# bd_word_arbiter

[src/rtl/bd_word_arbiter.sv]
// Round-robin arbiter that merges NREQ BD word sources (leaf_code + payload) into one registered encoder input.
// Latency: 1 cycle from input accept to out_v. PROG leaf codes open a pair lock that holds the grant for the second half.
// Backpressure: in_a is combinational, grant & (~out_v | out_a). A stalled output blocks every source.
//
// Ports:
//   clk, reset (async, active-low)
//   in_v/in_code/in_payload/in_a : per-requester word channel, requester i in slice i
//   out_v/out_code/out_payload/out_a : registered output word channel
//   locked            : registered, high while a PROG pair is open
//   err_lock_timeout  : one-cycle pulse when an open pair is abandoned
//   err_pair_mismatch : one-cycle pulse when the second half has a different leaf code
module bd_word_arbiter #(
   parameter int NREQ         = 4,
   parameter int NPAYLOAD     = 24,
   parameter int NCODE        = 6,
   parameter int PROG_LO      = 26,
   parameter int PROG_HI      = 29,
   parameter int LOCK_TIMEOUT = 1024
) (
   input  logic                     clk,
   input  logic                     reset,
   input  logic [NREQ-1:0]          in_v,
   input  logic [NREQ*NCODE-1:0]    in_code,
   input  logic [NREQ*NPAYLOAD-1:0] in_payload,
   output logic [NREQ-1:0]          in_a,
   output logic                     out_v,
   output logic [NCODE-1:0]         out_code,
   output logic [NPAYLOAD-1:0]      out_payload,
   input  logic                     out_a,
   output logic                     locked,
   output logic                     err_lock_timeout,
   output logic                     err_pair_mismatch
);

   localparam int PW = (NREQ > 1) ? $clog2(NREQ) : 1;
   localparam int CW = $clog2(LOCK_TIMEOUT) + 1;

   typedef enum logic {S_IDLE = 1'b0, S_LOCKED = 1'b1} state_t;

   state_t               state_q, state_d;
   logic [PW-1:0]        rr_ptr_q, rr_ptr_d;
   logic [PW-1:0]        lock_idx_q, lock_idx_d;
   logic [NCODE-1:0]     lock_code_q, lock_code_d;
   logic [CW-1:0]        cnt_q, cnt_d;
   logic                 out_v_q, out_v_d;
   logic [NCODE-1:0]     out_code_q, out_code_d;
   logic [NPAYLOAD-1:0]  out_payload_q, out_payload_d;
   logic                 locked_q, locked_d;
   logic                 err_to_q, err_to_d;
   logic                 err_mm_q, err_mm_d;

   logic                 can_load;
   logic                 gnt_any;
   logic [PW-1:0]        gnt_idx;
   logic [PW-1:0]        scan_idx;
   logic                 accept;
   logic [NCODE-1:0]     sel_code;
   logic [NPAYLOAD-1:0]  sel_payload;
   logic                 sel_is_prog;

   function automatic logic [PW-1:0] ptr_inc(input logic [PW-1:0] p);
      if (int'(p) == NREQ - 1) return '0;
      return p + PW'(1);
   endfunction

   assign can_load = ~out_v_q | out_a;

   // Grant selection: a locked pair only listens to its owner; otherwise scan
   // upward from rr_ptr with wrap.
   always_comb begin
      gnt_any  = 1'b0;
      gnt_idx  = '0;
      scan_idx = '0;
      if (state_q == S_LOCKED) begin
         gnt_any = in_v[lock_idx_q];
         gnt_idx = lock_idx_q;
      end else begin
         for (int k = 0; k < NREQ; k++) begin
            scan_idx = PW'((int'(rr_ptr_q) + k) % NREQ);
            if (!gnt_any && in_v[scan_idx]) begin
               gnt_any = 1'b1;
               gnt_idx = scan_idx;
            end
         end
      end
   end

   // Word mux for the granted requester.
   always_comb begin
      sel_code    = '0;
      sel_payload = '0;
      for (int i = 0; i < NREQ; i++) begin
         if (gnt_idx == PW'(i)) begin
            sel_code    = in_code[i*NCODE +: NCODE];
            sel_payload = in_payload[i*NPAYLOAD +: NPAYLOAD];
         end
      end
   end

   assign sel_is_prog = (int'(sel_code) >= PROG_LO) && (int'(sel_code) <= PROG_HI);

   // Gating with reset keeps every ack low while reset is held, even though
   // the arbitration state is already cleared asynchronously.
   assign accept = reset & can_load & gnt_any;

   // Next-state process.
   always_comb begin
      state_d       = state_q;
      rr_ptr_d      = rr_ptr_q;
      lock_idx_d    = lock_idx_q;
      lock_code_d   = lock_code_q;
      cnt_d         = cnt_q;
      out_v_d       = out_v_q;
      out_code_d    = out_code_q;
      out_payload_d = out_payload_q;
      err_to_d      = 1'b0;
      err_mm_d      = 1'b0;

      if (accept) begin
         out_v_d       = 1'b1;
         out_code_d    = sel_code;
         out_payload_d = sel_payload;
      end else if (out_a) begin
         out_v_d = 1'b0;
      end

      case (state_q)
         S_IDLE: begin
            if (accept) begin
               if (sel_is_prog) begin
                  state_d     = S_LOCKED;
                  lock_idx_d  = gnt_idx;
                  lock_code_d = sel_code;
                  cnt_d       = '0;
               end else begin
                  rr_ptr_d = ptr_inc(gnt_idx);
               end
            end
         end
         S_LOCKED: begin
            // A completing second half takes priority over a timeout on the
            // same edge; it is never itself a lock opener.
            if (accept) begin
               state_d  = S_IDLE;
               rr_ptr_d = ptr_inc(lock_idx_q);
               err_mm_d = (sel_code != lock_code_q);
            end else if (cnt_q == CW'(LOCK_TIMEOUT - 1)) begin
               state_d  = S_IDLE;
               rr_ptr_d = ptr_inc(lock_idx_q);
               err_to_d = 1'b1;
            end else begin
               cnt_d = cnt_q + CW'(1);
            end
         end
         default: state_d = S_IDLE;
      endcase

      locked_d = (state_d == S_LOCKED);
   end

   // State register process.
   always_ff @(posedge clk or negedge reset) begin
      if (!reset) begin
         state_q       <= S_IDLE;
         rr_ptr_q      <= '0;
         lock_idx_q    <= '0;
         lock_code_q   <= '0;
         cnt_q         <= '0;
         out_v_q       <= 1'b0;
         out_code_q    <= '0;
         out_payload_q <= '0;
         locked_q      <= 1'b0;
         err_to_q      <= 1'b0;
         err_mm_q      <= 1'b0;
      end else begin
         state_q       <= state_d;
         rr_ptr_q      <= rr_ptr_d;
         lock_idx_q    <= lock_idx_d;
         lock_code_q   <= lock_code_d;
         cnt_q         <= cnt_d;
         out_v_q       <= out_v_d;
         out_code_q    <= out_code_d;
         out_payload_q <= out_payload_d;
         locked_q      <= locked_d;
         err_to_q      <= err_to_d;
         err_mm_q      <= err_mm_d;
      end
   end

   // Output process.
   always_comb begin
      in_a = '0;
      if (accept) in_a[gnt_idx] = 1'b1;
   end

   assign out_v             = out_v_q;
   assign out_code          = out_code_q;
   assign out_payload       = out_payload_q;
   assign locked            = locked_q;
   assign err_lock_timeout  = err_to_q;
   assign err_pair_mismatch = err_mm_q;

endmodule

[config.mk]
export PLATFORM = sky130hd
export DESIGN_NAME = bd_word_arbiter
export DESIGN_NICKNAME = d
export VERILOG_FILES = /design/src/rtl/bd_word_arbiter.sv
export SDC_FILE = /design/constraint.sdc
export NUM_CORES = 1
export LEC_CHECK = 0
export ABC_CLOCK_PERIOD_IN_PS = 3850
export CORE_ASPECT_RATIO = 1.1
export CORE_MARGIN = 1.5
export CORE_UTILIZATION = 35
export CTS_BUF_LIST = sky130_fd_sc_hd__clkbuf_4
export CTS_CLUSTER_DIAMETER = 100
export DETAILED_ROUTE_END_ITERATION = 10
export PLACE_DENSITY = 0.73
export RECOVER_POWER = 50
export SLEW_MARGIN = 25
export SYNTH_ARGS = -nofsm -noshare
export SYNTH_HDL_FRONTEND = slang
export SYNTH_SLANG_ARGS = --single-unit
[constraint.sdc]
create_clock -name clk -period 3.85 [get_ports clk]
set_input_delay 0.385 -clock clk [delete_from_list [all_inputs] [get_ports clk]]
set_output_delay 0.385 -clock clk [all_outputs]
set_load 0.1 [all_outputs]
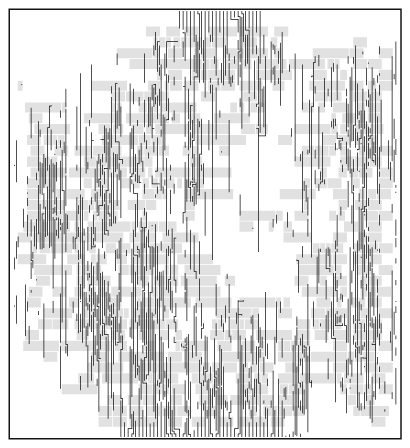
bd_word_arbiter/m2.png
wire length on this layer: 5520 um
nets with wire on the layer: 579
longest straight run: 43.9 um

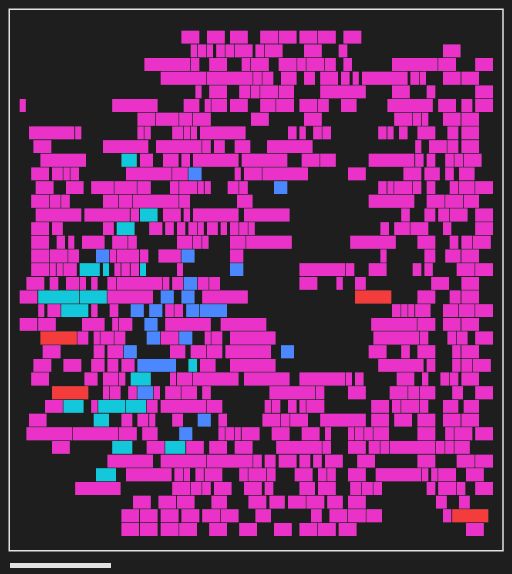
bd_word_arbiter/sizing.png
The bar under the picture is 20 um long.
[x1 and smaller] magenta | cells: 502
[x2] cyan | cells: 18
[x6 and larger] red | cells: 4
[x3 and x4] blue | cells: 21

==> flow_summary.ini <==
; generated from flow reports
[power]
p_seq_share_pct = 18.3
p_comb_share_pct = 77.1

[grt]
grt_pass1_vias = 3627
grt_first_pass_wirelength_um = 17760

[final_timing]
setup_ws_ps = 414.5
min_period_ps = 3435
skew_ps = 8.927
maxSlewViolCount = 56

[run]
maxCapViolations = 1

[routing]
top_layer = met4
wl_um = 11240

[floorplan]
tap_cells = 117

[outcome]
violations = max-capacitance violations, max-slew violations
status = complete, but fails checks

[logic_synthesis]
edf_count = 0
synthAdderAreaFrac_pct = 3.247

[cts]
cts_resized = 0
cts_buffer_depth = 2

[critical_path]
critPathRequiredTime_ps = 4120
reg2reg_from = rr_ptr_q[1]

# apb2axi_rd_drain_flat

apb2axi_rd_drain_flat/clock_nets.png
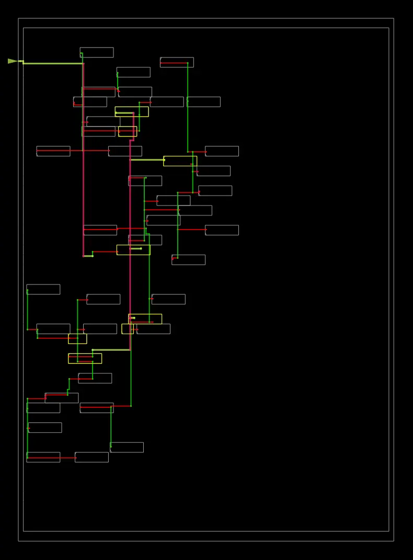
apb2axi_rd_drain_flat/sizing.png
The bar under the picture is 20 um long.
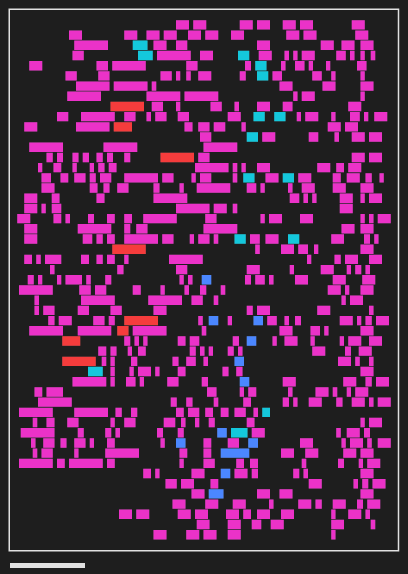
[config.mk]
export PLATFORM = sky130hd
export DESIGN_NAME = apb2axi_rd_drain_flat
export DESIGN_NICKNAME = d
export VERILOG_FILES = /design/src/rtl/apb2axi_rd_drain_pkg.sv /design/src/rtl/apb2axi_rd_drain_if.sv /design/src/rtl/apb2axi_apb_slv_if.sv /design/src/rtl/apb2axi_rd_drain.sv /design/src/flat_wrapper.sv
export SDC_FILE = /design/constraint.sdc
export NUM_CORES = 1
export LEC_CHECK = 0
export ABC_CLOCK_PERIOD_IN_PS = 8100
export CAP_MARGIN = 5
export CELL_PAD_IN_SITES_DETAIL_PLACEMENT = 1
export CELL_PAD_IN_SITES_GLOBAL_PLACEMENT = 2
export CORE_ASPECT_RATIO = 1.4
export CORE_UTILIZATION = 20
export CTS_CLUSTER_SIZE = 8
export DETAILED_ROUTE_END_ITERATION = 12
export PLACE_DENSITY_LB_ADDON = 0.05
export SLEW_MARGIN = 5
export SYNTH_ARGS = -nofsm -noshare
export SYNTH_HDL_FRONTEND = slang
export SYNTH_SLANG_ARGS = --single-unit
[constraint.sdc]
create_clock -name clk -period 8.1 [get_ports clk]
set_clock_uncertainty 0.2 [all_clocks]
set_input_delay 2.025 -clock clk [delete_from_list [all_inputs] [get_ports clk]]
set_output_delay 2.025 -clock clk [all_outputs]
set_load 0.01 [all_outputs]
[src/rtl/apb2axi_rd_drain_pkg.sv]
// ----------------------------------------------------------------------------
// apb2axi_rd_drain_pkg
// Shared types and constants for the APB-side read/completion drain block.
//   - APB bus widths, completion queue entry and read-data FIFO entry layouts
//   - register window offsets (relative to the block base)
//   - drain FSM state encoding
//   - COMPL_STATUS / DRAIN_STAT field positions and word builders
// ----------------------------------------------------------------------------
package apb2axi_rd_drain_pkg;

  localparam int APB_ADDR_W = 16;
  localparam int APB_DATA_W = 32;
  localparam int TAG_W      = 4;
  localparam int RD_DATA_W  = 64;

  // Completion queue entry, written by the AXI B/R-channel logic.
  typedef struct packed {
    logic             is_write;
    logic             error;
    logic [1:0]       resp;
    logic [TAG_W-1:0] tag;
    logic [7:0]       num_beats;
  } completion_entry_t;

  // Read data FIFO entry, one per AXI R beat.
  typedef struct packed {
    logic [TAG_W-1:0]     tag;
    logic [RD_DATA_W-1:0] data;
    logic [1:0]           resp;
    logic                 last;
  } rdf_entry_t;

  localparam int COMPLETION_W = $bits(completion_entry_t);
  localparam int RDF_W        = $bits(rdf_entry_t);

  typedef enum logic [1:0] {
    IDLE  = 2'd0,
    DRAIN = 2'd1,
    HOLD  = 2'd2
  } rd_drain_state_e;

  // Register offsets within the window.
  localparam logic [APB_ADDR_W-1:0] OFS_COMPL_STATUS = 16'h0000;
  localparam logic [APB_ADDR_W-1:0] OFS_COMPL_POP    = 16'h0004;
  localparam logic [APB_ADDR_W-1:0] OFS_RDATA_LO     = 16'h0008;
  localparam logic [APB_ADDR_W-1:0] OFS_RDATA_HI     = 16'h000C;
  localparam logic [APB_ADDR_W-1:0] OFS_DRAIN_STAT   = 16'h0010;

  // COMPL_STATUS field positions.
  localparam int CS_VALID_BIT    = 31;
  localparam int CS_IS_WRITE_BIT = 30;
  localparam int CS_ERROR_BIT    = 29;
  localparam int CS_RESP_LSB     = 27;
  localparam int CS_TAG_LSB      = 16;
  localparam int CS_BEATS_LSB    = 0;

  // DRAIN_STAT field positions.
  localparam int DS_STICKY_BIT   = 31;
  localparam int DS_RESP_LSB     = 16;
  localparam int DS_BEATS_LSB    = 0;

  function automatic logic [APB_DATA_W-1:0] compl_status_word(
    input logic              valid,
    input completion_entry_t e
  );
    logic [APB_DATA_W-1:0] w;
    w = '0;
    w[CS_VALID_BIT]            = valid;
    w[CS_IS_WRITE_BIT]         = e.is_write;
    w[CS_ERROR_BIT]            = e.error;
    w[CS_RESP_LSB +: 2]        = e.resp;
    w[CS_TAG_LSB +: TAG_W]     = e.tag;
    w[CS_BEATS_LSB +: 8]       = e.num_beats;
    return w;
  endfunction

  function automatic logic [APB_DATA_W-1:0] drain_stat_word(
    input logic       sticky_err,
    input logic [1:0] last_resp,
    input logic [7:0] beats_left
  );
    logic [APB_DATA_W-1:0] w;
    w = '0;
    w[DS_STICKY_BIT]    = sticky_err;
    w[DS_RESP_LSB +: 2] = last_resp;
    w[DS_BEATS_LSB +: 8] = beats_left;
    return w;
  endfunction

endpackage

[src/rtl/apb2axi_rd_drain_if.sv]
// ----------------------------------------------------------------------------
// apb2axi_rd_drain_if
// Bus bundle for the drain block: the APB slave signals plus the pop-side
// handshakes of the completion queue (cq_*) and read data FIFO (rdf_*).
//   slave  : view of the drain block (APB responder, FIFO reader)
//   master : view of the surrounding logic / APB host / FIFOs
// ----------------------------------------------------------------------------
interface apb2axi_rd_drain_if;
  import apb2axi_rd_drain_pkg::*;

  logic                    psel;
  logic                    penable;
  logic                    pwrite;
  logic [APB_ADDR_W-1:0]   paddr;
  logic [APB_DATA_W-1:0]   pwdata;
  logic [APB_DATA_W-1:0]   prdata;
  logic                    pready;
  logic                    pslverr;

  logic                    cq_valid;
  logic [COMPLETION_W-1:0] cq_entry;
  logic                    cq_pop;

  logic                    rdf_valid;
  logic [RDF_W-1:0]        rdf_entry;
  logic                    rdf_pop;

  modport slave (
    input  psel, penable, pwrite, paddr, pwdata,
    input  cq_valid, cq_entry, rdf_valid, rdf_entry,
    output prdata, pready, pslverr, cq_pop, rdf_pop
  );

  modport master (
    output psel, penable, pwrite, paddr, pwdata,
    output cq_valid, cq_entry, rdf_valid, rdf_entry,
    input  prdata, pready, pslverr, cq_pop, rdf_pop
  );

endinterface

[src/rtl/apb2axi_apb_slv_if.sv]
// ----------------------------------------------------------------------------
// apb2axi_apb_slv_if
// APB access decoder for the drain block register window.
//   clk, rst           : clock, asynchronous active-high reset
//   psel_i .. paddr_i  : APB request signals
//   stall_i            : the current access wants to wait (empty RDF)
//   access_o           : access phase in progress (psel & penable)
//   pready_o           : access completes this cycle
//   timeout_o          : stall limit reached, access completes with error
//   rd_*_o / wr_pop_o  : per-register strobes, valid for the whole access
//   bad_o              : unmapped offset or wrong direction
// ----------------------------------------------------------------------------
module apb2axi_apb_slv_if
  import apb2axi_rd_drain_pkg::*;
#(
  parameter int                    RDF_TIMEOUT = 64,
  parameter logic [APB_ADDR_W-1:0] BASE_OFS    = 16'h10
) (
  input  logic                  clk,
  input  logic                  rst,
  input  logic                  psel_i,
  input  logic                  penable_i,
  input  logic                  pwrite_i,
  input  logic [APB_ADDR_W-1:0] paddr_i,
  input  logic                  stall_i,
  output logic                  access_o,
  output logic                  pready_o,
  output logic                  timeout_o,
  output logic                  rd_status_o,
  output logic                  wr_pop_o,
  output logic                  rd_lo_o,
  output logic                  rd_hi_o,
  output logic                  rd_dstat_o,
  output logic                  bad_o
);

  // Wide enough to hold RDF_TIMEOUT-1 for any RDF_TIMEOUT >= 1.
  localparam int WAIT_W = $clog2(RDF_TIMEOUT + 1);

  logic [WAIT_W-1:0]     wait_q, wait_d;
  logic [APB_ADDR_W-1:0] ofs;

  // Addresses below the base wrap to large offsets and decode as unmapped.
  assign ofs      = paddr_i - BASE_OFS;
  assign access_o = psel_i & penable_i;

  assign rd_status_o = access_o & ~pwrite_i & (ofs == OFS_COMPL_STATUS);
  assign wr_pop_o    = access_o &  pwrite_i & (ofs == OFS_COMPL_POP);
  assign rd_lo_o     = access_o & ~pwrite_i & (ofs == OFS_RDATA_LO);
  assign rd_hi_o     = access_o & ~pwrite_i & (ofs == OFS_RDATA_HI);
  assign rd_dstat_o  = access_o & ~pwrite_i & (ofs == OFS_DRAIN_STAT);
  assign bad_o       = access_o & ~(rd_status_o | wr_pop_o | rd_lo_o |
                                    rd_hi_o | rd_dstat_o);

  // wait_q counts access cycles already spent stalled, so the limit is hit
  // on the RDF_TIMEOUT-th access cycle of the same transfer.
  assign timeout_o = access_o & stall_i &
                     (wait_q == WAIT_W'(RDF_TIMEOUT - 1));
  assign pready_o  = access_o & (~stall_i | timeout_o);

  always_comb begin
    wait_d = '0;
    if (access_o && stall_i && !timeout_o) begin
      wait_d = wait_q + WAIT_W'(1);
    end
  end

  always_ff @(posedge clk or posedge rst) begin
    if (rst) begin
      wait_q <= '0;
    end else begin
      wait_q <= wait_d;
    end
  end

endmodule

[src/rtl/apb2axi_rd_drain.sv]
// ----------------------------------------------------------------------------
// apb2axi_rd_drain
// APB-side reader for the converter return path. Pops one completion at a
// time into a holding register, and for read completions lets the host pull
// the read beats out of the RDF through RDATA_LO/RDATA_HI.
//   clk  : clock
//   rst  : asynchronous active-high reset; all outputs forced to 0 while high
//   bus  : APB slave + completion queue / RDF pop interface (slave modport)
// Registers (offset from BASE_OFS):
//   0x00 COMPL_STATUS RO, 0x04 COMPL_POP WO, 0x08 RDATA_LO RO,
//   0x0C RDATA_HI RO (pops RDF), 0x10 DRAIN_STAT RO
// ----------------------------------------------------------------------------
module apb2axi_rd_drain
  import apb2axi_rd_drain_pkg::*;
#(
  parameter int                    RDF_TIMEOUT = 64,
  parameter logic [APB_ADDR_W-1:0] BASE_OFS    = 16'h10
) (
  input  logic             clk,
  input  logic             rst,
  apb2axi_rd_drain_if.slave bus
);

  rd_drain_state_e   state_q, state_d;
  completion_entry_t hold_q, hold_d;
  logic              hold_valid_q, hold_valid_d;
  logic [7:0]        beats_left_q, beats_left_d;
  logic              sticky_err_q, sticky_err_d;
  logic [1:0]        last_resp_q, last_resp_d;

  completion_entry_t cq_e;
  rdf_entry_t        rdf_e;

  logic access, pready, timeout, stall;
  logic rd_status, wr_pop, rd_lo, rd_hi, rd_dstat, bad;

  logic [APB_DATA_W-1:0] prdata_c;
  logic                  pslverr_c;
  logic                  cq_pop_c;
  logic                  rdf_pop_c;
  logic                  beat_err;

  // The write data carries no information; the write itself is the strobe.
  logic unused_pwdata;
  assign unused_pwdata = ^bus.pwdata;

  assign cq_e  = completion_entry_t'(bus.cq_entry);
  assign rdf_e = rdf_entry_t'(bus.rdf_entry);

  // RDATA accesses in DRAIN wait for the RDF; outside DRAIN they fail at once.
  assign stall = (rd_lo | rd_hi) & (state_q == DRAIN) & ~bus.rdf_valid;

  apb2axi_apb_slv_if #(
    .RDF_TIMEOUT (RDF_TIMEOUT),
    .BASE_OFS    (BASE_OFS)
  ) u_apb_slv (
    .clk         (clk),
    .rst         (rst),
    .psel_i      (bus.psel),
    .penable_i   (bus.penable),
    .pwrite_i    (bus.pwrite),
    .paddr_i     (bus.paddr),
    .stall_i     (stall),
    .access_o    (access),
    .pready_o    (pready),
    .timeout_o   (timeout),
    .rd_status_o (rd_status),
    .wr_pop_o    (wr_pop),
    .rd_lo_o     (rd_lo),
    .rd_hi_o     (rd_hi),
    .rd_dstat_o  (rd_dstat),
    .bad_o       (bad)
  );

  // A popped beat is flagged when it belongs to another transaction or its
  // last bit disagrees with the remaining beat count.
  assign beat_err = (rdf_e.tag != hold_q.tag) ||
                    (rdf_e.last != (beats_left_q == 8'd1));

  always_comb begin
    state_d      = state_q;
    hold_d       = hold_q;
    hold_valid_d = hold_valid_q;
    beats_left_d = beats_left_q;
    sticky_err_d = sticky_err_q;
    last_resp_d  = last_resp_q;
    prdata_c     = '0;
    pslverr_c    = 1'b0;
    cq_pop_c     = 1'b0;
    rdf_pop_c    = 1'b0;

    if (access) begin
      // APB access owns this cycle; any pending completion latch waits.
      if (bad) begin
        pslverr_c = 1'b1;
      end else if (rd_status) begin
        prdata_c = compl_status_word(hold_valid_q, hold_q);
      end else if (rd_dstat) begin
        prdata_c = drain_stat_word(sticky_err_q, last_resp_q, beats_left_q);
      end else if (wr_pop) begin
        if (state_q == HOLD) begin
          hold_valid_d = 1'b0;
          hold_d       = '0;
          state_d      = IDLE;
        end else begin
          pslverr_c = 1'b1;
        end
      end else if (state_q != DRAIN) begin
        // RDATA_LO / RDATA_HI with nothing to drain.
        pslverr_c = 1'b1;
      end else if (!bus.rdf_valid) begin
        // Stalled: pready is low until either data arrives or the limit.
        pslverr_c = timeout;
      end else if (rd_lo) begin
        prdata_c = rdf_e.data[31:0];
      end else begin
        prdata_c     = rdf_e.data[63:32];
        rdf_pop_c    = 1'b1;
        last_resp_d  = rdf_e.resp;
        beats_left_d = beats_left_q - 8'd1;
        if (beat_err) begin
          pslverr_c    = 1'b1;
          sticky_err_d = 1'b1;
        end
        if (beats_left_q == 8'd1) begin
          state_d = HOLD;
        end
      end
    end else if (state_q == IDLE && bus.cq_valid) begin
      cq_pop_c     = 1'b1;
      hold_d       = cq_e;
      hold_valid_d = 1'b1;
      if (cq_e.is_write || cq_e.num_beats == 8'd0) begin
        beats_left_d = 8'd0;
        state_d      = HOLD;
      end else begin
        beats_left_d = cq_e.num_beats;
        sticky_err_d = 1'b0;
        state_d      = DRAIN;
      end
    end
  end

  always_ff @(posedge clk or posedge rst) begin
    if (rst) begin
      state_q      <= IDLE;
      hold_q       <= '0;
      hold_valid_q <= 1'b0;
      beats_left_q <= '0;
      sticky_err_q <= 1'b0;
      last_resp_q  <= '0;
    end else begin
      state_q      <= state_d;
      hold_q       <= hold_d;
      hold_valid_q <= hold_valid_d;
      beats_left_q <= beats_left_d;
      sticky_err_q <= sticky_err_d;
      last_resp_q  <= last_resp_d;
    end
  end

  // Outputs are combinational, so they are masked directly by reset to stay
  // at 0 the moment reset rises, even mid-access.
  assign bus.pready  = pready    & ~rst;
  assign bus.pslverr = pslverr_c & pready & ~rst;
  assign bus.prdata  = (pready & ~rst) ? prdata_c : '0;
  assign bus.cq_pop  = cq_pop_c  & ~rst;
  assign bus.rdf_pop = rdf_pop_c & ~rst;

endmodule

[src/flat_wrapper.sv]
// flat-port wrapper written by rule: the top's interface ports become plain ports
module apb2axi_rd_drain_flat import apb2axi_rd_drain_pkg::*;
#(
  parameter int                    RDF_TIMEOUT = 64,
  parameter logic [APB_ADDR_W-1:0] BASE_OFS    = 16'h10
)
  (clk, rst, bus_psel, bus_penable, bus_pwrite, bus_paddr, bus_pwdata, bus_cq_valid, bus_cq_entry, bus_rdf_valid, bus_rdf_entry, bus_prdata, bus_pready, bus_pslverr, bus_cq_pop, bus_rdf_pop);
  apb2axi_rd_drain_if bus_i ();
  input  logic clk;
  input  logic rst;
  input wire logic [$bits(bus_i.psel)-1:0] bus_psel;
  input wire logic [$bits(bus_i.penable)-1:0] bus_penable;
  input wire logic [$bits(bus_i.pwrite)-1:0] bus_pwrite;
  input wire logic [$bits(bus_i.paddr)-1:0] bus_paddr;
  input wire logic [$bits(bus_i.pwdata)-1:0] bus_pwdata;
  input wire logic [$bits(bus_i.cq_valid)-1:0] bus_cq_valid;
  input wire logic [$bits(bus_i.cq_entry)-1:0] bus_cq_entry;
  input wire logic [$bits(bus_i.rdf_valid)-1:0] bus_rdf_valid;
  input wire logic [$bits(bus_i.rdf_entry)-1:0] bus_rdf_entry;
  output wire logic [$bits(bus_i.prdata)-1:0] bus_prdata;
  output wire logic [$bits(bus_i.pready)-1:0] bus_pready;
  output wire logic [$bits(bus_i.pslverr)-1:0] bus_pslverr;
  output wire logic [$bits(bus_i.cq_pop)-1:0] bus_cq_pop;
  output wire logic [$bits(bus_i.rdf_pop)-1:0] bus_rdf_pop;
  assign bus_i.psel = bus_psel;
  assign bus_i.penable = bus_penable;
  assign bus_i.pwrite = bus_pwrite;
  assign bus_i.paddr = bus_paddr;
  assign bus_i.pwdata = bus_pwdata;
  assign bus_i.cq_valid = bus_cq_valid;
  assign bus_i.cq_entry = bus_cq_entry;
  assign bus_i.rdf_valid = bus_rdf_valid;
  assign bus_i.rdf_entry = bus_rdf_entry;
  assign bus_prdata = bus_i.prdata;
  assign bus_pready = bus_i.pready;
  assign bus_pslverr = bus_i.pslverr;
  assign bus_cq_pop = bus_i.cq_pop;
  assign bus_rdf_pop = bus_i.rdf_pop;
  apb2axi_rd_drain #(.RDF_TIMEOUT(RDF_TIMEOUT), .BASE_OFS(BASE_OFS)) u_core (.clk(clk), .rst(rst), .bus(bus_i));
endmodule
==> flow_summary.ini <==
; generated from flow reports
[outcome]
status = finished clean

[final_layout]
antenna_cells = 0
signal_buffers = 155
clock_area_share_pct = 3.425
seq_share_pct = 19.65
area_delta_synth_final_pct = 63.45

[critical_path]
critPathKind = in -> out
critPathTopFamily = simple AND/OR/NAND/NOR gates

[logic_synthesis]
synth.area.mux_share_pct = 2.214
ys_top_logic_family = simple AND/OR/NAND/NOR gates
netlist_instances = 381

[final_timing]
setup_violations = 0
worst_pin_slew_ps = 906.8

[cts]
cts_tree = built

[power]
internal_power_mw = 0.5144
sw_frac_of_total_pct = 33.66
p_comb_mw = 0.261

[run]
maxCapViolations = 0
warnings = 59

[floorplan]
fp-utilization_pct = 20.63

[grt]
gr-usage-met3_pct = 2.852

[routing]
wl_um = 12730
About apb2axi_rd_drain_flat/clock_nets.png:
total CTS buffers: 5
clk latency late pin: 280 ps
Clock Sinks: 37
clock network power: 0.212 mW
clock buffers: 7

About apb2axi_rd_drain_flat/sizing.png:
[x3 and x4] blue | cells: 12
[x6 and larger] red | cells: 8
[x1 and smaller] magenta | cells: 488
[x2] cyan | cells: 15


# serial_adder

serial_adder/m2.png
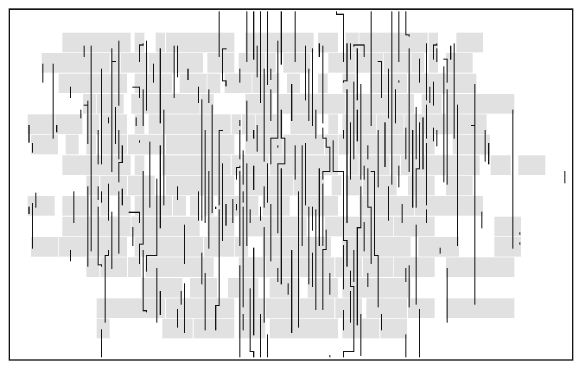
serial_adder/clock_nets.png
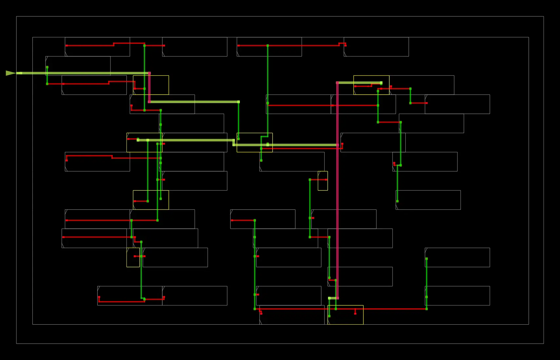
<file path="src/rtl/serial_adder_pkg.sv">
// serial_adder_pkg: shared types for the bit-serial adder.
package serial_adder_pkg;
  typedef enum logic [1:0] {IDLE, SHIFT, DONE} sa_state_t;
endpackage

</file>
<file path="src/rtl/fulladder.sv">
// fulladder: single-bit full adder cell.
module fulladder (
  input  logic a,
  input  logic b,
  input  logic Cin,
  output logic Cout,
  output logic s
);
  assign s    = a ^ b ^ Cin;
  assign Cout = (a & b) | (Cin & (a ^ b));
endmodule

</file>
<file path="src/rtl/serial_adder.sv">
// serial_adder: W-bit adder feeding one bit pair per clock, LSB first, through a single fulladder.
module serial_adder
  import serial_adder_pkg::*;
#(
  parameter int W = 8
) (
  input  logic         clk,
  input  logic         rst_n,
  input  logic         start,
  input  logic [W-1:0] a_in,
  input  logic [W-1:0] b_in,
  input  logic         cin,
  output logic         busy,
  output logic         done,
  output logic [W-1:0] sum,
  output logic         cout
);
  localparam int CW = W > 1 ? $clog2(W) : 1;
  sa_state_t state, state_next;
  logic [W-1:0] a_sh, b_sh, s_sh, s_next;
  logic [CW-1:0] cnt;
  logic carry, fa_cout, fa_s, last, load;
  fulladder u_fa (a_sh[0], b_sh[0], carry, fa_cout, fa_s);
  assign last   = cnt == CW'(W - 1);
  assign load   = start && state != SHIFT;
  // shift form keeps W = 1 legal without a special case
  assign s_next = (s_sh >> 1) | (W'(fa_s) << (W - 1));
  assign busy   = state == SHIFT;
  assign done   = state == DONE;
  always_comb begin
    state_next = state;
    state_next = state == SHIFT ? (last ? DONE : SHIFT) : (start ? SHIFT : IDLE);
  end
  always_ff @(posedge clk or negedge rst_n)
    if (!rst_n) state <= IDLE;
    else state <= state_next;
  always_ff @(posedge clk or negedge rst_n) begin
    if (!rst_n) begin
      a_sh  <= '0;
      b_sh  <= '0;
      s_sh  <= '0;
      carry <= 1'b0;
      cnt   <= '0;
      sum   <= '0;
      cout  <= 1'b0;
    end else if (load) begin
      a_sh  <= a_in;
      b_sh  <= b_in;
      carry <= cin;
      cnt   <= '0;
    end else if (busy) begin
      a_sh  <= a_sh >> 1;
      b_sh  <= b_sh >> 1;
      s_sh  <= s_next;
      carry <= fa_cout;
      cnt   <= cnt + 1'b1;
      if (last) begin
        sum  <= s_next;
        cout <= fa_cout;
      end
    end
  end
endmodule

</file>
<file path="config.mk">
export PLATFORM = sky130hd
export DESIGN_NAME = serial_adder
export DESIGN_NICKNAME = d
export VERILOG_FILES = /design/src/rtl/serial_adder_pkg.sv /design/src/rtl/fulladder.sv /design/src/rtl/serial_adder.sv
export SDC_FILE = /design/constraint.sdc
export NUM_CORES = 1
export LEC_CHECK = 0
export ABC_AREA = 0
export CORE_ASPECT_RATIO = 0.6
export CORE_MARGIN = 2
export CORE_UTILIZATION = 55
export DETAILED_ROUTE_END_ITERATION = 10
export PLACE_DENSITY = 0.95
export SYNTH_ARGS = -nofsm -noshare
export SYNTH_HDL_FRONTEND = slang
export SYNTH_HIERARCHICAL = 1
export SYNTH_SLANG_ARGS = --single-unit
</file>
<file path="constraint.sdc">
create_clock -name clk -period 3.46 [get_ports clk]
set_input_delay 1.038 -clock clk [delete_from_list [all_inputs] [get_ports clk]]
set_output_delay 1.038 -clock clk [all_outputs]
set_load 0.02 [all_outputs]
</file>
==> flow_summary.ini <==
; generated from flow reports
[outcome]
status = finished clean

[final_timing]
setup_violations = 0
worst_pin_slew_ps = 811.2

[hold_path]
min_from = a_sh[7]

[final_layout]
flops = 38
inverters = 1
regArea_sq_um = 950.9
lay_top_count = dfrtp_1

[logic_synthesis]
top_area_cell = dfrtp_1

[cts]
cts-hold-fix-buffers = 0
post_cts_buffers = 0

[critical_path]
worstReg2RegEnd = sum[2]
critical_path_depth = 2
cp-startpoint = state[1]

[run]
maxCapViolations = 0
Notes on serial_adder/m2.png above:
main direction: vertical
nets with wire on the layer: 150
longest straight run: 29.2 um
wire length on this layer: 1420 um
share of all routed wire: 48%

Notes on serial_adder/clock_nets.png above:
clk latency late pin: 290 ps
clock buffers: 7
clock network power: 0.308 mW


# stack_guard

stack_guard/clock_nets.png
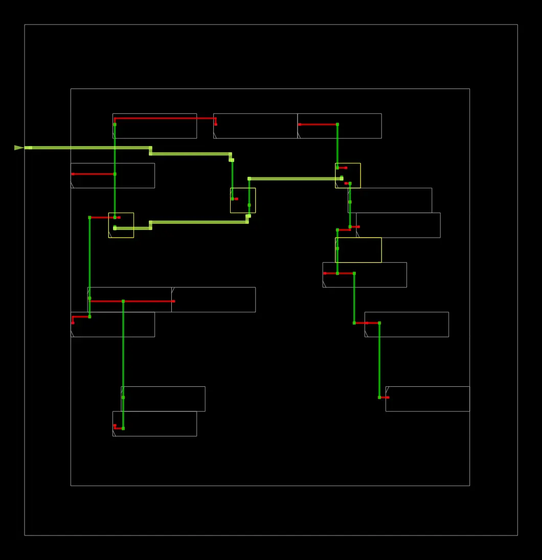
stack_guard/m2.png
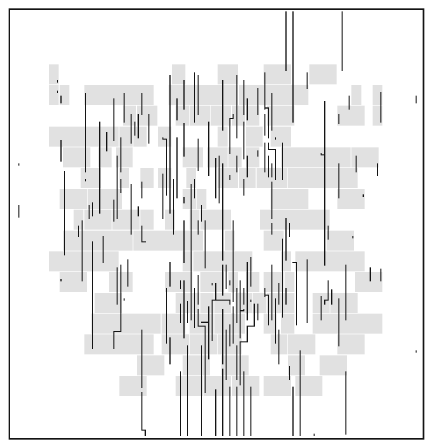
===== src/rtl/j1b_stack_pkg.sv =====
// Shared encodings for the J1B stack-control path and the stack guard FSM.
package j1b_stack_pkg;

    localparam logic [1:0] DELTA_HOLD = 2'b00;
    localparam logic [1:0] DELTA_PUSH = 2'b01;
    localparam logic [1:0] DELTA_ILL  = 2'b10;
    localparam logic [1:0] DELTA_POP  = 2'b11;

    localparam logic [1:0] CAUSE_NONE = 2'b00;
    localparam logic [1:0] CAUSE_OVF  = 2'b01;
    localparam logic [1:0] CAUSE_UNF  = 2'b10;
    localparam logic [1:0] CAUSE_ILL  = 2'b11;

    typedef enum logic {
        RUN  = 1'b0,
        TRAP = 1'b1
    } guard_state_t;

endpackage


===== src/rtl/stack_guard_cnt.sv =====
// Saturating up-counter with synchronous clear; a clear coinciding with an
// increment loads 1 so the event that caused it is not lost.
module stack_guard_cnt #(
    parameter int W = 8
) (
    input  logic         clk,
    input  logic         reset,
    input  logic         clr,
    input  logic         inc,
    output logic [W-1:0] count
);

    always_ff @(posedge clk or posedge reset) begin
        if (reset) begin
            count <= '0;
        end else if (clr) begin
            count <= inc ? {{(W-1){1'b0}}, 1'b1} : '0;
        end else if (inc && (count != '1)) begin
            count <= count + 1'b1;
        end
    end

endmodule


===== src/rtl/stack_guard.sv =====
// Guard between the J1B stack controls and a stack2 instance: squashes
// overflow/underflow/illegal deltas and traps. Optional hwm via STACK_GUARD_HWM_EN.
//
// state | meaning
// RUN   | controls pass through; violations are detected
// TRAP  | controls frozen; waiting for trap_ack
module stack_guard
    import j1b_stack_pkg::*;
#(
    parameter int DEPTH = 32,
    parameter int PW    = 5,
    parameter int ECW   = 8
) (
    input  logic           clk,
    input  logic           reset,
    input  logic [1:0]     delta_i,
    input  logic           we_i,
    output logic [1:0]     delta_o,
    output logic           we_o,
    input  logic [PW-1:0]  depth,
    output logic           trap_req,
    input  logic           trap_ack,
    output logic [1:0]     trap_cause,
    output logic [2:0]     sticky,
    output logic [ECW-1:0] err_count,
    input  logic           clr,
    output logic [PW-1:0]  hwm
);

    guard_state_t state, state_nxt;
    logic         ovf, unf, ill, viol;
    logic [1:0]   cause_now;
    logic [2:0]   viol_bits;
    logic [1:0]   cause_q;
    logic [2:0]   sticky_q;

    always_comb begin
        ill       = (delta_i == DELTA_ILL);
        ovf       = (delta_i == DELTA_PUSH) && (depth == PW'(DEPTH - 1));
        unf       = (delta_i == DELTA_POP) && (depth == '0);
        viol      = (state == RUN) && (ill || ovf || unf);
        cause_now = ill ? CAUSE_ILL : (ovf ? CAUSE_OVF : (unf ? CAUSE_UNF : CAUSE_NONE));
        viol_bits = viol ? {ill, unf && !ovf, ovf && !ill} : 3'b000;
    end

    always_ff @(posedge clk or posedge reset) begin
        if (reset) begin
            state <= RUN;
        end else begin
            state <= state_nxt;
        end
    end

    always_comb begin
        state_nxt = state;
        delta_o   = DELTA_HOLD;
        we_o      = 1'b0;
        case (state)
            RUN: begin
                if (viol) begin
                    state_nxt = TRAP;
                end else begin
                    delta_o = delta_i;
                    we_o    = we_i;
                end
            end
            TRAP: begin
                if (trap_ack) state_nxt = RUN;
            end
            default: state_nxt = RUN;
        endcase
    end

    always_ff @(posedge clk or posedge reset) begin
        if (reset) begin
            cause_q  <= CAUSE_NONE;
            sticky_q <= 3'b000;
        end else begin
            if (viol) begin
                cause_q <= cause_now;
            end else if ((state == TRAP) && trap_ack) begin
                cause_q <= CAUSE_NONE;
            end
            sticky_q <= clr ? viol_bits : (sticky_q | viol_bits);
        end
    end

    stack_guard_cnt #(.W(ECW)) u_cnt (
        .clk   (clk),
        .reset (reset),
        .clr   (clr),
        .inc   (viol),
        .count (err_count)
    );

`ifdef STACK_GUARD_HWM_EN
    logic [PW-1:0] hwm_q;

    // Sampled depth lands one cycle later; a clear restarts tracking from zero.
    always_ff @(posedge clk or posedge reset) begin
        if (reset) begin
            hwm_q <= '0;
        end else if (clr) begin
            hwm_q <= '0;
        end else if (depth > hwm_q) begin
            hwm_q <= depth;
        end
    end

    assign hwm = hwm_q;
`else
    assign hwm = '0;
`endif

    assign trap_req   = (state == TRAP);
    assign trap_cause = cause_q;
    assign sticky     = sticky_q;

endmodule


===== config.mk =====
export PLATFORM = sky130hd
export DESIGN_NAME = stack_guard
export DESIGN_NICKNAME = d
export VERILOG_FILES = /design/src/rtl/j1b_stack_pkg.sv /design/src/rtl/stack_guard_cnt.sv /design/src/rtl/stack_guard.sv
export SDC_FILE = /design/constraint.sdc
export NUM_CORES = 1
export LEC_CHECK = 0
export CAP_MARGIN = 40
export CORE_AREA = 5 5 49 51
export CTS_CLUSTER_DIAMETER = 30
export DETAILED_ROUTE_END_ITERATION = 6
export DIE_AREA = 0 0 54 56
export HOLD_SLACK_MARGIN = 0.12
export PLACE_DENSITY_LB_ADDON = 0.05
export SLEW_MARGIN = 20
export SYNTH_ARGS = -nofsm -noshare
export SYNTH_HDL_FRONTEND = slang
export SYNTH_SLANG_ARGS = --single-unit

===== constraint.sdc =====
create_clock -name clk -period 5.9 [get_ports clk]
set_input_delay 1.18 -clock clk [delete_from_list [all_inputs] [get_ports clk]]
set_output_delay 1.18 -clock clk [all_outputs]
set_load 0.05 [all_outputs]

==> flow_summary.ini <==
; generated from flow reports
[outcome]
status = finished clean

[place]
placed_cell_area_sq_mm = 0.001092

[final_timing]
worst_pin_slew_ps = 514.0
setup_ws_ps = 1157

[logic_synthesis]
xor_share_pct = 0
ys.flops = 14
synth-compound-area-share_pct = 19.32
synth.area.mux_share_pct = 1.236
common_cells = 14 x dfrtp_1, 7 x o21ai_0, 6 x inv_1, 6 x nand3_1
synthAdderAreaFrac_pct = 1.546

[power]
power_density_mw_per_mm2 = 229.2
powerSeq_mw = 0.108
sw_frac_of_total_pct = 35.06

[critical_path]
critPathRequiredTime_ps = 4720
critPathKind = in -> out
cp-startpoint = depth[0]

[floorplan]
tap_cells = 27
io-pin-count = 34

[final_layout]
clock_area_share_pct = 3.215
largestClassByArea = combinational gates

[cts]
post_cts_buffers = 0
ctsRootBufferMaster = clkbuf_4
cts_resized = 0
cts_sinks = 14

[routing]
wl_um = 1842
avgViaCountPerCell = 5.183
wl_per_cell_um = 12.97

[grt]
grt_first_pass_wirelength_um = 3077
About stack_guard/clock_nets.png:
total CTS buffers: 3
Seq cells: 14
Clock Skews: 6.118 ps

About stack_guard/m2.png:
longest straight run: 21.4 um
wire length on this layer: 792 um


# demux_1x4

[src/rtl/demux_pkg.sv]
// demux_pkg: shared constants and FSM encoding for the 1-to-4 demultiplexer.
package demux_pkg;

    localparam int NUM_CH = 4;
    localparam int SEL_W  = 2;

    typedef enum logic {
        EMPTY = 1'b0,
        FULL  = 1'b1
    } state_t;

endpackage

[src/rtl/demux_sat_counter.sv]
// demux_sat_counter: per-channel delivered-transfer counter that sticks at all-ones.
module demux_sat_counter #(
    parameter int CNT_W = 16
) (
    input  logic             clk,
    input  logic             rst,
    input  logic             inc,
    output logic [CNT_W-1:0] count
);

    logic [CNT_W-1:0] count_q;
    logic [CNT_W-1:0] count_d;

    // Step by one on inc, but never wrap past the all-ones ceiling.
    always_comb begin
        count_d = count_q;
        if (inc && (count_q != {CNT_W{1'b1}})) begin
            count_d = count_q + {{(CNT_W-1){1'b0}}, 1'b1};
        end
    end

    // Counter register, cleared by the synchronous reset.
    always_ff @(posedge clk) begin
        if (rst) begin
            count_q <= '0;
        end else begin
            count_q <= count_d;
        end
    end

    assign count = count_q;

endmodule

[src/rtl/demux_1x4.sv]
// demux_1x4: single-entry holding register that steers one payload to one of
// four ready/valid sinks. Optional per-channel delivery counters are built
// only when the macro DEMUX_STATS_EN is defined.
module demux_1x4
    import demux_pkg::*;
#(
    parameter int DATA_W = 8,
    parameter int CNT_W  = 16
) (
    input  logic                    clk,
    input  logic                    rst,
    input  logic [DATA_W-1:0]       in_data,
    input  logic [SEL_W-1:0]        in_sel,
    input  logic                    in_valid,
    output logic                    in_ready,
    output logic [DATA_W-1:0]       out_data,
    output logic [NUM_CH-1:0]       out_valid,
    input  logic [NUM_CH-1:0]       out_ready
`ifdef DEMUX_STATS_EN
    ,
    output logic [NUM_CH*CNT_W-1:0] stat_cnt
`endif
);

    state_t            state_q;
    state_t            state_d;
    logic [DATA_W-1:0] hold_data_q;
    logic [DATA_W-1:0] hold_data_d;
    logic [SEL_W-1:0]  hold_sel_q;
    logic [SEL_W-1:0]  hold_sel_d;

    logic              sel_ready;
    logic              accept;
    logic              drain;

    // Only the sink addressed by the held entry can free the register; the
    // other out_ready bits are deliberately ignored.
    always_comb begin
        sel_ready = out_ready[hold_sel_q];
        in_ready  = !rst && ((state_q == EMPTY) || sel_ready);
        accept    = in_valid && in_ready;
        drain     = (state_q == FULL) && sel_ready;
    end

    // Next-state and holding-register load: a drain and an accept in the same
    // cycle keep the FSM FULL with the new entry, giving one transfer per cycle.
    always_comb begin
        state_d     = state_q;
        hold_data_d = hold_data_q;
        hold_sel_d  = hold_sel_q;
        case (state_q)
            EMPTY: begin
                if (accept) begin
                    state_d     = FULL;
                    hold_data_d = in_data;
                    hold_sel_d  = in_sel;
                end
            end
            FULL: begin
                if (drain) begin
                    if (accept) begin
                        state_d     = FULL;
                        hold_data_d = in_data;
                        hold_sel_d  = in_sel;
                    end else begin
                        state_d     = EMPTY;
                    end
                end
            end
            default: begin
                state_d = EMPTY;
            end
        endcase
    end

    // State and holding register; reset discards any held entry.
    always_ff @(posedge clk) begin
        if (rst) begin
            state_q     <= EMPTY;
            hold_data_q <= '0;
            hold_sel_q  <= '0;
        end else begin
            state_q     <= state_d;
            hold_data_q <= hold_data_d;
            hold_sel_q  <= hold_sel_d;
        end
    end

    // One-hot valid decoded purely from registered state, so no input reaches
    // the outputs combinationally.
    always_comb begin
        out_valid = '0;
        if (state_q == FULL) begin
            out_valid[hold_sel_q] = 1'b1;
        end
    end

    assign out_data = hold_data_q;

`ifdef DEMUX_STATS_EN
    for (genvar k = 0; k < NUM_CH; k++) begin : g_stats
        logic inc;
        assign inc = drain && (hold_sel_q == SEL_W'(k));

        demux_sat_counter #(
            .CNT_W (CNT_W)
        ) u_cnt (
            .clk   (clk),
            .rst   (rst),
            .inc   (inc),
            .count (stat_cnt[k*CNT_W +: CNT_W])
        );
    end
`endif

endmodule
[config.mk]
export PLATFORM = sky130hd
export DESIGN_NAME = demux_1x4
export DESIGN_NICKNAME = d
export VERILOG_FILES = /design/src/rtl/demux_pkg.sv /design/src/rtl/demux_sat_counter.sv /design/src/rtl/demux_1x4.sv
export SDC_FILE = /design/constraint.sdc
export NUM_CORES = 1
export LEC_CHECK = 0
export CORE_MARGIN = 4
export CORE_UTILIZATION = 34
export DETAILED_ROUTE_END_ITERATION = 8
export GPL_ROUTABILITY_DRIVEN = 0
export PLACE_DENSITY = 0.72
export SLEW_MARGIN = 20
export SYNTH_ARGS = -nofsm -noshare
export SYNTH_HDL_FRONTEND = slang
export SYNTH_SLANG_ARGS = --single-unit
export TNS_END_PERCENT = 20
[constraint.sdc]
create_clock -name clk -period 1.2 [get_ports clk]
set_input_delay 0.18 -clock clk [delete_from_list [all_inputs] [get_ports clk]]
set_output_delay 0.18 -clock clk [all_outputs]
set_load 0.05 [all_outputs]
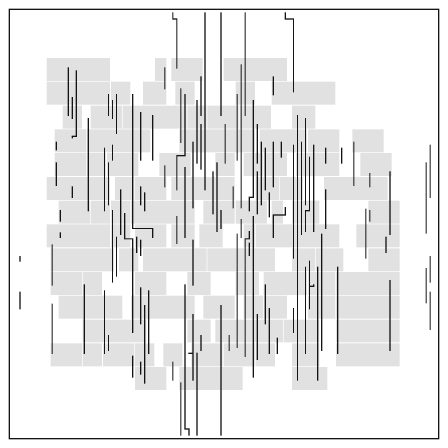
demux_1x4/m2.png
wire length on this layer: 723 um
longest straight run: 30.3 um
share of all routed wire: 53%
nets with wire on the layer: 96

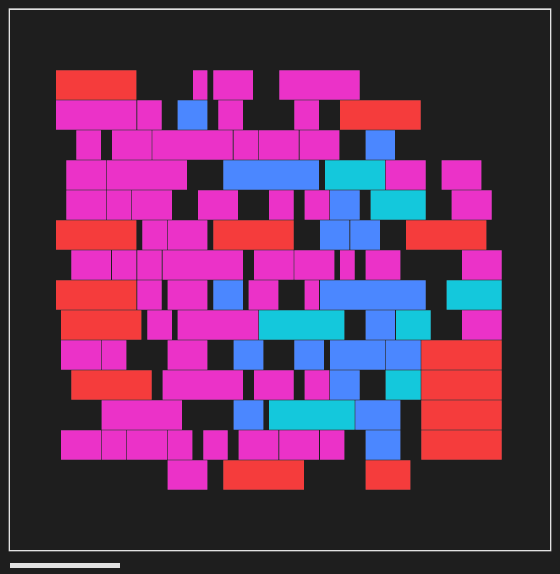
demux_1x4/sizing.png
The bar under the picture is 10 um long.
[x1 and smaller] magenta | cells: 58
[x2] cyan | cells: 7
[x6 and larger] red | cells: 14
[x3 and x4] blue | cells: 17

==> flow_summary.ini <==
; generated from flow reports
[outcome]
status = complete, but fails checks
violations = negative setup slack

[final_layout]
clock_area_share_pct = 2.313
largestClassByArea = non-clock buffers
lay_top_count = nand2b_1

[critical_path]
end_kind = primary output
path_max_fanout = 4
critical_path_depth = 3
r2r_slack_ps = -130
path_cells = mux2i_2 -> a221oi_4 -> buf_12

[floorplan]
die-height_um = 48.97
rows = 14

[final_timing]
setup_tns_ps = -1687
setup_ws_ps = -297.1
setup_violations = 15
clock.fmax_mhz = 668.0

[grt]
grt_max_degree = 13
gr-usage-met3_pct = 5.810
grt_first_pass_wirelength_um = 2421
grt_pass1_vias = 564

[power]
p_comb_mw = 0.413
p_sw_mw = 0.3292

[cts]
cts-hold-fix-buffers = 0

[logic_synthesis]
async_flop_share_pct = 0

[routing]
drt_iter0_markers = 2

# remote_comm

remote_comm/clock_nets.png
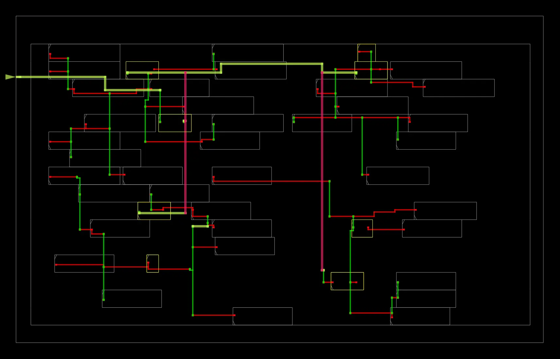
remote_comm/m2.png
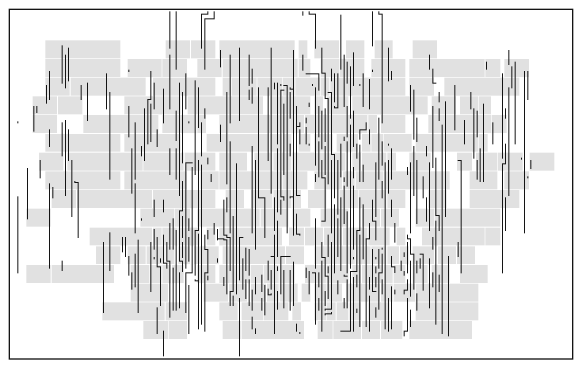
[src/rtl/remote_comm.sv]
// remote_comm: sends a 16-bit command as two 8N1 UART bytes, high byte first.
// Bits are held for BAUD_DIV clocks. The start bit begins one clock after the
// request is accepted. busy falls and cmd_snt rises on the edge that ends the
// low byte's stop bit.
module remote_comm #(
  parameter int BAUD_DIV = 2604
) (
  input  logic        clk,
  input  logic        rst_n,
  input  logic [15:0] cmd,
  input  logic        snd_cmd,
  output logic        TX,
  output logic        busy,
  output logic        cmd_snt
);
  localparam int BW = (BAUD_DIV > 1) ? $clog2(BAUD_DIV) : 1;
  localparam logic [BW-1:0] BAUD_LAST = BW'(BAUD_DIV - 1);

  typedef enum logic [1:0] {IDLE = 2'd0, TX_HIGH = 2'd1, TX_LOW = 2'd2} state_t;

  state_t        state, state_nxt;
  logic [BW-1:0] baud_cnt;
  logic [3:0]    bit_cnt;   // 0 start, 1..8 data, 9 stop
  logic          lead;      // the single clock between capture and the start bit
  logic [15:0]   hold;
  logic          accept, bit_end, byte_end;
  logic [7:0]    cur_byte;

  assign accept   = (state == IDLE) && snd_cmd;
  assign bit_end  = !lead && (baud_cnt == BAUD_LAST);
  assign byte_end = bit_end && (bit_cnt == 4'd9);
  assign cur_byte = (state == TX_LOW) ? hold[7:0] : hold[15:8];

  // state register
  always_ff @(posedge clk or negedge rst_n)
    if (!rst_n) state <= IDLE;
    else        state <= state_nxt;

  // next-state logic: each byte ends when its stop bit has run its full time
  always_comb begin
    state_nxt = state;
    case (state)
      IDLE:    if (snd_cmd)  state_nxt = TX_HIGH;
      TX_HIGH: if (byte_end) state_nxt = TX_LOW;
      TX_LOW:  if (byte_end) state_nxt = IDLE;
      default: state_nxt = IDLE;
    endcase
  end

  // busy is decoded from the state
  always_comb busy = (state != IDLE);

  // holding register: loaded only on an accepted request, so later cmd changes are ignored
  always_ff @(posedge clk)
    if (accept) hold <= cmd;

  // baud/bit counters, registered serial line and the sticky completion flag
  always_ff @(posedge clk or negedge rst_n) begin
    if (!rst_n) begin
      baud_cnt <= '0;
      bit_cnt  <= '0;
      lead     <= 1'b0;
      TX       <= 1'b1;
      cmd_snt  <= 1'b0;
    end else if (state == IDLE) begin
      baud_cnt <= '0;
      bit_cnt  <= '0;
      TX       <= 1'b1;
      lead     <= snd_cmd;
      if (snd_cmd) cmd_snt <= 1'b0;
    end else if (lead) begin
      lead <= 1'b0;
      TX   <= 1'b0;                       // start bit of the high byte
    end else if (!bit_end) begin
      baud_cnt <= baud_cnt + 1'b1;
    end else begin
      baud_cnt <= '0;
      if (bit_cnt == 4'd9) begin
        bit_cnt <= '0;
        // The high byte's stop bit leads straight into the low byte's start bit.
        TX <= (state == TX_HIGH) ? 1'b0 : 1'b1;
        if (state == TX_LOW) cmd_snt <= 1'b1;
      end else begin
        bit_cnt <= bit_cnt + 4'd1;
        TX      <= (bit_cnt == 4'd8) ? 1'b1 : cur_byte[bit_cnt[2:0]];
      end
    end
  end
endmodule

[config.mk]
export PLATFORM = sky130hd
export DESIGN_NAME = remote_comm
export DESIGN_NICKNAME = d
export VERILOG_FILES = /design/src/rtl/remote_comm.sv
export SDC_FILE = /design/constraint.sdc
export NUM_CORES = 1
export LEC_CHECK = 0
export ABC_AREA = 0
export CAP_MARGIN = 20
export CORE_ASPECT_RATIO = 0.6
export CORE_MARGIN = 2
export CORE_UTILIZATION = 49
export CTS_CLUSTER_DIAMETER = 60
export DETAILED_ROUTE_END_ITERATION = 6
export PLACE_DENSITY = 0.75
export SYNTH_ARGS = -nofsm -noshare
export SYNTH_HDL_FRONTEND = slang
export SYNTH_SLANG_ARGS = --single-unit
[constraint.sdc]
create_clock -name clk -period 1.8 [get_ports clk]
set_input_delay 0.36 -clock clk [delete_from_list [all_inputs] [get_ports clk]]
set_output_delay 0.36 -clock clk [all_outputs]
set_load 0.01 [all_outputs]
==> flow_summary.ini <==
; generated from flow reports
[final_timing]
min_period_ps = 1924
skew_ps = 3.288
setup_ws_ps = -123.9
maxSlewHeadroom_pct = 65.98
setup_violations = 17

[logic_synthesis]
edf_count = 16
ys_sh_simple_pct = 20.13
ys_cells = 149
synthAdderAreaFrac_pct = 0.7062
ys_chip_area_sq_mm = 0.001772

[routing]
drt-met1-wl_um = 1909
routed-wl-met2_um = 1929

[cts]
clock_latency_ps = 300
cts_made_buffers = 5

[power]
p_sw_mw = 0.3461
top_power_group = registers
p_leak_nw = 1.040
p_comb_share_pct = 3.2

[place]
hpwlAfterDp_um = 2841
gp_congestion = 0.8794

[final_layout]
num-nets-final = 223
largest_reg_flops = 16
regArea_sq_mm = 0.001008

[outcome]
violations = negative setup slack
status = complete, but fails checks

[grt]
grt_pass1_vias = 1380
antenna_found_initial = 0

[critical_path]
worst-endpoint-arrival_ps = 2150
cp-startpoint = baud_cnt[2]
## Picture notes: remote_comm/clock_nets.png
clock buffers: 5
Clock Sinks: 37
clock network power: 0.606 mW

## Picture notes: remote_comm/m2.png
share of all routed wire: 45%
wire length on this layer: 1930 um
main direction: vertical


# dist_filter_bcd

### src/rtl/dist_filter_bcd_pkg.sv
// Shared constants, BCD FSM states and packed-BCD type for the distance filter.
package dist_pkg;

    localparam int BIN_W      = 14;
    localparam int BCD_DIGITS = 4;
    localparam int BCD_W      = 4 * BCD_DIGITS;
    localparam int MAX_CM_DEF = 400;

    typedef enum logic [1:0] {
        IDLE  = 2'd0,
        LOAD  = 2'd1,
        SHIFT = 2'd2,
        DONE  = 2'd3
    } bcd_state_e;

    typedef logic [BCD_W-1:0] bcd_t;

    // Double-dabble correction: every nibble of 5 or more gets 3 added before the shift.
    function automatic bcd_t bcd_adjust(input bcd_t v);
        bcd_t r;
        r = v;
        for (int i = 0; i < BCD_DIGITS; i++) begin
            if (v[4*i +: 4] >= 4'd5) begin
                r[4*i +: 4] = v[4*i +: 4] + 4'd3;
            end else begin
                r[4*i +: 4] = v[4*i +: 4];
            end
        end
        return r;
    endfunction

endpackage

### src/rtl/dist_filter_bcd_bin2bcd_seq.sv
// Sequential double-dabble converter: start/busy/done handshake, one bit per cycle.
module bin2bcd_seq
    import dist_pkg::*;
(
    input  logic             clk,
    input  logic             rst,
    input  logic             start,
    input  logic [BIN_W-1:0] bin,
    output logic             busy,
    output logic             done,
    output bcd_t             bcd
);

    localparam int CNT_W = $clog2(BIN_W + 1);

    bcd_state_e       state_r, state_s;
    logic [BIN_W-1:0] bin_r, bin_s;
    bcd_t             acc_r, acc_s, adj_s;
    logic [CNT_W-1:0] cnt_r;
    logic             last_s;

    // Next state and the shift datapath for the current bit.
    always_comb begin
        state_s = state_r;
        adj_s   = bcd_adjust(acc_r);
        acc_s   = {adj_s[BCD_W-2:0], bin_r[BIN_W-1]};
        bin_s   = {bin_r[BIN_W-2:0], 1'b0};
        last_s  = (state_r == SHIFT) && (cnt_r == CNT_W'(1));
        case (state_r)
            IDLE: begin
                if (start) state_s = LOAD;
                else       state_s = IDLE;
            end
            LOAD:  state_s = SHIFT;
            SHIFT: begin
                if (last_s) state_s = DONE;
                else        state_s = SHIFT;
            end
            DONE: begin
                if (start) state_s = LOAD;
                else       state_s = IDLE;
            end
            default: state_s = IDLE;
        endcase
    end

    // State, shift registers and registered handshake/result outputs.
    always_ff @(posedge clk or negedge rst) begin
        if (!rst) begin
            state_r <= IDLE;
            bin_r   <= '0;
            acc_r   <= '0;
            cnt_r   <= '0;
            busy    <= 1'b0;
            done    <= 1'b0;
            bcd     <= '0;
        end else begin
            state_r <= state_s;
            busy    <= (state_s != IDLE);
            done    <= last_s;
            if (last_s) bcd <= acc_s;
            case (state_r)
                LOAD: begin
                    bin_r <= bin;
                    acc_r <= '0;
                    cnt_r <= CNT_W'(BIN_W);
                end
                SHIFT: begin
                    bin_r <= bin_s;
                    acc_r <= acc_s;
                    cnt_r <= cnt_r - CNT_W'(1);
                end
                default: begin
                    cnt_r <= cnt_r;
                end
            endcase
        end
    end

endmodule

### src/rtl/dist_filter_bcd.sv
// Distance clamp, moving average (built only with DIST_AVG_EN) and BCD conversion
// with a pending flag so that samples arriving mid-conversion trigger one re-conversion.
module dist_filter_bcd
    import dist_pkg::*;
#(
    parameter int DIST_W   = 24,
    parameter int AVG_LOG2 = 2,
    parameter int MAX_CM   = MAX_CM_DEF
) (
    input  logic              clk,
    input  logic              rst,
    input  logic [DIST_W-1:0] i_distance,
    input  logic              i_dist_valid,
    output logic [BCD_W-1:0]  o_bcd,
    output logic              o_valid,
    output logic              o_over,
    output logic              o_busy
);

    logic             over_s;
    logic [BIN_W-1:0] clamp_s;
    logic [BIN_W-1:0] avg_s;
    logic             pending_r;
    logic             start_s;
    logic             over_r;
    bcd_t             bcd_s;

    assign over_s  = (i_distance > DIST_W'(MAX_CM));
    assign clamp_s = over_s ? BIN_W'(MAX_CM) : i_distance[BIN_W-1:0];

`ifdef DIST_AVG_EN
    localparam int DEPTH = 1 << AVG_LOG2;
    localparam int SUM_W = BIN_W + AVG_LOG2;

    logic [BIN_W-1:0]    win_r [DEPTH];
    logic [AVG_LOG2-1:0] wptr_r;
    logic [SUM_W-1:0]    sum_r;
    logic                first_r;

    // The first sample after reset fills the whole window so the average starts flat.
    always_ff @(posedge clk or negedge rst) begin
        if (!rst) begin
            for (int i = 0; i < DEPTH; i++) win_r[i] <= '0;
            wptr_r  <= '0;
            sum_r   <= '0;
            first_r <= 1'b1;
        end else if (i_dist_valid) begin
            if (first_r) begin
                for (int i = 0; i < DEPTH; i++) win_r[i] <= clamp_s;
                sum_r   <= SUM_W'(clamp_s) << AVG_LOG2;
                first_r <= 1'b0;
            end else begin
                sum_r         <= sum_r - SUM_W'(win_r[wptr_r]) + SUM_W'(clamp_s);
                win_r[wptr_r] <= clamp_s;
                wptr_r        <= wptr_r + AVG_LOG2'(1);
            end
        end else begin
            first_r <= first_r;
        end
    end

    assign avg_s = BIN_W'(sum_r >> AVG_LOG2);
`else
    logic [BIN_W-1:0] avg_r;

    // One register stage keeps the latency equal to the averaging build.
    always_ff @(posedge clk or negedge rst) begin
        if (!rst) begin
            avg_r <= '0;
        end else if (i_dist_valid) begin
            avg_r <= clamp_s;
        end else begin
            avg_r <= avg_r;
        end
    end

    assign avg_s = avg_r;
`endif

    // The converter only takes a start while idle or on its DONE cycle.
    always_comb begin
        if (pending_r && (!o_busy || o_valid)) start_s = 1'b1;
        else                                   start_s = 1'b0;
    end

    // A strobe that coincides with an accepted start is covered by that LOAD's avg.
    always_ff @(posedge clk or negedge rst) begin
        if (!rst) begin
            pending_r <= 1'b0;
            over_r    <= 1'b0;
        end else begin
            if (start_s)           pending_r <= 1'b0;
            else if (i_dist_valid) pending_r <= 1'b1;
            else                   pending_r <= pending_r;
            if (i_dist_valid) over_r <= over_s;
            else              over_r <= over_r;
        end
    end

    bin2bcd_seq u_bin2bcd (
        .clk   (clk),
        .rst   (rst),
        .start (start_s),
        .bin   (avg_s),
        .busy  (o_busy),
        .done  (o_valid),
        .bcd   (bcd_s)
    );

    assign o_bcd  = bcd_s;
    assign o_over = over_r;

endmodule

### config.mk
export PLATFORM = sky130hd
export DESIGN_NAME = dist_filter_bcd
export DESIGN_NICKNAME = d
export VERILOG_FILES = /design/src/rtl/dist_filter_bcd_pkg.sv /design/src/rtl/dist_filter_bcd_bin2bcd_seq.sv /design/src/rtl/dist_filter_bcd.sv
export SDC_FILE = /design/constraint.sdc
export NUM_CORES = 1
export LEC_CHECK = 0
export ABC_AREA = 1
export CORE_MARGIN = 10
export CORE_UTILIZATION = 40
export CTS_BUF_LIST = sky130_fd_sc_hd__clkbuf_4 sky130_fd_sc_hd__clkbuf_8
export DETAILED_ROUTE_END_ITERATION = 10
export PLACE_DENSITY = 0.59
export SYNTH_ARGS = -nofsm -noshare
export SYNTH_HDL_FRONTEND = slang
export SYNTH_SLANG_ARGS = --single-unit
### constraint.sdc
create_clock -name clk -period 3.1 [get_ports clk]
set_input_delay 0.62 -clock clk [delete_from_list [all_inputs] [get_ports clk]]
set_output_delay 0.62 -clock clk [all_outputs]
set_load 0.05 [all_outputs]
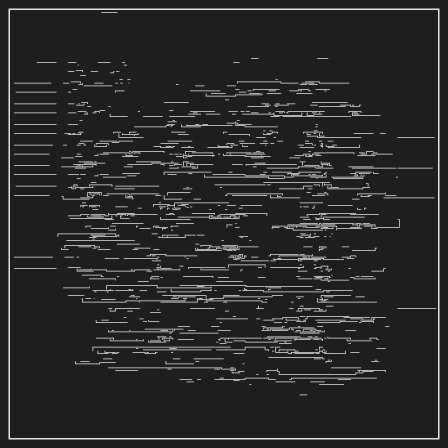
dist_filter_bcd/m1.png
share of all routed wire: 48%
wire length on this layer: 3270 um
nets with wire on the layer: 419
main direction: horizontal

==> flow_summary.ini <==
; generated from flow reports
[floorplan]
fp-utilization_pct = 41.69
fp.dieW_um = 113

[power]
ir_worst_vdd_mv = 0.3309
power_frac_clock_pct = 33.6
clock_power_mw = 0.968
p_sw_mw = 0.9971

[logic_synthesis]
syn_area_sq_mm = 0.003460
synth.area.mux_share_pct = 0.8680
synth-compound-area-share_pct = 10.67

[final_layout]
logic_gates = 252
combGateArea_sq_mm = 0.001375
fin_area_sq_mm = 0.004198

[place]
place_ws_ps = 1027

[outcome]
status = finished clean

[critical_path]
crit_end = o_bcd[10]

[cts]
cts-hold-fix-buffers = 0

[final_timing]
maxSlewViolCount = 0

[grt]
antenna_found_initial = 0
grt_pass1_vias = 2593
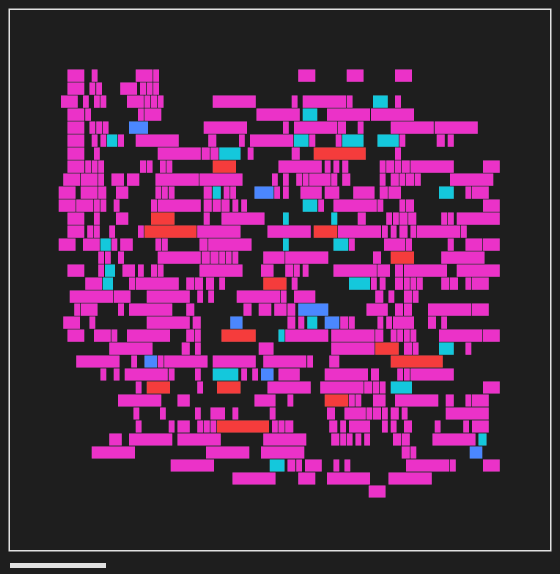
dist_filter_bcd/sizing.png
The bar under the picture is 20 um long.
[x6 and larger] red | cells: 14
[x2] cyan | cells: 25
[x3 and x4] blue | cells: 8
[x1 and smaller] magenta | cells: 394


# alu_op_sequencer_flat

alu_op_sequencer_flat/clock_nets.png
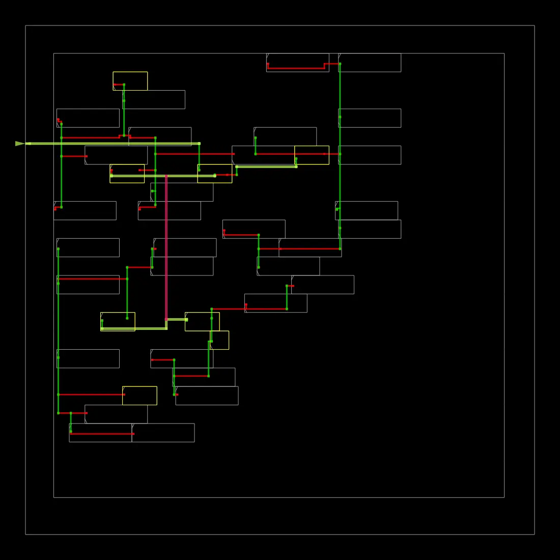
alu_op_sequencer_flat/layers.png
Only two layers are drawn.
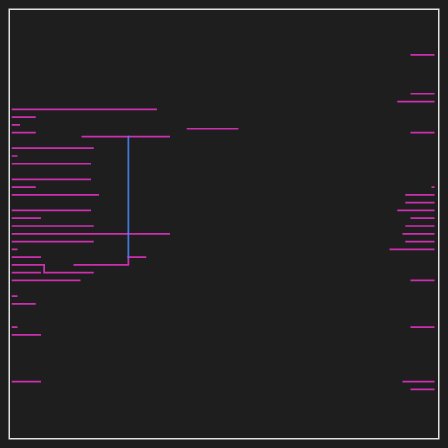
alu_op_sequencer_flat/m1.png
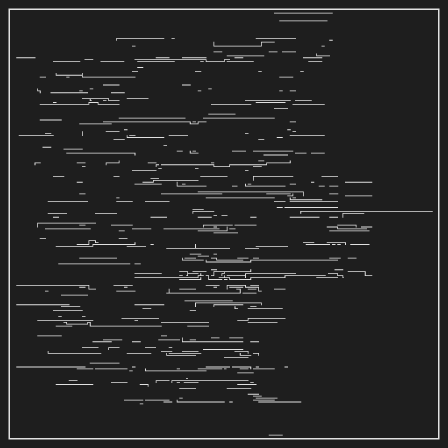
<file path="src/rtl/alu_seq_pkg.sv">
// Shared types and constants for the ALU op sequencer: command and state
// encodings, ALU operation codes and default datapath widths.
package alu_seq_pkg;

    localparam int DEF_DATA_W = 16;
    localparam int DEF_RN_W   = 3;

    typedef enum logic [2:0] {
        MOV_IMM = 3'd0,
        MOV_REG = 3'd1,
        ADD     = 3'd2,
        CMP     = 3'd3,
        AND     = 3'd4,
        MVN     = 3'd5
    } cmd_e;

    typedef enum logic [2:0] {
        IDLE,
        DECODE,
        GET_A,
        GET_B,
        OPERATE,
        WRITE_REG,
        WRITE_IMM,
        DONE
    } state_e;

    localparam logic [1:0] ALU_ADD  = 2'b00;
    localparam logic [1:0] ALU_SUB  = 2'b01;
    localparam logic [1:0] ALU_AND  = 2'b10;
    localparam logic [1:0] ALU_NOTB = 2'b11;

    // Opcodes 6 and 7 have no encoding and complete as errors.
    function automatic logic is_legal_op(input logic [2:0] op);
        return (op <= 3'd5);
    endfunction

endpackage

</file>
<file path="src/rtl/alu_seq_if.sv">
// Command channel between the instruction decoder (master) and the
// sequencer (slave): valid/ready accept plus done/error completion pulses.
interface alu_seq_if #(
    parameter int DATA_W = alu_seq_pkg::DEF_DATA_W,
    parameter int RN_W   = alu_seq_pkg::DEF_RN_W
);
    logic              cmd_valid;
    logic              cmd_ready;
    logic [2:0]        cmd_op;
    logic [RN_W-1:0]   cmd_rd;
    logic [RN_W-1:0]   cmd_rn;
    logic [RN_W-1:0]   cmd_rm;
    logic [DATA_W-1:0] cmd_imm;
    logic              done;
    logic              cmd_err;

    modport master (
        output cmd_valid, cmd_op, cmd_rd, cmd_rn, cmd_rm, cmd_imm,
        input  cmd_ready, done, cmd_err
    );

    modport slave (
        input  cmd_valid, cmd_op, cmd_rd, cmd_rn, cmd_rm, cmd_imm,
        output cmd_ready, done, cmd_err
    );
endinterface

</file>
<file path="src/rtl/alu_seq_perf_cnt.sv">
// Saturating completed-command counter; only instantiated when the
// sequencer is built with ALU_SEQ_PERF_CNT_EN.
module alu_seq_perf_cnt #(
    parameter int CNT_W = 16
) (
    input  logic             clk,
    input  logic             reset_n,
    input  logic             i_inc,
    output logic [CNT_W-1:0] o_count
);
    logic [CNT_W-1:0] r_count;

    always_ff @(posedge clk or negedge reset_n) begin
        if (!reset_n) begin
            r_count <= '0;
        end else if (i_inc && (r_count != {CNT_W{1'b1}})) begin
            r_count <= r_count + CNT_W'(1);
        end
    end

    assign o_count = r_count;
endmodule

</file>
<file path="src/rtl/alu_op_sequencer.sv">
// Moore controller sequencing register reads, ALU op, Z capture and writeback.
// Optional build macro ALU_SEQ_PERF_CNT_EN enables the perf_cmds counter.
module alu_op_sequencer
    import alu_seq_pkg::*;
#(
    parameter int DATA_W = DEF_DATA_W,
    parameter int RN_W   = DEF_RN_W
) (
    input  logic              clk,
    input  logic              reset_n,
    alu_seq_if.slave          cmd_if,
    output logic [RN_W-1:0]   readnum,
    output logic [RN_W-1:0]   writenum,
    output logic              write,
    output logic              loada,
    output logic              loadb,
    output logic              loadc,
    output logic              loads,
    output logic              asel,
    output logic              vsel,
    output logic [1:0]        alu_op,
    output logic [DATA_W-1:0] imm_out,
    output logic [15:0]       perf_cmds
);
    state_e            r_state;
    state_e            w_state_next;
    logic [2:0]        r_op;
    logic [RN_W-1:0]   r_rd;
    logic [RN_W-1:0]   r_rn;
    logic [RN_W-1:0]   r_rm;
    logic [DATA_W-1:0] r_imm;
    logic              w_accept;
    logic              w_done;

    assign w_accept = (r_state == IDLE) && cmd_if.cmd_valid;

    always_ff @(posedge clk or negedge reset_n) begin
        if (!reset_n) begin
            r_state <= IDLE;
        end else begin
            r_state <= w_state_next;
        end
    end

    // Command fields are captured only on accept so later input changes cannot reach the strobes.
    always_ff @(posedge clk or negedge reset_n) begin
        if (!reset_n) begin
            r_op  <= '0;
            r_rd  <= '0;
            r_rn  <= '0;
            r_rm  <= '0;
            r_imm <= '0;
        end else if (w_accept) begin
            r_op  <= cmd_if.cmd_op;
            r_rd  <= cmd_if.cmd_rd;
            r_rn  <= cmd_if.cmd_rn;
            r_rm  <= cmd_if.cmd_rm;
            r_imm <= cmd_if.cmd_imm;
        end
    end

    always_comb begin
        w_state_next = r_state;
        case (r_state)
            IDLE: begin
                if (cmd_if.cmd_valid) w_state_next = DECODE;
            end
            DECODE: begin
                case (r_op)
                    MOV_IMM:       w_state_next = WRITE_IMM;
                    ADD, AND, CMP: w_state_next = GET_A;
                    MOV_REG, MVN:  w_state_next = GET_B;
                    default:       w_state_next = DONE;
                endcase
            end
            GET_A:     w_state_next = GET_B;
            GET_B:     w_state_next = OPERATE;
            OPERATE:   w_state_next = (r_op == CMP) ? DONE : WRITE_REG;
            WRITE_REG: w_state_next = DONE;
            WRITE_IMM: w_state_next = DONE;
            DONE:      w_state_next = IDLE;
            default:   w_state_next = IDLE;
        endcase
    end

    always_comb begin
        readnum  = '0;
        writenum = '0;
        write    = 1'b0;
        loada    = 1'b0;
        loadb    = 1'b0;
        loadc    = 1'b0;
        loads    = 1'b0;
        asel     = 1'b0;
        vsel     = 1'b0;
        alu_op   = ALU_ADD;
        w_done   = 1'b0;
        case (r_state)
            GET_A: begin
                readnum = r_rn;
                loada   = 1'b1;
            end
            GET_B: begin
                readnum = r_rm;
                loadb   = 1'b1;
            end
            OPERATE: begin
                case (r_op)
                    MOV_REG: begin
                        loadc  = 1'b1;
                        asel   = 1'b1;
                        alu_op = ALU_ADD;
                    end
                    CMP: begin
                        loads  = 1'b1;
                        alu_op = ALU_SUB;
                    end
                    AND: begin
                        loadc  = 1'b1;
                        alu_op = ALU_AND;
                    end
                    MVN: begin
                        loadc  = 1'b1;
                        alu_op = ALU_NOTB;
                    end
                    default: begin
                        loadc  = 1'b1;
                        alu_op = ALU_ADD;
                    end
                endcase
            end
            WRITE_REG: begin
                writenum = r_rd;
                write    = 1'b1;
            end
            WRITE_IMM: begin
                writenum = r_rd;
                vsel     = 1'b1;
                write    = 1'b1;
            end
            DONE: begin
                w_done = 1'b1;
            end
            default: begin
            end
        endcase
    end

    assign cmd_if.cmd_ready = (r_state == IDLE);
    assign cmd_if.done      = w_done;
    assign cmd_if.cmd_err   = w_done && !is_legal_op(r_op);
    assign imm_out          = r_imm;

`ifdef ALU_SEQ_PERF_CNT_EN
    alu_seq_perf_cnt #(
        .CNT_W (16)
    ) u_perf_cnt (
        .clk     (clk),
        .reset_n (reset_n),
        .i_inc   (w_done),
        .o_count (perf_cmds)
    );
`else
    assign perf_cmds = '0;
`endif

endmodule

</file>
<file path="src/flat_wrapper.sv">
// flat-port wrapper written by rule: the top's interface ports become plain ports
module alu_op_sequencer_flat import alu_seq_pkg::*;
#(
    parameter int DATA_W = DEF_DATA_W,
    parameter int RN_W   = DEF_RN_W
)
  (clk, reset_n, readnum, writenum, write, loada, loadb, loadc, loads, asel, vsel, alu_op, imm_out, perf_cmds, cmd_if_cmd_valid, cmd_if_cmd_op, cmd_if_cmd_rd, cmd_if_cmd_rn, cmd_if_cmd_rm, cmd_if_cmd_imm, cmd_if_cmd_ready, cmd_if_done, cmd_if_cmd_err);
  alu_seq_if #(.DATA_W(DATA_W), .RN_W(RN_W)) cmd_if_i ();
  input  logic clk;
  input  logic reset_n;
  output logic [RN_W-1:0] readnum;
  output logic [RN_W-1:0] writenum;
  output logic write;
  output logic loada;
  output logic loadb;
  output logic loadc;
  output logic loads;
  output logic asel;
  output logic vsel;
  output logic [1:0] alu_op;
  output logic [DATA_W-1:0] imm_out;
  output logic [15:0] perf_cmds;
  input wire logic [$bits(cmd_if_i.cmd_valid)-1:0] cmd_if_cmd_valid;
  input wire logic [$bits(cmd_if_i.cmd_op)-1:0] cmd_if_cmd_op;
  input wire logic [$bits(cmd_if_i.cmd_rd)-1:0] cmd_if_cmd_rd;
  input wire logic [$bits(cmd_if_i.cmd_rn)-1:0] cmd_if_cmd_rn;
  input wire logic [$bits(cmd_if_i.cmd_rm)-1:0] cmd_if_cmd_rm;
  input wire logic [$bits(cmd_if_i.cmd_imm)-1:0] cmd_if_cmd_imm;
  output wire logic [$bits(cmd_if_i.cmd_ready)-1:0] cmd_if_cmd_ready;
  output wire logic [$bits(cmd_if_i.done)-1:0] cmd_if_done;
  output wire logic [$bits(cmd_if_i.cmd_err)-1:0] cmd_if_cmd_err;
  assign cmd_if_i.cmd_valid = cmd_if_cmd_valid;
  assign cmd_if_i.cmd_op = cmd_if_cmd_op;
  assign cmd_if_i.cmd_rd = cmd_if_cmd_rd;
  assign cmd_if_i.cmd_rn = cmd_if_cmd_rn;
  assign cmd_if_i.cmd_rm = cmd_if_cmd_rm;
  assign cmd_if_i.cmd_imm = cmd_if_cmd_imm;
  assign cmd_if_cmd_ready = cmd_if_i.cmd_ready;
  assign cmd_if_done = cmd_if_i.done;
  assign cmd_if_cmd_err = cmd_if_i.cmd_err;
  alu_op_sequencer #(.DATA_W(DATA_W), .RN_W(RN_W)) u_core (.clk(clk), .reset_n(reset_n), .cmd_if(cmd_if_i), .readnum(readnum), .writenum(writenum), .write(write), .loada(loada), .loadb(loadb), .loadc(loadc), .loads(loads), .asel(asel), .vsel(vsel), .alu_op(alu_op), .imm_out(imm_out), .perf_cmds(perf_cmds));
endmodule
</file>
<file path="config.mk">
export PLATFORM = sky130hd
export DESIGN_NAME = alu_op_sequencer_flat
export DESIGN_NICKNAME = d
export VERILOG_FILES = /design/src/rtl/alu_seq_pkg.sv /design/src/rtl/alu_seq_if.sv /design/src/rtl/alu_seq_perf_cnt.sv /design/src/rtl/alu_op_sequencer.sv /design/src/flat_wrapper.sv
export SDC_FILE = /design/constraint.sdc
export NUM_CORES = 1
export LEC_CHECK = 0
export ABC_AREA = 0
export CAP_MARGIN = 15
export CORE_MARGIN = 4
export CORE_UTILIZATION = 35
export DETAILED_ROUTE_END_ITERATION = 7
export PLACE_DENSITY = 0.86
export SLEW_MARGIN = 20
export SYNTH_ARGS = -nofsm -noshare
export SYNTH_HDL_FRONTEND = slang
export SYNTH_SLANG_ARGS = --single-unit
export TNS_END_PERCENT = 1
</file>
<file path="constraint.sdc">
create_clock -name clk -period 1.5 [get_ports clk]
set_input_delay 0.45 -clock clk [delete_from_list [all_inputs] [get_ports clk]]
set_output_delay 0.45 -clock clk [all_outputs]
set_load 0.1 [all_outputs]
</file>
==> flow_summary.ini <==
; generated from flow reports
[outcome]
status = complete, but fails checks
violations = negative setup slack

[final_timing]
hold_slack_ps = 506.8
rsz0062_at_grt = true
maxSlewViolCount = 0
setup_ws_ps = -625.5
setup_violations = 46

[hold_path]
hold_class = reg -> reg

[place]
place_ws_ps = -405.4

[logic_synthesis]
syn_area_sq_mm = 0.001563
area_leaders = dfrtp_1 50%, mux2_2 20%, buf_4 8.2%
synthFlopType = dfrtp_1

[final_layout]
clock_area_share_pct = 3.640
num-nets-final = 234
mostFrequentLayoutCells = 37 x buf_12, 31 x dfrtp_1, 30 x clkdlybuf4s50_1, 27 x mux2_2, 16 x conb_1
combGateArea_sq_um = 773.2
inverters = 2
stdcell_count = 256

[grt]
grt_usage_pct = 13.54
antenna_found_initial = 0
grt_busiest_layer = met2

[routing]
avgViaCountPerCell = 4.613
routed-wl-met2_um = 1935

[critical_path]
path_cells = or4bb_4 -> nor3_4 -> buf_12
About alu_op_sequencer_flat/clock_nets.png:
Clock Sinks: 31

About alu_op_sequencer_flat/layers.png:
[M3] magenta | wire length: 336 um
[M4] blue | wire length: 21.1 um

About alu_op_sequencer_flat/m1.png:
longest straight run: 23.0 um
share of all routed wire: 36%


# puf_eval_ctrl

puf_eval_ctrl/m2.png
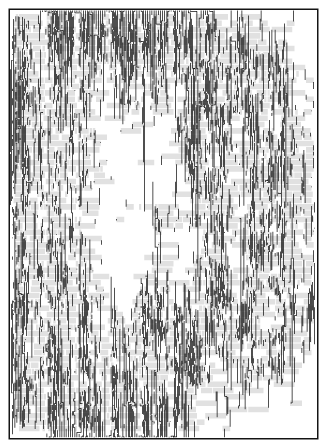
puf_eval_ctrl/layers.png
Only two layers are drawn.
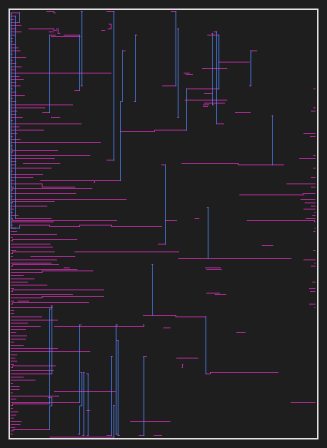
<file path="src/rtl/puf_ctrl_pkg.sv">
// Shared types and widths for the arbiter PUF evaluation sequencer.
package puf_ctrl_pkg;

  localparam int PUF_CHAL_W = 128;
  localparam int PUF_RESP_W = 16;

  typedef enum logic [2:0] {
    IDLE,
    PRST,
    SETTLE,
    FIRE,
    SAMPLE,
    VOTE,
    DONE
  } state_t;

endpackage

</file>
<file path="src/rtl/puf_vote_acc.sv">
// Per-bit ones counters for repeated PUF evaluations, with majority and
// all-samples-agree outputs derived from the counts.
module puf_vote_acc
  import puf_ctrl_pkg::*;
#(
  parameter int NUM_EVAL = 15,
  parameter int CNT_W    = $clog2(NUM_EVAL + 1)
) (
  input  logic                  clk,
  input  logic                  reset,
  input  logic                  clr,
  input  logic                  acc,
  input  logic [PUF_RESP_W-1:0] sample_bits,
  output logic [PUF_RESP_W-1:0] majority,
  output logic [PUF_RESP_W-1:0] stable
);

  localparam logic [CNT_W-1:0] HALF = CNT_W'((NUM_EVAL + 1) / 2);
  localparam logic [CNT_W-1:0] FULL = CNT_W'(NUM_EVAL);

  logic [CNT_W-1:0] ones [PUF_RESP_W];

  always_ff @(posedge clk or negedge reset) begin
    if (!reset) begin
      for (int i = 0; i < PUF_RESP_W; i++) ones[i] <= '0;
    end else if (clr) begin
      for (int i = 0; i < PUF_RESP_W; i++) ones[i] <= '0;
    end else if (acc) begin
      for (int i = 0; i < PUF_RESP_W; i++) ones[i] <= ones[i] + CNT_W'(sample_bits[i]);
    end
  end

  always_comb begin
    majority = '0;
    stable   = '0;
    for (int i = 0; i < PUF_RESP_W; i++) begin
      majority[i] = (ones[i] >= HALF);
      stable[i]   = (ones[i] == '0) || (ones[i] == FULL);
    end
  end

endmodule

</file>
<file path="src/rtl/puf_eval_ctrl.sv">
// Sequencer driving the PUF array through repeated reset/settle/fire/sample
// evaluations of one latched challenge, then majority-voting the response.
module puf_eval_ctrl
  import puf_ctrl_pkg::*;
#(
  parameter int RST_CYCLES    = 4,
  parameter int SETTLE_CYCLES = 8,
  parameter int FIRE_CYCLES   = 16,
  parameter int NUM_EVAL      = 15,
  parameter int CNT_W         = $clog2(NUM_EVAL + 1)
) (
  input  logic                  clk,
  input  logic                  reset,
  input  logic                  start,
  input  logic [PUF_CHAL_W-1:0] challenge_in,
  input  logic                  abort,
  output logic                  busy,
  output logic                  done,
  output logic [PUF_RESP_W-1:0] response_out,
  output logic [PUF_RESP_W-1:0] stable_out,
  output logic [PUF_CHAL_W-1:0] puf_challenge,
  output logic                  puf_trigger,
  output logic                  puf_reset,
  input  logic [PUF_RESP_W-1:0] puf_response
);

  localparam logic [7:0] RST_LAST    = 8'(RST_CYCLES - 1);
  localparam logic [7:0] SETTLE_LAST = 8'(SETTLE_CYCLES - 1);
  localparam logic [7:0] FIRE_LAST   = 8'(FIRE_CYCLES - 1);
  localparam logic [7:0] EVAL_LAST   = 8'(NUM_EVAL - 1);

  state_t                state;
  logic [7:0]            phase;
  logic [7:0]            eval_cnt;
  logic [PUF_RESP_W-1:0] resp_meta;
  logic [PUF_RESP_W-1:0] resp_sync;
  logic [PUF_RESP_W-1:0] majority;
  logic [PUF_RESP_W-1:0] stable;
  logic                  acc_clr;
  logic                  acc_en;

  // Arbiter outputs settle asynchronously to clk.
  always_ff @(posedge clk or negedge reset) begin
    if (!reset) begin
      resp_meta <= '0;
      resp_sync <= '0;
    end else begin
      resp_meta <= puf_response;
      resp_sync <= resp_meta;
    end
  end

  assign acc_clr = (state == IDLE) && start;
  assign acc_en  = (state == SAMPLE) && !abort;

  puf_vote_acc #(
    .NUM_EVAL (NUM_EVAL),
    .CNT_W    (CNT_W)
  ) u_vote_acc (
    .clk         (clk),
    .reset       (reset),
    .clr         (acc_clr),
    .acc         (acc_en),
    .sample_bits (resp_sync),
    .majority    (majority),
    .stable      (stable)
  );

  // Outputs are registered alongside the state they belong to.
  always_ff @(posedge clk or negedge reset) begin
    if (!reset) begin
      state         <= IDLE;
      phase         <= '0;
      eval_cnt      <= '0;
      busy          <= 1'b0;
      done          <= 1'b0;
      response_out  <= '0;
      stable_out    <= '0;
      puf_challenge <= '0;
      puf_trigger   <= 1'b0;
      puf_reset     <= 1'b1;
    end else begin
      done <= 1'b0;
      if (state == IDLE) begin
        if (start) begin
          puf_challenge <= challenge_in;
          eval_cnt      <= '0;
          phase         <= '0;
          busy          <= 1'b1;
          puf_reset     <= 1'b1;
          state         <= PRST;
        end
      end else if (abort) begin
        state       <= IDLE;
        phase       <= '0;
        busy        <= 1'b0;
        puf_trigger <= 1'b0;
        puf_reset   <= 1'b1;
      end else begin
        case (state)
          PRST: begin
            if (phase == RST_LAST) begin
              phase     <= '0;
              puf_reset <= 1'b0;
              state     <= SETTLE;
            end else phase <= phase + 8'd1;
          end
          SETTLE: begin
            // Trigger rises only after at least one cycle out of reset.
            if (phase == SETTLE_LAST) begin
              phase       <= '0;
              puf_trigger <= 1'b1;
              state       <= FIRE;
            end else phase <= phase + 8'd1;
          end
          FIRE: begin
            if (phase == FIRE_LAST) begin
              phase       <= '0;
              puf_trigger <= 1'b0;
              state       <= SAMPLE;
            end else phase <= phase + 8'd1;
          end
          SAMPLE: begin
            eval_cnt <= eval_cnt + 8'd1;
            if (eval_cnt == EVAL_LAST) begin
              state <= VOTE;
            end else begin
              puf_reset <= 1'b1;
              state     <= PRST;
            end
          end
          VOTE: begin
            response_out <= majority;
            stable_out   <= stable;
            done         <= 1'b1;
            state        <= DONE;
          end
          default: begin
            busy      <= 1'b0;
            puf_reset <= 1'b1;
            state     <= IDLE;
          end
        endcase
      end
    end
  end

endmodule

</file>
<file path="config.mk">
export PLATFORM = sky130hd
export DESIGN_NAME = puf_eval_ctrl
export DESIGN_NICKNAME = d
export VERILOG_FILES = /design/src/rtl/puf_ctrl_pkg.sv /design/src/rtl/puf_vote_acc.sv /design/src/rtl/puf_eval_ctrl.sv
export SDC_FILE = /design/constraint.sdc
export NUM_CORES = 1
export LEC_CHECK = 0
export CAP_MARGIN = 0
export CORE_ASPECT_RATIO = 1.4
export CORE_MARGIN = 1
export CORE_UTILIZATION = 48
export DETAILED_ROUTE_END_ITERATION = 6
export PLACE_DENSITY = 0.8
export SYNTH_ARGS = -nofsm -noshare
export SYNTH_HDL_FRONTEND = slang
export SYNTH_SLANG_ARGS = --single-unit
</file>
<file path="constraint.sdc">
create_clock -name clk -period 2.6 [get_ports clk]
set_input_delay 0.52 -clock clk [delete_from_list [all_inputs] [get_ports clk]]
set_output_delay 0.52 -clock clk [all_outputs]
set_load 0.05 [all_outputs]
</file>
==> flow_summary.ini <==
; generated from flow reports
[grt]
use_met2_pct = 41.65
grt_pass1_vias = 9519

[routing]
drt-met1-wl_um = 10450
drt_iter0_markers = 404
drtAntennaViolNets = 0

[final_timing]
hold_viol_final = 7
clock.fmax_mhz = 415.0
fin_crit_sh_pct = 92.68
hold_slack_ps = -26.52

[outcome]
status = complete, but fails checks
violations = negative hold slack

[logic_synthesis]
ys_cells = 1150
edf_count = 0
top_area_cell = dfrtp_1
ys_seq_share_pct = 61.59

[cts]
cts_tree = built

[run]
warnings = 29

[power]
clock_power_mw = 4.06

[final_layout]
drive_gt1_share_pct = 6.259

[place]
gp_congestion = 0.8402
Notes on puf_eval_ctrl/m2.png above:
nets with wire on the layer: 1352
longest straight run: 84.7 um
main direction: vertical
share of all routed wire: 51%

Notes on puf_eval_ctrl/layers.png above:
[M4] blue | wire length: 1110 um
[M3] magenta | wire length: 2270 um


# audio_pwm_decoder_flat

## src/rtl/audio_pkg.sv

```systemverilog
// Shared audio link definitions: PWM period, sample width and decoder state type.
package audio_pkg;

  localparam int unsigned PWM_PERIOD = 256;
  localparam int unsigned SAMPLE_W   = 8;
  localparam int unsigned SAMPLE_MAX = (1 << SAMPLE_W) - 1;

  typedef enum logic {
    IDLE,
    TRACK
  } dec_state_e;

  // A full-high window counts PERIOD cycles, one more than a sample can hold.
  function automatic logic [SAMPLE_W-1:0] sat_sample(input logic [31:0] count);
    return (count > SAMPLE_MAX) ? '1 : count[SAMPLE_W-1:0];
  endfunction

endpackage

```

## src/rtl/audio_pwm_decoder_if.sv

```systemverilog
// PWM receive link: the PWM stream in, recovered samples and lock status out.
interface audio_pwm_decoder_if;
  import audio_pkg::*;

  logic                pwm_in;
  logic [SAMPLE_W-1:0] sample;
  logic                sample_valid;
  logic                locked;
  logic                resync_err;

  modport master (
    output pwm_in,
    input  sample,
    input  sample_valid,
    input  locked,
    input  resync_err
  );

  modport slave (
    input  pwm_in,
    output sample,
    output sample_valid,
    output locked,
    output resync_err
  );

endinterface

```

## src/rtl/pwm_sync.sv

```systemverilog
// Reset-to-0 multi-flop synchronizer for a single asynchronous input.
module pwm_sync #(
  parameter int unsigned STAGES = 2
) (
  input  logic clk,
  input  logic rst_n,
  input  logic d,
  output logic q
);

  logic [STAGES-1:0] sync_q;
  logic [STAGES-1:0] sync_d;

  always_comb begin
    sync_d = {sync_q[STAGES-2:0], d};
  end

  always_ff @(posedge clk or negedge rst_n) begin
    if (!rst_n) begin
      sync_q <= '0;
    end else begin
      sync_q <= sync_d;
    end
  end

  assign q = sync_q[STAGES-1];

endmodule

```

## src/rtl/audio_pwm_decoder.sv

```systemverilog
// Recovers one sample per PWM period by counting high cycles in a window
// aligned to the rising edge at each period start.
module audio_pwm_decoder
  import audio_pkg::*;
#(
  parameter int unsigned PERIOD      = PWM_PERIOD,
  parameter int unsigned SYNC_STAGES = 2
) (
  input  logic                clk,
  input  logic                reset,
  audio_pwm_decoder_if.slave  bus
);

  localparam int unsigned WCNT_W = $clog2(PERIOD);
  localparam int unsigned HCNT_W = WCNT_W + 1;
  localparam logic [WCNT_W-1:0] WCNT_LAST = WCNT_W'(PERIOD - 1);

  logic                s;
  logic                rise;
  logic [HCNT_W-1:0]   hsum;

  dec_state_e          state_q,  state_d;
  logic                s_prev_q, s_prev_d;
  logic [WCNT_W-1:0]   wcnt_q,   wcnt_d;
  logic [HCNT_W-1:0]   hcnt_q,   hcnt_d;
  logic [SAMPLE_W-1:0] sample_q, sample_d;
  logic                valid_q,  valid_d;
  logic                locked_q, locked_d;
  logic                err_q,    err_d;

  pwm_sync #(
    .STAGES (SYNC_STAGES)
  ) u_sync (
    .clk   (clk),
    .rst_n (reset),
    .d     (bus.pwm_in),
    .q     (s)
  );

  assign rise = s & ~s_prev_q;
  assign hsum = hcnt_q + HCNT_W'(s);

  always_comb begin
    state_d  = state_q;
    s_prev_d = s;
    wcnt_d   = wcnt_q;
    hcnt_d   = hcnt_q;
    sample_d = sample_q;
    valid_d  = 1'b0;
    locked_d = locked_q;
    err_d    = 1'b0;

    unique case (state_q)
      IDLE: begin
        if (rise) begin
          state_d = TRACK;
          wcnt_d  = WCNT_W'(1);
          hcnt_d  = HCNT_W'(1);
        end
      end
      TRACK: begin
        wcnt_d = wcnt_q + WCNT_W'(1);
        hcnt_d = hsum;
        if (wcnt_q == WCNT_LAST) begin
          sample_d = sat_sample(32'(hsum));
          valid_d  = 1'b1;
          locked_d = 1'b1;
          wcnt_d   = '0;
          hcnt_d   = '0;
        end
        // Any rise off window start restarts the window; when it lands on the
        // last cycle the completed sample above is still emitted.
        if (rise && (wcnt_q != '0)) begin
          err_d    = 1'b1;
          locked_d = 1'b0;
          wcnt_d   = WCNT_W'(1);
          hcnt_d   = HCNT_W'(1);
        end
      end
      default: state_d = IDLE;
    endcase
  end

  always_ff @(posedge clk or negedge reset) begin
    if (!reset) begin
      state_q  <= IDLE;
      s_prev_q <= 1'b0;
      wcnt_q   <= '0;
      hcnt_q   <= '0;
      sample_q <= '0;
      valid_q  <= 1'b0;
      locked_q <= 1'b0;
      err_q    <= 1'b0;
    end else begin
      state_q  <= state_d;
      s_prev_q <= s_prev_d;
      wcnt_q   <= wcnt_d;
      hcnt_q   <= hcnt_d;
      sample_q <= sample_d;
      valid_q  <= valid_d;
      locked_q <= locked_d;
      err_q    <= err_d;
    end
  end

  assign bus.sample       = sample_q;
  assign bus.sample_valid = valid_q;
  assign bus.locked       = locked_q;
  assign bus.resync_err   = err_q;

endmodule

```

## src/flat_wrapper.sv

```systemverilog
// flat-port wrapper written by rule: the top's interface ports become plain ports
module audio_pwm_decoder_flat import audio_pkg::*;
#(
  parameter int unsigned PERIOD      = PWM_PERIOD,
  parameter int unsigned SYNC_STAGES = 2
)
  (clk, reset, bus_pwm_in, bus_sample, bus_sample_valid, bus_locked, bus_resync_err);
  audio_pwm_decoder_if bus_i ();
  input  logic clk;
  input  logic reset;
  input wire logic [$bits(bus_i.pwm_in)-1:0] bus_pwm_in;
  output wire logic [$bits(bus_i.sample)-1:0] bus_sample;
  output wire logic [$bits(bus_i.sample_valid)-1:0] bus_sample_valid;
  output wire logic [$bits(bus_i.locked)-1:0] bus_locked;
  output wire logic [$bits(bus_i.resync_err)-1:0] bus_resync_err;
  assign bus_i.pwm_in = bus_pwm_in;
  assign bus_sample = bus_i.sample;
  assign bus_sample_valid = bus_i.sample_valid;
  assign bus_locked = bus_i.locked;
  assign bus_resync_err = bus_i.resync_err;
  audio_pwm_decoder #(.PERIOD(PERIOD), .SYNC_STAGES(SYNC_STAGES)) u_core (.clk(clk), .reset(reset), .bus(bus_i));
endmodule
```

## config.mk

```make
export PLATFORM = sky130hd
export DESIGN_NAME = audio_pwm_decoder_flat
export DESIGN_NICKNAME = d
export VERILOG_FILES = /design/src/rtl/audio_pkg.sv /design/src/rtl/audio_pwm_decoder_if.sv /design/src/rtl/pwm_sync.sv /design/src/rtl/audio_pwm_decoder.sv /design/src/flat_wrapper.sv
export SDC_FILE = /design/constraint.sdc
export NUM_CORES = 1
export LEC_CHECK = 0
export CORE_ASPECT_RATIO = 0.75
export CORE_MARGIN = 8
export CORE_UTILIZATION = 55
export DETAILED_ROUTE_END_ITERATION = 12
export GPL_TIMING_DRIVEN = 0
export PLACE_DENSITY = 0.77
export SLEW_MARGIN = 20
export SYNTH_ARGS = -nofsm -noshare
export SYNTH_HDL_FRONTEND = slang
export SYNTH_SLANG_ARGS = --single-unit
```

## constraint.sdc

```tcl
create_clock -name clk -period 2.3 [get_ports clk]
set_input_delay 0.69 -clock clk [delete_from_list [all_inputs] [get_ports clk]]
set_output_delay 0.69 -clock clk [all_outputs]
set_load 0.05 [all_outputs]
```

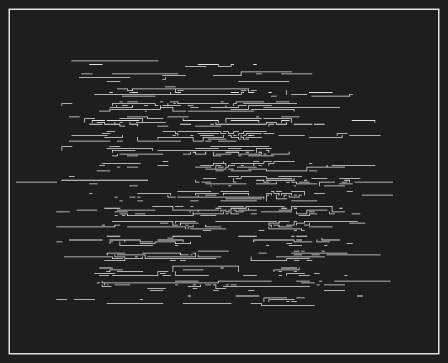
audio_pwm_decoder_flat/m1.png
wire length on this layer: 1550 um
main direction: horizontal
longest straight run: 26.7 um
nets with wire on the layer: 159

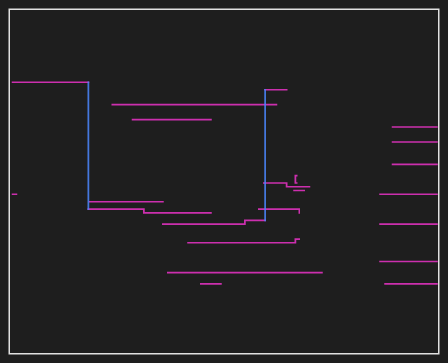
audio_pwm_decoder_flat/layers.png
Only two layers are drawn.
[M3] magenta | wire length: 256 um
[M4] blue | wire length: 46.9 um

==> flow_summary.ini <==
; generated from flow reports
[floorplan]
io-pin-count = 14
die-height_um = 62.46

[logic_synthesis]
edf_count = 0
top_area_cell = dfrtp_1
async_flop_share_pct = 100.0
ys_seq_share_pct = 50.59

[final_layout]
seq_share_pct = 43.39
regArea_sq_um = 800.8
regMostFlops = u_core.hcnt_q
largest_reg_flops = 9

[grt]
use_met2_pct = 21.54
grt_busiest_layer = met2
grt_pass1_vias = 1238

[cts]
cts_tree = built
clock_latency_ps = 280

[outcome]
status = finished clean

[routing]
drt_iter0_markers = 95
wl_met3_um = 256

[final_timing]
rsz0062_at_grt = false

[hold_path]
hold_end = u_core.u_sync.sync_q[1]

[critical_path]
crit_end = bus_sample[2]
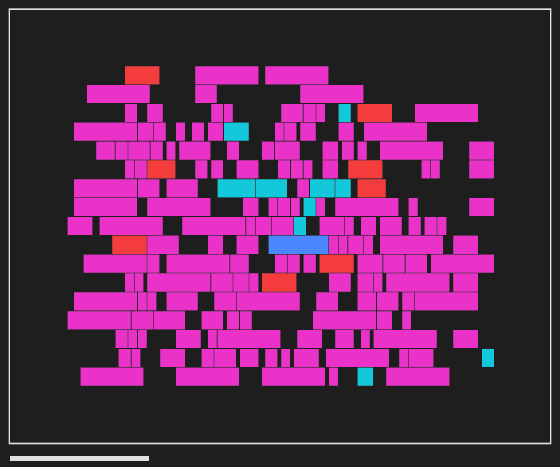
audio_pwm_decoder_flat/sizing.png
The bar under the picture is 20 um long.
[x6 and larger] red | cells: 8
[x1 and smaller] magenta | cells: 156
[x3 and x4] blue | cells: 1
[x2] cyan | cells: 10


# bd4_sync_tx

bd4_sync_tx/m1.png
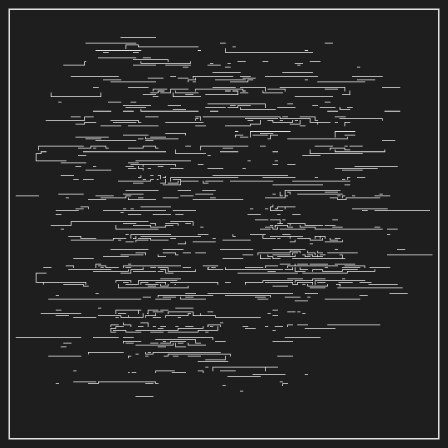
bd4_sync_tx/sizing.png
The bar under the picture is 20 um long.
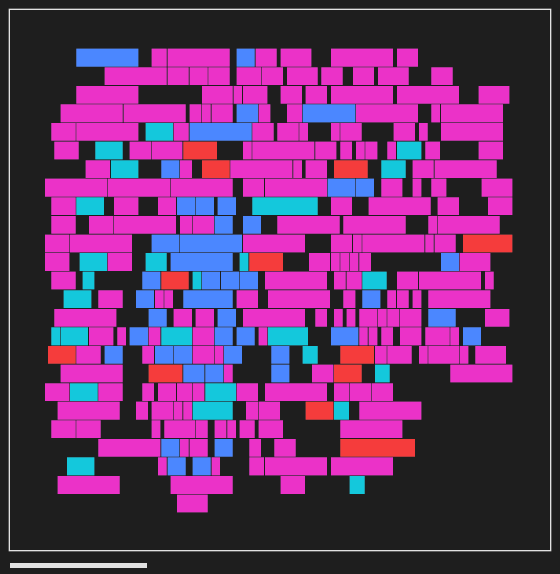
--- src/rtl/bd4_pkg.sv ---
`default_nettype none
// ============================================================================
//  Module      : bd4_pkg
//  Description : Shared types and constants for the 4-phase bundled-data
//                transmitter and receiver.
//  Revision    : 1.0 - initial release
// ============================================================================
package bd4_pkg;

    typedef enum logic [1:0] {
        IDLE   = 2'd0,
        SETUP  = 2'd1,
        REQ_HI = 2'd2,
        REQ_LO = 2'd3
    } bd4_state_t;

    localparam int BD4_CNT_W = 16;

endpackage
`default_nettype wire

--- src/rtl/sync_ff.sv ---
`default_nettype none
// ============================================================================
//  Module      : sync_ff
//  Description : Multi-flop synchronizer for one asynchronous level signal.
//  Revision    : 1.0 - initial release
// ============================================================================
module sync_ff #(
    parameter int STAGES = 2
) (
    input  logic clk,
    input  logic rst,
    input  logic d,
    output logic q
);

    logic [STAGES-1:0] r_sync;

    always_ff @(posedge clk or posedge rst) begin
        if (rst) begin
            r_sync <= '0;
        end else begin
            r_sync <= {r_sync[STAGES-2:0], d};
        end
    end

    assign q = r_sync[STAGES-1];

endmodule
`default_nettype wire

--- src/rtl/bd4_sync_tx.sv ---
`default_nettype none
// ============================================================================
//  Module      : bd4_sync_tx
//  Description : Clocked sender for a 4-phase bundled-data channel; data setup
//                before the request is counted in whole clock cycles.
//  Revision    : 1.0 - initial release
// ============================================================================
module bd4_sync_tx
    import bd4_pkg::*;
#(
    parameter int WIDTH        = 8,
    parameter int SETUP_CYCLES = 2,
    parameter int SYNC_STAGES  = 2,
    parameter int TIMEOUT      = 1024
) (
    input  logic                 clk,
    input  logic                 rst,
    input  logic [WIDTH-1:0]     in_data,
    input  logic                 in_valid,
    output logic                 in_ready,
    output logic [WIDTH-1:0]     bd_data,
    output logic                 bd_req,
    input  logic                 bd_ack,
    output logic                 busy,
    output logic                 timeout_err,
    output logic [BD4_CNT_W-1:0] tx_count
);

    localparam int                   c_SETUP_W    = 4;
    localparam logic [c_SETUP_W-1:0] c_SETUP_LOAD = c_SETUP_W'(SETUP_CYCLES - 1);

    bd4_state_t           r_state, w_state_nxt;
    logic [c_SETUP_W-1:0] r_setup_cnt, w_setup_cnt_nxt;
    logic [WIDTH-1:0]     r_bd_data, w_bd_data_nxt;
    logic                 r_bd_req, w_bd_req_nxt;
    logic [BD4_CNT_W-1:0] r_tx_count, w_tx_count_nxt;
    logic                 w_ack_s;

    // The acknowledge only ever reaches the FSM through this synchronizer.
    sync_ff #(
        .STAGES (SYNC_STAGES)
    ) u_ack_sync (
        .clk (clk),
        .rst (rst),
        .d   (bd_ack),
        .q   (w_ack_s)
    );

    always_ff @(posedge clk or posedge rst) begin
        if (rst) begin
            r_state     <= IDLE;
            r_setup_cnt <= '0;
            r_bd_data   <= '0;
            r_bd_req    <= 1'b0;
            r_tx_count  <= '0;
        end else begin
            r_state     <= w_state_nxt;
            r_setup_cnt <= w_setup_cnt_nxt;
            r_bd_data   <= w_bd_data_nxt;
            r_bd_req    <= w_bd_req_nxt;
            r_tx_count  <= w_tx_count_nxt;
        end
    end

    always_comb begin
        w_state_nxt     = r_state;
        w_setup_cnt_nxt = r_setup_cnt;
        w_bd_data_nxt   = r_bd_data;
        w_bd_req_nxt    = r_bd_req;
        w_tx_count_nxt  = r_tx_count;
        unique case (r_state)
            IDLE: begin
                if (in_valid) begin
                    w_bd_data_nxt   = in_data;
                    w_setup_cnt_nxt = c_SETUP_LOAD;
                    w_state_nxt     = SETUP;
                end
            end
            SETUP: begin
                // A stale high ack here is ignored; only REQ_HI looks at it.
                if (r_setup_cnt == '0) begin
                    w_bd_req_nxt = 1'b1;
                    w_state_nxt  = REQ_HI;
                end else begin
                    w_setup_cnt_nxt = r_setup_cnt - 1'b1;
                end
            end
            REQ_HI: begin
                if (w_ack_s) begin
                    w_bd_req_nxt = 1'b0;
                    w_state_nxt  = REQ_LO;
                end
            end
            REQ_LO: begin
                if (!w_ack_s) begin
                    w_tx_count_nxt = r_tx_count + 1'b1;
                    w_state_nxt    = IDLE;
                end
            end
            default: begin
                w_state_nxt = IDLE;
            end
        endcase
    end

    generate
        if (TIMEOUT > 0) begin : g_timeout
            localparam int                c_TO_W   = (TIMEOUT < 2) ? 1 : $clog2(TIMEOUT + 1);
            localparam logic [c_TO_W-1:0] c_TO_LIM = c_TO_W'(TIMEOUT);

            logic [c_TO_W-1:0] r_to_cnt;
            logic              r_err;
            logic              w_waiting;

            // Counting restarts whenever the state is about to change.
            assign w_waiting = ((r_state == REQ_HI) || (r_state == REQ_LO)) &&
                               (w_state_nxt == r_state);

            always_ff @(posedge clk or posedge rst) begin
                if (rst) begin
                    r_to_cnt <= '0;
                    r_err    <= 1'b0;
                end else begin
                    if (!w_waiting) begin
                        r_to_cnt <= '0;
                    end else if (r_to_cnt != c_TO_LIM) begin
                        r_to_cnt <= r_to_cnt + 1'b1;
                    end
                    if (w_waiting && (r_to_cnt == c_TO_LIM - 1'b1)) begin
                        r_err <= 1'b1;
                    end
                end
            end

            assign timeout_err = r_err;
        end else begin : g_no_timeout
            assign timeout_err = 1'b0;
        end
    endgenerate

    assign in_ready = (r_state == IDLE);
    assign busy     = (r_state != IDLE);
    assign bd_data  = r_bd_data;
    assign bd_req   = r_bd_req;
    assign tx_count = r_tx_count;

endmodule
`default_nettype wire
--- config.mk ---
export PLATFORM = sky130hd
export DESIGN_NAME = bd4_sync_tx
export DESIGN_NICKNAME = d
export VERILOG_FILES = /design/src/rtl/bd4_pkg.sv /design/src/rtl/sync_ff.sv /design/src/rtl/bd4_sync_tx.sv
export SDC_FILE = /design/constraint.sdc
export NUM_CORES = 1
export LEC_CHECK = 0
export CAP_MARGIN = 20
export CORE_MARGIN = 5
export CORE_UTILIZATION = 47
export CTS_BUF_LIST = sky130_fd_sc_hd__clkbuf_4 sky130_fd_sc_hd__clkbuf_8 sky130_fd_sc_hd__clkbuf_16
export CTS_CLUSTER_DIAMETER = 40
export CTS_CLUSTER_SIZE = 40
export DETAILED_ROUTE_END_ITERATION = 7
export PLACE_DENSITY = 0.75
export SLEW_MARGIN = 20
export SYNTH_ARGS = -nofsm -noshare
export SYNTH_HDL_FRONTEND = slang
export SYNTH_SLANG_ARGS = --single-unit
export TNS_END_PERCENT = 5
--- constraint.sdc ---
create_clock -name clk -period 1.7 [get_ports clk]
set_clock_uncertainty 0.1 [all_clocks]
set_input_delay 0.34 -clock clk [delete_from_list [all_inputs] [get_ports clk]]
set_output_delay 0.34 -clock clk [all_outputs]
set_load 0.005 [all_outputs]
==> flow_summary.ini <==
; generated from flow reports
[final_timing]
setup_violations = 22
setup_ws_ps = -205.8

[power]
ir_worst_vdd_mv = 0.8993
p_leak_nw = 1.507
p_seq_share_pct = 34.5

[logic_synthesis]
synth.area.mux_share_pct = 5.416
ys_cells = 207

[run]
maxCapViolations = 0
warnings = 34

[final_layout]
largestClassByArea = combinational gates
clock_area_share_pct = 3.588
stdcell_count = 340

[place]
placedCellCount = 321

[outcome]
violations = negative setup slack
status = complete, but fails checks

[floorplan]
dieArea_sq_mm = 0.006249

[cts]
cts_resized = 19
About bd4_sync_tx/m1.png:
main direction: horizontal
wire length on this layer: 2050 um

About bd4_sync_tx/sizing.png:
[x2] cyan | cells: 26
[x3 and x4] blue | cells: 44
[x1 and smaller] magenta | cells: 204
[x6 and larger] red | cells: 12


# i2s_rx

$ cat config.mk
export PLATFORM = sky130hd
export DESIGN_NAME = i2s_rx
export DESIGN_NICKNAME = d
export VERILOG_FILES = /design/src/rtl/i2s_pkg.sv /design/src/rtl/i2s_sync_edge.sv /design/src/rtl/i2s_rx.sv
export SDC_FILE = /design/constraint.sdc
export NUM_CORES = 1
export LEC_CHECK = 0
export CORE_UTILIZATION = 51
export CTS_BUF_LIST = sky130_fd_sc_hd__clkbuf_2
export DETAILED_ROUTE_END_ITERATION = 6
export PLACE_DENSITY = 0.85
export SYNTH_ARGS = -nofsm -noshare
export SYNTH_HDL_FRONTEND = slang
export SYNTH_SLANG_ARGS = --single-unit
export TNS_END_PERCENT = 1
$ cat constraint.sdc
create_clock -name clk -period 1.6 [get_ports clk]
set_input_delay 0.16 -clock clk [delete_from_list [all_inputs] [get_ports clk]]
set_output_delay 0.16 -clock clk [all_outputs]
set_load 0.01 [all_outputs]
$ cat src/rtl/i2s_pkg.sv
// Shared I2S definitions for the ADAU1761 audio path (receive and transmit).
// Contents: default word/slot widths, receiver FSM state type, channel codes
// matching the LRCLK level (0 = left, 1 = right).
package i2s_pkg;

    localparam int I2S_DATA_W = 24;
    localparam int I2S_SLOT_W = 32;

    typedef enum logic {
        UNSYNC = 1'b0,
        RUN    = 1'b1
    } i2s_rx_state_t;

    localparam logic CH_L = 1'b0;
    localparam logic CH_R = 1'b1;

endpackage

$ cat src/rtl/i2s_sync_edge.sv
// Two-flop synchronizer with rise/fall pulse outputs taken from the
// synchronized level and its one-cycle-delayed copy.
// Ports:
//   clk, rst : system clock, synchronous active-high reset
//   din      : asynchronous input
//   sync     : synchronized level (2-flop latency)
//   rise     : one-cycle pulse, sync went 0->1
//   fall     : one-cycle pulse, sync went 1->0
module i2s_sync_edge (
    input  logic clk,
    input  logic rst,
    input  logic din,
    output logic sync,
    output logic rise,
    output logic fall
);

    logic [2:0] q;

    always_ff @(posedge clk) begin
        if (rst) begin
            q <= 3'b000;
        end else begin
            q <= {q[1:0], din};
        end
    end

    assign sync = q[1];
    assign rise = q[1] & ~q[2];
    assign fall = ~q[1] & q[2];

endmodule

$ cat src/rtl/i2s_rx.sv
// I2S receive deserializer: captures sdata_i on BCLK rises (detected in the
// clk domain) and presents complete left/right sample pairs on valid/ready.
// Ports:
//   clk, rst           : system clock, synchronous active-high reset
//   bclk_i, lrclk_i    : bit clock and word select from the transmitter
//   sdata_i            : serial ADC data, MSB first, one BCLK after LRCLK edge
//   d_l_o, d_r_o       : delivered left/right samples, stable while valid_o
//   valid_o, ready_i   : frame handshake, transfer on valid_o & ready_i
//   sync_o             : receiver is locked to the frame
//   overrun_o          : sticky, a complete frame was dropped (output held)
//
// state  | meaning
// UNSYNC | waiting for an LRCLK 1->0 (left slot start); data ignored
// RUN    | locked; capturing words and delivering L/R pairs
import i2s_pkg::*;

module i2s_rx #(
    parameter int DATA_W = I2S_DATA_W,
    parameter int SLOT_W = I2S_SLOT_W
) (
    input  logic              clk,
    input  logic              rst,
    input  logic              bclk_i,
    input  logic              lrclk_i,
    input  logic              sdata_i,
    output logic [DATA_W-1:0] d_l_o,
    output logic [DATA_W-1:0] d_r_o,
    output logic              valid_o,
    input  logic              ready_i,
    output logic              sync_o,
    output logic              overrun_o
);

    localparam int CNT_W = $clog2(SLOT_W + 1);

    logic bclk_s, bclk_rise, unused_bclk_fall;
    logic lr_s, unused_lr_rise, unused_lr_fall;
    logic sd_s, unused_sd_rise, unused_sd_fall;

    i2s_sync_edge u_sync_bclk (.clk(clk), .rst(rst), .din(bclk_i),
                               .sync(bclk_s), .rise(bclk_rise), .fall(unused_bclk_fall));
    i2s_sync_edge u_sync_lr   (.clk(clk), .rst(rst), .din(lrclk_i),
                               .sync(lr_s), .rise(unused_lr_rise), .fall(unused_lr_fall));
    i2s_sync_edge u_sync_sd   (.clk(clk), .rst(rst), .din(sdata_i),
                               .sync(sd_s), .rise(unused_sd_rise), .fall(unused_sd_fall));

    i2s_rx_state_t     state, state_next;
    logic              lr_prev;
    logic              chan;
    logic              done_l;
    logic [CNT_W-1:0]  bit_cnt;
    logic [DATA_W-2:0] shreg;
    logic [DATA_W-1:0] hold_l;

    logic              lr_edge, data_bit, word_last, frame_done;
    logic [DATA_W-1:0] word;

    // The rise where LRCLK has changed carries the previous word's last slot
    // bit, so it only realigns the counter; data starts on the next rise.
    assign lr_edge    = bclk_rise && (lr_s != lr_prev);
    assign data_bit   = bclk_rise && (state == RUN) && !lr_edge && (bit_cnt < CNT_W'(SLOT_W));
    assign word_last  = data_bit && (bit_cnt == CNT_W'(DATA_W - 1));
    assign word       = {shreg, sd_s};
    assign frame_done = word_last && (chan == CH_R) && done_l;
    assign sync_o     = (state == RUN);

    always_ff @(posedge clk) begin
        if (rst) begin
            state <= UNSYNC;
        end else begin
            state <= state_next;
        end
    end

    always_comb begin
        state_next = state;
        case (state)
            UNSYNC:  if (bclk_rise && lr_prev && !lr_s) state_next = RUN;
            RUN:     state_next = RUN;
            default: state_next = UNSYNC;
        endcase
    end

    always_ff @(posedge clk) begin
        if (rst) begin
            lr_prev   <= 1'b0;
            chan      <= CH_L;
            done_l    <= 1'b0;
            bit_cnt   <= '0;
            shreg     <= '0;
            hold_l    <= '0;
            d_l_o     <= '0;
            d_r_o     <= '0;
            valid_o   <= 1'b0;
            overrun_o <= 1'b0;
        end else begin
            if (bclk_rise) lr_prev <= lr_s;

            if (state == UNSYNC) begin
                if (state_next == RUN) begin
                    bit_cnt <= '0;
                    chan    <= CH_L;
                    done_l  <= 1'b0;
                end
            end else if (lr_edge) begin
                // A slot ending before a full word drops the whole frame.
                if (bit_cnt < CNT_W'(DATA_W)) done_l <= 1'b0;
                bit_cnt <= '0;
                chan    <= lr_s;
            end else if (data_bit) begin
                bit_cnt <= bit_cnt + CNT_W'(1);
                if (bit_cnt < CNT_W'(DATA_W)) shreg <= word[DATA_W-2:0];
                if (word_last) begin
                    if (chan == CH_L) begin
                        hold_l <= word;
                        done_l <= 1'b1;
                    end else begin
                        // Right word ends the frame whether or not it is kept.
                        done_l <= 1'b0;
                    end
                end
            end

            if (frame_done) begin
                if (!valid_o || ready_i) begin
                    d_l_o   <= hold_l;
                    d_r_o   <= word;
                    valid_o <= 1'b1;
                end else begin
                    overrun_o <= 1'b1;
                end
            end else if (valid_o && ready_i) begin
                valid_o <= 1'b0;
            end
        end
    end

endmodule

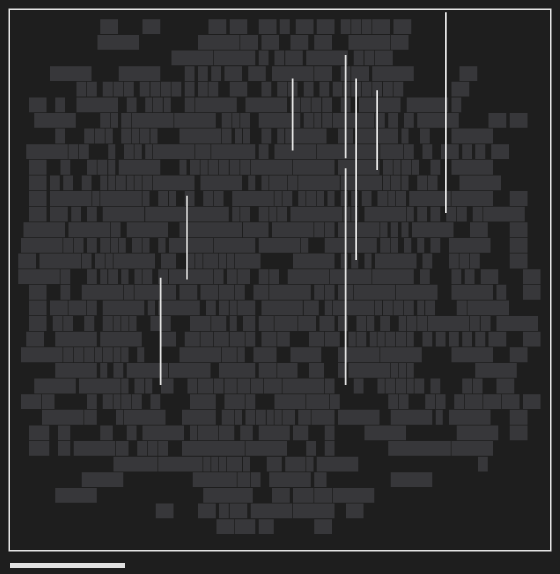
i2s_rx/m4.png
The bar under the picture is 20 um long.
share of all routed wire: 1.7%
wire length on this layer: 180 um
nets with wire on the layer: 5
main direction: vertical

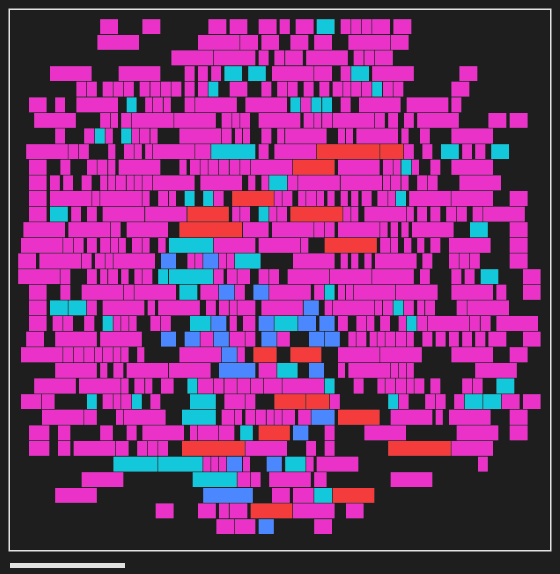
i2s_rx/sizing.png
The bar under the picture is 20 um long.
[x2] cyan | cells: 54
[x3 and x4] blue | cells: 24
[x1 and smaller] magenta | cells: 494
[x6 and larger] red | cells: 18

==> flow_summary.ini <==
; generated from flow reports
[final_layout]
combGateArea_sq_mm = 0.001837
flops = 114
num-fill-cells = 675
fin_area_sq_mm = 0.005415
inverters = 3
clock_area_share_pct = 4.829
seq_share_pct = 42.35
largestClassByArea = sequential cells

[logic_synthesis]
top_area_cell = dfxtp_1
synth_cell_types = 38
synth.area.mux_share_pct = 0.2317

[final_timing]
hold_slack_ps = 43.57
setup_ws_ps = -12.11
clock.fmax_mhz = 620.3
setup_violations = 3
maxSlewHeadroom_pct = 70.46

[critical_path]
path_max_fanout = 21
critPathKind = reg -> reg

[routing]
wl_um = 10510
routed-wl-met2_um = 5287
top_layer = met4

[place]
gp_congestion = 0.8356

[outcome]
violations = negative setup slack
status = complete, but fails checks

[floorplan]
fp-utilization_pct = 52.57
dieArea_sq_mm = 0.008841

[hold_path]
min_from = sdata_i

[power]
top_power_group = registers
p_comb_mw = 0.0900

[cts]
ctsRootBufferMaster = clkbuf_2

# program_loader

program_loader/m2.png
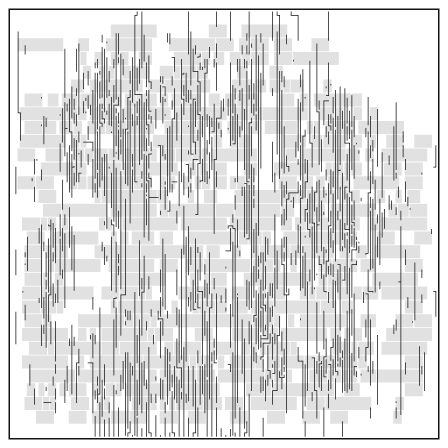
==> src/rtl/program_loader.sv <==
// program_loader: streams a program image into instruction memory while
// holding the core in reset, then runs the core for a bounded cycle budget
// and reports done / fail (error_flag) / truncated image status.
module program_loader #(
  parameter int unsigned DATA_WIDTH    = 16,
  parameter int unsigned ADDR_WIDTH    = 8,
  parameter int unsigned CLEAR_ON_LOAD = 1,
  parameter int unsigned RUN_CYCLES    = 100,
  parameter int unsigned CNT_WIDTH     = 16
) (
  input  logic                  i_clock,
  input  logic                  i_reset,
  input  logic                  i_load_start,
  input  logic                  i_load_valid,
  input  logic [DATA_WIDTH-1:0] i_load_data,
  input  logic                  i_load_last,
  output logic                  o_load_ready,
  output logic                  o_imem_we,
  output logic [ADDR_WIDTH-1:0] o_imem_addr,
  output logic [DATA_WIDTH-1:0] o_imem_wdata,
  output logic                  o_core_hold,
  input  logic                  i_error_flag,
  output logic                  o_busy,
  output logic                  o_done,
  output logic                  o_fail,
  output logic                  o_truncated,
  output logic [ADDR_WIDTH:0]   o_words_loaded,
  output logic [CNT_WIDTH-1:0]  o_cycles_run
);

  localparam int unsigned DEPTH = 1 << ADDR_WIDTH;
  localparam int unsigned WL_W  = ADDR_WIDTH + 1;

  localparam logic [ADDR_WIDTH-1:0] LAST_ADDR = ADDR_WIDTH'(DEPTH - 1);
  localparam logic [WL_W-1:0]       LAST_IDX  = WL_W'(DEPTH - 1);
  localparam logic [CNT_WIDTH-1:0]  RUN_LIMIT = CNT_WIDTH'(RUN_CYCLES);
  localparam logic [CNT_WIDTH-1:0]  CNT_MAX   = {CNT_WIDTH{1'b1}};

  typedef enum logic [2:0] {
    S_IDLE,
    S_CLEAR,
    S_LOAD,
    S_RELEASE,
    S_RUN,
    S_DONE,
    S_FAIL
  } state_t;

  state_t                r_state;
  logic                  r_load_ready;
  logic                  r_imem_we;
  logic [ADDR_WIDTH-1:0] r_imem_addr;
  logic [DATA_WIDTH-1:0] r_imem_wdata;
  logic                  r_core_hold;
  logic                  r_busy;
  logic                  r_done;
  logic                  r_fail;
  logic                  r_truncated;
  logic [WL_W-1:0]       r_words_loaded;
  logic [CNT_WIDTH-1:0]  r_cycles_run;

  logic                  w_accept;
  logic                  w_at_end;
  logic [CNT_WIDTH-1:0]  w_cycles_inc;

  // Beat handshake, full-depth detection and saturating run counter increment
  assign w_accept     = (r_state == S_LOAD) && i_load_valid && r_load_ready;
  assign w_at_end     = (r_words_loaded == LAST_IDX);
  assign w_cycles_inc = (r_cycles_run == CNT_MAX) ? r_cycles_run
                                                  : r_cycles_run + CNT_WIDTH'(1);

  // Sequencer: clear, load, release, run and report, all outputs registered
  always_ff @(posedge i_clock or negedge i_reset) begin
    if (!i_reset) begin
      r_state        <= S_IDLE;
      r_load_ready   <= 1'b0;
      r_imem_we      <= 1'b0;
      r_imem_addr    <= '0;
      r_imem_wdata   <= '0;
      r_core_hold    <= 1'b1;
      r_busy         <= 1'b0;
      r_done         <= 1'b0;
      r_fail         <= 1'b0;
      r_truncated    <= 1'b0;
      r_words_loaded <= '0;
      r_cycles_run   <= '0;
    end else begin
      case (r_state)
        S_IDLE, S_DONE, S_FAIL: begin
          if (i_load_start) begin
            r_done         <= 1'b0;
            r_fail         <= 1'b0;
            r_truncated    <= 1'b0;
            r_words_loaded <= '0;
            r_cycles_run   <= '0;
            r_busy         <= 1'b1;
            if (CLEAR_ON_LOAD != 0) begin
              r_state      <= S_CLEAR;
              r_imem_we    <= 1'b1;
              r_imem_addr  <= '0;
              r_imem_wdata <= '0;
            end else begin
              r_state      <= S_LOAD;
              r_load_ready <= 1'b1;
            end
          end
        end
        S_CLEAR: begin
          if (r_imem_addr == LAST_ADDR) begin
            r_state      <= S_LOAD;
            r_imem_we    <= 1'b0;
            r_load_ready <= 1'b1;
          end else begin
            r_imem_addr <= r_imem_addr + ADDR_WIDTH'(1);
          end
        end
        S_LOAD: begin
          r_imem_we <= w_accept;
          if (w_accept) begin
            r_imem_addr    <= r_words_loaded[ADDR_WIDTH-1:0];
            r_imem_wdata   <= i_load_data;
            r_words_loaded <= r_words_loaded + WL_W'(1);
            if (i_load_last || w_at_end) begin
              r_state      <= S_RELEASE;
              r_load_ready <= 1'b0;
              r_truncated  <= !i_load_last;
            end
          end
        end
        S_RELEASE: begin
          r_state     <= S_RUN;
          r_imem_we   <= 1'b0;
          r_core_hold <= 1'b0;
        end
        S_RUN: begin
          if (i_error_flag) begin
            r_state     <= S_FAIL;
            r_fail      <= 1'b1;
            r_core_hold <= 1'b1;
            r_busy      <= 1'b0;
          end else begin
            r_cycles_run <= w_cycles_inc;
            if (w_cycles_inc >= RUN_LIMIT) begin
              r_state     <= S_DONE;
              r_done      <= 1'b1;
              r_core_hold <= 1'b1;
              r_busy      <= 1'b0;
            end
          end
        end
        default: begin
          r_state     <= S_IDLE;
          r_core_hold <= 1'b1;
          r_busy      <= 1'b0;
        end
      endcase
    end
  end

  assign o_load_ready   = r_load_ready;
  assign o_imem_we      = r_imem_we;
  assign o_imem_addr    = r_imem_addr;
  assign o_imem_wdata   = r_imem_wdata;
  assign o_core_hold    = r_core_hold;
  assign o_busy         = r_busy;
  assign o_done         = r_done;
  assign o_fail         = r_fail;
  assign o_truncated    = r_truncated;
  assign o_words_loaded = r_words_loaded;
  assign o_cycles_run   = r_cycles_run;

endmodule

==> config.mk <==
export PLATFORM = sky130hd
export DESIGN_NAME = program_loader
export DESIGN_NICKNAME = d
export VERILOG_FILES = /design/src/rtl/program_loader.sv
export SDC_FILE = /design/constraint.sdc
export NUM_CORES = 1
export LEC_CHECK = 0
export ABC_AREA = 0
export CORE_UTILIZATION = 51
export CTS_BUF_LIST = sky130_fd_sc_hd__clkbuf_16
export CTS_CLUSTER_SIZE = 10
export DETAILED_ROUTE_END_ITERATION = 6
export PLACE_DENSITY = 0.81
export RECOVER_POWER = 25
export SYNTH_ARGS = -nofsm -noshare
export SYNTH_HDL_FRONTEND = slang
export SYNTH_SLANG_ARGS = --single-unit
==> constraint.sdc <==
create_clock -name i_clock -period 2.6 [get_ports i_clock]
set_input_delay 0.52 -clock i_clock [delete_from_list [all_inputs] [get_ports i_clock]]
set_output_delay 0.52 -clock i_clock [all_outputs]
set_load 0.01 [all_outputs]
==> flow_summary.ini <==
; generated from flow reports
[final_timing]
skew_ps = 4.813

[grt]
grt_max_degree = 60
grt_pass1_vias = 3093

[cts]
post_cts_buffers = 0
cts_made_buffers = 9

[routing]
drt_iter0_markers = 284
routed-wl-met2_um = 4364
drc = 3

[logic_synthesis]
ys_seq_share_pct = 42.71
synthFlopType = dfrtp_1
netlist_instances = 397
syn_area_sq_mm = 0.003460

[outcome]
violations = design-rule violations
status = complete, but fails checks

[power]
top_power_group = the clock network
## Picture notes: program_loader/m2.png
nets with wire on the layer: 425
main direction: vertical
longest straight run: 37.4 um


# fetch_stage

`config.mk`:
```
export PLATFORM = sky130hd
export DESIGN_NAME = fetch_stage
export DESIGN_NICKNAME = d
export VERILOG_FILES = /design/src/rtl/fetch_stage.sv
export SDC_FILE = /design/constraint.sdc
export NUM_CORES = 1
export LEC_CHECK = 0
export ABC_CLOCK_PERIOD_IN_PS = 2200
export CAP_MARGIN = 20
export CORE_UTILIZATION = 40
export CTS_CLUSTER_DIAMETER = 30
export DETAILED_ROUTE_END_ITERATION = 12
export PLACE_DENSITY_LB_ADDON = 0.1
export SKIP_LAST_GASP = 1
export SLEW_MARGIN = 20
export SYNTH_ARGS = -nofsm -noshare
export SYNTH_HDL_FRONTEND = slang
export SYNTH_SLANG_ARGS = --single-unit
```
`constraint.sdc`:
```
create_clock -name i_clk -period 2.2 [get_ports i_clk]
set_clock_uncertainty 0.15 [all_clocks]
set_input_delay 0.44 -clock i_clk [delete_from_list [all_inputs] [get_ports i_clk]]
set_output_delay 0.44 -clock i_clk [all_outputs]
set_load 0.01 [all_outputs]
```
`src/rtl/fetch_stage.sv`:
```
// rtl/fetch_stage.sv - instruction fetch stage with IF/ID register, PC control and icache miss/kill handling
// Optional macro FETCH_PERF_CNT_EN adds fetched-instruction and miss-wait cycle counters.
`timescale 1ns/1ps
module fetch_stage #(
   parameter logic [31:0] RESET_PC  = 32'h0000_0000,
   parameter logic [31:0] NOP_INSTR = 32'h0000_0013
) (
   input  logic        i_clk,
   input  logic        i_reset,
   input  logic        i_ihit,
   input  logic [31:0] i_icache_rdata,
   output logic        o_icache_req,
   output logic [31:0] o_icache_addr,
   input  logic        i_stallD,
   input  logic        i_flushD,
   input  logic        i_redirect,
   input  logic [31:0] i_redirect_pc,
   output logic [31:0] o_instrD,
   output logic [31:0] o_pcD,
   output logic        o_validD,
   output logic [6:0]  o_opcodeD,
   output logic [2:0]  o_funct3D,
   output logic [6:0]  o_funct7D,
   output logic [31:0] o_perf_fetched,
   output logic [31:0] o_perf_miss_cycles
);

   typedef enum logic [1:0] {
      S_RUN  = 2'd0,
      S_MISS = 2'd1,
      S_KILL = 2'd2
   } state_t;

   state_t      r_state;
   logic [31:0] r_pc;
   logic [31:0] r_instr_d;
   logic [31:0] r_pc_d;
   logic        r_valid_d;

   // A flush releases the PC exactly like an unstalled cycle does.
   logic w_advance;
   assign w_advance = !i_stallD || i_flushD;

   always_ff @(posedge i_clk or negedge i_reset) begin
      if (!i_reset) begin
         r_state   <= S_RUN;
         r_pc      <= RESET_PC;
         r_instr_d <= NOP_INSTR;
         r_pc_d    <= 32'd0;
         r_valid_d <= 1'b0;
      end else if (i_redirect) begin
         r_pc      <= i_redirect_pc & 32'hFFFF_FFFC;
         r_instr_d <= NOP_INSTR;
         r_valid_d <= 1'b0;
         if (r_state == S_MISS) begin
            r_state <= S_KILL;
         end
      end else begin
         case (r_state)
            S_RUN, S_MISS: begin
               if (i_ihit) begin
                  r_state <= S_RUN;
                  if (w_advance) begin
                     r_pc <= r_pc + 32'd4;
                  end
                  if (i_flushD) begin
                     r_instr_d <= NOP_INSTR;
                     r_valid_d <= 1'b0;
                  end else if (!i_stallD) begin
                     r_instr_d <= i_icache_rdata;
                     r_pc_d    <= r_pc;
                     r_valid_d <= 1'b1;
                  end
               end else begin
                  r_state <= S_MISS;
                  if (w_advance) begin
                     r_instr_d <= NOP_INSTR;
                     r_valid_d <= 1'b0;
                  end
               end
            end
            // The fill returning here belongs to the abandoned address; IF/ID is already a bubble.
            S_KILL: begin
               if (i_ihit) begin
                  r_state <= S_RUN;
               end
            end
            default: r_state <= S_RUN;
         endcase
      end
   end

   assign o_icache_req  = i_reset;
   assign o_icache_addr = r_pc;
   assign o_instrD      = r_instr_d;
   assign o_pcD         = r_pc_d;
   assign o_validD      = r_valid_d;
   assign o_opcodeD     = r_instr_d[6:0];
   assign o_funct3D     = r_instr_d[14:12];
   assign o_funct7D     = r_instr_d[31:25];

`ifdef FETCH_PERF_CNT_EN
   logic [31:0] r_perf_fetched;
   logic [31:0] r_perf_miss_cycles;
   logic        w_capture;

   assign w_capture = !i_redirect && (r_state != S_KILL) && i_ihit && !i_stallD && !i_flushD;

   always_ff @(posedge i_clk or negedge i_reset) begin
      if (!i_reset) begin
         r_perf_fetched     <= 32'd0;
         r_perf_miss_cycles <= 32'd0;
      end else begin
         if (w_capture) begin
            r_perf_fetched <= r_perf_fetched + 32'd1;
         end
         if (r_state != S_RUN) begin
            r_perf_miss_cycles <= r_perf_miss_cycles + 32'd1;
         end
      end
   end

   assign o_perf_fetched     = r_perf_fetched;
   assign o_perf_miss_cycles = r_perf_miss_cycles;
`else
   assign o_perf_fetched     = 32'd0;
   assign o_perf_miss_cycles = 32'd0;
`endif

endmodule
```
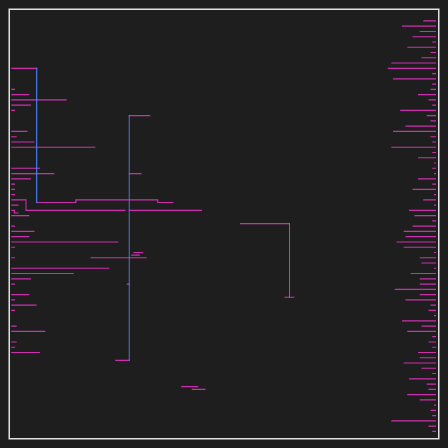
fetch_stage/layers.png
Only two layers are drawn.
[M4] blue | wire length: 117 um
[M3] magenta | wire length: 672 um

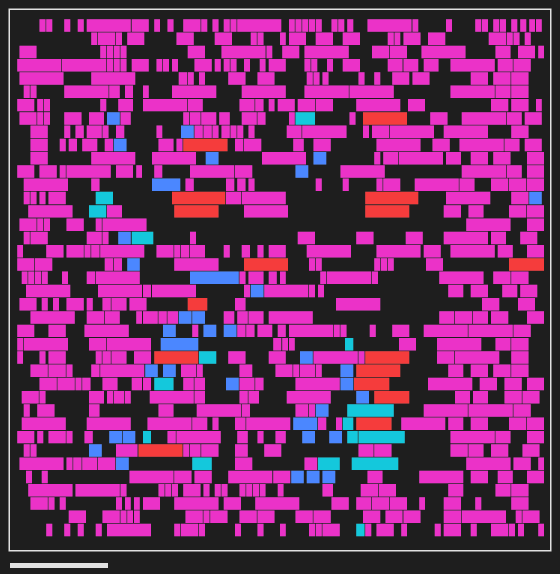
fetch_stage/sizing.png
The bar under the picture is 20 um long.
[x2] cyan | cells: 16
[x1 and smaller] magenta | cells: 603
[x3 and x4] blue | cells: 36
[x6 and larger] red | cells: 16

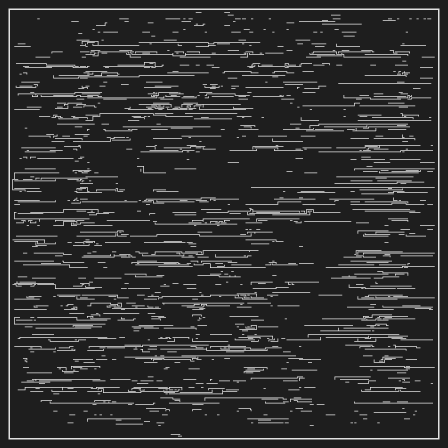
fetch_stage/m1.png
share of all routed wire: 43%
wire length on this layer: 5140 um
main direction: horizontal
nets with wire on the layer: 614

==> flow_summary.ini <==
; generated from flow reports
[outcome]
status = finished clean

[final_timing]
fin_crit_sh_pct = 93.20
setup_violations = 0
maxSlewViolCount = 0

[power]
p_sw_mw = 1.404
power_frac_clock_pct = 32.7
p_comb_share_pct = 24.9

[logic_synthesis]
ys_top_logic_family = simple AND/OR/NAND/NOR gates
netlist_instances = 483
syn_area_sq_mm = 0.004718
ys_chip_area_sq_mm = 0.004718

[floorplan]
fp.dieW_um = 110.6
die-height_um = 110.6

[grt]
use_met2_pct = 32.30

[final_layout]
area_delta_synth_final_pct = 44.79
num-fill-cells = 1032
combGateArea_sq_mm = 0.001871
antenna_cells = 0
drive_gt1_share_pct = 10.13
postLayoutCoreUtil_pct = 59.57
flops = 95

[cts]
cts_tree = built

[place]
port_buffers = 178

[routing]
drt-met1-wl_um = 5142
drc = 0

[critical_path]
start_kind = primary input

# fetch_prefetch

fetch_prefetch/layers.png
Only two layers are drawn.
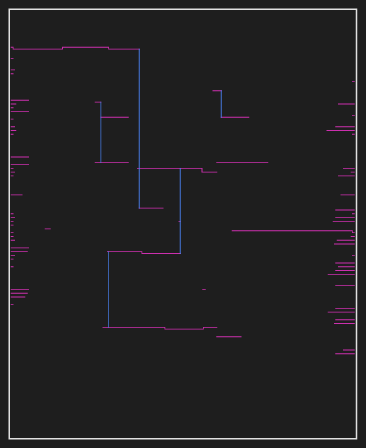
fetch_prefetch/m2.png
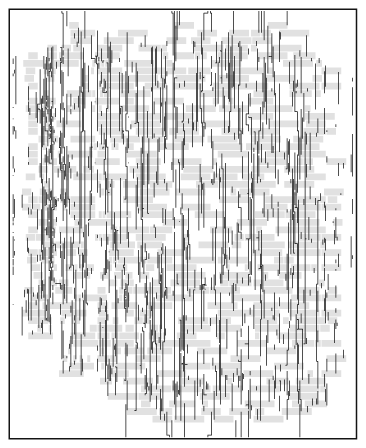
**src/rtl/fetch_pkg.sv**
```systemverilog
`default_nettype none
// ============================================================================
// Module      : fetch_pkg
// Description : Shared constants and types for the prefetching fetch stage.
// Revision    : 1.0 - initial release
// ============================================================================
package fetch_pkg;

    // Opcode (top nibble of an instruction) that stops sequential fetching
    localparam logic [3:0] HLT_OP = 4'hF;

    // Byte distance between sequential instructions
    localparam int unsigned PC_INC = 2;

    // Default datapath widths used by the entry type below
    localparam int unsigned FETCH_ADDR_W  = 16;
    localparam int unsigned FETCH_INSTR_W = 16;

    // One prefetch queue entry: the instruction and the PC it was fetched from
    typedef struct packed {
        logic [FETCH_ADDR_W-1:0]  pc;
        logic [FETCH_INSTR_W-1:0] instr;
    } fetch_entry_t;

endpackage
`default_nettype wire

```
**src/rtl/fetch_fifo.sv**
```systemverilog
`default_nettype none
// ============================================================================
// Module      : fetch_fifo
// Description : Synchronous DEPTH-entry FIFO with push, pop and flush.
//               Flush wins over push and pop in the same cycle.
// Revision    : 1.0 - initial release
// ============================================================================
module fetch_fifo
    import fetch_pkg::*;
#(
    parameter int unsigned WIDTH = 32,
    parameter int unsigned DEPTH = 4
) (
    input  logic                     clk,
    input  logic                     rst,
    input  logic                     push,
    input  logic                     pop,
    input  logic                     flush,
    input  logic [WIDTH-1:0]         wdata,
    output logic [WIDTH-1:0]         rdata,
    output logic [$clog2(DEPTH):0]   count,
    output logic                     empty,
    output logic                     full
);

    localparam int unsigned PTR_W = $clog2(DEPTH);
    localparam int unsigned CNT_W = PTR_W + 1;

    logic [WIDTH-1:0] r_mem [DEPTH];
    logic [PTR_W-1:0] r_wr_ptr;
    logic [PTR_W-1:0] r_rd_ptr;
    logic [CNT_W-1:0] r_count;
    logic             w_push;
    logic             w_pop;

    assign empty  = (r_count == '0);
    assign full   = (r_count == CNT_W'(DEPTH));
    assign count  = r_count;
    assign rdata  = r_mem[r_rd_ptr];

    // Overflow/underflow attempts are ignored rather than corrupting state
    assign w_push = push && !full;
    assign w_pop  = pop && !empty;

    // Pointer and occupancy bookkeeping; flush empties the queue outright
    always_ff @(posedge clk or posedge rst) begin
        if (rst) begin
            r_wr_ptr <= '0;
            r_rd_ptr <= '0;
            r_count  <= '0;
        end else if (flush) begin
            r_wr_ptr <= '0;
            r_rd_ptr <= '0;
            r_count  <= '0;
        end else begin
            if (w_push) begin
                r_wr_ptr <= r_wr_ptr + PTR_W'(1);
            end
            if (w_pop) begin
                r_rd_ptr <= r_rd_ptr + PTR_W'(1);
            end
            case ({w_push, w_pop})
                2'b10:   r_count <= r_count + CNT_W'(1);
                2'b01:   r_count <= r_count - CNT_W'(1);
                default: r_count <= r_count;
            endcase
        end
    end

    // Storage write; contents need no reset because occupancy gates reads
    always_ff @(posedge clk) begin
        if (w_push && !flush) begin
            r_mem[r_wr_ptr] <= wdata;
        end
    end

endmodule
`default_nettype wire

```
**src/rtl/fetch_prefetch.sv**
```systemverilog
`default_nettype none
// ============================================================================
// Module      : fetch_prefetch
// Description : Instruction-fetch stage with a prefetch queue. Issues
//               sequential fetches with one request in flight, queues the
//               returned {pc, instr} pairs and hands them to decode under a
//               valid/ready handshake. Decode redirects flush and refetch;
//               a HLT opcode stops fetching until the next redirect.
// Revision    : 1.0 - initial release
// ============================================================================
module fetch_prefetch
    import fetch_pkg::*;
#(
    parameter int unsigned        ADDR_W   = 16,
    parameter int unsigned        INSTR_W  = 16,
    parameter int unsigned        DEPTH    = 4,
    parameter logic [ADDR_W-1:0]  RESET_PC = '0
) (
    input  logic                clk,
    input  logic                rst,
    output logic                imem_req,
    output logic [ADDR_W-1:0]   imem_addr,
    input  logic                imem_valid,
    input  logic [INSTR_W-1:0]  imem_data,
    input  logic                redirect,
    input  logic [ADDR_W-1:0]   redirect_pc,
    output logic                instr_valid,
    output logic [INSTR_W-1:0]  instr,
    output logic [ADDR_W-1:0]   instr_pc,
    input  logic                instr_ready
);

    localparam int unsigned CNT_W   = $clog2(DEPTH) + 1;
    localparam int unsigned ENTRY_W = ADDR_W + INSTR_W;

    logic [ADDR_W-1:0]  r_fetch_pc;
    logic [ADDR_W-1:0]  r_req_pc;
    logic               r_outstanding;
    logic               r_squash;
    logic               r_halted;

    logic [CNT_W-1:0]   w_count;
    logic               w_empty;
    logic               w_full;
    logic [ENTRY_W-1:0] w_head;
    logic               w_hlt_resp;
    logic               w_accept;
    logic               w_room;
    logic               w_pop;

    assign w_hlt_resp = imem_valid && (imem_data[INSTR_W-1 -: 4] == HLT_OP);

    // A response is kept only if it answers a live, unsquashed request
    assign w_accept   = imem_valid && r_outstanding && !r_squash && !redirect;

    // Queue slots already promised to in-flight requests count as used, so a
    // response always finds space
    assign w_room     = !w_full && ((w_count + CNT_W'(r_outstanding)) < CNT_W'(DEPTH));

    // A returning response (live or squashed) frees the single request slot in
    // the same cycle, which keeps 1-cycle memory at one fetch per cycle and
    // lets the post-redirect fetch go out as the squashed response lands
    assign imem_req   = !rst && !redirect && !r_halted
                        && (!r_squash || imem_valid)
                        && (!r_outstanding || imem_valid)
                        && w_room
                        && !w_hlt_resp;
    assign imem_addr  = r_fetch_pc;

    assign instr_valid = !w_empty;
    assign instr       = w_empty ? '0 : w_head[INSTR_W-1:0];
    assign instr_pc    = w_empty ? '0 : w_head[ENTRY_W-1:INSTR_W];
    assign w_pop       = instr_valid && instr_ready;

    fetch_fifo #(
        .WIDTH (ENTRY_W),
        .DEPTH (DEPTH)
    ) u_fifo (
        .clk   (clk),
        .rst   (rst),
        .push  (w_accept),
        .pop   (w_pop),
        .flush (redirect),
        .wdata ({r_req_pc, imem_data}),
        .rdata (w_head),
        .count (w_count),
        .empty (w_empty),
        .full  (w_full)
    );

    // Fetch PC, in-flight tracking, squash and halt control; redirect first
    always_ff @(posedge clk or posedge rst) begin
        if (rst) begin
            r_fetch_pc    <= RESET_PC;
            r_req_pc      <= '0;
            r_outstanding <= 1'b0;
            r_squash      <= 1'b0;
            r_halted      <= 1'b0;
        end else if (redirect) begin
            r_fetch_pc <= redirect_pc;
            r_halted   <= 1'b0;
            if (r_outstanding && !imem_valid) begin
                r_squash <= 1'b1;
            end else begin
                r_squash      <= 1'b0;
                r_outstanding <= 1'b0;
            end
        end else begin
            if (imem_req) begin
                r_fetch_pc    <= r_fetch_pc + ADDR_W'(PC_INC);
                r_req_pc      <= r_fetch_pc;
                r_outstanding <= 1'b1;
            end else if (imem_valid) begin
                r_outstanding <= 1'b0;
            end
            if (imem_valid) begin
                r_squash <= 1'b0;
            end
            if (w_accept && w_hlt_resp) begin
                r_halted <= 1'b1;
            end
        end
    end

endmodule
`default_nettype wire

```
**config.mk**
```make
export PLATFORM = sky130hd
export DESIGN_NAME = fetch_prefetch
export DESIGN_NICKNAME = d
export VERILOG_FILES = /design/src/rtl/fetch_pkg.sv /design/src/rtl/fetch_fifo.sv /design/src/rtl/fetch_prefetch.sv
export SDC_FILE = /design/constraint.sdc
export NUM_CORES = 1
export LEC_CHECK = 0
export CORE_ASPECT_RATIO = 1.25
export CORE_MARGIN = 3
export CORE_UTILIZATION = 40
export DETAILED_ROUTE_END_ITERATION = 10
export MAX_ROUTING_LAYER = met4
export PLACE_DENSITY_LB_ADDON = 0.05
export SLEW_MARGIN = 20
export SYNTH_ARGS = -nofsm -noshare
export SYNTH_HDL_FRONTEND = slang
export SYNTH_SLANG_ARGS = --single-unit
export TNS_END_PERCENT = 50
```
**constraint.sdc**
```tcl
create_clock -name clk -period 2.85 [get_ports clk]
set_clock_uncertainty 0.05 [all_clocks]
set_input_delay 0.4275 -clock clk [delete_from_list [all_inputs] [get_ports clk]]
set_output_delay 0.4275 -clock clk [all_outputs]
set_load 0.05 [all_outputs]
```
==> flow_summary.ini <==
; generated from flow reports
[final_layout]
clock_area_share_pct = 6.538
sh_comb_area_pct = 21.19
drive_gt1_share_pct = 23.76
nClkBuffers = 20

[grt]
grt_busiest_layer = met2
grt_pass1_vias = 4288
grt_usage_pct = 15.89

[outcome]
status = finished clean

[power]
internal_power_mw = 5.360
p_sw_mw = 2.535
power_frac_clock_pct = 28.6

[routing]
routed-wl-met2_um = 7116
drc = 0

[final_timing]
rsz0062_at_grt = false

[logic_synthesis]
async_flop_share_pct = 24.71
top_area_share_pct = 54.98
ys.flops = 170
common_cells = 128 x edfxtp_1, 55 x nand2_1, 42 x dfrtp_1, 33 x and2_1, 32 x mux4_2
syn_area_sq_mm = 0.006990

[cts]
cts_tree = built
cts_made_buffers = 17
About fetch_prefetch/layers.png:
[M3] magenta | wire length: 497 um
[M4] blue | wire length: 146 um

About fetch_prefetch/m2.png:
wire length on this layer: 7120 um
longest straight run: 76.2 um
main direction: vertical
share of all routed wire: 51%


# lab2_rr_arbiter_5bit

--- src/rtl/lab2_rr_arbiter_5bit.sv ---
// lab2_rr_arbiter_5bit: five-way round-robin arbiter with per-grant hold limit
// Ports: clk, rst (async, active-high); req[4:0] request lines;
//        grant[4:0] registered one-hot grant; A[2:0] granted index; V valid (=|grant).
// MAX_HOLD (1..7) caps consecutive cycles one owner keeps the grant.
module lab2_rr_arbiter_5bit #(
  parameter int MAX_HOLD = 4
) (
  input  logic       clk,
  input  logic       rst,
  input  logic [4:0] req,
  output logic [4:0] grant,
  output logic [2:0] A,
  output logic       V
);
  typedef enum logic {IDLE, GRANT} state_t;
  state_t state, state_nx;
  logic [2:0] ptr, ptr_nx, hold_cnt, hold_nx, owner, owner_nx, win, idx;
  logic [3:0] sum;
  logic [4:0] elig;
  logic found, keep;
  always_ff @(posedge clk or posedge rst)
    if (rst) begin
      state    <= IDLE;
      ptr      <= '0;
      hold_cnt <= '0;
      owner    <= '0;
      grant    <= '0;
      A        <= '0;
      V        <= 1'b0;
    end else begin
      state    <= state_nx;
      ptr      <= ptr_nx;
      hold_cnt <= hold_nx;
      owner    <= owner_nx;
      grant    <= state_nx == GRANT ? 5'd1 << owner_nx : 5'd0;
      A        <= state_nx == GRANT ? owner_nx : 3'd0;
      V        <= state_nx == GRANT;
    end
  // Owner is masked out while granted: on release it is not requesting anyway,
  // and on expiry it must lose to any other requester.
  always_comb begin
    keep  = state == GRANT && req[owner] && hold_cnt < 3'(MAX_HOLD);
    elig  = state == GRANT ? req & ~(5'd1 << owner) : req;
    win   = '0;
    found = 1'b0;
    sum   = '0;
    idx   = '0;
    // Scan farthest-first so the position nearest ptr is the last to overwrite.
    for (int k = 4; k >= 0; k--) begin
      sum = {1'b0, ptr} + 4'(k);
      idx = sum >= 4'd5 ? 3'(sum - 4'd5) : sum[2:0];
      if (elig[idx]) begin
        win   = idx;
        found = 1'b1;
      end
    end
    state_nx = state;
    ptr_nx   = ptr;
    hold_nx  = hold_cnt;
    owner_nx = owner;
    if (keep)
      hold_nx = hold_cnt + 3'd1;
    else if (found) begin
      state_nx = GRANT;
      owner_nx = win;
      hold_nx  = 3'd1;
      ptr_nx   = win == 3'd4 ? 3'd0 : win + 3'd1;
    end else if (state == GRANT && req[owner]) begin
      hold_nx = 3'd1;
      ptr_nx  = owner == 3'd4 ? 3'd0 : owner + 3'd1;
    end else
      state_nx = IDLE;
  end
endmodule
--- config.mk ---
export PLATFORM = sky130hd
export DESIGN_NAME = lab2_rr_arbiter_5bit
export DESIGN_NICKNAME = d
export VERILOG_FILES = /design/src/rtl/lab2_rr_arbiter_5bit.sv
export SDC_FILE = /design/constraint.sdc
export NUM_CORES = 1
export LEC_CHECK = 0
export CAP_MARGIN = 20
export CORE_MARGIN = 1.5
export CORE_UTILIZATION = 66
export CTS_BUF_LIST = sky130_fd_sc_hd__clkbuf_2 sky130_fd_sc_hd__clkbuf_4 sky130_fd_sc_hd__clkbuf_8
export DETAILED_ROUTE_END_ITERATION = 16
export GPL_TIMING_DRIVEN = 0
export PLACE_DENSITY_LB_ADDON = 0.25
export RECOVER_POWER = 25
export SLEW_MARGIN = 10
export SYNTH_ARGS = -nofsm -noshare
export SYNTH_HDL_FRONTEND = slang
export SYNTH_SLANG_ARGS = --single-unit
--- constraint.sdc ---
create_clock -name clk -period 7.85 [get_ports clk]
set_input_delay 2.355 -clock clk [delete_from_list [all_inputs] [get_ports clk]]
set_output_delay 2.355 -clock clk [all_outputs]
set_load 0.05 [all_outputs]
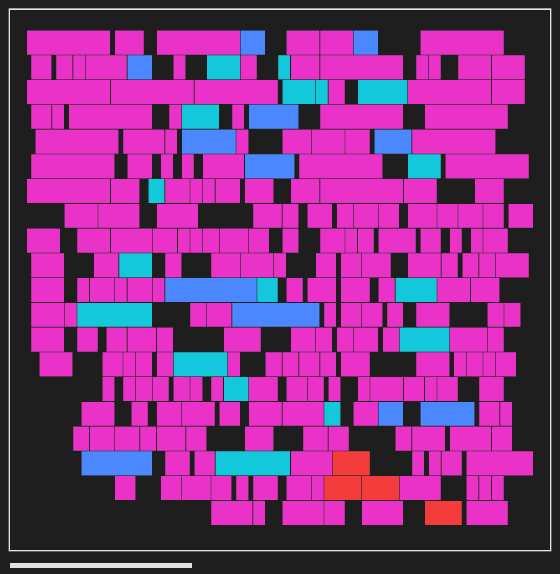
lab2_rr_arbiter_5bit/sizing.png
The bar under the picture is 20 um long.
[x1 and smaller] magenta | cells: 220
[x6 and larger] red | cells: 4
[x2] cyan | cells: 17
[x3 and x4] blue | cells: 12

==> flow_summary.ini <==
; generated from flow reports
[logic_synthesis]
ys_cells = 235
yosysWarningCount = 0
netlist_instances = 235
ys_chip_area_sq_mm = 0.002095

[critical_path]
worst-endpoint-arrival_ps = 5220
critPathKind = in -> reg

[place]
port_buffers = 15
gp_congestion = 0.8852

[cts]
cts_buffer_depth = 2

[routing]
wl_met3_um = 426
wl_per_cell_um = 17.65

[final_layout]
seq_share_pct = 19.40
postLayoutCoreUtil_pct = 76.69
area_delta_synth_final_pct = 10.87

[final_timing]
hold_viol_final = 0
maxSlewHeadroom_pct = 44.27

[outcome]
status = finished clean

[hold_path]
hold_end = hold_cnt[0]
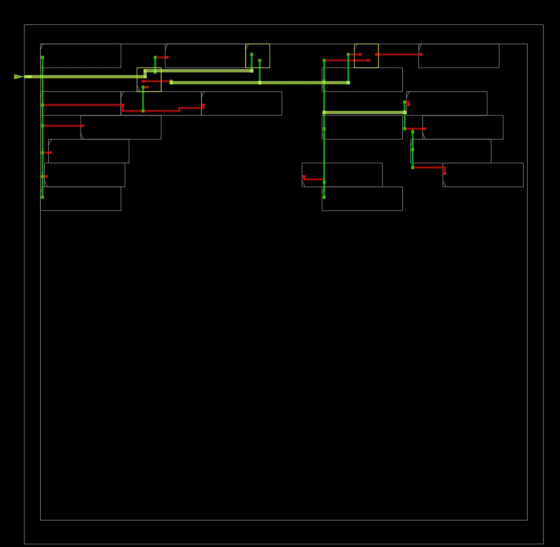
lab2_rr_arbiter_5bit/clock_nets.png
Seq cells: 18
clock buffers: 3
Clock Sinks: 18
Clock Skews: 4.563 ps


# qdma_block_transfer_top

==> src/rtl/qdma_block_transfer_top.sv <==
// Host processor handshake FSM plus a queued block-transfer engine that copies
// words between four 32x8 arrays through an 8-deep FIFO.
module qdma_block_transfer_top (
    input  logic       clk,
    input  logic       rst,
    input  logic       DMA_req,
    input  logic [1:0] transfer_type,
    input  logic [2:0] src_module,
    input  logic [2:0] dest_module,
    input  logic [4:0] src_address,
    input  logic [4:0] dest_address,
    input  logic [4:0] words,
    output logic       drq,
    output logic       hrq,
    output logic       start_transfer,
    output logic       dack,
    output logic       transfer_done
);

    typedef enum logic [1:0] {P_IDLE, P_REQ, P_GRANT} p_state_t;
    typedef enum logic [1:0] {D_IDLE, D_HREQ, D_XFER, D_DONE} d_state_t;

    localparam logic [3:0] FIFO_DEPTH = 4'd8;

    // Storage arrays; never reset so they can be preloaded around reset.
    logic [7:0] memory0     [32];
    logic [7:0] peripheral1 [32];
    logic [7:0] memory1     [32];
    logic [7:0] peripheral2 [32];

    // ---------------- processor side ----------------
    p_state_t p_state_q, p_state_d;
    logic     dma_req_prev_q;
    logic     drq_q, drq_d;
    logic     start_q, start_d;

    // ---------------- engine side -------------------
    d_state_t   e_state_q, e_state_d;
    logic [1:0] src_mod_q, src_mod_d;
    logic [1:0] dst_mod_q, dst_mod_d;
    logic [4:0] src_ptr_q, src_ptr_d;
    logic [4:0] dst_ptr_q, dst_ptr_d;
    logic [4:0] reads_left_q, reads_left_d;
    logic [4:0] words_to_be_transferred, words_to_be_transferred_d;
    logic [3:0] fifo_count, fifo_count_d;
    logic [2:0] fifo_wr_q, fifo_wr_d;
    logic [2:0] fifo_rd_q, fifo_rd_d;
    logic [7:0] fifo_mem [8];
    logic       hrq_q, hrq_d;
    logic       dack_q, dack_d;
    logic       done_q, done_d;

    logic [4:0] req_len;
    logic       req_valid;
    logic       push, pop;
    logic [7:0] src_rd_data;
    logic [7:0] fifo_head;

    assign drq            = drq_q;
    assign start_transfer = start_q;
    assign hrq            = hrq_q;
    assign dack           = dack_q;
    assign transfer_done  = done_q;

    // ================= processor FSM =================
    always_ff @(posedge clk) begin
        if (!rst) begin
            p_state_q      <= P_IDLE;
            dma_req_prev_q <= 1'b0;
            drq_q          <= 1'b0;
            start_q        <= 1'b0;
        end else begin
            p_state_q      <= p_state_d;
            dma_req_prev_q <= DMA_req;
            drq_q          <= drq_d;
            start_q        <= start_d;
        end
    end

    // A degenerate request finishes without ever raising hrq, so P_REQ also
    // watches transfer_done to avoid re-requesting forever.
    always_comb begin
        p_state_d = p_state_q;
        case (p_state_q)
            P_IDLE:  if (DMA_req && !dma_req_prev_q) p_state_d = P_REQ;
            P_REQ: begin
                if (done_q)     p_state_d = P_IDLE;
                else if (hrq_q) p_state_d = P_GRANT;
            end
            P_GRANT: if (done_q) p_state_d = P_IDLE;
            default: p_state_d = P_IDLE;
        endcase
    end

    always_comb begin
        drq_d   = (p_state_d == P_REQ);
        start_d = (p_state_d == P_GRANT);
    end

    // ================= engine request decode =================
    always_comb begin
        case (transfer_type)
            2'b00:   req_len = 5'd1;
            2'b11:   req_len = 5'd0;
            default: req_len = words;
        endcase
        req_valid = (req_len != 5'd0) && !src_module[2] && !dest_module[2];
    end

    assign push = (e_state_q == D_XFER) && (reads_left_q != 5'd0) && (fifo_count != FIFO_DEPTH);
    assign pop  = (e_state_q == D_XFER) && (fifo_count != 4'd0);

    always_comb begin
        case (src_mod_q)
            2'd0:    src_rd_data = memory0[src_ptr_q];
            2'd1:    src_rd_data = peripheral1[src_ptr_q];
            2'd2:    src_rd_data = memory1[src_ptr_q];
            default: src_rd_data = peripheral2[src_ptr_q];
        endcase
        fifo_head = fifo_mem[fifo_rd_q];
    end

    // ================= engine FSM =================
    always_ff @(posedge clk) begin
        if (!rst) begin
            e_state_q               <= D_IDLE;
            src_mod_q               <= 2'd0;
            dst_mod_q               <= 2'd0;
            src_ptr_q               <= 5'd0;
            dst_ptr_q               <= 5'd0;
            reads_left_q            <= 5'd0;
            words_to_be_transferred <= 5'd0;
            fifo_count              <= 4'd0;
            fifo_wr_q               <= 3'd0;
            fifo_rd_q               <= 3'd0;
            hrq_q                   <= 1'b0;
            dack_q                  <= 1'b0;
            done_q                  <= 1'b0;
        end else begin
            e_state_q               <= e_state_d;
            src_mod_q               <= src_mod_d;
            dst_mod_q               <= dst_mod_d;
            src_ptr_q               <= src_ptr_d;
            dst_ptr_q               <= dst_ptr_d;
            reads_left_q            <= reads_left_d;
            words_to_be_transferred <= words_to_be_transferred_d;
            fifo_count              <= fifo_count_d;
            fifo_wr_q               <= fifo_wr_d;
            fifo_rd_q               <= fifo_rd_d;
            hrq_q                   <= hrq_d;
            dack_q                  <= dack_d;
            done_q                  <= done_d;
        end
    end

    // Datapath next-state: request latch, pointers, counters, FIFO occupancy.
    always_comb begin
        src_mod_d                 = src_mod_q;
        dst_mod_d                 = dst_mod_q;
        src_ptr_d                 = src_ptr_q;
        dst_ptr_d                 = dst_ptr_q;
        reads_left_d              = reads_left_q;
        words_to_be_transferred_d = words_to_be_transferred;
        fifo_wr_d                 = fifo_wr_q;
        fifo_rd_d                 = fifo_rd_q;
        fifo_count_d              = fifo_count;

        if (e_state_q == D_IDLE && drq_q) begin
            src_mod_d = src_module[1:0];
            dst_mod_d = dest_module[1:0];
            src_ptr_d = src_address;
            dst_ptr_d = dest_address;
            if (req_valid) begin
                reads_left_d              = req_len;
                words_to_be_transferred_d = req_len;
            end else begin
                reads_left_d              = 5'd0;
                words_to_be_transferred_d = 5'd0;
            end
        end

        if (push) begin
            src_ptr_d    = src_ptr_q + 5'd1;
            reads_left_d = reads_left_q - 5'd1;
            fifo_wr_d    = fifo_wr_q + 3'd1;
        end
        if (pop) begin
            dst_ptr_d                 = dst_ptr_q + 5'd1;
            words_to_be_transferred_d = words_to_be_transferred - 5'd1;
            fifo_rd_d                 = fifo_rd_q + 3'd1;
        end

        case ({push, pop})
            2'b10:   fifo_count_d = fifo_count + 4'd1;
            2'b01:   fifo_count_d = fifo_count - 4'd1;
            default: fifo_count_d = fifo_count;
        endcase
    end

    always_comb begin
        e_state_d = e_state_q;
        case (e_state_q)
            D_IDLE: begin
                if (drq_q) e_state_d = req_valid ? D_HREQ : D_DONE;
            end
            D_HREQ: if (start_q) e_state_d = D_XFER;
            D_XFER: if (words_to_be_transferred_d == 5'd0) e_state_d = D_DONE;
            default: e_state_d = D_IDLE;
        endcase
    end

    always_comb begin
        hrq_d  = (e_state_d == D_HREQ) || (e_state_d == D_XFER);
        dack_d = (e_state_d == D_XFER);
        done_d = (e_state_d == D_DONE);
    end

    // ================= storage =================
    always_ff @(posedge clk) begin
        if (push) fifo_mem[fifo_wr_q] <= src_rd_data;
    end

    // Writes are gated by reset so an aborted transfer stops immediately.
    always_ff @(posedge clk) begin
        if (rst && pop) begin
            case (dst_mod_q)
                2'd0:    memory0[dst_ptr_q]     <= fifo_head;
                2'd1:    peripheral1[dst_ptr_q] <= fifo_head;
                2'd2:    memory1[dst_ptr_q]     <= fifo_head;
                default: peripheral2[dst_ptr_q] <= fifo_head;
            endcase
        end
    end

endmodule

==> config.mk <==
export PLATFORM = sky130hd
export DESIGN_NAME = qdma_block_transfer_top
export DESIGN_NICKNAME = d
export VERILOG_FILES = /design/src/rtl/qdma_block_transfer_top.sv
export SDC_FILE = /design/constraint.sdc
export NUM_CORES = 1
export LEC_CHECK = 0
export CORE_ASPECT_RATIO = 1.1
export CORE_UTILIZATION = 40
export DETAILED_ROUTE_END_ITERATION = 6
export GPL_ROUTABILITY_DRIVEN = 0
export PLACE_DENSITY = 0.78
export RECOVER_POWER = 25
export SLEW_MARGIN = 20
export SYNTH_ARGS = -nofsm -noshare
export SYNTH_HDL_FRONTEND = slang
export SYNTH_SLANG_ARGS = --single-unit
==> constraint.sdc <==
create_clock -name clk -period 3.15 [get_ports clk]
set_clock_uncertainty 0.15 [all_clocks]
set_input_delay 0.63 -clock clk [delete_from_list [all_inputs] [get_ports clk]]
set_output_delay 0.63 -clock clk [all_outputs]
set_load 0.02 [all_outputs]
==> flow_summary.ini <==
; generated from flow reports
[cts]
htreeDepth = 1
cts_tree = built
cts-hold-fix-buffers = 0

[final_timing]
hold_viol_final = 0
worst_pin_slew_ps = 729.3
fin_crit_sh_pct = 90.44

[place]
placed_cell_area_sq_mm = 0.001597
place_ws_ps = 211.8

[critical_path]
path_max_fanout = 8
reg2reg_from = reads_left_q[0]
r2r_slack_ps = 300

[outcome]
status = finished clean

[power]
p_seq_share_pct = 44.5
p_sw_mw = 0.2483
powerSeq_mw = 0.375

[floorplan]
core_sq_mm = 0.003331

[logic_synthesis]
yosysWarningCount = 0
ys_top_logic_family = simple AND/OR/NAND/NOR gates

[final_layout]
logic_gates = 114
sh_comb_area_pct = 51.14
seq_share_pct = 29.14
drive_gt1_share_pct = 11.11
combGateArea_sq_um = 843.3
flops = 24

[routing]
routed-wl-met2_um = 1236
wl_um = 2556
wl_met3_um = 42
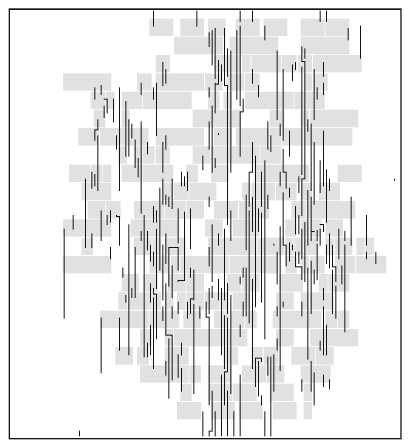
qdma_block_transfer_top/m2.png
main direction: vertical
wire length on this layer: 1240 um
share of all routed wire: 48%

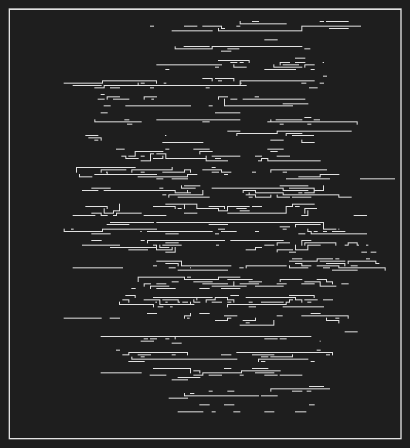
qdma_block_transfer_top/m1.png
wire length on this layer: 1240 um
main direction: horizontal
share of all routed wire: 48%
nets with wire on the layer: 183
longest straight run: 31.3 um

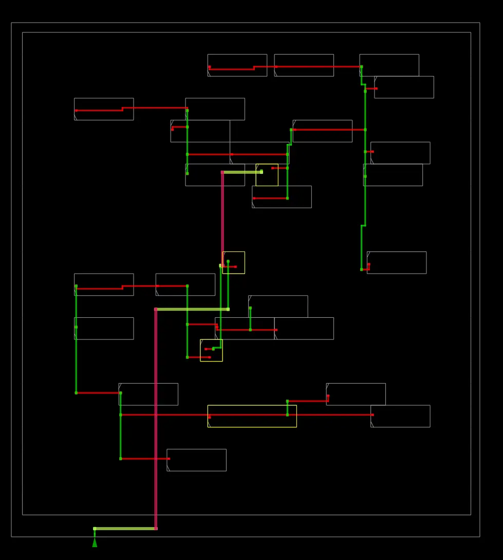
qdma_block_transfer_top/clock_nets.png
Clock Sinks: 24
clock network power: 0.222 mW
clock buffers: 3


# tablet_fill_ctrl

tablet_fill_ctrl/layers.png
Only two layers are drawn.
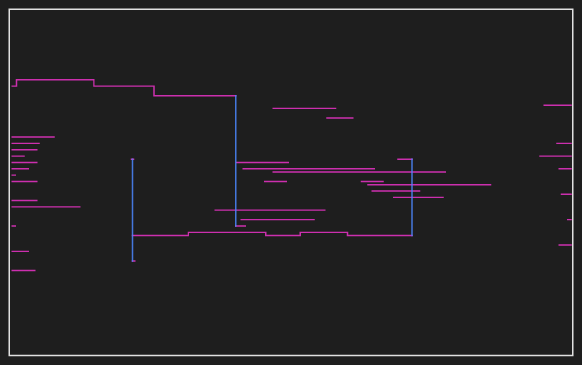
tablet_fill_ctrl/clock_nets.png
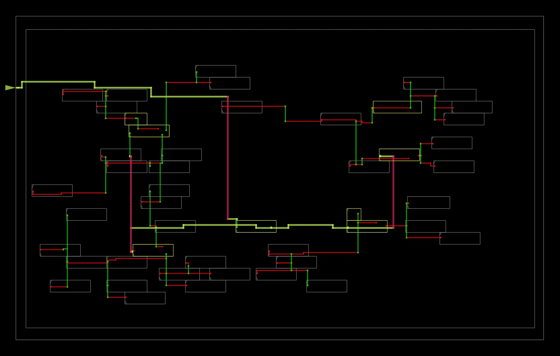
tablet_fill_ctrl/sizing.png
The bar under the picture is 20 um long.
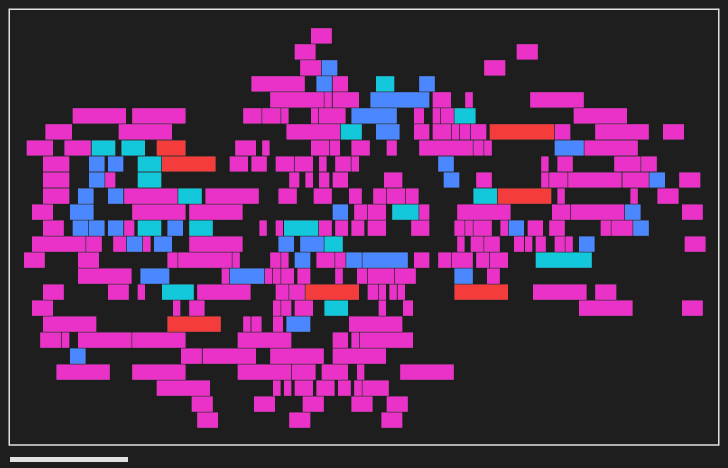
===== config.mk =====
export PLATFORM = sky130hd
export DESIGN_NAME = tablet_fill_ctrl
export DESIGN_NICKNAME = d
export VERILOG_FILES = /design/src/rtl/tablet_pkg.sv /design/src/rtl/edge_sync.sv /design/src/rtl/tablet_fill_ctrl.sv
export SDC_FILE = /design/constraint.sdc
export NUM_CORES = 1
export LEC_CHECK = 0
export CORE_ASPECT_RATIO = 0.6
export CORE_MARGIN = 2
export CORE_UTILIZATION = 28
export CTS_CLUSTER_DIAMETER = 120
export CTS_CLUSTER_SIZE = 8
export DETAILED_ROUTE_END_ITERATION = 10
export SYNTH_ARGS = -nofsm -noshare
export SYNTH_HDL_FRONTEND = slang
export SYNTH_SLANG_ARGS = --single-unit

===== constraint.sdc =====
create_clock -name clk -period 2.3 [get_ports clk]
set_input_delay 0.69 -clock clk [delete_from_list [all_inputs] [get_ports clk]]
set_output_delay 0.69 -clock clk [all_outputs]
set_load 0.02 [all_outputs]

===== src/rtl/tablet_pkg.sv =====
// Shared types and constants for the tablet-filling line controller.
package tablet_pkg;

  localparam int unsigned DIGIT_W = 4;
  localparam int unsigned STATE_W = 3;

  typedef logic [DIGIT_W-1:0] bcd_t;

  localparam bcd_t BCD_MAX = 4'd9;

  // Two-digit BCD value: bottle count and per-bottle target.
  typedef struct packed {
    bcd_t tens;
    bcd_t ones;
  } bcd2_t;

  typedef enum logic [STATE_W-1:0] {
    ST_IDLE  = 3'd0,
    ST_FILL  = 3'd1,
    ST_SWAP  = 3'd2,
    ST_PAUSE = 3'd3,
    ST_DONE  = 3'd4
  } state_t;

  // A usable target has two legal BCD digits and is not zero.
  function automatic logic target_ok(input bcd2_t t);
    return (t.tens <= BCD_MAX) && (t.ones <= BCD_MAX) && (t != '0);
  endfunction

  // Two-digit BCD increment; ones wraps 9->0 and carries into tens.
  function automatic bcd2_t bcd_inc(input bcd2_t v);
    bcd2_t r;
    r = v;
    if (v.ones == BCD_MAX) begin
      r.ones = '0;
      r.tens = (v.tens == BCD_MAX) ? '0 : v.tens + 4'd1;
    end else begin
      r.ones = v.ones + 4'd1;
    end
    return r;
  endfunction

endpackage


===== src/rtl/edge_sync.sv =====
// Two-flop synchroniser; optional rising-edge detector on the synchronised level.
module edge_sync #(
  parameter bit RISE = 1'b1
) (
  input  logic clk,
  input  logic reset,
  input  logic din,
  output logic dout
);

  logic s1;
  logic s2;

  // Metastability guard for the asynchronous input.
  always_ff @(posedge clk or posedge reset) begin
    if (reset) begin
      s1 <= 1'b0;
      s2 <= 1'b0;
    end else begin
      s1 <= din;
      s2 <= s1;
    end
  end

  generate
    if (RISE) begin : g_rise
      logic s3;

      // Delayed copy of the synchronised level for edge detection.
      always_ff @(posedge clk or posedge reset) begin
        if (reset) s3 <= 1'b0;
        else       s3 <= s2;
      end

      assign dout = s2 & ~s3;
    end else begin : g_level
      assign dout = s2;
    end
  endgenerate

endmodule


===== src/rtl/tablet_fill_ctrl.sv =====
// Bottle-fill sequencer: counts tablets per bottle, swaps bottles, ends after a batch quota.
module tablet_fill_ctrl
  import tablet_pkg::*;
#(
  parameter int unsigned MAX_BOTTLES = 10,
  parameter int unsigned SWAP_CYC    = 4
) (
  input  logic       clk,
  input  logic       reset,
  input  logic       start_btn,
  input  logic       stop_btn,
  input  logic       pill,
  input  logic [3:0] target_tens,
  input  logic [3:0] target_ones,
  output logic       count_en,
  output logic       allow_start,
  output logic       stop,
  output logic       over,
  output logic       valve_open,
  output logic       bottle_swap,
  output logic [3:0] bottle_tens,
  output logic [3:0] bottle_ones,
  output logic [3:0] bottles_done,
  output logic       cfg_err,
  output logic [2:0] state
);

  localparam int unsigned     SWAP_W    = (SWAP_CYC > 1) ? $clog2(SWAP_CYC) : 1;
  localparam logic [SWAP_W-1:0] SWAP_LAST = SWAP_W'(SWAP_CYC - 1);
  localparam logic [3:0]      MAX_B     = 4'(MAX_BOTTLES);

  logic start_rise;
  logic stop_lvl;
  logic pill_rise;

  state_t            state_q, state_d;
  bcd2_t             cnt_q, cnt_d;
  bcd2_t             tgt_q, tgt_d;
  bcd2_t             tgt_in;
  logic [3:0]        done_q, done_d;
  logic [SWAP_W-1:0] swap_q, swap_d;
  logic              en_d;
  logic              err_d;

  edge_sync #(.RISE(1'b1)) u_start_sync (.clk(clk), .reset(reset), .din(start_btn), .dout(start_rise));
  edge_sync #(.RISE(1'b0)) u_stop_sync  (.clk(clk), .reset(reset), .din(stop_btn),  .dout(stop_lvl));
  edge_sync #(.RISE(1'b1)) u_pill_sync  (.clk(clk), .reset(reset), .din(pill),      .dout(pill_rise));

  assign tgt_in = '{tens: target_tens, ones: target_ones};

  // Next-state, bottle counter, batch counter and swap timer.
  always_comb begin
    state_d = state_q;
    cnt_d   = cnt_q;
    tgt_d   = tgt_q;
    done_d  = done_q;
    swap_d  = swap_q;
    en_d    = 1'b0;
    err_d   = 1'b0;
    case (state_q)
      ST_IDLE, ST_DONE: begin
        if (start_rise) begin
          tgt_d = tgt_in;
          if (!target_ok(tgt_in)) begin
            err_d = 1'b1;
          end else begin
            cnt_d   = '0;
            done_d  = '0;
            state_d = ST_FILL;
          end
        end
      end
      ST_FILL: begin
        if (cnt_q == tgt_q) begin
          state_d = ST_SWAP;
          done_d  = done_q + 4'd1;
          cnt_d   = '0;
          swap_d  = SWAP_LAST;
        end else begin
          if (pill_rise) begin
            en_d  = 1'b1;
            cnt_d = bcd_inc(cnt_q);
          end
          // A tablet that completes the bottle wins over a pause request.
          if (stop_lvl && (cnt_d != tgt_q)) state_d = ST_PAUSE;
        end
      end
      ST_SWAP: begin
        if (swap_q == '0) begin
          if (done_q == MAX_B) state_d = ST_DONE;
          else if (stop_lvl)   state_d = ST_PAUSE;
          else                 state_d = ST_FILL;
        end else begin
          swap_d = swap_q - SWAP_W'(1);
        end
      end
      ST_PAUSE: begin
        if (!stop_lvl) state_d = ST_FILL;
      end
      default: state_d = ST_IDLE;
    endcase
  end

  // State and registered outputs; indicators follow the upcoming state.
  always_ff @(posedge clk or posedge reset) begin
    if (reset) begin
      state_q     <= ST_IDLE;
      cnt_q       <= '0;
      tgt_q       <= '0;
      done_q      <= '0;
      swap_q      <= '0;
      count_en    <= 1'b0;
      cfg_err     <= 1'b0;
      allow_start <= 1'b0;
      stop        <= 1'b0;
      over        <= 1'b0;
      valve_open  <= 1'b0;
      bottle_swap <= 1'b0;
    end else begin
      state_q     <= state_d;
      cnt_q       <= cnt_d;
      tgt_q       <= tgt_d;
      done_q      <= done_d;
      swap_q      <= swap_d;
      count_en    <= en_d;
      cfg_err     <= err_d;
      allow_start <= (state_d == ST_FILL) || (state_d == ST_SWAP) || (state_d == ST_PAUSE);
      stop        <= (state_d == ST_PAUSE);
      over        <= (state_d == ST_DONE);
      valve_open  <= (state_d == ST_FILL);
      bottle_swap <= (state_d == ST_SWAP);
    end
  end

  assign bottle_tens  = cnt_q.tens;
  assign bottle_ones  = cnt_q.ones;
  assign bottles_done = done_q;
  assign state        = state_q;

endmodule


==> flow_summary.ini <==
; generated from flow reports
[grt]
grt_busiest_layer = met1

[cts]
ctsRootBufferMaster = clkbuf_16
clk_pin_slew_ps = 60

[logic_synthesis]
netlist_instances = 215
ys_sh_simple_pct = 20.06
ys_chip_area_sq_mm = 0.002271

[power]
p_comb_mw = 1.54
internal_power_mw = 2.176
p_sw_mw = 1.311
power_frac_clock_pct = 23.8

[final_timing]
clock.fmax_mhz = 446.7
maxSlewHeadroom_pct = 65.82

[final_layout]
area_delta_synth_final_pct = 36.09
signal_buffers = 59

[floorplan]
core_sq_mm = 0.007883

[outcome]
status = finished clean

[critical_path]
max_stage_delay_ps = 380
crit_end = stop

[routing]
first_pass_iters = 4
Notes on tablet_fill_ctrl/layers.png above:
[M4] blue | wire length: 66.0 um
[M3] magenta | wire length: 400 um

Notes on tablet_fill_ctrl/clock_nets.png above:
total CTS buffers: 5
Clock Sinks: 40
Clock Skews: 7.008 ps
clock network power: 0.831 mW

Notes on tablet_fill_ctrl/sizing.png above:
[x2] cyan | cells: 17
[x6 and larger] red | cells: 7
[x3 and x4] blue | cells: 37
[x1 and smaller] magenta | cells: 212


# scan_position_stepper

`src/rtl/scan_position_stepper.sv`:
```
// Scan position generator: steps a saturating position left/right once every
// TICK_DIV enabled clocks, with a matching one-hot LED vector and a step strobe.
module scan_position_stepper #(
  parameter int unsigned POS_W    = 3,
  parameter int          TICK_DIV = 4
) (
  input  logic                  clk_i,
  input  logic                  arst_i,
  input  logic                  en_i,
  input  logic                  dir_i,
  input  logic                  load_i,
  input  logic [POS_W-1:0]      load_val_i,
  output logic [POS_W-1:0]      pos_o,
  output logic [(2**POS_W)-1:0] led_o,
  output logic                  step_o,
  output logic                  at_edge_o
);

  localparam int unsigned LedW = 2 ** POS_W;
  localparam int unsigned CntW = (TICK_DIV > 1) ? $clog2(TICK_DIV) : 1;
  localparam logic [POS_W-1:0] PosMax  = {POS_W{1'b1}};
  localparam logic [CntW-1:0]  CntLast = CntW'(TICK_DIV - 1);

  if (TICK_DIV < 1) begin : g_bad_tick_div
    $error("scan_position_stepper: TICK_DIV must be >= 1");
  end

  logic [CntW-1:0]  cnt_q, cnt_d;
  logic [POS_W-1:0] pos_q, pos_d;
  logic [LedW-1:0]  led_q, led_d;
  logic             step_q, step_d;
  logic             opportunity;

  assign opportunity = en_i && (cnt_q == CntLast);

  // Next-state: load beats the step opportunity; ends saturate without a strobe.
  always_comb begin
    cnt_d  = cnt_q;
    pos_d  = pos_q;
    step_d = 1'b0;
    if (load_i) begin
      pos_d = load_val_i;
      cnt_d = '0;
    end else if (en_i) begin
      cnt_d = opportunity ? '0 : cnt_q + CntW'(1);
      if (opportunity) begin
        if (dir_i && (pos_q != PosMax)) begin
          pos_d  = pos_q + POS_W'(1);
          step_d = 1'b1;
        end else if (!dir_i && (pos_q != '0)) begin
          pos_d  = pos_q - POS_W'(1);
          step_d = 1'b1;
        end
      end
    end
    // Derived from pos_d so led and pos always change on the same edge.
    led_d = LedW'(1) << pos_d;
  end

  // State registers with synchronous reset.
  always_ff @(posedge clk_i) begin
    if (arst_i) begin
      cnt_q  <= '0;
      pos_q  <= '0;
      led_q  <= LedW'(1);
      step_q <= 1'b0;
    end else begin
      cnt_q  <= cnt_d;
      pos_q  <= pos_d;
      led_q  <= led_d;
      step_q <= step_d;
    end
  end

  assign pos_o     = pos_q;
  assign led_o     = led_q;
  assign step_o    = step_q;
  assign at_edge_o = (pos_q == '0) || (pos_q == PosMax);

endmodule

```
`config.mk`:
```
export PLATFORM = sky130hd
export DESIGN_NAME = scan_position_stepper
export DESIGN_NICKNAME = d
export VERILOG_FILES = /design/src/rtl/scan_position_stepper.sv
export SDC_FILE = /design/constraint.sdc
export NUM_CORES = 1
export LEC_CHECK = 0
export CAP_MARGIN = 20
export CORE_MARGIN = 10
export CORE_UTILIZATION = 45
export DETAILED_ROUTE_END_ITERATION = 7
export DONT_BUFFER_PORTS = 1
export PLACE_DENSITY = 0.68
export SLEW_MARGIN = 20
export SYNTH_ARGS = -nofsm -noshare
export SYNTH_HDL_FRONTEND = slang
export SYNTH_SLANG_ARGS = --single-unit
export TNS_END_PERCENT = 10
```
`constraint.sdc`:
```
create_clock -name clk_i -period 5 [get_ports clk_i]
set_clock_uncertainty 0.1 [all_clocks]
set_input_delay 1 -clock clk_i [delete_from_list [all_inputs] [get_ports clk_i]]
set_output_delay 1 -clock clk_i [all_outputs]
set_load 0.05 [all_outputs]
```
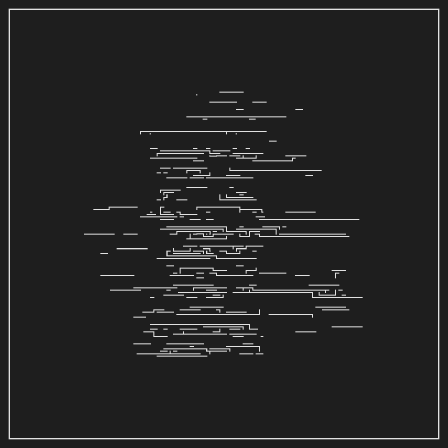
scan_position_stepper/m1.png
share of all routed wire: 41%
nets with wire on the layer: 76

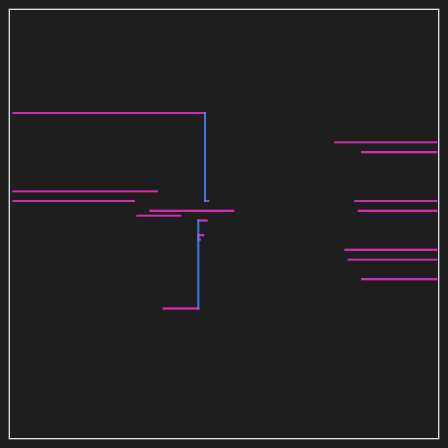
scan_position_stepper/layers.png
Only two layers are drawn.
[M3] magenta | wire length: 170 um
[M4] blue | wire length: 24.5 um

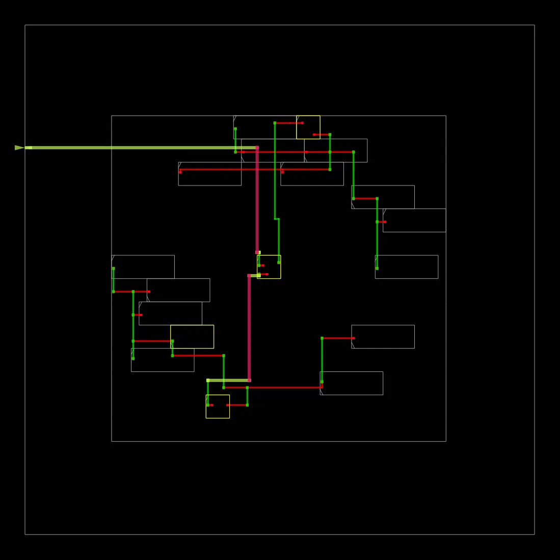
scan_position_stepper/clock_nets.png
Seq cells: 14
total CTS buffers: 3
Clock Sinks: 14
clock buffers: 4

==> flow_summary.ini <==
; generated from flow reports
[cts]
clock_latency_ps = 280
cts_tree = built
cts_buffer_depth = 2

[floorplan]
tap_cells = 16

[power]
p_comb_mw = 0.0344
top_power_group = registers
internal_power_mw = 0.1760

[logic_synthesis]
async_flop_share_pct = 0
yosysMostFrequentCell = dfxtp_1
syn_area_sq_um = 704.4
yosysWarningCount = 0
ys.flops = 14

[routing]
first_pass_iters = 4
wl_um = 1491
drt_iter0_markers = 15

[critical_path]
cpMaxStageDelayCell = dfxtp_1

[final_layout]
fin_area_sq_um = 755.7
stdcell_count = 94
lay_top_count = dfxtp_1
postLayoutCoreUtil_pct = 50.76

[place]
hpwlAfterDp_um = 1188

[final_timing]
rsz0062_at_grt = false
min_period_ps = 3051

[grt]
grt_max_degree = 10

[outcome]
status = finished clean

# modq_prod_gen

modq_prod_gen/layers.png
Only two layers are drawn.
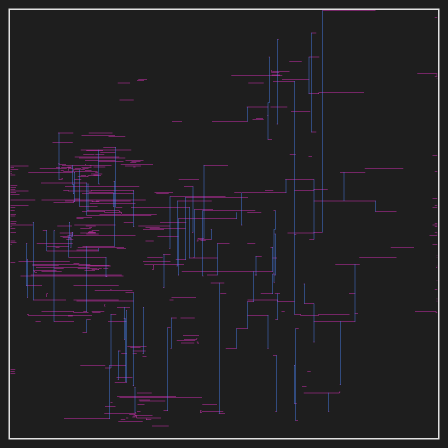
modq_prod_gen/m2.png
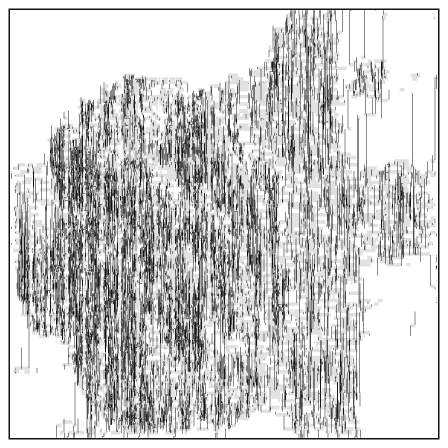
### src/rtl/modq_pkg.sv
// ---------------------------------------------------------------------------
// modq_pkg
// Constants shared by the mod-q product generator and the mod-q reducer.
//   q = 33292289 = 2^25 - 2^18 + 1
// Contents:
//   Q, Q_BITS, PROD_BITS  : modulus and operand/product widths
//   N_COEF, IDX_BITS      : coefficients per polynomial and index width
//   IDX_MAX               : index that carries the last-of-polynomial marker
//   B_LO_BITS             : split point of operand b for the partial products
//   in_range()            : operand < Q test used by the optional range check
// ---------------------------------------------------------------------------
package modq_pkg;

  localparam int unsigned Q         = 33292289;
  localparam int          Q_BITS    = 25;
  localparam int          PROD_BITS = 2 * Q_BITS;
  localparam int          N_COEF    = 256;
  localparam int          IDX_BITS  = $clog2(N_COEF);

  localparam logic [IDX_BITS-1:0] IDX_MAX = IDX_BITS'(N_COEF - 1);

  // b is split into a low and a high slice; stage 1 holds a*b_lo and a*b_hi.
  localparam int B_LO_BITS = 13;
  localparam int B_HI_BITS = Q_BITS - B_LO_BITS;

  function automatic logic in_range(input logic [Q_BITS-1:0] x);
    return (32'(x) < Q);
  endfunction

endpackage

### src/rtl/modq_sync_fifo.sv
// ---------------------------------------------------------------------------
// modq_sync_fifo
// Synchronous FIFO with a registered head. The head register is part of the
// occupancy: occ = head valid + entries waiting in the body storage.
// A write into an empty FIFO goes straight into the head register, so the
// data is visible on the cycle after the write. A pop with a simultaneous
// write on a 1-entry FIFO reloads the head with the new data (no bubble).
// Ports:
//   clk, rst       clock, asynchronous active-low reset
//   i_wr           write strobe (caller guarantees not full)
//   i_wr_data      write data
//   i_rd           consumer ready; a pop happens on i_rd & !o_empty
//   o_rd_data      head data (registered, stable while not popped)
//   o_empty        head not valid
//   o_full         occ == DEPTH
//   o_occ          number of stored entries including the head
// Parameters: WIDTH data width, DEPTH entries (power of 2, >= 2)
// ---------------------------------------------------------------------------
module modq_sync_fifo #(
  parameter int WIDTH = 8,
  parameter int DEPTH = 4
) (
  input  logic                       clk,
  input  logic                       rst,
  input  logic                       i_wr,
  input  logic [WIDTH-1:0]           i_wr_data,
  input  logic                       i_rd,
  output logic [WIDTH-1:0]           o_rd_data,
  output logic                       o_empty,
  output logic                       o_full,
  output logic [$clog2(DEPTH):0]     o_occ
);

  localparam int PTR_BITS = $clog2(DEPTH);
  localparam int CNT_BITS = PTR_BITS + 1;

  logic [WIDTH-1:0]    r_mem [DEPTH];
  logic [PTR_BITS-1:0] r_wr_ptr;
  logic [PTR_BITS-1:0] r_rd_ptr;
  logic [CNT_BITS-1:0] r_body_cnt;
  logic [WIDTH-1:0]    r_head;
  logic                r_head_vld;

  logic w_pop;
  logic w_head_free;
  logic w_body_empty;
  logic w_load_body;
  logic w_bypass;
  logic w_body_push;

  assign w_pop        = r_head_vld & i_rd;
  assign w_head_free  = ~r_head_vld | w_pop;
  assign w_body_empty = (r_body_cnt == '0);
  // Older body entries always refill the head before new data, keeping order.
  assign w_load_body  = w_head_free & ~w_body_empty;
  assign w_bypass     = w_head_free & w_body_empty & i_wr;
  assign w_body_push  = i_wr & ~w_bypass;

  always_ff @(posedge clk or negedge rst) begin
    if (!rst) begin
      r_head_vld <= 1'b0;
      r_head     <= '0;
      r_wr_ptr   <= '0;
      r_rd_ptr   <= '0;
      r_body_cnt <= '0;
    end else begin
      if (w_head_free) begin
        r_head_vld <= w_load_body | w_bypass;
      end
      if (w_load_body) begin
        r_head <= r_mem[r_rd_ptr];
      end else if (w_bypass) begin
        r_head <= i_wr_data;
      end
      if (w_body_push) begin
        r_wr_ptr <= r_wr_ptr + 1'b1;
      end
      if (w_load_body) begin
        r_rd_ptr <= r_rd_ptr + 1'b1;
      end
      r_body_cnt <= r_body_cnt + CNT_BITS'(w_body_push) - CNT_BITS'(w_load_body);
    end
  end

  // Body storage carries no reset; only pointers and counts define validity.
  always_ff @(posedge clk) begin
    if (w_body_push) begin
      r_mem[r_wr_ptr] <= i_wr_data;
    end
  end

  assign o_rd_data = r_head;
  assign o_empty   = ~r_head_vld;
  assign o_occ     = r_body_cnt + CNT_BITS'(r_head_vld);
  assign o_full    = (o_occ == CNT_BITS'(DEPTH));

endmodule

### src/rtl/modq_prod_gen.sv
// ---------------------------------------------------------------------------
// modq_prod_gen
// Producer of the 50-bit product stream feeding the mod-q reducer.
// Operand pairs (a,b) are multiplied in a MUL_STAGES-deep pipeline and the
// full-width products, tagged with a coefficient index and a last marker,
// are buffered in a DEPTH-entry FIFO.
//
// Handshake (both ports): a transfer happens on a cycle where valid and ready
// are both 1. A source holding valid=1 keeps its payload stable until the
// transfer; ready never depends on valid in the same cycle.
//
// Ports:
//   clk, rst     clock, asynchronous active-low reset
//   in_valid     operand pair valid
//   in_ready     an operand pair can be accepted this cycle
//   in_a, in_b   25-bit operands, expected in [0,Q)
//   prod_valid   FIFO head valid
//   prod_ready   downstream accepts the head
//   prod         a*b, 50 bits, not reduced
//   prod_idx     coefficient index of the head
//   prod_last    head carries index N_COEF-1
//   err          sticky operand range error
// Parameters: MUL_STAGES (>=1), DEPTH (power of 2, >= MUL_STAGES+1)
// Build option: define MODQ_RANGE_CHECK_EN to build the operand range check;
// without it err is a constant 0.
// ---------------------------------------------------------------------------
module modq_prod_gen
  import modq_pkg::*;
#(
  parameter int MUL_STAGES = 2,
  parameter int DEPTH      = 4
) (
  input  logic                 clk,
  input  logic                 rst,
  input  logic                 in_valid,
  output logic                 in_ready,
  input  logic [Q_BITS-1:0]    in_a,
  input  logic [Q_BITS-1:0]    in_b,
  output logic                 prod_valid,
  input  logic                 prod_ready,
  output logic [PROD_BITS-1:0] prod,
  output logic [IDX_BITS-1:0]  prod_idx,
  output logic                 prod_last,
  output logic                 err
);

  localparam int CNT_BITS  = $clog2(DEPTH) + 1;
  localparam int FIFO_W    = PROD_BITS + IDX_BITS + 1;
  localparam int PLO_BITS  = Q_BITS + B_LO_BITS;
  localparam int PHI_BITS  = Q_BITS + B_HI_BITS;

  logic                  w_accept;
  logic                  w_last_in;
  logic                  r_run;
  logic [IDX_BITS-1:0]   r_idx_in;

  logic [MUL_STAGES-1:0] r_vld;
  logic [MUL_STAGES-1:0] r_slast;
  logic [IDX_BITS-1:0]   r_sidx [MUL_STAGES];
  logic [PLO_BITS-1:0]   r_plo;
  logic [PHI_BITS-1:0]   r_phi;
  logic [PROD_BITS-1:0]  w_sum;
  logic [PROD_BITS-1:0]  w_fin_prod;

  logic [CNT_BITS-1:0]   w_inflight;
  logic [CNT_BITS-1:0]   w_occ;
  logic [CNT_BITS:0]     w_used;
  logic                  w_fifo_wr;
  logic                  w_fifo_full;
  logic                  w_fifo_empty;
  logic [FIFO_W-1:0]     w_fifo_wdata;
  logic [FIFO_W-1:0]     w_fifo_rdata;

  assign w_accept  = in_valid & in_ready;
  assign w_last_in = (r_idx_in == IDX_MAX);

  // in_ready stays low until the first clock edge after reset release.
  always_ff @(posedge clk or negedge rst) begin
    if (!rst) begin
      r_run <= 1'b0;
    end else begin
      r_run <= 1'b1;
    end
  end

  always_ff @(posedge clk or negedge rst) begin
    if (!rst) begin
      r_idx_in <= '0;
    end else if (w_accept) begin
      r_idx_in <= w_last_in ? '0 : r_idx_in + 1'b1;
    end
  end

  // Stage valids: the only pipeline state that needs a reset.
  always_ff @(posedge clk or negedge rst) begin
    if (!rst) begin
      r_vld <= '0;
    end else begin
      r_vld[0] <= w_accept;
      for (int k = 1; k < MUL_STAGES; k++) begin
        r_vld[k] <= r_vld[k-1];
      end
    end
  end

  // Stage 1 registers the two partial products a*b_lo and a*b_hi along with
  // the tag; later stages only move the tag along.
  always_ff @(posedge clk) begin
    r_plo      <= {{B_LO_BITS{1'b0}}, in_a} * {{Q_BITS{1'b0}}, in_b[B_LO_BITS-1:0]};
    r_phi      <= {{B_HI_BITS{1'b0}}, in_a} * {{Q_BITS{1'b0}}, in_b[Q_BITS-1:B_LO_BITS]};
    r_sidx[0]  <= r_idx_in;
    r_slast[0] <= w_last_in;
    for (int k = 1; k < MUL_STAGES; k++) begin
      r_sidx[k]  <= r_sidx[k-1];
      r_slast[k] <= r_slast[k-1];
    end
  end

  assign w_sum = {{(PROD_BITS-PLO_BITS){1'b0}}, r_plo} + {r_phi, {B_LO_BITS{1'b0}}};

  // With a single stage the partial-product sum feeds the FIFO directly;
  // otherwise stage 2 registers the sum and any further stages delay it.
  if (MUL_STAGES == 1) begin : g_mul_one
    assign w_fin_prod = w_sum;
  end else begin : g_mul_multi
    logic [PROD_BITS-1:0] r_prod [1:MUL_STAGES-1];
    always_ff @(posedge clk) begin
      r_prod[1] <= w_sum;
      for (int k = 2; k < MUL_STAGES; k++) begin
        r_prod[k] <= r_prod[k-1];
      end
    end
    assign w_fin_prod = r_prod[MUL_STAGES-1];
  end

  // Credits: every accepted pair owns a FIFO slot from accept until pop, so
  // the FIFO can never be written while full.
  always_comb begin
    w_inflight = '0;
    for (int k = 0; k < MUL_STAGES; k++) begin
      w_inflight = w_inflight + CNT_BITS'(r_vld[k]);
    end
  end

  assign w_used   = {1'b0, w_inflight} + {1'b0, w_occ};
  assign in_ready = r_run & (w_used < (CNT_BITS+1)'(DEPTH));

  assign w_fifo_wr    = r_vld[MUL_STAGES-1];
  assign w_fifo_wdata = {w_fin_prod, r_sidx[MUL_STAGES-1], r_slast[MUL_STAGES-1]};

  modq_sync_fifo #(
    .WIDTH (FIFO_W),
    .DEPTH (DEPTH)
  ) u_fifo (
    .clk       (clk),
    .rst       (rst),
    .i_wr      (w_fifo_wr),
    .i_wr_data (w_fifo_wdata),
    .i_rd      (prod_ready),
    .o_rd_data (w_fifo_rdata),
    .o_empty   (w_fifo_empty),
    .o_full    (w_fifo_full),
    .o_occ     (w_occ)
  );

  assign prod_valid = ~w_fifo_empty;
  assign {prod, prod_idx, prod_last} = w_fifo_rdata;

  a_fifo_no_overflow : assert property (@(posedge clk) disable iff (!rst)
    !(w_fifo_wr && w_fifo_full));

`ifdef MODQ_RANGE_CHECK_EN
  // Out-of-range operands are still multiplied and forwarded; only flagged.
  logic r_err;
  always_ff @(posedge clk or negedge rst) begin
    if (!rst) begin
      r_err <= 1'b0;
    end else if (w_accept && (!in_range(in_a) || !in_range(in_b))) begin
      r_err <= 1'b1;
    end
  end
  assign err = r_err;
`else
  assign err = 1'b0;
`endif

endmodule

### config.mk
export PLATFORM = sky130hd
export DESIGN_NAME = modq_prod_gen
export DESIGN_NICKNAME = d
export VERILOG_FILES = /design/src/rtl/modq_pkg.sv /design/src/rtl/modq_sync_fifo.sv /design/src/rtl/modq_prod_gen.sv
export SDC_FILE = /design/constraint.sdc
export NUM_CORES = 2
export LEC_CHECK = 0
export CORE_MARGIN = 2
export CORE_UTILIZATION = 35
export DETAILED_ROUTE_END_ITERATION = 16
export PLACE_DENSITY = 0.6
export SYNTH_ARGS = -nofsm -noshare
export SYNTH_HDL_FRONTEND = slang
export SYNTH_SLANG_ARGS = --single-unit
### constraint.sdc
create_clock -name clk -period 2.65 [get_ports clk]
set_clock_uncertainty 0.15 [all_clocks]
set_input_delay 0.53 -clock clk [delete_from_list [all_inputs] [get_ports clk]]
set_output_delay 0.53 -clock clk [all_outputs]
set_load 0.05 [all_outputs]
==> flow_summary.ini <==
; generated from flow reports
[outcome]
status = complete, but fails checks
violations = negative setup slack

[final_layout]
signal_buffers = 807
flops = 457

[place]
port_buffers = 114
place_ws_ps = -3686

[critical_path]
critPathRequiredTime_ps = 2940
reg2reg_depth = 10
cp-startpoint = in_b[1]
cpMostUsedCell = fa_1
critPathTopFamily = adder cells
worst-endpoint-arrival_ps = 5480
crit_buf_inv = 9

[logic_synthesis]
netlist_instances = 3387
area_leaders = fa_1 27%, edfxtp_1 20%, dfxtp_1 7.9%

[cts]
cts_tree = built

[routing]
wl_per_cell_um = 17.76
wl_um = 97580
first_pass_iters = 5

[hold_path]
hold_class = reg -> reg

[final_timing]
setup_violations = 68
setup_ws_ps = -2539

[floorplan]
fp.dieW_um = 325.9
core_sq_mm = 0.1032

[grt]
grt_usage_pct = 18.17
grt_busiest_layer = met2
## Picture notes: modq_prod_gen/layers.png
[M3] magenta | wire length: 4620 um
[M4] blue | wire length: 2860 um

## Picture notes: modq_prod_gen/m2.png
wire length on this layer: 48.4 mm
nets with wire on the layer: 4133
main direction: vertical
share of all routed wire: 50%
longest straight run: 92.1 um


# regfile_wport_arbiter_flat

regfile_wport_arbiter_flat/m1.png
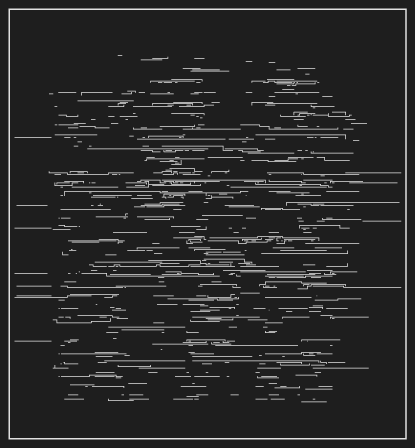
regfile_wport_arbiter_flat/layers.png
Only two layers are drawn.
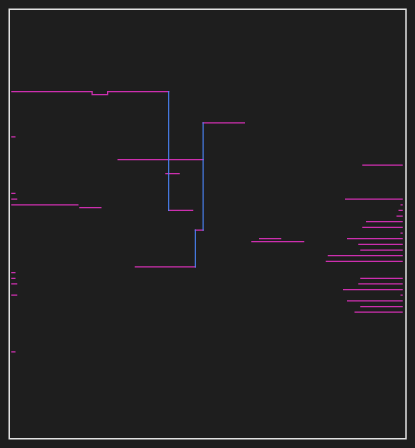
regfile_wport_arbiter_flat/sizing.png
The bar under the picture is 20 um long.
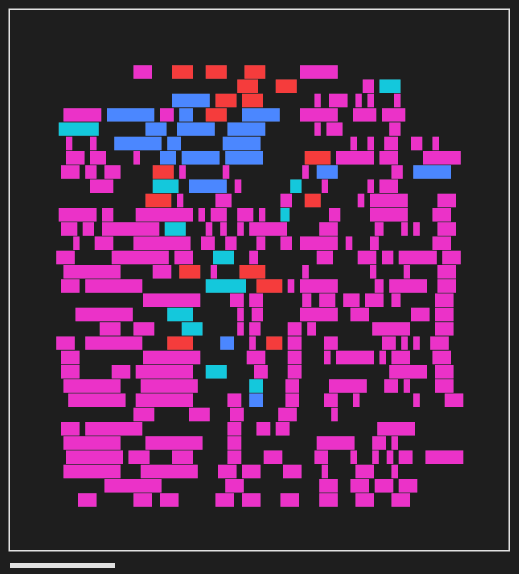
<file path="src/rtl/regfile_wport_arbiter_if.sv">
// Request/response bundle around the shared register-file write port.
// slave  : the arbiter (consumes requests, drives grants and the rf write port)
// master : the requesters/pipeline side (drives requests, observes grants)
interface regfile_wport_arbiter_if;
  // pipeline writeback
  logic       pipe_we;
  logic [2:0] pipe_rd;
  logic [7:0] pipe_data;
  // multi-cycle unit result return
  logic       mu_valid;
  logic [2:0] mu_rd;
  logic [7:0] mu_data;
  logic       mu_ready;
  // debug/host write
  logic       dbg_req;
  logic [2:0] dbg_rd;
  logic [7:0] dbg_data;
  logic       dbg_ack;
  // register-file write port and pipeline feedback
  logic       rf_we;
  logic [2:0] rf_waddr;
  logic [7:0] rf_wdata;
  logic [7:0] pend_mask;
  logic       stall_req;

  modport slave (
    input  pipe_we, pipe_rd, pipe_data,
    input  mu_valid, mu_rd, mu_data,
    output mu_ready,
    input  dbg_req, dbg_rd, dbg_data,
    output dbg_ack,
    output rf_we, rf_waddr, rf_wdata,
    output pend_mask, stall_req
  );

  modport master (
    output pipe_we, pipe_rd, pipe_data,
    output mu_valid, mu_rd, mu_data,
    input  mu_ready,
    output dbg_req, dbg_rd, dbg_data,
    input  dbg_ack,
    input  rf_we, rf_waddr, rf_wdata,
    input  pend_mask, stall_req
  );
endinterface

</file>
<file path="src/rtl/regfile_wport_arbiter.sv">
// Arbitrates the single 8-bit register-file write port between pipeline
// writeback (highest), buffered multi-cycle unit results, and debug writes.
// Ports:
//   clk    - system clock, rising edge
//   reset  - synchronous active-high reset
//   bus    - slave side of regfile_wport_arbiter_if: requests in, mu_ready,
//            dbg_ack (comb), rf_we/rf_waddr/rf_wdata (registered),
//            pend_mask (comb from FIFO state), stall_req (registered)
module regfile_wport_arbiter #(
  parameter int unsigned DEPTH        = 2,
  parameter int unsigned STARVE_LIMIT = 4
) (
  input  logic                    clk,
  input  logic                    reset,
  regfile_wport_arbiter_if.slave  bus
);

  localparam int unsigned PTR_W = (DEPTH > 1) ? $clog2(DEPTH) : 1;
  localparam int unsigned CNT_W = $clog2(DEPTH + 1);
  localparam int unsigned STV_W = 4;

  // FIFO storage and state
  logic [2:0]       rd_mem   [DEPTH];
  logic [7:0]       data_mem [DEPTH];
  logic [PTR_W-1:0] wr_ptr_q, rd_ptr_q;
  logic [CNT_W-1:0] count_q,  count_d;

  // starvation tracking
  logic [STV_W-1:0] starve_q, starve_d;
  logic             pop_q;
  logic             stall_q;

  // registered write port
  logic             rf_we_q;
  logic [2:0]       rf_waddr_q;
  logic [7:0]       rf_wdata_q;

  // combinational decisions
  logic             fifo_empty, fifo_ready;
  logic             push, pop, dbg_grant;
  logic             wr_en_d;
  logic [2:0]       wr_addr_d;
  logic [7:0]       wr_data_d;
  logic [7:0]       pend_c;
  logic [PTR_W-1:0] idx;

  // Priority: pipe > FIFO head > debug (debug only with FIFO empty)
  always_comb begin
    fifo_empty = (count_q == '0);
    fifo_ready = (count_q < CNT_W'(DEPTH));
    push       = bus.mu_valid && fifo_ready;
    pop        = !bus.pipe_we && !fifo_empty;
    dbg_grant  = bus.dbg_req && !bus.pipe_we && fifo_empty;

    wr_en_d   = 1'b0;
    wr_addr_d = rf_waddr_q;
    wr_data_d = rf_wdata_q;
    if (bus.pipe_we) begin
      wr_en_d   = 1'b1;
      wr_addr_d = bus.pipe_rd;
      wr_data_d = bus.pipe_data;
    end else if (pop) begin
      wr_en_d   = 1'b1;
      wr_addr_d = rd_mem[rd_ptr_q];
      wr_data_d = data_mem[rd_ptr_q];
    end else if (dbg_grant) begin
      wr_en_d   = 1'b1;
      wr_addr_d = bus.dbg_rd;
      wr_data_d = bus.dbg_data;
    end

    count_d = count_q;
    if (push && !pop)      count_d = count_q + 1'b1;
    else if (!push && pop) count_d = count_q - 1'b1;

    // counts cycles a non-empty FIFO loses to the pipeline, saturating
    starve_d = starve_q;
    if (fifo_empty || pop)
      starve_d = '0;
    else if (bus.pipe_we && (starve_q != STV_W'(STARVE_LIMIT)))
      starve_d = starve_q + 1'b1;
  end

  // Pending-destination mask over the live FIFO window
  always_comb begin
    pend_c = '0;
    idx    = '0;
    for (int unsigned k = 0; k < DEPTH; k++) begin
      idx = rd_ptr_q + PTR_W'(k);
      if (CNT_W'(k) < count_q)
        pend_c[rd_mem[idx]] = 1'b1;
    end
  end

  // FIFO payload storage; no reset needed, validity comes from count_q
  always_ff @(posedge clk) begin
    if (push) begin
      rd_mem[wr_ptr_q]   <= bus.mu_rd;
      data_mem[wr_ptr_q] <= bus.mu_data;
    end
  end

  // Control state, write port and stall request
  always_ff @(posedge clk) begin
    if (reset) begin
      wr_ptr_q   <= '0;
      rd_ptr_q   <= '0;
      count_q    <= '0;
      starve_q   <= '0;
      pop_q      <= 1'b0;
      stall_q    <= 1'b0;
      rf_we_q    <= 1'b0;
      rf_waddr_q <= '0;
      rf_wdata_q <= '0;
    end else begin
      if (push) wr_ptr_q <= wr_ptr_q + 1'b1;
      if (pop)  rd_ptr_q <= rd_ptr_q + 1'b1;
      count_q  <= count_d;
      starve_q <= starve_d;
      pop_q    <= pop;
      rf_we_q  <= wr_en_d;
      if (wr_en_d) begin
        rf_waddr_q <= wr_addr_d;
        rf_wdata_q <= wr_data_d;
      end
      // stall drops one edge after the pop that relieved the FIFO
      if (starve_d == STV_W'(STARVE_LIMIT))
        stall_q <= 1'b1;
      else if (pop_q)
        stall_q <= 1'b0;
    end
  end

  assign bus.mu_ready  = fifo_ready;
  assign bus.dbg_ack   = dbg_grant;
  assign bus.rf_we     = rf_we_q;
  assign bus.rf_waddr  = rf_waddr_q;
  assign bus.rf_wdata  = rf_wdata_q;
  assign bus.pend_mask = pend_c;
  assign bus.stall_req = stall_q;

endmodule

</file>
<file path="src/flat_wrapper.sv">
// flat-port wrapper written by rule: the top's interface ports become plain ports
module regfile_wport_arbiter_flat 
#(
  parameter int unsigned DEPTH        = 2,
  parameter int unsigned STARVE_LIMIT = 4
)
  (clk, reset, bus_pipe_we, bus_pipe_rd, bus_pipe_data, bus_mu_valid, bus_mu_rd, bus_mu_data, bus_mu_ready, bus_dbg_req, bus_dbg_rd, bus_dbg_data, bus_dbg_ack, bus_rf_we, bus_rf_waddr, bus_rf_wdata, bus_pend_mask, bus_stall_req);
  regfile_wport_arbiter_if bus_i ();
  input  logic clk;
  input  logic reset;
  input wire logic [$bits(bus_i.pipe_we)-1:0] bus_pipe_we;
  input wire logic [$bits(bus_i.pipe_rd)-1:0] bus_pipe_rd;
  input wire logic [$bits(bus_i.pipe_data)-1:0] bus_pipe_data;
  input wire logic [$bits(bus_i.mu_valid)-1:0] bus_mu_valid;
  input wire logic [$bits(bus_i.mu_rd)-1:0] bus_mu_rd;
  input wire logic [$bits(bus_i.mu_data)-1:0] bus_mu_data;
  output wire logic [$bits(bus_i.mu_ready)-1:0] bus_mu_ready;
  input wire logic [$bits(bus_i.dbg_req)-1:0] bus_dbg_req;
  input wire logic [$bits(bus_i.dbg_rd)-1:0] bus_dbg_rd;
  input wire logic [$bits(bus_i.dbg_data)-1:0] bus_dbg_data;
  output wire logic [$bits(bus_i.dbg_ack)-1:0] bus_dbg_ack;
  output wire logic [$bits(bus_i.rf_we)-1:0] bus_rf_we;
  output wire logic [$bits(bus_i.rf_waddr)-1:0] bus_rf_waddr;
  output wire logic [$bits(bus_i.rf_wdata)-1:0] bus_rf_wdata;
  output wire logic [$bits(bus_i.pend_mask)-1:0] bus_pend_mask;
  output wire logic [$bits(bus_i.stall_req)-1:0] bus_stall_req;
  assign bus_i.pipe_we = bus_pipe_we;
  assign bus_i.pipe_rd = bus_pipe_rd;
  assign bus_i.pipe_data = bus_pipe_data;
  assign bus_i.mu_valid = bus_mu_valid;
  assign bus_i.mu_rd = bus_mu_rd;
  assign bus_i.mu_data = bus_mu_data;
  assign bus_mu_ready = bus_i.mu_ready;
  assign bus_i.dbg_req = bus_dbg_req;
  assign bus_i.dbg_rd = bus_dbg_rd;
  assign bus_i.dbg_data = bus_dbg_data;
  assign bus_dbg_ack = bus_i.dbg_ack;
  assign bus_rf_we = bus_i.rf_we;
  assign bus_rf_waddr = bus_i.rf_waddr;
  assign bus_rf_wdata = bus_i.rf_wdata;
  assign bus_pend_mask = bus_i.pend_mask;
  assign bus_stall_req = bus_i.stall_req;
  regfile_wport_arbiter #(.DEPTH(DEPTH), .STARVE_LIMIT(STARVE_LIMIT)) u_core (.clk(clk), .reset(reset), .bus(bus_i));
endmodule
</file>
<file path="config.mk">
export PLATFORM = sky130hd
export DESIGN_NAME = regfile_wport_arbiter_flat
export DESIGN_NICKNAME = d
export VERILOG_FILES = /design/src/rtl/regfile_wport_arbiter_if.sv /design/src/rtl/regfile_wport_arbiter.sv /design/src/flat_wrapper.sv
export SDC_FILE = /design/constraint.sdc
export NUM_CORES = 1
export LEC_CHECK = 0
export CAP_MARGIN = 20
export CELL_PAD_IN_SITES_DETAIL_PLACEMENT = 1
export CELL_PAD_IN_SITES_GLOBAL_PLACEMENT = 2
export CORE_ASPECT_RATIO = 1.1
export CORE_MARGIN = 8
export CORE_UTILIZATION = 31
export DETAILED_ROUTE_END_ITERATION = 10
export GPL_TIMING_DRIVEN = 0
export PLACE_DENSITY_LB_ADDON = 0.1
export SYNTH_ARGS = -nofsm -noshare
export SYNTH_HDL_FRONTEND = slang
export SYNTH_SLANG_ARGS = --single-unit
export TNS_END_PERCENT = 30
</file>
<file path="constraint.sdc">
create_clock -name clk -period 2.5 [get_ports clk]
set_input_delay 0.5 -clock clk [delete_from_list [all_inputs] [get_ports clk]]
set_output_delay 0.5 -clock clk [all_outputs]
set_load 0.1 [all_outputs]
</file>
==> flow_summary.ini <==
; generated from flow reports
[critical_path]
critPathRequiredTime_ps = 2000
cpMaxStageDelayCell = clkdlybuf4s50_1
critPathTopFamily = buffers and inverters
path_cells = clkdlybuf4s50_1 -> inv_1 -> and3_2 -> buf_4
r2r_slack_ps = 680
end_kind = primary output
max_stage_delay_ps = 550

[final_layout]
num-nets-final = 307
lay_top_count = clkdlybuf4s50_1
signal_buffers = 70

[hold_path]
holdPathStages = 1

[power]
top_power_group = combinational cells
sw_frac_of_total_pct = 46.19
power_mw = 3.029

[grt]
grt_max_degree = 18
gr-usage-met3_pct = 3.423

[logic_synthesis]
synth-compound-area-share_pct = 14.39
avgSynthCellArea_sq_um = 10.82
common_cells = 23 x dfxtp_1, 22 x edfxtp_1, 20 x nor2_1, 17 x nand2_1
ys_seq_share_pct = 52.61
edf_count = 22

[final_timing]
min_period_ps = 2449

[place]
gp_congestion = 0.7884

[cts]
cts_tree = built

[floorplan]
tap_cells = 82

[outcome]
status = finished clean
Notes on regfile_wport_arbiter_flat/m1.png above:
nets with wire on the layer: 271
wire length on this layer: 2700 um
main direction: horizontal

Notes on regfile_wport_arbiter_flat/layers.png above:
[M4] blue | wire length: 63.2 um
[M3] magenta | wire length: 321 um

Notes on regfile_wport_arbiter_flat/sizing.png above:
[x2] cyan | cells: 12
[x1 and smaller] magenta | cells: 218
[x3 and x4] blue | cells: 18
[x6 and larger] red | cells: 17


# deserializer_flat

File: src/rtl/deserializer_if.sv
// Valid/accept/data channel; the producer owns v and d, the consumer owns a.
interface deserializer_if #(
  parameter int W = 1
);
  logic         v;
  logic         a;
  logic [W-1:0] d;

  modport master (output v, output d, input a);
  modport slave  (input v, input d, output a);
endinterface

File: src/rtl/deserializer.sv
// Packs D consecutive Nin-bit input words (LSB word first) into one Nout-bit
// output word, holding the assembled word until the consumer accepts it.
module deserializer #(
  parameter int Nin  = 1,
  parameter int Nout = 2
) (
  input  logic clk,
  input  logic reset,
  deserializer_if.slave  in,
  deserializer_if.master out
);

  localparam int D  = (Nout + Nin - 1) / Nin;
  localparam int CW = (D > 1) ? $clog2(D) : 1;
  localparam logic [CW-1:0] LAST = CW'(D - 1);

  typedef enum logic {COLLECT, HOLD} state_t;

  state_t            state_q, state_d;
  logic [CW-1:0]     cnt_q, cnt_d;
  logic [Nout-1:0]   buf_q, buf_d;
  logic              wr;
  // Full D*Nin-bit view; bits above Nout (the discarded top of the last word) are dropped.
  logic [D*Nin-1:0]  assembled_unused;

  always_comb begin
    assembled_unused             = '0;
    assembled_unused[Nout-1:0]   = buf_q;
    assembled_unused[int'(cnt_q)*Nin +: Nin] = in.d;
    buf_d                        = assembled_unused[Nout-1:0];
  end

  always_comb begin
    state_d = state_q;
    cnt_d   = cnt_q;
    wr      = 1'b0;
    in.a    = 1'b1;
    out.v   = 1'b0;
    unique case (state_q)
      COLLECT: begin
        if (in.v) begin
          wr = 1'b1;
          if (cnt_q == LAST) begin
            cnt_d   = '0;
            state_d = HOLD;
          end else begin
            cnt_d = cnt_q + CW'(1);
          end
        end
      end
      HOLD: begin
        out.v = 1'b1;
        in.a  = out.a;
        if (out.a) begin
          state_d = COLLECT;
          // Input accepted alongside the output transfer starts the next group at slot 0.
          if (in.v) begin
            wr = 1'b1;
            if (D == 1) state_d = HOLD;
            else        cnt_d   = CW'(1);
          end
        end
      end
      default: state_d = COLLECT;
    endcase
  end

  always_ff @(posedge clk or posedge reset) begin
    if (reset) begin
      state_q <= COLLECT;
      cnt_q   <= '0;
      buf_q   <= '0;
    end else begin
      state_q <= state_d;
      cnt_q   <= cnt_d;
      if (wr) buf_q <= buf_d;
    end
  end

  assign out.d = buf_q;

endmodule
File: src/flat_wrapper.sv
// flat-port wrapper written by rule: the top's interface ports become plain ports
module deserializer_flat 
#(
  parameter int Nin  = 1,
  parameter int Nout = 2
)
  (clk, reset, in_v, in_d, in_a, out_v, out_d, out_a);
  deserializer_if in_i ();
  deserializer_if out_i ();
  input  logic clk;
  input  logic reset;
  input wire logic [$bits(in_i.v)-1:0] in_v;
  input wire logic [$bits(in_i.d)-1:0] in_d;
  output wire logic [$bits(in_i.a)-1:0] in_a;
  output wire logic [$bits(out_i.v)-1:0] out_v;
  output wire logic [$bits(out_i.d)-1:0] out_d;
  input wire logic [$bits(out_i.a)-1:0] out_a;
  assign in_i.v = in_v;
  assign in_i.d = in_d;
  assign in_a = in_i.a;
  assign out_v = out_i.v;
  assign out_d = out_i.d;
  assign out_i.a = out_a;
  deserializer #(.Nin(Nin), .Nout(Nout)) u_core (.clk(clk), .reset(reset), .in(in_i), .out(out_i));
endmodule
File: config.mk
export PLATFORM = sky130hd
export DESIGN_NAME = deserializer_flat
export DESIGN_NICKNAME = d
export VERILOG_FILES = /design/src/rtl/deserializer_if.sv /design/src/rtl/deserializer.sv /design/src/flat_wrapper.sv
export SDC_FILE = /design/constraint.sdc
export NUM_CORES = 1
export LEC_CHECK = 0
export CORE_AREA = 8 8 45 47
export DETAILED_ROUTE_END_ITERATION = 12
export DIE_AREA = 0 0 53 55
export GPL_TIMING_DRIVEN = 0
export SLEW_MARGIN = 25
export SYNTH_ARGS = -nofsm -noshare
export SYNTH_HDL_FRONTEND = slang
export SYNTH_SLANG_ARGS = --single-unit
File: constraint.sdc
create_clock -name clk -period 2 [get_ports clk]
set_input_delay 0.4 -clock clk [delete_from_list [all_inputs] [get_ports clk]]
set_output_delay 0.4 -clock clk [all_outputs]
set_load 0.1 [all_outputs]
==> flow_summary.ini <==
; generated from flow reports
[outcome]
status = finished clean

[cts]
ctsRootBufferMaster = clkbuf_4

[floorplan]
tap_cells = 16
die-height_um = 55

[final_layout]
seq_share_pct = 28.99
mostFrequentLayoutCells = 4 x clkdlybuf4s50_1, 3 x clkbuf_4, 3 x dfrtp_1

[logic_synthesis]
edf_count = 0
synth-compound-area-share_pct = 5.217

[final_timing]
clock.fmax_mhz = 514.3
min_period_ps = 1944

[grt]
grt_max_degree = 5
grt.overflow.total = 0

[place]
port_buffers = 7
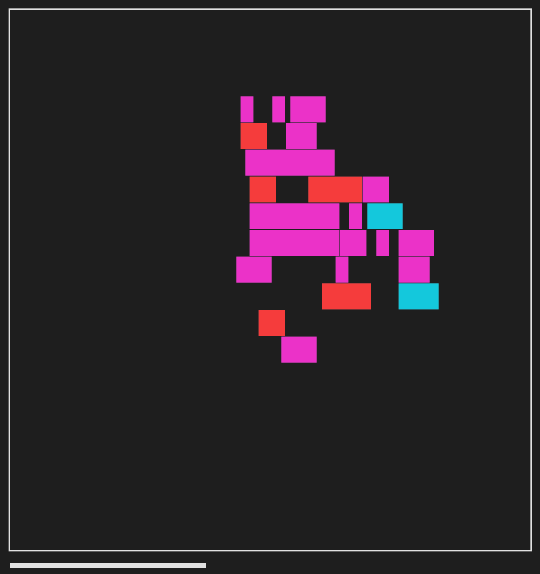
deserializer_flat/sizing.png
The bar under the picture is 20 um long.
[x3 and x4] red | cells: 5
[x1 and smaller] magenta | cells: 16
[x2] cyan | cells: 2

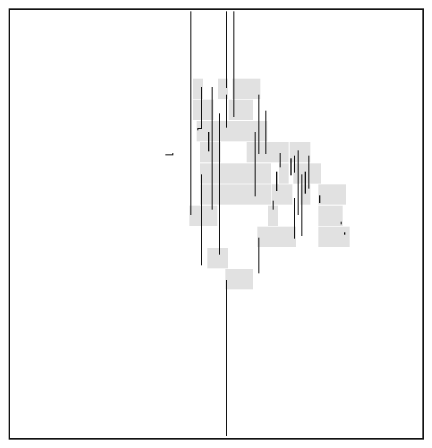
deserializer_flat/m2.png
share of all routed wire: 57%
nets with wire on the layer: 27


# pdm_capture_ctrl_flat

**config.mk**
```make
export PLATFORM = sky130hd
export DESIGN_NAME = pdm_capture_ctrl_flat
export DESIGN_NICKNAME = d
export VERILOG_FILES = /design/src/rtl/pdm_audio_pkg.sv /design/src/rtl/pdm_capture_ctrl_if.sv /design/src/rtl/pdm_window_counter.sv /design/src/rtl/pdm_capture_ctrl.sv /design/src/flat_wrapper.sv
export SDC_FILE = /design/constraint.sdc
export NUM_CORES = 1
export LEC_CHECK = 0
export CORE_UTILIZATION = 40
export DETAILED_ROUTE_END_ITERATION = 16
export GPL_TIMING_DRIVEN = 0
export PLACE_DENSITY = 0.7
export SYNTH_ARGS = -nofsm -noshare
export SYNTH_HDL_FRONTEND = slang
export SYNTH_SLANG_ARGS = --single-unit
```
**constraint.sdc**
```tcl
create_clock -name i_clk -period 3 [get_ports i_clk]
set_clock_uncertainty 0.2 [all_clocks]
set_input_delay 0.45 -clock i_clk [delete_from_list [all_inputs] [get_ports i_clk]]
set_output_delay 0.45 -clock i_clk [all_outputs]
set_load 0.005 [all_outputs]
```
**src/rtl/pdm_audio_pkg.sv**
```systemverilog
// ---------------------------------------------------------------------------
// pdm_audio_pkg
// Shared definitions for the PDM audio path (capture sequencer and pdm_filter).
//   - default timing/width parameters shared with pdm_filter
//   - capture FSM state encoding
//   - lg2(): number of bits needed to hold a value
// ---------------------------------------------------------------------------
package pdm_audio_pkg;

    localparam int unsigned SAMPLE_CLKS_DEF   = 375;
    localparam int unsigned SAMPLEHS_CLKS_DEF = 15;
    localparam int unsigned BITS_DEF          = 18;

    typedef enum logic [1:0] {
        StIdle   = 2'd0,
        StWake   = 2'd1,
        StSettle = 2'd2,
        StRun    = 2'd3
    } state_e;

    // Bits needed to represent the value x (minimum 1), e.g. lg2(14) = 4.
    function automatic int unsigned lg2(input int unsigned x);
        int unsigned n;
        n = 1;
        while ((n < 32) && ((x >> n) != 0)) begin
            n = n + 1;
        end
        return n;
    endfunction

endpackage

```
**src/rtl/pdm_capture_ctrl_if.sv**
```systemverilog
// ---------------------------------------------------------------------------
// pdm_capture_ctrl_if
// Bus-side handshake between the capture sequencer and the register block.
// Signal names are from the capture sequencer's point of view.
//   o_data          held decimated sample
//   o_data_valid    o_data not yet consumed
//   o_overrun       sticky: a sample was overwritten before being consumed
//   i_data_ack      bus side consumed o_data
//   i_clear_overrun clears o_overrun
// Modports: master = capture sequencer, slave = register block.
// ---------------------------------------------------------------------------
interface pdm_capture_ctrl_if
    import pdm_audio_pkg::*;
#(
    parameter int unsigned BITS = BITS_DEF
);
    logic [BITS-1:0] o_data;
    logic            o_data_valid;
    logic            o_overrun;
    logic            i_data_ack;
    logic            i_clear_overrun;

    modport master (
        output o_data,
        output o_data_valid,
        output o_overrun,
        input  i_data_ack,
        input  i_clear_overrun
    );

    modport slave (
        input  o_data,
        input  o_data_valid,
        input  o_overrun,
        output i_data_ack,
        output i_clear_overrun
    );
endinterface

```
**src/rtl/pdm_window_counter.sv**
```systemverilog
// ---------------------------------------------------------------------------
// pdm_window_counter
// Synchronizes the raw PDM bit and counts ones over each high-speed window.
// Ports:
//   i_clk, i_reset    clock, synchronous active-high reset
//   i_clear           holds window and ones counters at 0, suppresses strobe
//   i_pdm_data        asynchronous PDM pin bit
//   o_sample          ones count of the last completed window
//   o_sample_ready    one-cycle strobe when o_sample is updated
// ---------------------------------------------------------------------------
module pdm_window_counter
    import pdm_audio_pkg::*;
#(
    parameter int unsigned SAMPLEHS_CLKS = SAMPLEHS_CLKS_DEF,
    localparam int unsigned CW           = lg2(SAMPLEHS_CLKS - 1)
) (
    input  logic          i_clk,
    input  logic          i_reset,
    input  logic          i_clear,
    input  logic          i_pdm_data,
    output logic [CW-1:0] o_sample,
    output logic          o_sample_ready
);
    localparam logic [CW-1:0] LAST_WCNT = CW'(SAMPLEHS_CLKS - 1);

    logic          r_sync1;
    logic          r_sync2;
    logic [CW-1:0] r_wcnt;
    logic [CW-1:0] r_ones;
    logic [CW-1:0] r_sample;
    logic          r_sample_ready;

    always_ff @(posedge i_clk) begin
        if (i_reset) begin
            r_sync1        <= 1'b0;
            r_sync2        <= 1'b0;
            r_wcnt         <= '0;
            r_ones         <= '0;
            r_sample       <= '0;
            r_sample_ready <= 1'b0;
        end else begin
            r_sync1 <= i_pdm_data;
            r_sync2 <= r_sync1;
            if (i_clear) begin
                r_wcnt         <= '0;
                r_ones         <= '0;
                r_sample_ready <= 1'b0;
            end else if (r_wcnt == LAST_WCNT) begin
                // Last slot of the window samples no bit: SAMPLEHS_CLKS-1 bits
                // per window keeps the count centred on SAMPLEHS_CLKS>>1.
                r_wcnt         <= '0;
                r_sample       <= r_ones;
                r_sample_ready <= 1'b1;
                r_ones         <= '0;
            end else begin
                r_wcnt         <= r_wcnt + CW'(1);
                r_ones         <= r_ones + CW'(r_sync2);
                r_sample_ready <= 1'b0;
            end
        end
    end

    assign o_sample       = r_sample;
    assign o_sample_ready = r_sample_ready;

endmodule

```
**src/rtl/pdm_capture_ctrl.sv**
```systemverilog
// ---------------------------------------------------------------------------
// pdm_capture_ctrl
// Sequencer for one PDM microphone channel: gates the mic clock, waits for
// mic wake-up, feeds per-window ones counts to pdm_filter, discards the
// filter's start-up transient and holds decimated samples for the bus side.
// Ports:
//   i_clk, i_reset      clock, synchronous active-high reset
//   i_enable            level, capture requested
//   i_pdm_data          asynchronous PDM pin bit
//   i_filtered          filter output sample
//   i_filtered_ready    filter output strobe
//   o_pdm_clk_en        mic clock gate
//   o_filter_reset      filter reset
//   o_sample_ready      window strobe to the filter
//   o_sample            window ones count to the filter
//   o_running           FSM is in RUN
//   io_bus              holding register handshake (data/valid/ack/overrun)
// ---------------------------------------------------------------------------
module pdm_capture_ctrl
    import pdm_audio_pkg::*;
#(
    parameter int unsigned SAMPLE_CLKS    = SAMPLE_CLKS_DEF,
    parameter int unsigned SAMPLEHS_CLKS  = SAMPLEHS_CLKS_DEF,
    parameter int unsigned BITS           = BITS_DEF,
    parameter int unsigned WAKE_CLKS      = 1024,
    parameter int unsigned SETTLE_SAMPLES = 4,
    localparam int unsigned SW            = lg2(SAMPLEHS_CLKS - 1)
) (
    input  logic            i_clk,
    input  logic            i_reset,
    input  logic            i_enable,
    input  logic            i_pdm_data,
    input  logic [BITS-1:0] i_filtered,
    input  logic            i_filtered_ready,
    output logic            o_pdm_clk_en,
    output logic            o_filter_reset,
    output logic            o_sample_ready,
    output logic [SW-1:0]   o_sample,
    output logic            o_running,
    pdm_capture_ctrl_if.master io_bus
);
    localparam int unsigned WW = lg2(WAKE_CLKS - 1);
    localparam int unsigned DW = lg2(SETTLE_SAMPLES - 1);
    localparam logic [WW-1:0] LAST_WAKE    = WW'(WAKE_CLKS - 1);
    localparam logic [DW-1:0] LAST_DISCARD = DW'(SETTLE_SAMPLES - 1);

    if ((SAMPLEHS_CLKS < 3) || ((SAMPLEHS_CLKS % 2) == 0) ||
        (SAMPLE_CLKS < SAMPLEHS_CLKS) || (WAKE_CLKS == 0) || (SETTLE_SAMPLES == 0)) begin : g_bad_cfg
        $error("pdm_capture_ctrl: invalid parameter set");
    end

    state_e          r_state;
    logic [WW-1:0]   r_wake_cnt;
    logic [DW-1:0]   r_discard_cnt;
    logic [BITS-1:0] r_data;
    logic            r_data_valid;
    logic            r_overrun;
    logic            r_pdm_clk_en;
    logic            r_filter_reset;
    logic            r_running;

    logic w_win_clear;
    logic w_ovr_set;

    // Clearing on !i_enable kills a window strobe that would land on the
    // same edge the FSM drops to IDLE.
    assign w_win_clear = (r_state == StIdle) || (r_state == StWake) || !i_enable;

    assign w_ovr_set = (r_state == StRun) && i_enable && i_filtered_ready &&
                       r_data_valid && !io_bus.i_data_ack;

    pdm_window_counter #(
        .SAMPLEHS_CLKS (SAMPLEHS_CLKS)
    ) u_window (
        .i_clk          (i_clk),
        .i_reset        (i_reset),
        .i_clear        (w_win_clear),
        .i_pdm_data     (i_pdm_data),
        .o_sample       (o_sample),
        .o_sample_ready (o_sample_ready)
    );

    always_ff @(posedge i_clk) begin
        if (i_reset) begin
            r_state        <= StIdle;
            r_wake_cnt     <= '0;
            r_discard_cnt  <= '0;
            r_data         <= '0;
            r_data_valid   <= 1'b0;
            r_overrun      <= 1'b0;
            r_pdm_clk_en   <= 1'b0;
            r_filter_reset <= 1'b1;
            r_running      <= 1'b0;
        end else begin
            // Set wins over a coincident clear.
            r_overrun <= w_ovr_set | (r_overrun & ~io_bus.i_clear_overrun);

            if (!i_enable) begin
                r_state        <= StIdle;
                r_pdm_clk_en   <= 1'b0;
                r_filter_reset <= 1'b1;
                r_running      <= 1'b0;
                r_data_valid   <= 1'b0;
            end else begin
                case (r_state)
                    StIdle: begin
                        r_state        <= StWake;
                        r_wake_cnt     <= '0;
                        r_pdm_clk_en   <= 1'b1;
                        r_filter_reset <= 1'b1;
                    end
                    StWake: begin
                        if (r_wake_cnt == LAST_WAKE) begin
                            r_state        <= StSettle;
                            r_discard_cnt  <= '0;
                            r_filter_reset <= 1'b0;
                        end else begin
                            r_wake_cnt <= r_wake_cnt + WW'(1);
                        end
                    end
                    StSettle: begin
                        // The final discarded sample is not stored either.
                        if (i_filtered_ready) begin
                            if (r_discard_cnt == LAST_DISCARD) begin
                                r_state   <= StRun;
                                r_running <= 1'b1;
                            end else begin
                                r_discard_cnt <= r_discard_cnt + DW'(1);
                            end
                        end
                    end
                    StRun: begin
                        if (i_filtered_ready) begin
                            r_data       <= i_filtered;
                            r_data_valid <= 1'b1;
                        end else if (io_bus.i_data_ack) begin
                            r_data_valid <= 1'b0;
                        end
                    end
                    default: r_state <= StIdle;
                endcase
            end
        end
    end

    assign o_pdm_clk_en        = r_pdm_clk_en;
    assign o_filter_reset      = r_filter_reset;
    assign o_running           = r_running;
    assign io_bus.o_data       = r_data;
    assign io_bus.o_data_valid = r_data_valid;
    assign io_bus.o_overrun    = r_overrun;

endmodule

```
**src/flat_wrapper.sv**
```systemverilog
// flat-port wrapper written by rule: the top's interface ports become plain ports
module pdm_capture_ctrl_flat import pdm_audio_pkg::*;
#(
    parameter int unsigned SAMPLE_CLKS    = SAMPLE_CLKS_DEF,
    parameter int unsigned SAMPLEHS_CLKS  = SAMPLEHS_CLKS_DEF,
    parameter int unsigned BITS           = BITS_DEF,
    parameter int unsigned WAKE_CLKS      = 1024,
    parameter int unsigned SETTLE_SAMPLES = 4,
    localparam int unsigned SW            = lg2(SAMPLEHS_CLKS - 1)
)
  (i_clk, i_reset, i_enable, i_pdm_data, i_filtered, i_filtered_ready, o_pdm_clk_en, o_filter_reset, o_sample_ready, o_sample, o_running, io_bus_o_data, io_bus_o_data_valid, io_bus_o_overrun, io_bus_i_data_ack, io_bus_i_clear_overrun);
  pdm_capture_ctrl_if #(.BITS(BITS)) io_bus_i ();
  input  logic i_clk;
  input  logic i_reset;
  input  logic i_enable;
  input  logic i_pdm_data;
  input  logic [BITS-1:0] i_filtered;
  input  logic i_filtered_ready;
  output logic o_pdm_clk_en;
  output logic o_filter_reset;
  output logic o_sample_ready;
  output logic [SW-1:0] o_sample;
  output logic o_running;
  output wire logic [$bits(io_bus_i.o_data)-1:0] io_bus_o_data;
  output wire logic [$bits(io_bus_i.o_data_valid)-1:0] io_bus_o_data_valid;
  output wire logic [$bits(io_bus_i.o_overrun)-1:0] io_bus_o_overrun;
  input wire logic [$bits(io_bus_i.i_data_ack)-1:0] io_bus_i_data_ack;
  input wire logic [$bits(io_bus_i.i_clear_overrun)-1:0] io_bus_i_clear_overrun;
  assign io_bus_o_data = io_bus_i.o_data;
  assign io_bus_o_data_valid = io_bus_i.o_data_valid;
  assign io_bus_o_overrun = io_bus_i.o_overrun;
  assign io_bus_i.i_data_ack = io_bus_i_data_ack;
  assign io_bus_i.i_clear_overrun = io_bus_i_clear_overrun;
  pdm_capture_ctrl #(.SAMPLE_CLKS(SAMPLE_CLKS), .SAMPLEHS_CLKS(SAMPLEHS_CLKS), .BITS(BITS), .WAKE_CLKS(WAKE_CLKS), .SETTLE_SAMPLES(SETTLE_SAMPLES)) u_core (.i_clk(i_clk), .i_reset(i_reset), .i_enable(i_enable), .i_pdm_data(i_pdm_data), .i_filtered(i_filtered), .i_filtered_ready(i_filtered_ready), .o_pdm_clk_en(o_pdm_clk_en), .o_filter_reset(o_filter_reset), .o_sample_ready(o_sample_ready), .o_sample(o_sample), .o_running(o_running), .io_bus(io_bus_i));
endmodule
```
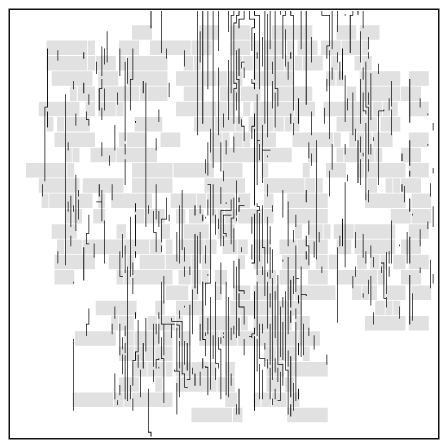
pdm_capture_ctrl_flat/m2.png
wire length on this layer: 2130 um
longest straight run: 30.3 um
share of all routed wire: 45%

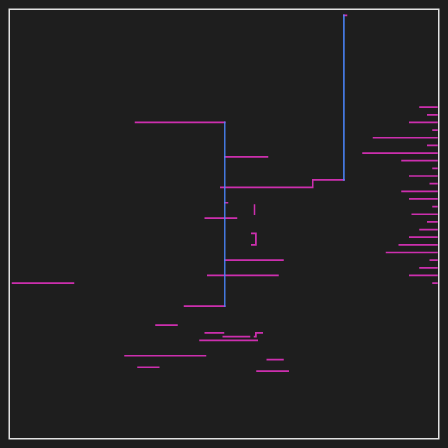
pdm_capture_ctrl_flat/layers.png
Only two layers are drawn.
[M3] magenta | wire length: 248 um
[M4] blue | wire length: 61.9 um

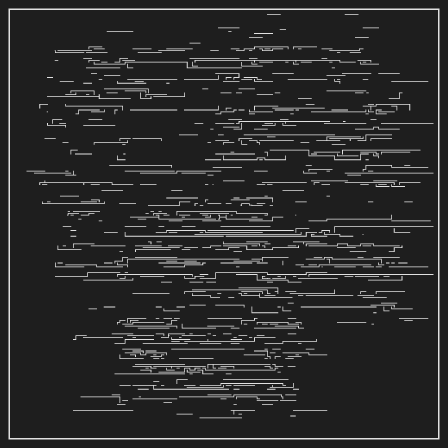
pdm_capture_ctrl_flat/m1.png
longest straight run: 25.8 um
wire length on this layer: 2290 um
nets with wire on the layer: 306
share of all routed wire: 48%
main direction: horizontal

==> flow_summary.ini <==
; generated from flow reports
[outcome]
status = finished clean

[grt]
gr-usage-met3_pct = 3.713
grt.overflow.total = 0
use_met2_pct = 27.09

[final_layout]
fin_area_sq_mm = 0.002892
buffer_area_share_pct = 18.95
clock_area_share_pct = 3.375

[critical_path]
critical_path_depth = 5

[logic_synthesis]
ys_cells = 251
synth-compound-area-share_pct = 16.52
yosysWarningCount = 0
top_area_share_pct = 47.41
syn-num-nets = 288

[floorplan]
tap_cells = 70
fp.dieW_um = 76.09
fp-utilization_pct = 42.19

[cts]
htreeDepth = 2
cts_sinks = 52

[power]
p_sw_mw = 0.3103
powerSeq_mw = 0.701

[routing]
routed-wl-met2_um = 2128

[final_timing]
clock.fmax_mhz = 478.7

[run]
warnings = 32

# exe_muldiv_ctrl

[src/rtl/exe_muldiv_ctrl.sv]
// rtl/exe_muldiv_ctrl.sv - iterative RV32 M-extension multiply/divide unit with pipeline stall
module exe_muldiv_ctrl #(
  parameter int XLEN  = 32,
  parameter int CNT_W = 6
) (
  input  logic            clk,
  input  logic            rst,
  input  logic            start_i,
  input  logic [1:0]      op_i,
  input  logic [XLEN-1:0] a_i,
  input  logic [XLEN-1:0] b_i,
  input  logic            flush_i,
  output logic            stall_o,
  output logic            busy_o,
  output logic            done_o,
  output logic [XLEN-1:0] result_o
);

  typedef enum logic [1:0] {S_IDLE, S_BUSY, S_DONE} state_t;

  state_t            r_state, w_state_nxt;
  logic [1:0]        r_op;
  logic [XLEN-1:0]   r_md;
  logic [XLEN-1:0]   r_x;
  logic [2*XLEN-1:0] r_acc;
  logic [CNT_W-1:0]  r_cnt;
  logic [XLEN-1:0]   r_result;

  logic              w_accept;
  logic              w_div0;
  logic              w_last;
  logic [XLEN:0]     w_sum;
  logic [XLEN:0]     w_rem_sh;
  logic [XLEN:0]     w_diff;
  logic [2*XLEN-1:0] w_acc_nxt;
  logic [XLEN-1:0]   w_x_nxt;
  logic [XLEN-1:0]   w_iter_result;

  assign w_accept = (r_state == S_IDLE) & start_i & ~flush_i;
  assign w_div0   = op_i[1] & (b_i == '0);
  assign w_last   = (r_cnt == CNT_W'(XLEN - 1));

  // r_md is the multiplicand or divisor; r_x is the multiplier (shifts out LSB-first)
  // or the dividend that turns into the quotient (shifts out MSB-first).
  always_comb begin
    w_sum    = {1'b0, r_acc[2*XLEN-1:XLEN]} + (r_x[0] ? {1'b0, r_md} : '0);
    w_rem_sh = {r_acc[2*XLEN-1:XLEN], r_x[XLEN-1]};
    w_diff   = w_rem_sh - {1'b0, r_md};
    if (r_op[1]) begin
      w_acc_nxt = {(w_diff[XLEN] ? w_rem_sh[XLEN-1:0] : w_diff[XLEN-1:0]), {XLEN{1'b0}}};
      w_x_nxt   = {r_x[XLEN-2:0], ~w_diff[XLEN]};
    end else begin
      w_acc_nxt = {w_sum, r_acc[XLEN-1:1]};
      w_x_nxt   = {1'b0, r_x[XLEN-1:1]};
    end
    case (r_op)
      2'b00:   w_iter_result = w_acc_nxt[XLEN-1:0];
      2'b10:   w_iter_result = w_x_nxt;
      default: w_iter_result = w_acc_nxt[2*XLEN-1:XLEN];
    endcase
  end

  always_ff @(posedge clk or negedge rst) begin
    if (!rst) r_state <= S_IDLE;
    else      r_state <= w_state_nxt;
  end

  always_comb begin
    w_state_nxt = r_state;
    if (flush_i) begin
      w_state_nxt = S_IDLE;
    end else begin
      case (r_state)
        S_IDLE:  if (start_i) w_state_nxt = w_div0 ? S_DONE : S_BUSY;
        S_BUSY:  if (w_last) w_state_nxt = S_DONE;
        default: w_state_nxt = S_IDLE;
      endcase
    end
  end

  // Gating with rst keeps stall low during reset even if E still presents an M-op.
  always_comb begin
    stall_o = rst & start_i & ~flush_i & ((r_state == S_IDLE) | (r_state == S_BUSY));
    busy_o  = (r_state != S_IDLE);
    done_o  = (r_state == S_DONE);
  end

  assign result_o = r_result;

  always_ff @(posedge clk or negedge rst) begin
    if (!rst) begin
      r_op     <= '0;
      r_md     <= '0;
      r_x      <= '0;
      r_acc    <= '0;
      r_cnt    <= '0;
      r_result <= '0;
    end else if (w_accept) begin
      r_op  <= op_i;
      r_md  <= b_i;
      r_x   <= a_i;
      r_acc <= '0;
      r_cnt <= '0;
      if (w_div0) r_result <= op_i[0] ? a_i : {XLEN{1'b1}};
    end else if ((r_state == S_BUSY) && !flush_i) begin
      r_acc <= w_acc_nxt;
      r_x   <= w_x_nxt;
      r_cnt <= r_cnt + 1'b1;
      if (w_last) r_result <= w_iter_result;
    end
  end

endmodule
[config.mk]
export PLATFORM = sky130hd
export DESIGN_NAME = exe_muldiv_ctrl
export DESIGN_NICKNAME = d
export VERILOG_FILES = /design/src/rtl/exe_muldiv_ctrl.sv
export SDC_FILE = /design/constraint.sdc
export NUM_CORES = 1
export LEC_CHECK = 0
export CORE_ASPECT_RATIO = 0.8
export CORE_MARGIN = 3
export CORE_UTILIZATION = 24
export CTS_CLUSTER_DIAMETER = 60
export DETAILED_ROUTE_END_ITERATION = 8
export PLACE_DENSITY = 0.51
export RECOVER_POWER = 100
export SLEW_MARGIN = 20
export SYNTH_ARGS = -nofsm -noshare
export SYNTH_HDL_FRONTEND = slang
export SYNTH_SLANG_ARGS = --single-unit
[constraint.sdc]
create_clock -name clk -period 10.5 [get_ports clk]
set_clock_uncertainty 0.15 [all_clocks]
set_input_delay 2.1 -clock clk [delete_from_list [all_inputs] [get_ports clk]]
set_output_delay 2.1 -clock clk [all_outputs]
set_load 0.01 [all_outputs]
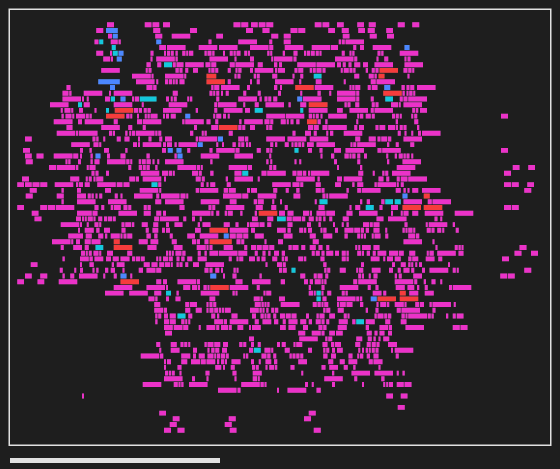
exe_muldiv_ctrl/sizing.png
The bar under the picture is 100 um long.
[x1 and smaller] magenta | cells: 1497
[x2] cyan | cells: 28
[x6 and larger] red | cells: 24
[x3 and x4] blue | cells: 23

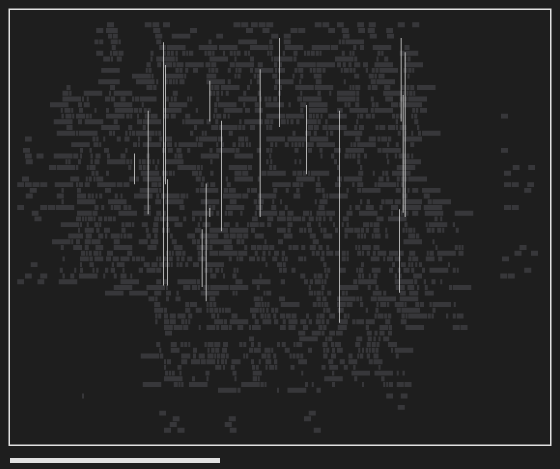
exe_muldiv_ctrl/m4.png
The bar under the picture is 100 um long.
main direction: vertical
wire length on this layer: 902 um
longest straight run: 116 um
nets with wire on the layer: 14
share of all routed wire: 1.9%

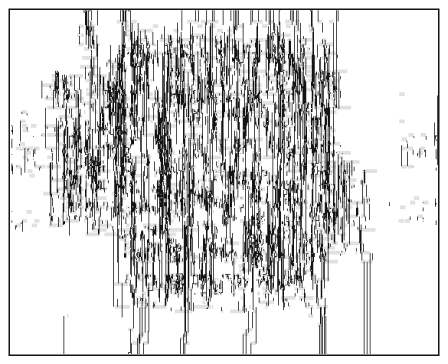
exe_muldiv_ctrl/m2.png
longest straight run: 85.0 um
wire length on this layer: 20.3 mm
main direction: vertical
nets with wire on the layer: 1391
share of all routed wire: 43%

==> flow_summary.ini <==
; generated from flow reports
[outcome]
status = complete, but fails checks
violations = max-capacitance violations, max-slew violations

[grt]
use_met2_pct = 26.29
met1_usage_pct = 25.86

[critical_path]
path_max_fanout = 47

[final_timing]
maxSlewViolCount = 142
hold_slack_ps = 346.4
rsz0062_at_grt = false

[cts]
post_cts_buffers = 0

[routing]
drtAntennaViolNets = 0

[final_layout]
flops = 169
mostFrequentLayoutCells = 199 x nand2_1, 171 x a21oi_1, 168 x dfrtp_1, 142 x o21ai_0, 129 x nor2_1
antenna_cells = 0

[floorplan]
dieArea_sq_mm = 0.05321

[run]
maxCapViolations = 4

[place]
place_ws_ps = 4364

# scoreboard_regfile

scoreboard_regfile/m2.png
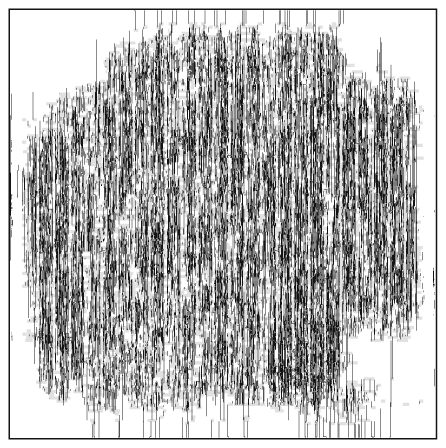
scoreboard_regfile/sizing.png
The bar under the picture is 100 um long.
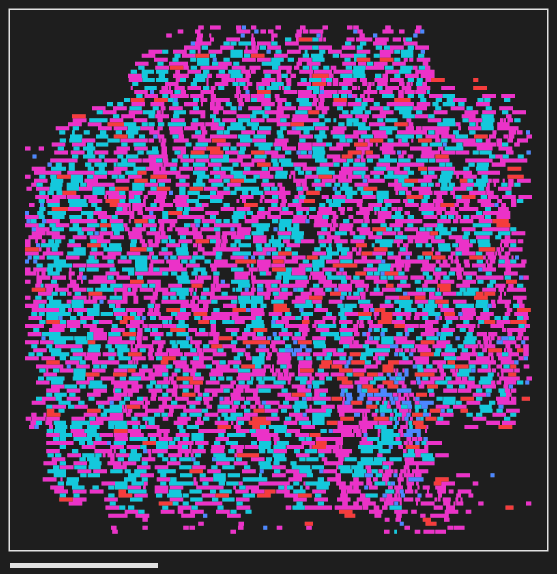
<file path="config.mk">
export PLATFORM = sky130hd
export DESIGN_NAME = scoreboard_regfile
export DESIGN_NICKNAME = d
export VERILOG_FILES = /design/src/rtl/scoreboard_regfile.sv
export SDC_FILE = /design/constraint.sdc
export NUM_CORES = 2
export LEC_CHECK = 0
export ABC_AREA = 0
export CAP_MARGIN = 40
export CORE_AREA = 10 10 352 354
export DETAILED_ROUTE_END_ITERATION = 6
export DIE_AREA = 0 0 362 364
export HOLD_SLACK_MARGIN = 0.05
export MAX_ROUTING_LAYER = met4
export PLACE_DENSITY = 0.66
export SETUP_SLACK_MARGIN = 0.1
export SLEW_MARGIN = 15
export SYNTH_ARGS = -nofsm -noshare
export SYNTH_HDL_FRONTEND = slang
export SYNTH_SLANG_ARGS = --single-unit
</file>
<file path="constraint.sdc">
create_clock -name clk -period 4.3 [get_ports clk]
set_input_delay 0.43 -clock clk [delete_from_list [all_inputs] [get_ports clk]]
set_output_delay 0.43 -clock clk [all_outputs]
set_load 0.02 [all_outputs]
</file>
<file path="src/rtl/scoreboard_regfile.sv">
// Register file with a per-register busy scoreboard for hazard detection.
// Read ports are combinational, with an optional writeback bypass; destinations are tracked through reservations.
module scoreboard_regfile #(
  parameter int unsigned XLEN   = 32,
  parameter int unsigned NREGS  = 32,
  parameter int unsigned NREAD  = 2,
  parameter int unsigned BYPASS = 1,
  localparam int unsigned AW    = $clog2(NREGS)
) (
  input  logic                  clk,
  input  logic                  reset,
  input  logic [NREAD*AW-1:0]   rd_addr,
  output logic [NREAD*XLEN-1:0] rd_data,
  output logic [NREAD-1:0]      rd_busy,
  input  logic                  res_valid,
  input  logic [AW-1:0]         res_rd,
  output logic                  res_accept,
  input  logic                  wb_valid,
  input  logic [AW-1:0]         wb_rd,
  input  logic [XLEN-1:0]       wb_data,
  output logic [AW:0]           pending_count,
  output logic                  wb_error
);

  localparam logic BYP = (BYPASS != 0);

  logic [XLEN-1:0]  mem_q [NREGS];
  logic [NREGS-1:0] busy_q, busy_d;
  logic [AW:0]      cnt_q, cnt_d;
  logic             err_q, err_d;
  logic             wb_we, res_set, cnt_dec;

  assign wb_we   = wb_valid & (wb_rd != '0);
  assign res_set = res_accept & (res_rd != '0);
  assign cnt_dec = wb_we & busy_q[wb_rd];

  // A busy destination is acceptable only when it retires in the same cycle.
  assign res_accept = reset & res_valid &
                      ((res_rd == '0) | ~busy_q[res_rd] | (wb_valid & (wb_rd == res_rd)));

  // Set after clear so that a same-cycle reservation wins over the retiring writeback.
  always_comb begin
    busy_d = busy_q;
    if (wb_we)   busy_d[wb_rd]  = 1'b0;
    if (res_set) busy_d[res_rd] = 1'b1;
    cnt_d = cnt_q + (AW+1)'(res_set) - (AW+1)'(cnt_dec);
    err_d = err_q | (wb_we & ~busy_q[wb_rd]);
  end

  always_ff @(posedge clk or negedge reset) begin
    if (!reset) begin
      for (int i = 0; i < int'(NREGS); i++) mem_q[i] <= '0;
      busy_q <= '0;
      cnt_q  <= '0;
      err_q  <= 1'b0;
    end else begin
      if (wb_we) mem_q[wb_rd] <= wb_data;
      busy_q <= busy_d;
      cnt_q  <= cnt_d;
      err_q  <= err_d;
    end
  end

  assign pending_count = cnt_q;
  assign wb_error      = err_q;

  for (genvar g = 0; g < int'(NREAD); g++) begin : g_rd
    logic [AW-1:0]   addr;
    logic            hit;
    logic [XLEN-1:0] data_c;
    logic            busy_c;

    assign addr = rd_addr[g*AW +: AW];
    assign hit  = BYP & wb_valid & (wb_rd == addr);

    // Outputs are forced quiet while reset is held, even if writeback inputs toggle.
    always_comb begin
      data_c = '0;
      busy_c = 1'b0;
      if (reset && (addr != '0)) begin
        data_c = hit ? wb_data : mem_q[addr];
        busy_c = busy_q[addr] & ~(hit & ~(res_accept & (res_rd == addr)));
      end
    end

    assign rd_data[g*XLEN +: XLEN] = data_c;
    assign rd_busy[g]              = busy_c;
  end

endmodule
</file>
==> flow_summary.ini <==
; generated from flow reports
[outcome]
status = finished clean

[routing]
wl_per_cell_um = 32.28
top_layer = met4
wl_um = 184200

[cts]
cts_made_buffers = 114
ctsRootBufferMaster = clkbuf_16

[final_layout]
antenna_cells = 5
num-fill-cells = 9436
flops = 1063
signal_buffers = 351
lay_top_count = dfrtp_1

[final_timing]
skew_ps = 10.90
setup_tns_ps = 0

[floorplan]
core_sq_mm = 0.1171
die-height_um = 364

[logic_synthesis]
yosysMostFrequentCell = dfrtp_1
ys.flops = 1063
netlist_instances = 4067

[grt]
grt_max_degree = 172
met1_usage_pct = 37.86
gr-usage-met3_pct = 4.595

[power]
ir_worst_vdd_mv = 0.4039
p_leak_nw = 28.59
power_density_mw_per_mm2 = 458.6

[critical_path]
critPathTopFamily = buffers and inverters
critPathRequiredTime_ps = 3870
cpMostUsedCell = clkdlybuf4s50_1
r2r_slack_ps = 1000
critPathKind = in -> out

[place]
placed_cell_area_sq_mm = 0.06197
## Picture notes: scoreboard_regfile/m2.png
wire length on this layer: 86.7 mm
longest straight run: 174 um
share of all routed wire: 47%
main direction: vertical
nets with wire on the layer: 3803

## Picture notes: scoreboard_regfile/sizing.png
[x6 and larger] red | cells: 226
[x1 and smaller] magenta | cells: 2244
[x2] cyan | cells: 1496
[x3 and x4] blue | cells: 198


# per_timer_flat

per_timer_flat/sizing.png
The bar under the picture is 50 um long.
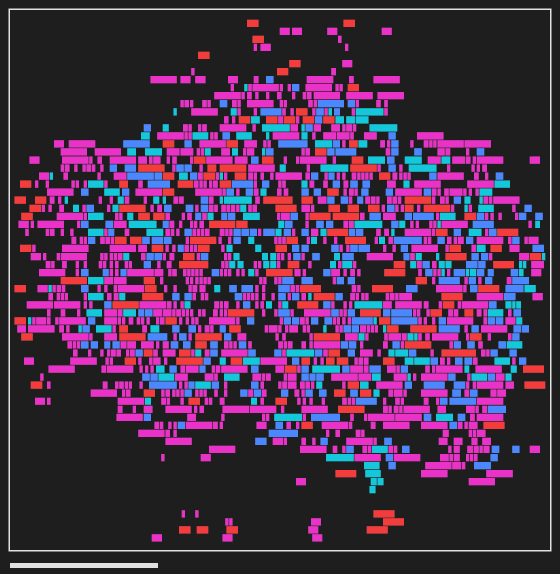
per_timer_flat/m2.png
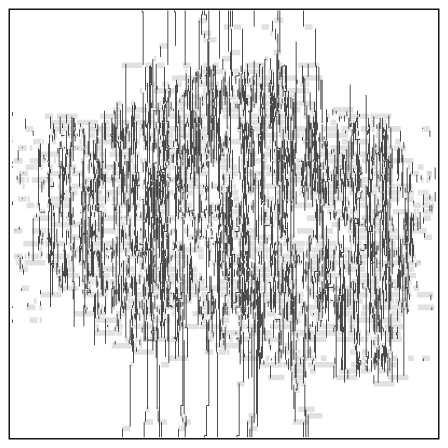
$ cat config.mk
export PLATFORM = sky130hd
export DESIGN_NAME = per_timer_flat
export DESIGN_NICKNAME = d
export VERILOG_FILES = /design/src/rtl/per_timer_pkg.sv /design/src/rtl/per_timer_if.sv /design/src/rtl/per_timer_prescaler.sv /design/src/rtl/per_timer.sv /design/src/flat_wrapper.sv
export SDC_FILE = /design/constraint.sdc
export NUM_CORES = 1
export LEC_CHECK = 0
export ABC_AREA = 1
export CORE_UTILIZATION = 25
export CTS_CLUSTER_DIAMETER = 80
export DETAILED_ROUTE_END_ITERATION = 10
export PLACE_DENSITY = 0.55
export SLEW_MARGIN = 20
export SYNTH_ARGS = -nofsm -noshare
export SYNTH_HDL_FRONTEND = slang
export SYNTH_SLANG_ARGS = --single-unit
export TNS_END_PERCENT = 100
$ cat constraint.sdc
create_clock -name clk -period 1.5 [get_ports clk]
set_input_delay 0.15 -clock clk [delete_from_list [all_inputs] [get_ports clk]]
set_output_delay 0.15 -clock clk [all_outputs]
set_load 0.03 [all_outputs]
$ cat src/rtl/per_timer_pkg.sv
// Shared bus encodings, register offsets and CTRL layout for the timer/PWM peripheral.
// Also provides the CTRL packing helper used by the read path.
package per_timer_pkg;

    localparam int MemAddressWidth = 32;
    localparam int MemByteWidth    = 32;
    localparam int SelectModeWidth = 2;

    typedef logic [MemAddressWidth-1:0] mem_addr_t;
    typedef logic [MemByteWidth-1:0]    mem_byte_t;
    typedef logic [SelectModeWidth-1:0] select_mode_t;
    typedef logic [7:0]                 timer_prescale_t;

    localparam select_mode_t SelectAsNone   = 2'd0;
    localparam select_mode_t SelectAsMaster = 2'd1;
    localparam select_mode_t SelectAsDevice = 2'd2;

    localparam logic RWInoutR = 1'b0;
    localparam logic RWInoutW = 1'b1;

    // Word offsets as seen on addr_in[4:2]
    localparam logic [2:0] TimerCtrlOff   = 3'd0;
    localparam logic [2:0] TimerCountOff  = 3'd1;
    localparam logic [2:0] TimerCmpOff    = 3'd2;
    localparam logic [2:0] TimerStatusOff = 3'd3;
    localparam logic [2:0] TimerDutyOff   = 3'd4;

    localparam int TimerCtrlEnBit       = 0;
    localparam int TimerCtrlReloadBit   = 1;
    localparam int TimerCtrlIrqEnBit    = 2;
    localparam int TimerCtrlPwmEnBit    = 3;
    localparam int TimerCtrlPrescaleLsb = 8;

    typedef struct packed {
        timer_prescale_t prescale;
        logic            pwm_en;
        logic            irq_en;
        logic            reload;
        logic            en;
    } ctrl_t;

    function automatic mem_byte_t pack_ctrl(input ctrl_t c);
        mem_byte_t v;
        v = '0;
        v[TimerCtrlEnBit]     = c.en;
        v[TimerCtrlReloadBit] = c.reload;
        v[TimerCtrlIrqEnBit]  = c.irq_en;
        v[TimerCtrlPwmEnBit]  = c.pwm_en;
        v[TimerCtrlPrescaleLsb +: 8] = c.prescale;
        return v;
    endfunction

    function automatic ctrl_t unpack_ctrl(input mem_byte_t v);
        ctrl_t c;
        c.en       = v[TimerCtrlEnBit];
        c.reload   = v[TimerCtrlReloadBit];
        c.irq_en   = v[TimerCtrlIrqEnBit];
        c.pwm_en   = v[TimerCtrlPwmEnBit];
        c.prescale = v[TimerCtrlPrescaleLsb +: 8];
        return c;
    endfunction

endpackage

$ cat src/rtl/per_timer_if.sv
// xSimBus device-side signal bundle: single-cycle accesses, no wait states, never stalls.
interface per_timer_if;
    import per_timer_pkg::*;

    select_mode_t select_as_in;
    mem_addr_t    addr_in;
    mem_byte_t    data_in;
    mem_byte_t    data_out;
    logic         rw_in;

    modport master (
        output select_as_in,
        output addr_in,
        output data_in,
        output rw_in,
        input  data_out
    );

    modport slave (
        input  select_as_in,
        input  addr_in,
        input  data_in,
        input  rw_in,
        output data_out
    );

endinterface

$ cat src/rtl/per_timer_prescaler.sv
// 8-bit prescaler: tick is combinational in the cycle the count equals limit (period limit+1).
// Clear forces the count to 0 and suppresses that cycle's tick; no backpressure.
module per_timer_prescaler
    import per_timer_pkg::*;
(
    input  logic            clk,
    input  logic            rst,
    input  logic            en,
    input  logic            clear,
    input  timer_prescale_t limit,
    output logic            tick
);

    timer_prescale_t cnt;

    assign tick = en && !clear && (cnt == limit);

    always_ff @(posedge clk or negedge rst) begin
        if (!rst) begin
            cnt <= '0;
        end else if (clear) begin
            cnt <= '0;
        end else if (en) begin
            cnt <= (cnt == limit) ? 8'd0 : cnt + 8'd1;
        end
    end

endmodule

$ cat src/rtl/per_timer.sv
// Timer/PWM bus responder: 0-cycle reads, writes commit on the selecting edge, pwm_out registered.
// Every access completes in one cycle; the bus is never held.
module per_timer
    import per_timer_pkg::*;
(
    input  logic         clk,
    input  logic         rst,
    per_timer_if.slave   bus,
    output logic         irq_out,
    output logic         pwm_out
);

    ctrl_t     ctrl;
    mem_byte_t count;
    mem_byte_t cmp;
    mem_byte_t duty;
    logic      match;
    logic      tick;

    logic       sel;
    logic       wr;
    logic [2:0] off;
    logic       wr_ctrl;
    logic       wr_count;
    logic       wr_cmp;
    logic       wr_status;
    logic       wr_duty;
    logic       hit;

    assign sel       = (bus.select_as_in == SelectAsDevice);
    assign wr        = sel && (bus.rw_in == RWInoutW);
    assign off       = bus.addr_in[4:2];
    assign wr_ctrl   = wr && (off == TimerCtrlOff);
    assign wr_count  = wr && (off == TimerCountOff);
    assign wr_cmp    = wr && (off == TimerCmpOff);
    assign wr_status = wr && (off == TimerStatusOff);
    assign wr_duty   = wr && (off == TimerDutyOff);
    assign hit       = (count == cmp);

    logic unused_addr;
    assign unused_addr = &{1'b0, bus.addr_in[MemAddressWidth-1:5], bus.addr_in[1:0]};

    // A CTRL write clears the prescaler, which also masks the tick in that cycle
    per_timer_prescaler u_prescaler (
        .clk   (clk),
        .rst   (rst),
        .en    (ctrl.en),
        .clear (wr_ctrl),
        .limit (ctrl.prescale),
        .tick  (tick)
    );

    always_ff @(posedge clk or negedge rst) begin
        if (!rst) begin
            ctrl    <= '0;
            count   <= '0;
            cmp     <= '0;
            duty    <= '0;
            match   <= 1'b0;
            pwm_out <= 1'b0;
        end else begin
            if (wr_ctrl) begin
                ctrl <= unpack_ctrl(bus.data_in);
            end else if (tick && hit && !ctrl.reload) begin
                ctrl.en <= 1'b0;
            end

            if (wr_count) begin
                count <= bus.data_in;
            end else if (tick) begin
                if (hit) begin
                    if (ctrl.reload) begin
                        count <= '0;
                    end
                end else begin
                    count <= count + 32'd1;
                end
            end

            if (wr_cmp) begin
                cmp <= bus.data_in;
            end

            if (wr_duty) begin
                duty <= bus.data_in;
            end

            // Setting beats a simultaneous write-1-clear
            if (tick && hit) begin
                match <= 1'b1;
            end else if (wr_status && bus.data_in[0]) begin
                match <= 1'b0;
            end

            pwm_out <= ctrl.pwm_en && (count < duty);
        end
    end

    assign irq_out = match && ctrl.irq_en;

    always_comb begin
        bus.data_out = '0;
        if (sel) begin
            case (off)
                TimerCtrlOff:   bus.data_out = pack_ctrl(ctrl);
                TimerCountOff:  bus.data_out = count;
                TimerCmpOff:    bus.data_out = cmp;
                TimerStatusOff: bus.data_out = {31'd0, match};
                TimerDutyOff:   bus.data_out = duty;
                default:        bus.data_out = '0;
            endcase
        end
    end

endmodule

$ cat src/flat_wrapper.sv
// flat-port wrapper written by rule: the top's interface ports become plain ports
module per_timer_flat import per_timer_pkg::*;
  (clk, rst, irq_out, pwm_out, bus_select_as_in, bus_addr_in, bus_data_in, bus_rw_in, bus_data_out);
  per_timer_if bus_i ();
  input  logic clk;
  input  logic rst;
  output logic irq_out;
  output logic pwm_out;
  input wire logic [$bits(bus_i.select_as_in)-1:0] bus_select_as_in;
  input wire logic [$bits(bus_i.addr_in)-1:0] bus_addr_in;
  input wire logic [$bits(bus_i.data_in)-1:0] bus_data_in;
  input wire logic [$bits(bus_i.rw_in)-1:0] bus_rw_in;
  output wire logic [$bits(bus_i.data_out)-1:0] bus_data_out;
  assign bus_i.select_as_in = bus_select_as_in;
  assign bus_i.addr_in = bus_addr_in;
  assign bus_i.data_in = bus_data_in;
  assign bus_i.rw_in = bus_rw_in;
  assign bus_data_out = bus_i.data_out;
  per_timer u_core (.clk(clk), .rst(rst), .bus(bus_i), .irq_out(irq_out), .pwm_out(pwm_out));
endmodule
==> flow_summary.ini <==
; generated from flow reports
[critical_path]
start_kind = register
cp-startpoint = u_core.count[13]
r2r_slack_ps = -360
worst-endpoint-arrival_ps = 2190

[final_timing]
hold_slack_ps = 127.7
setup_ws_ps = -362.0
min_period_ps = 1862
setup_violations = 67

[outcome]
status = complete, but fails checks
violations = negative setup slack

[place]
place_ws_ps = -546.0
gp_congestion = 0.8585

[cts]
post_cts_buffers = 51
ctsRootBufferMaster = clkbuf_16

[routing]
wl_um = 31020

[power]
power_density_mw_per_mm2 = 1088
ir_worst_vdd_mv = 0.7727

[logic_synthesis]
ys_seq_share_pct = 36.19
synth-compound-area-share_pct = 12.40

[grt]
met1_usage_pct = 24.14
About per_timer_flat/sizing.png:
[x3 and x4] blue | cells: 275
[x6 and larger] red | cells: 141
[x2] cyan | cells: 164
[x1 and smaller] magenta | cells: 940

About per_timer_flat/m2.png:
nets with wire on the layer: 1302
longest straight run: 64.3 um
share of all routed wire: 48%



==> notes/layouts.md <==
Pictures saved along the way, in no particular order.

Wiring by layer.
Only two layers are drawn.
picture 1
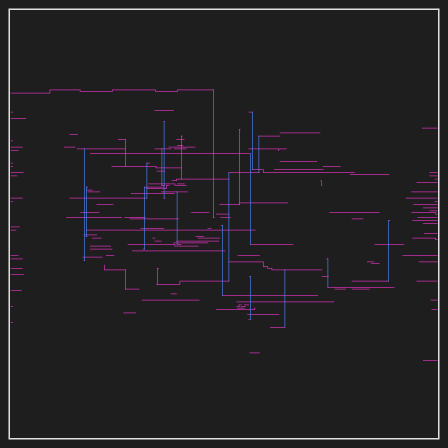
picture 2
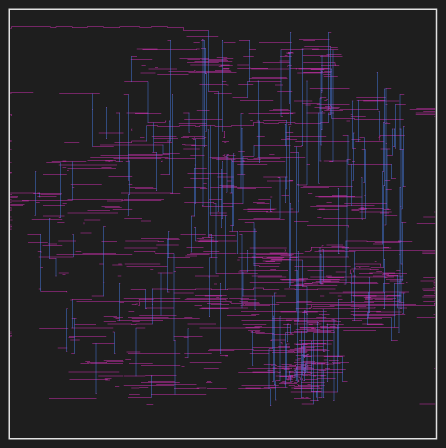
picture 3
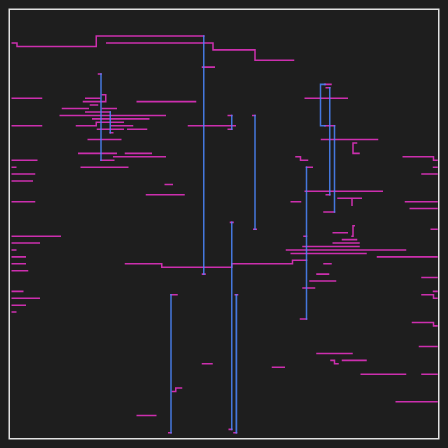
picture 4
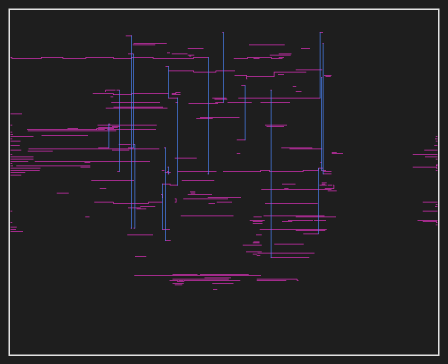
picture 5
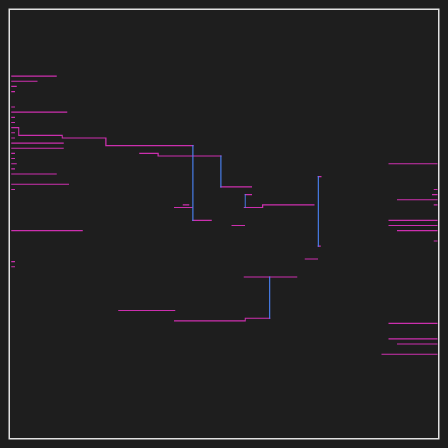
picture 6
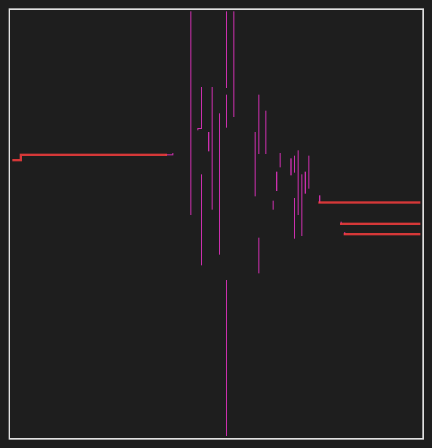
For scoreboard_regfile, see picture 2.
For per_timer_flat, see picture 1.
For deserializer_flat, see picture 6.
For program_loader, see picture 3.
For exe_muldiv_ctrl, see picture 4.
For dist_filter_bcd, see picture 5.
The one with the least wire is picture 6.


==> gallery <==
Wiring by layer.
Only two layers are drawn.
image #1
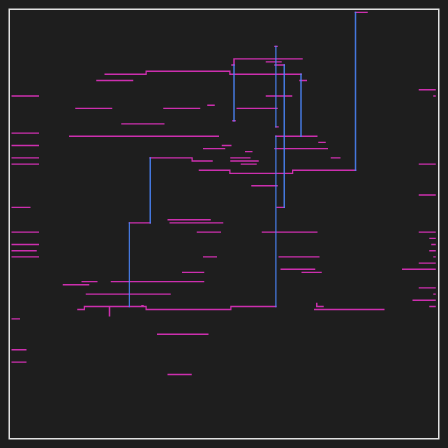
image #2
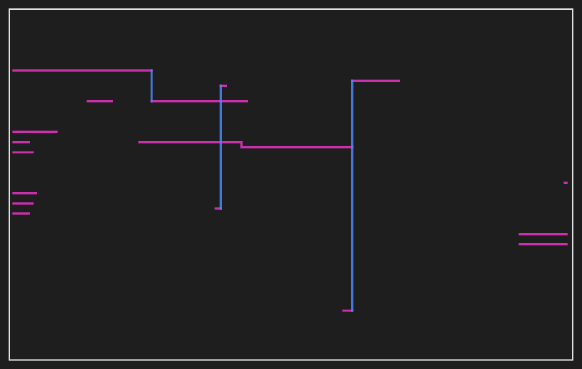
image #3
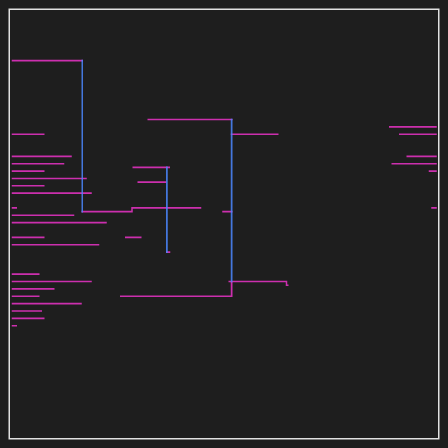
image #4
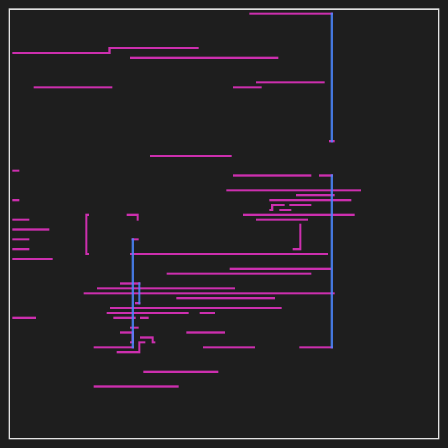
image #5
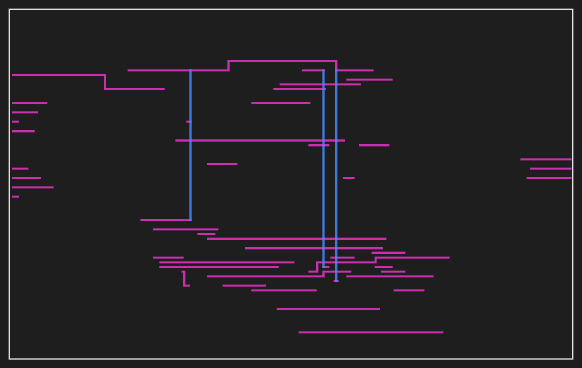
image #6
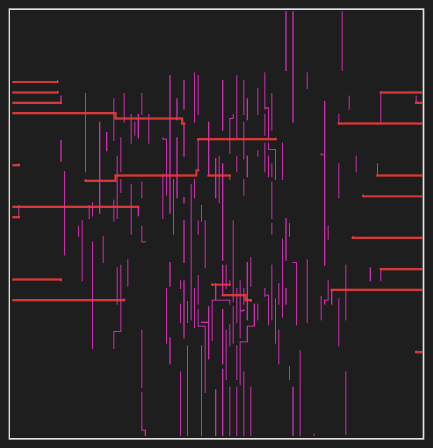
Image #2 comes from serial_adder.
Image #1 comes from i2s_rx.
Image #3 comes from bd4_sync_tx.
Image #5 comes from remote_comm.
Image #6 comes from stack_guard.
Image #4 comes from lab2_rr_arbiter_5bit.

Key to image #4:
[M4] blue | wire length: 59.2 um
[M3] magenta | wire length: 427 um

Power and IR drop assume default switching activity.
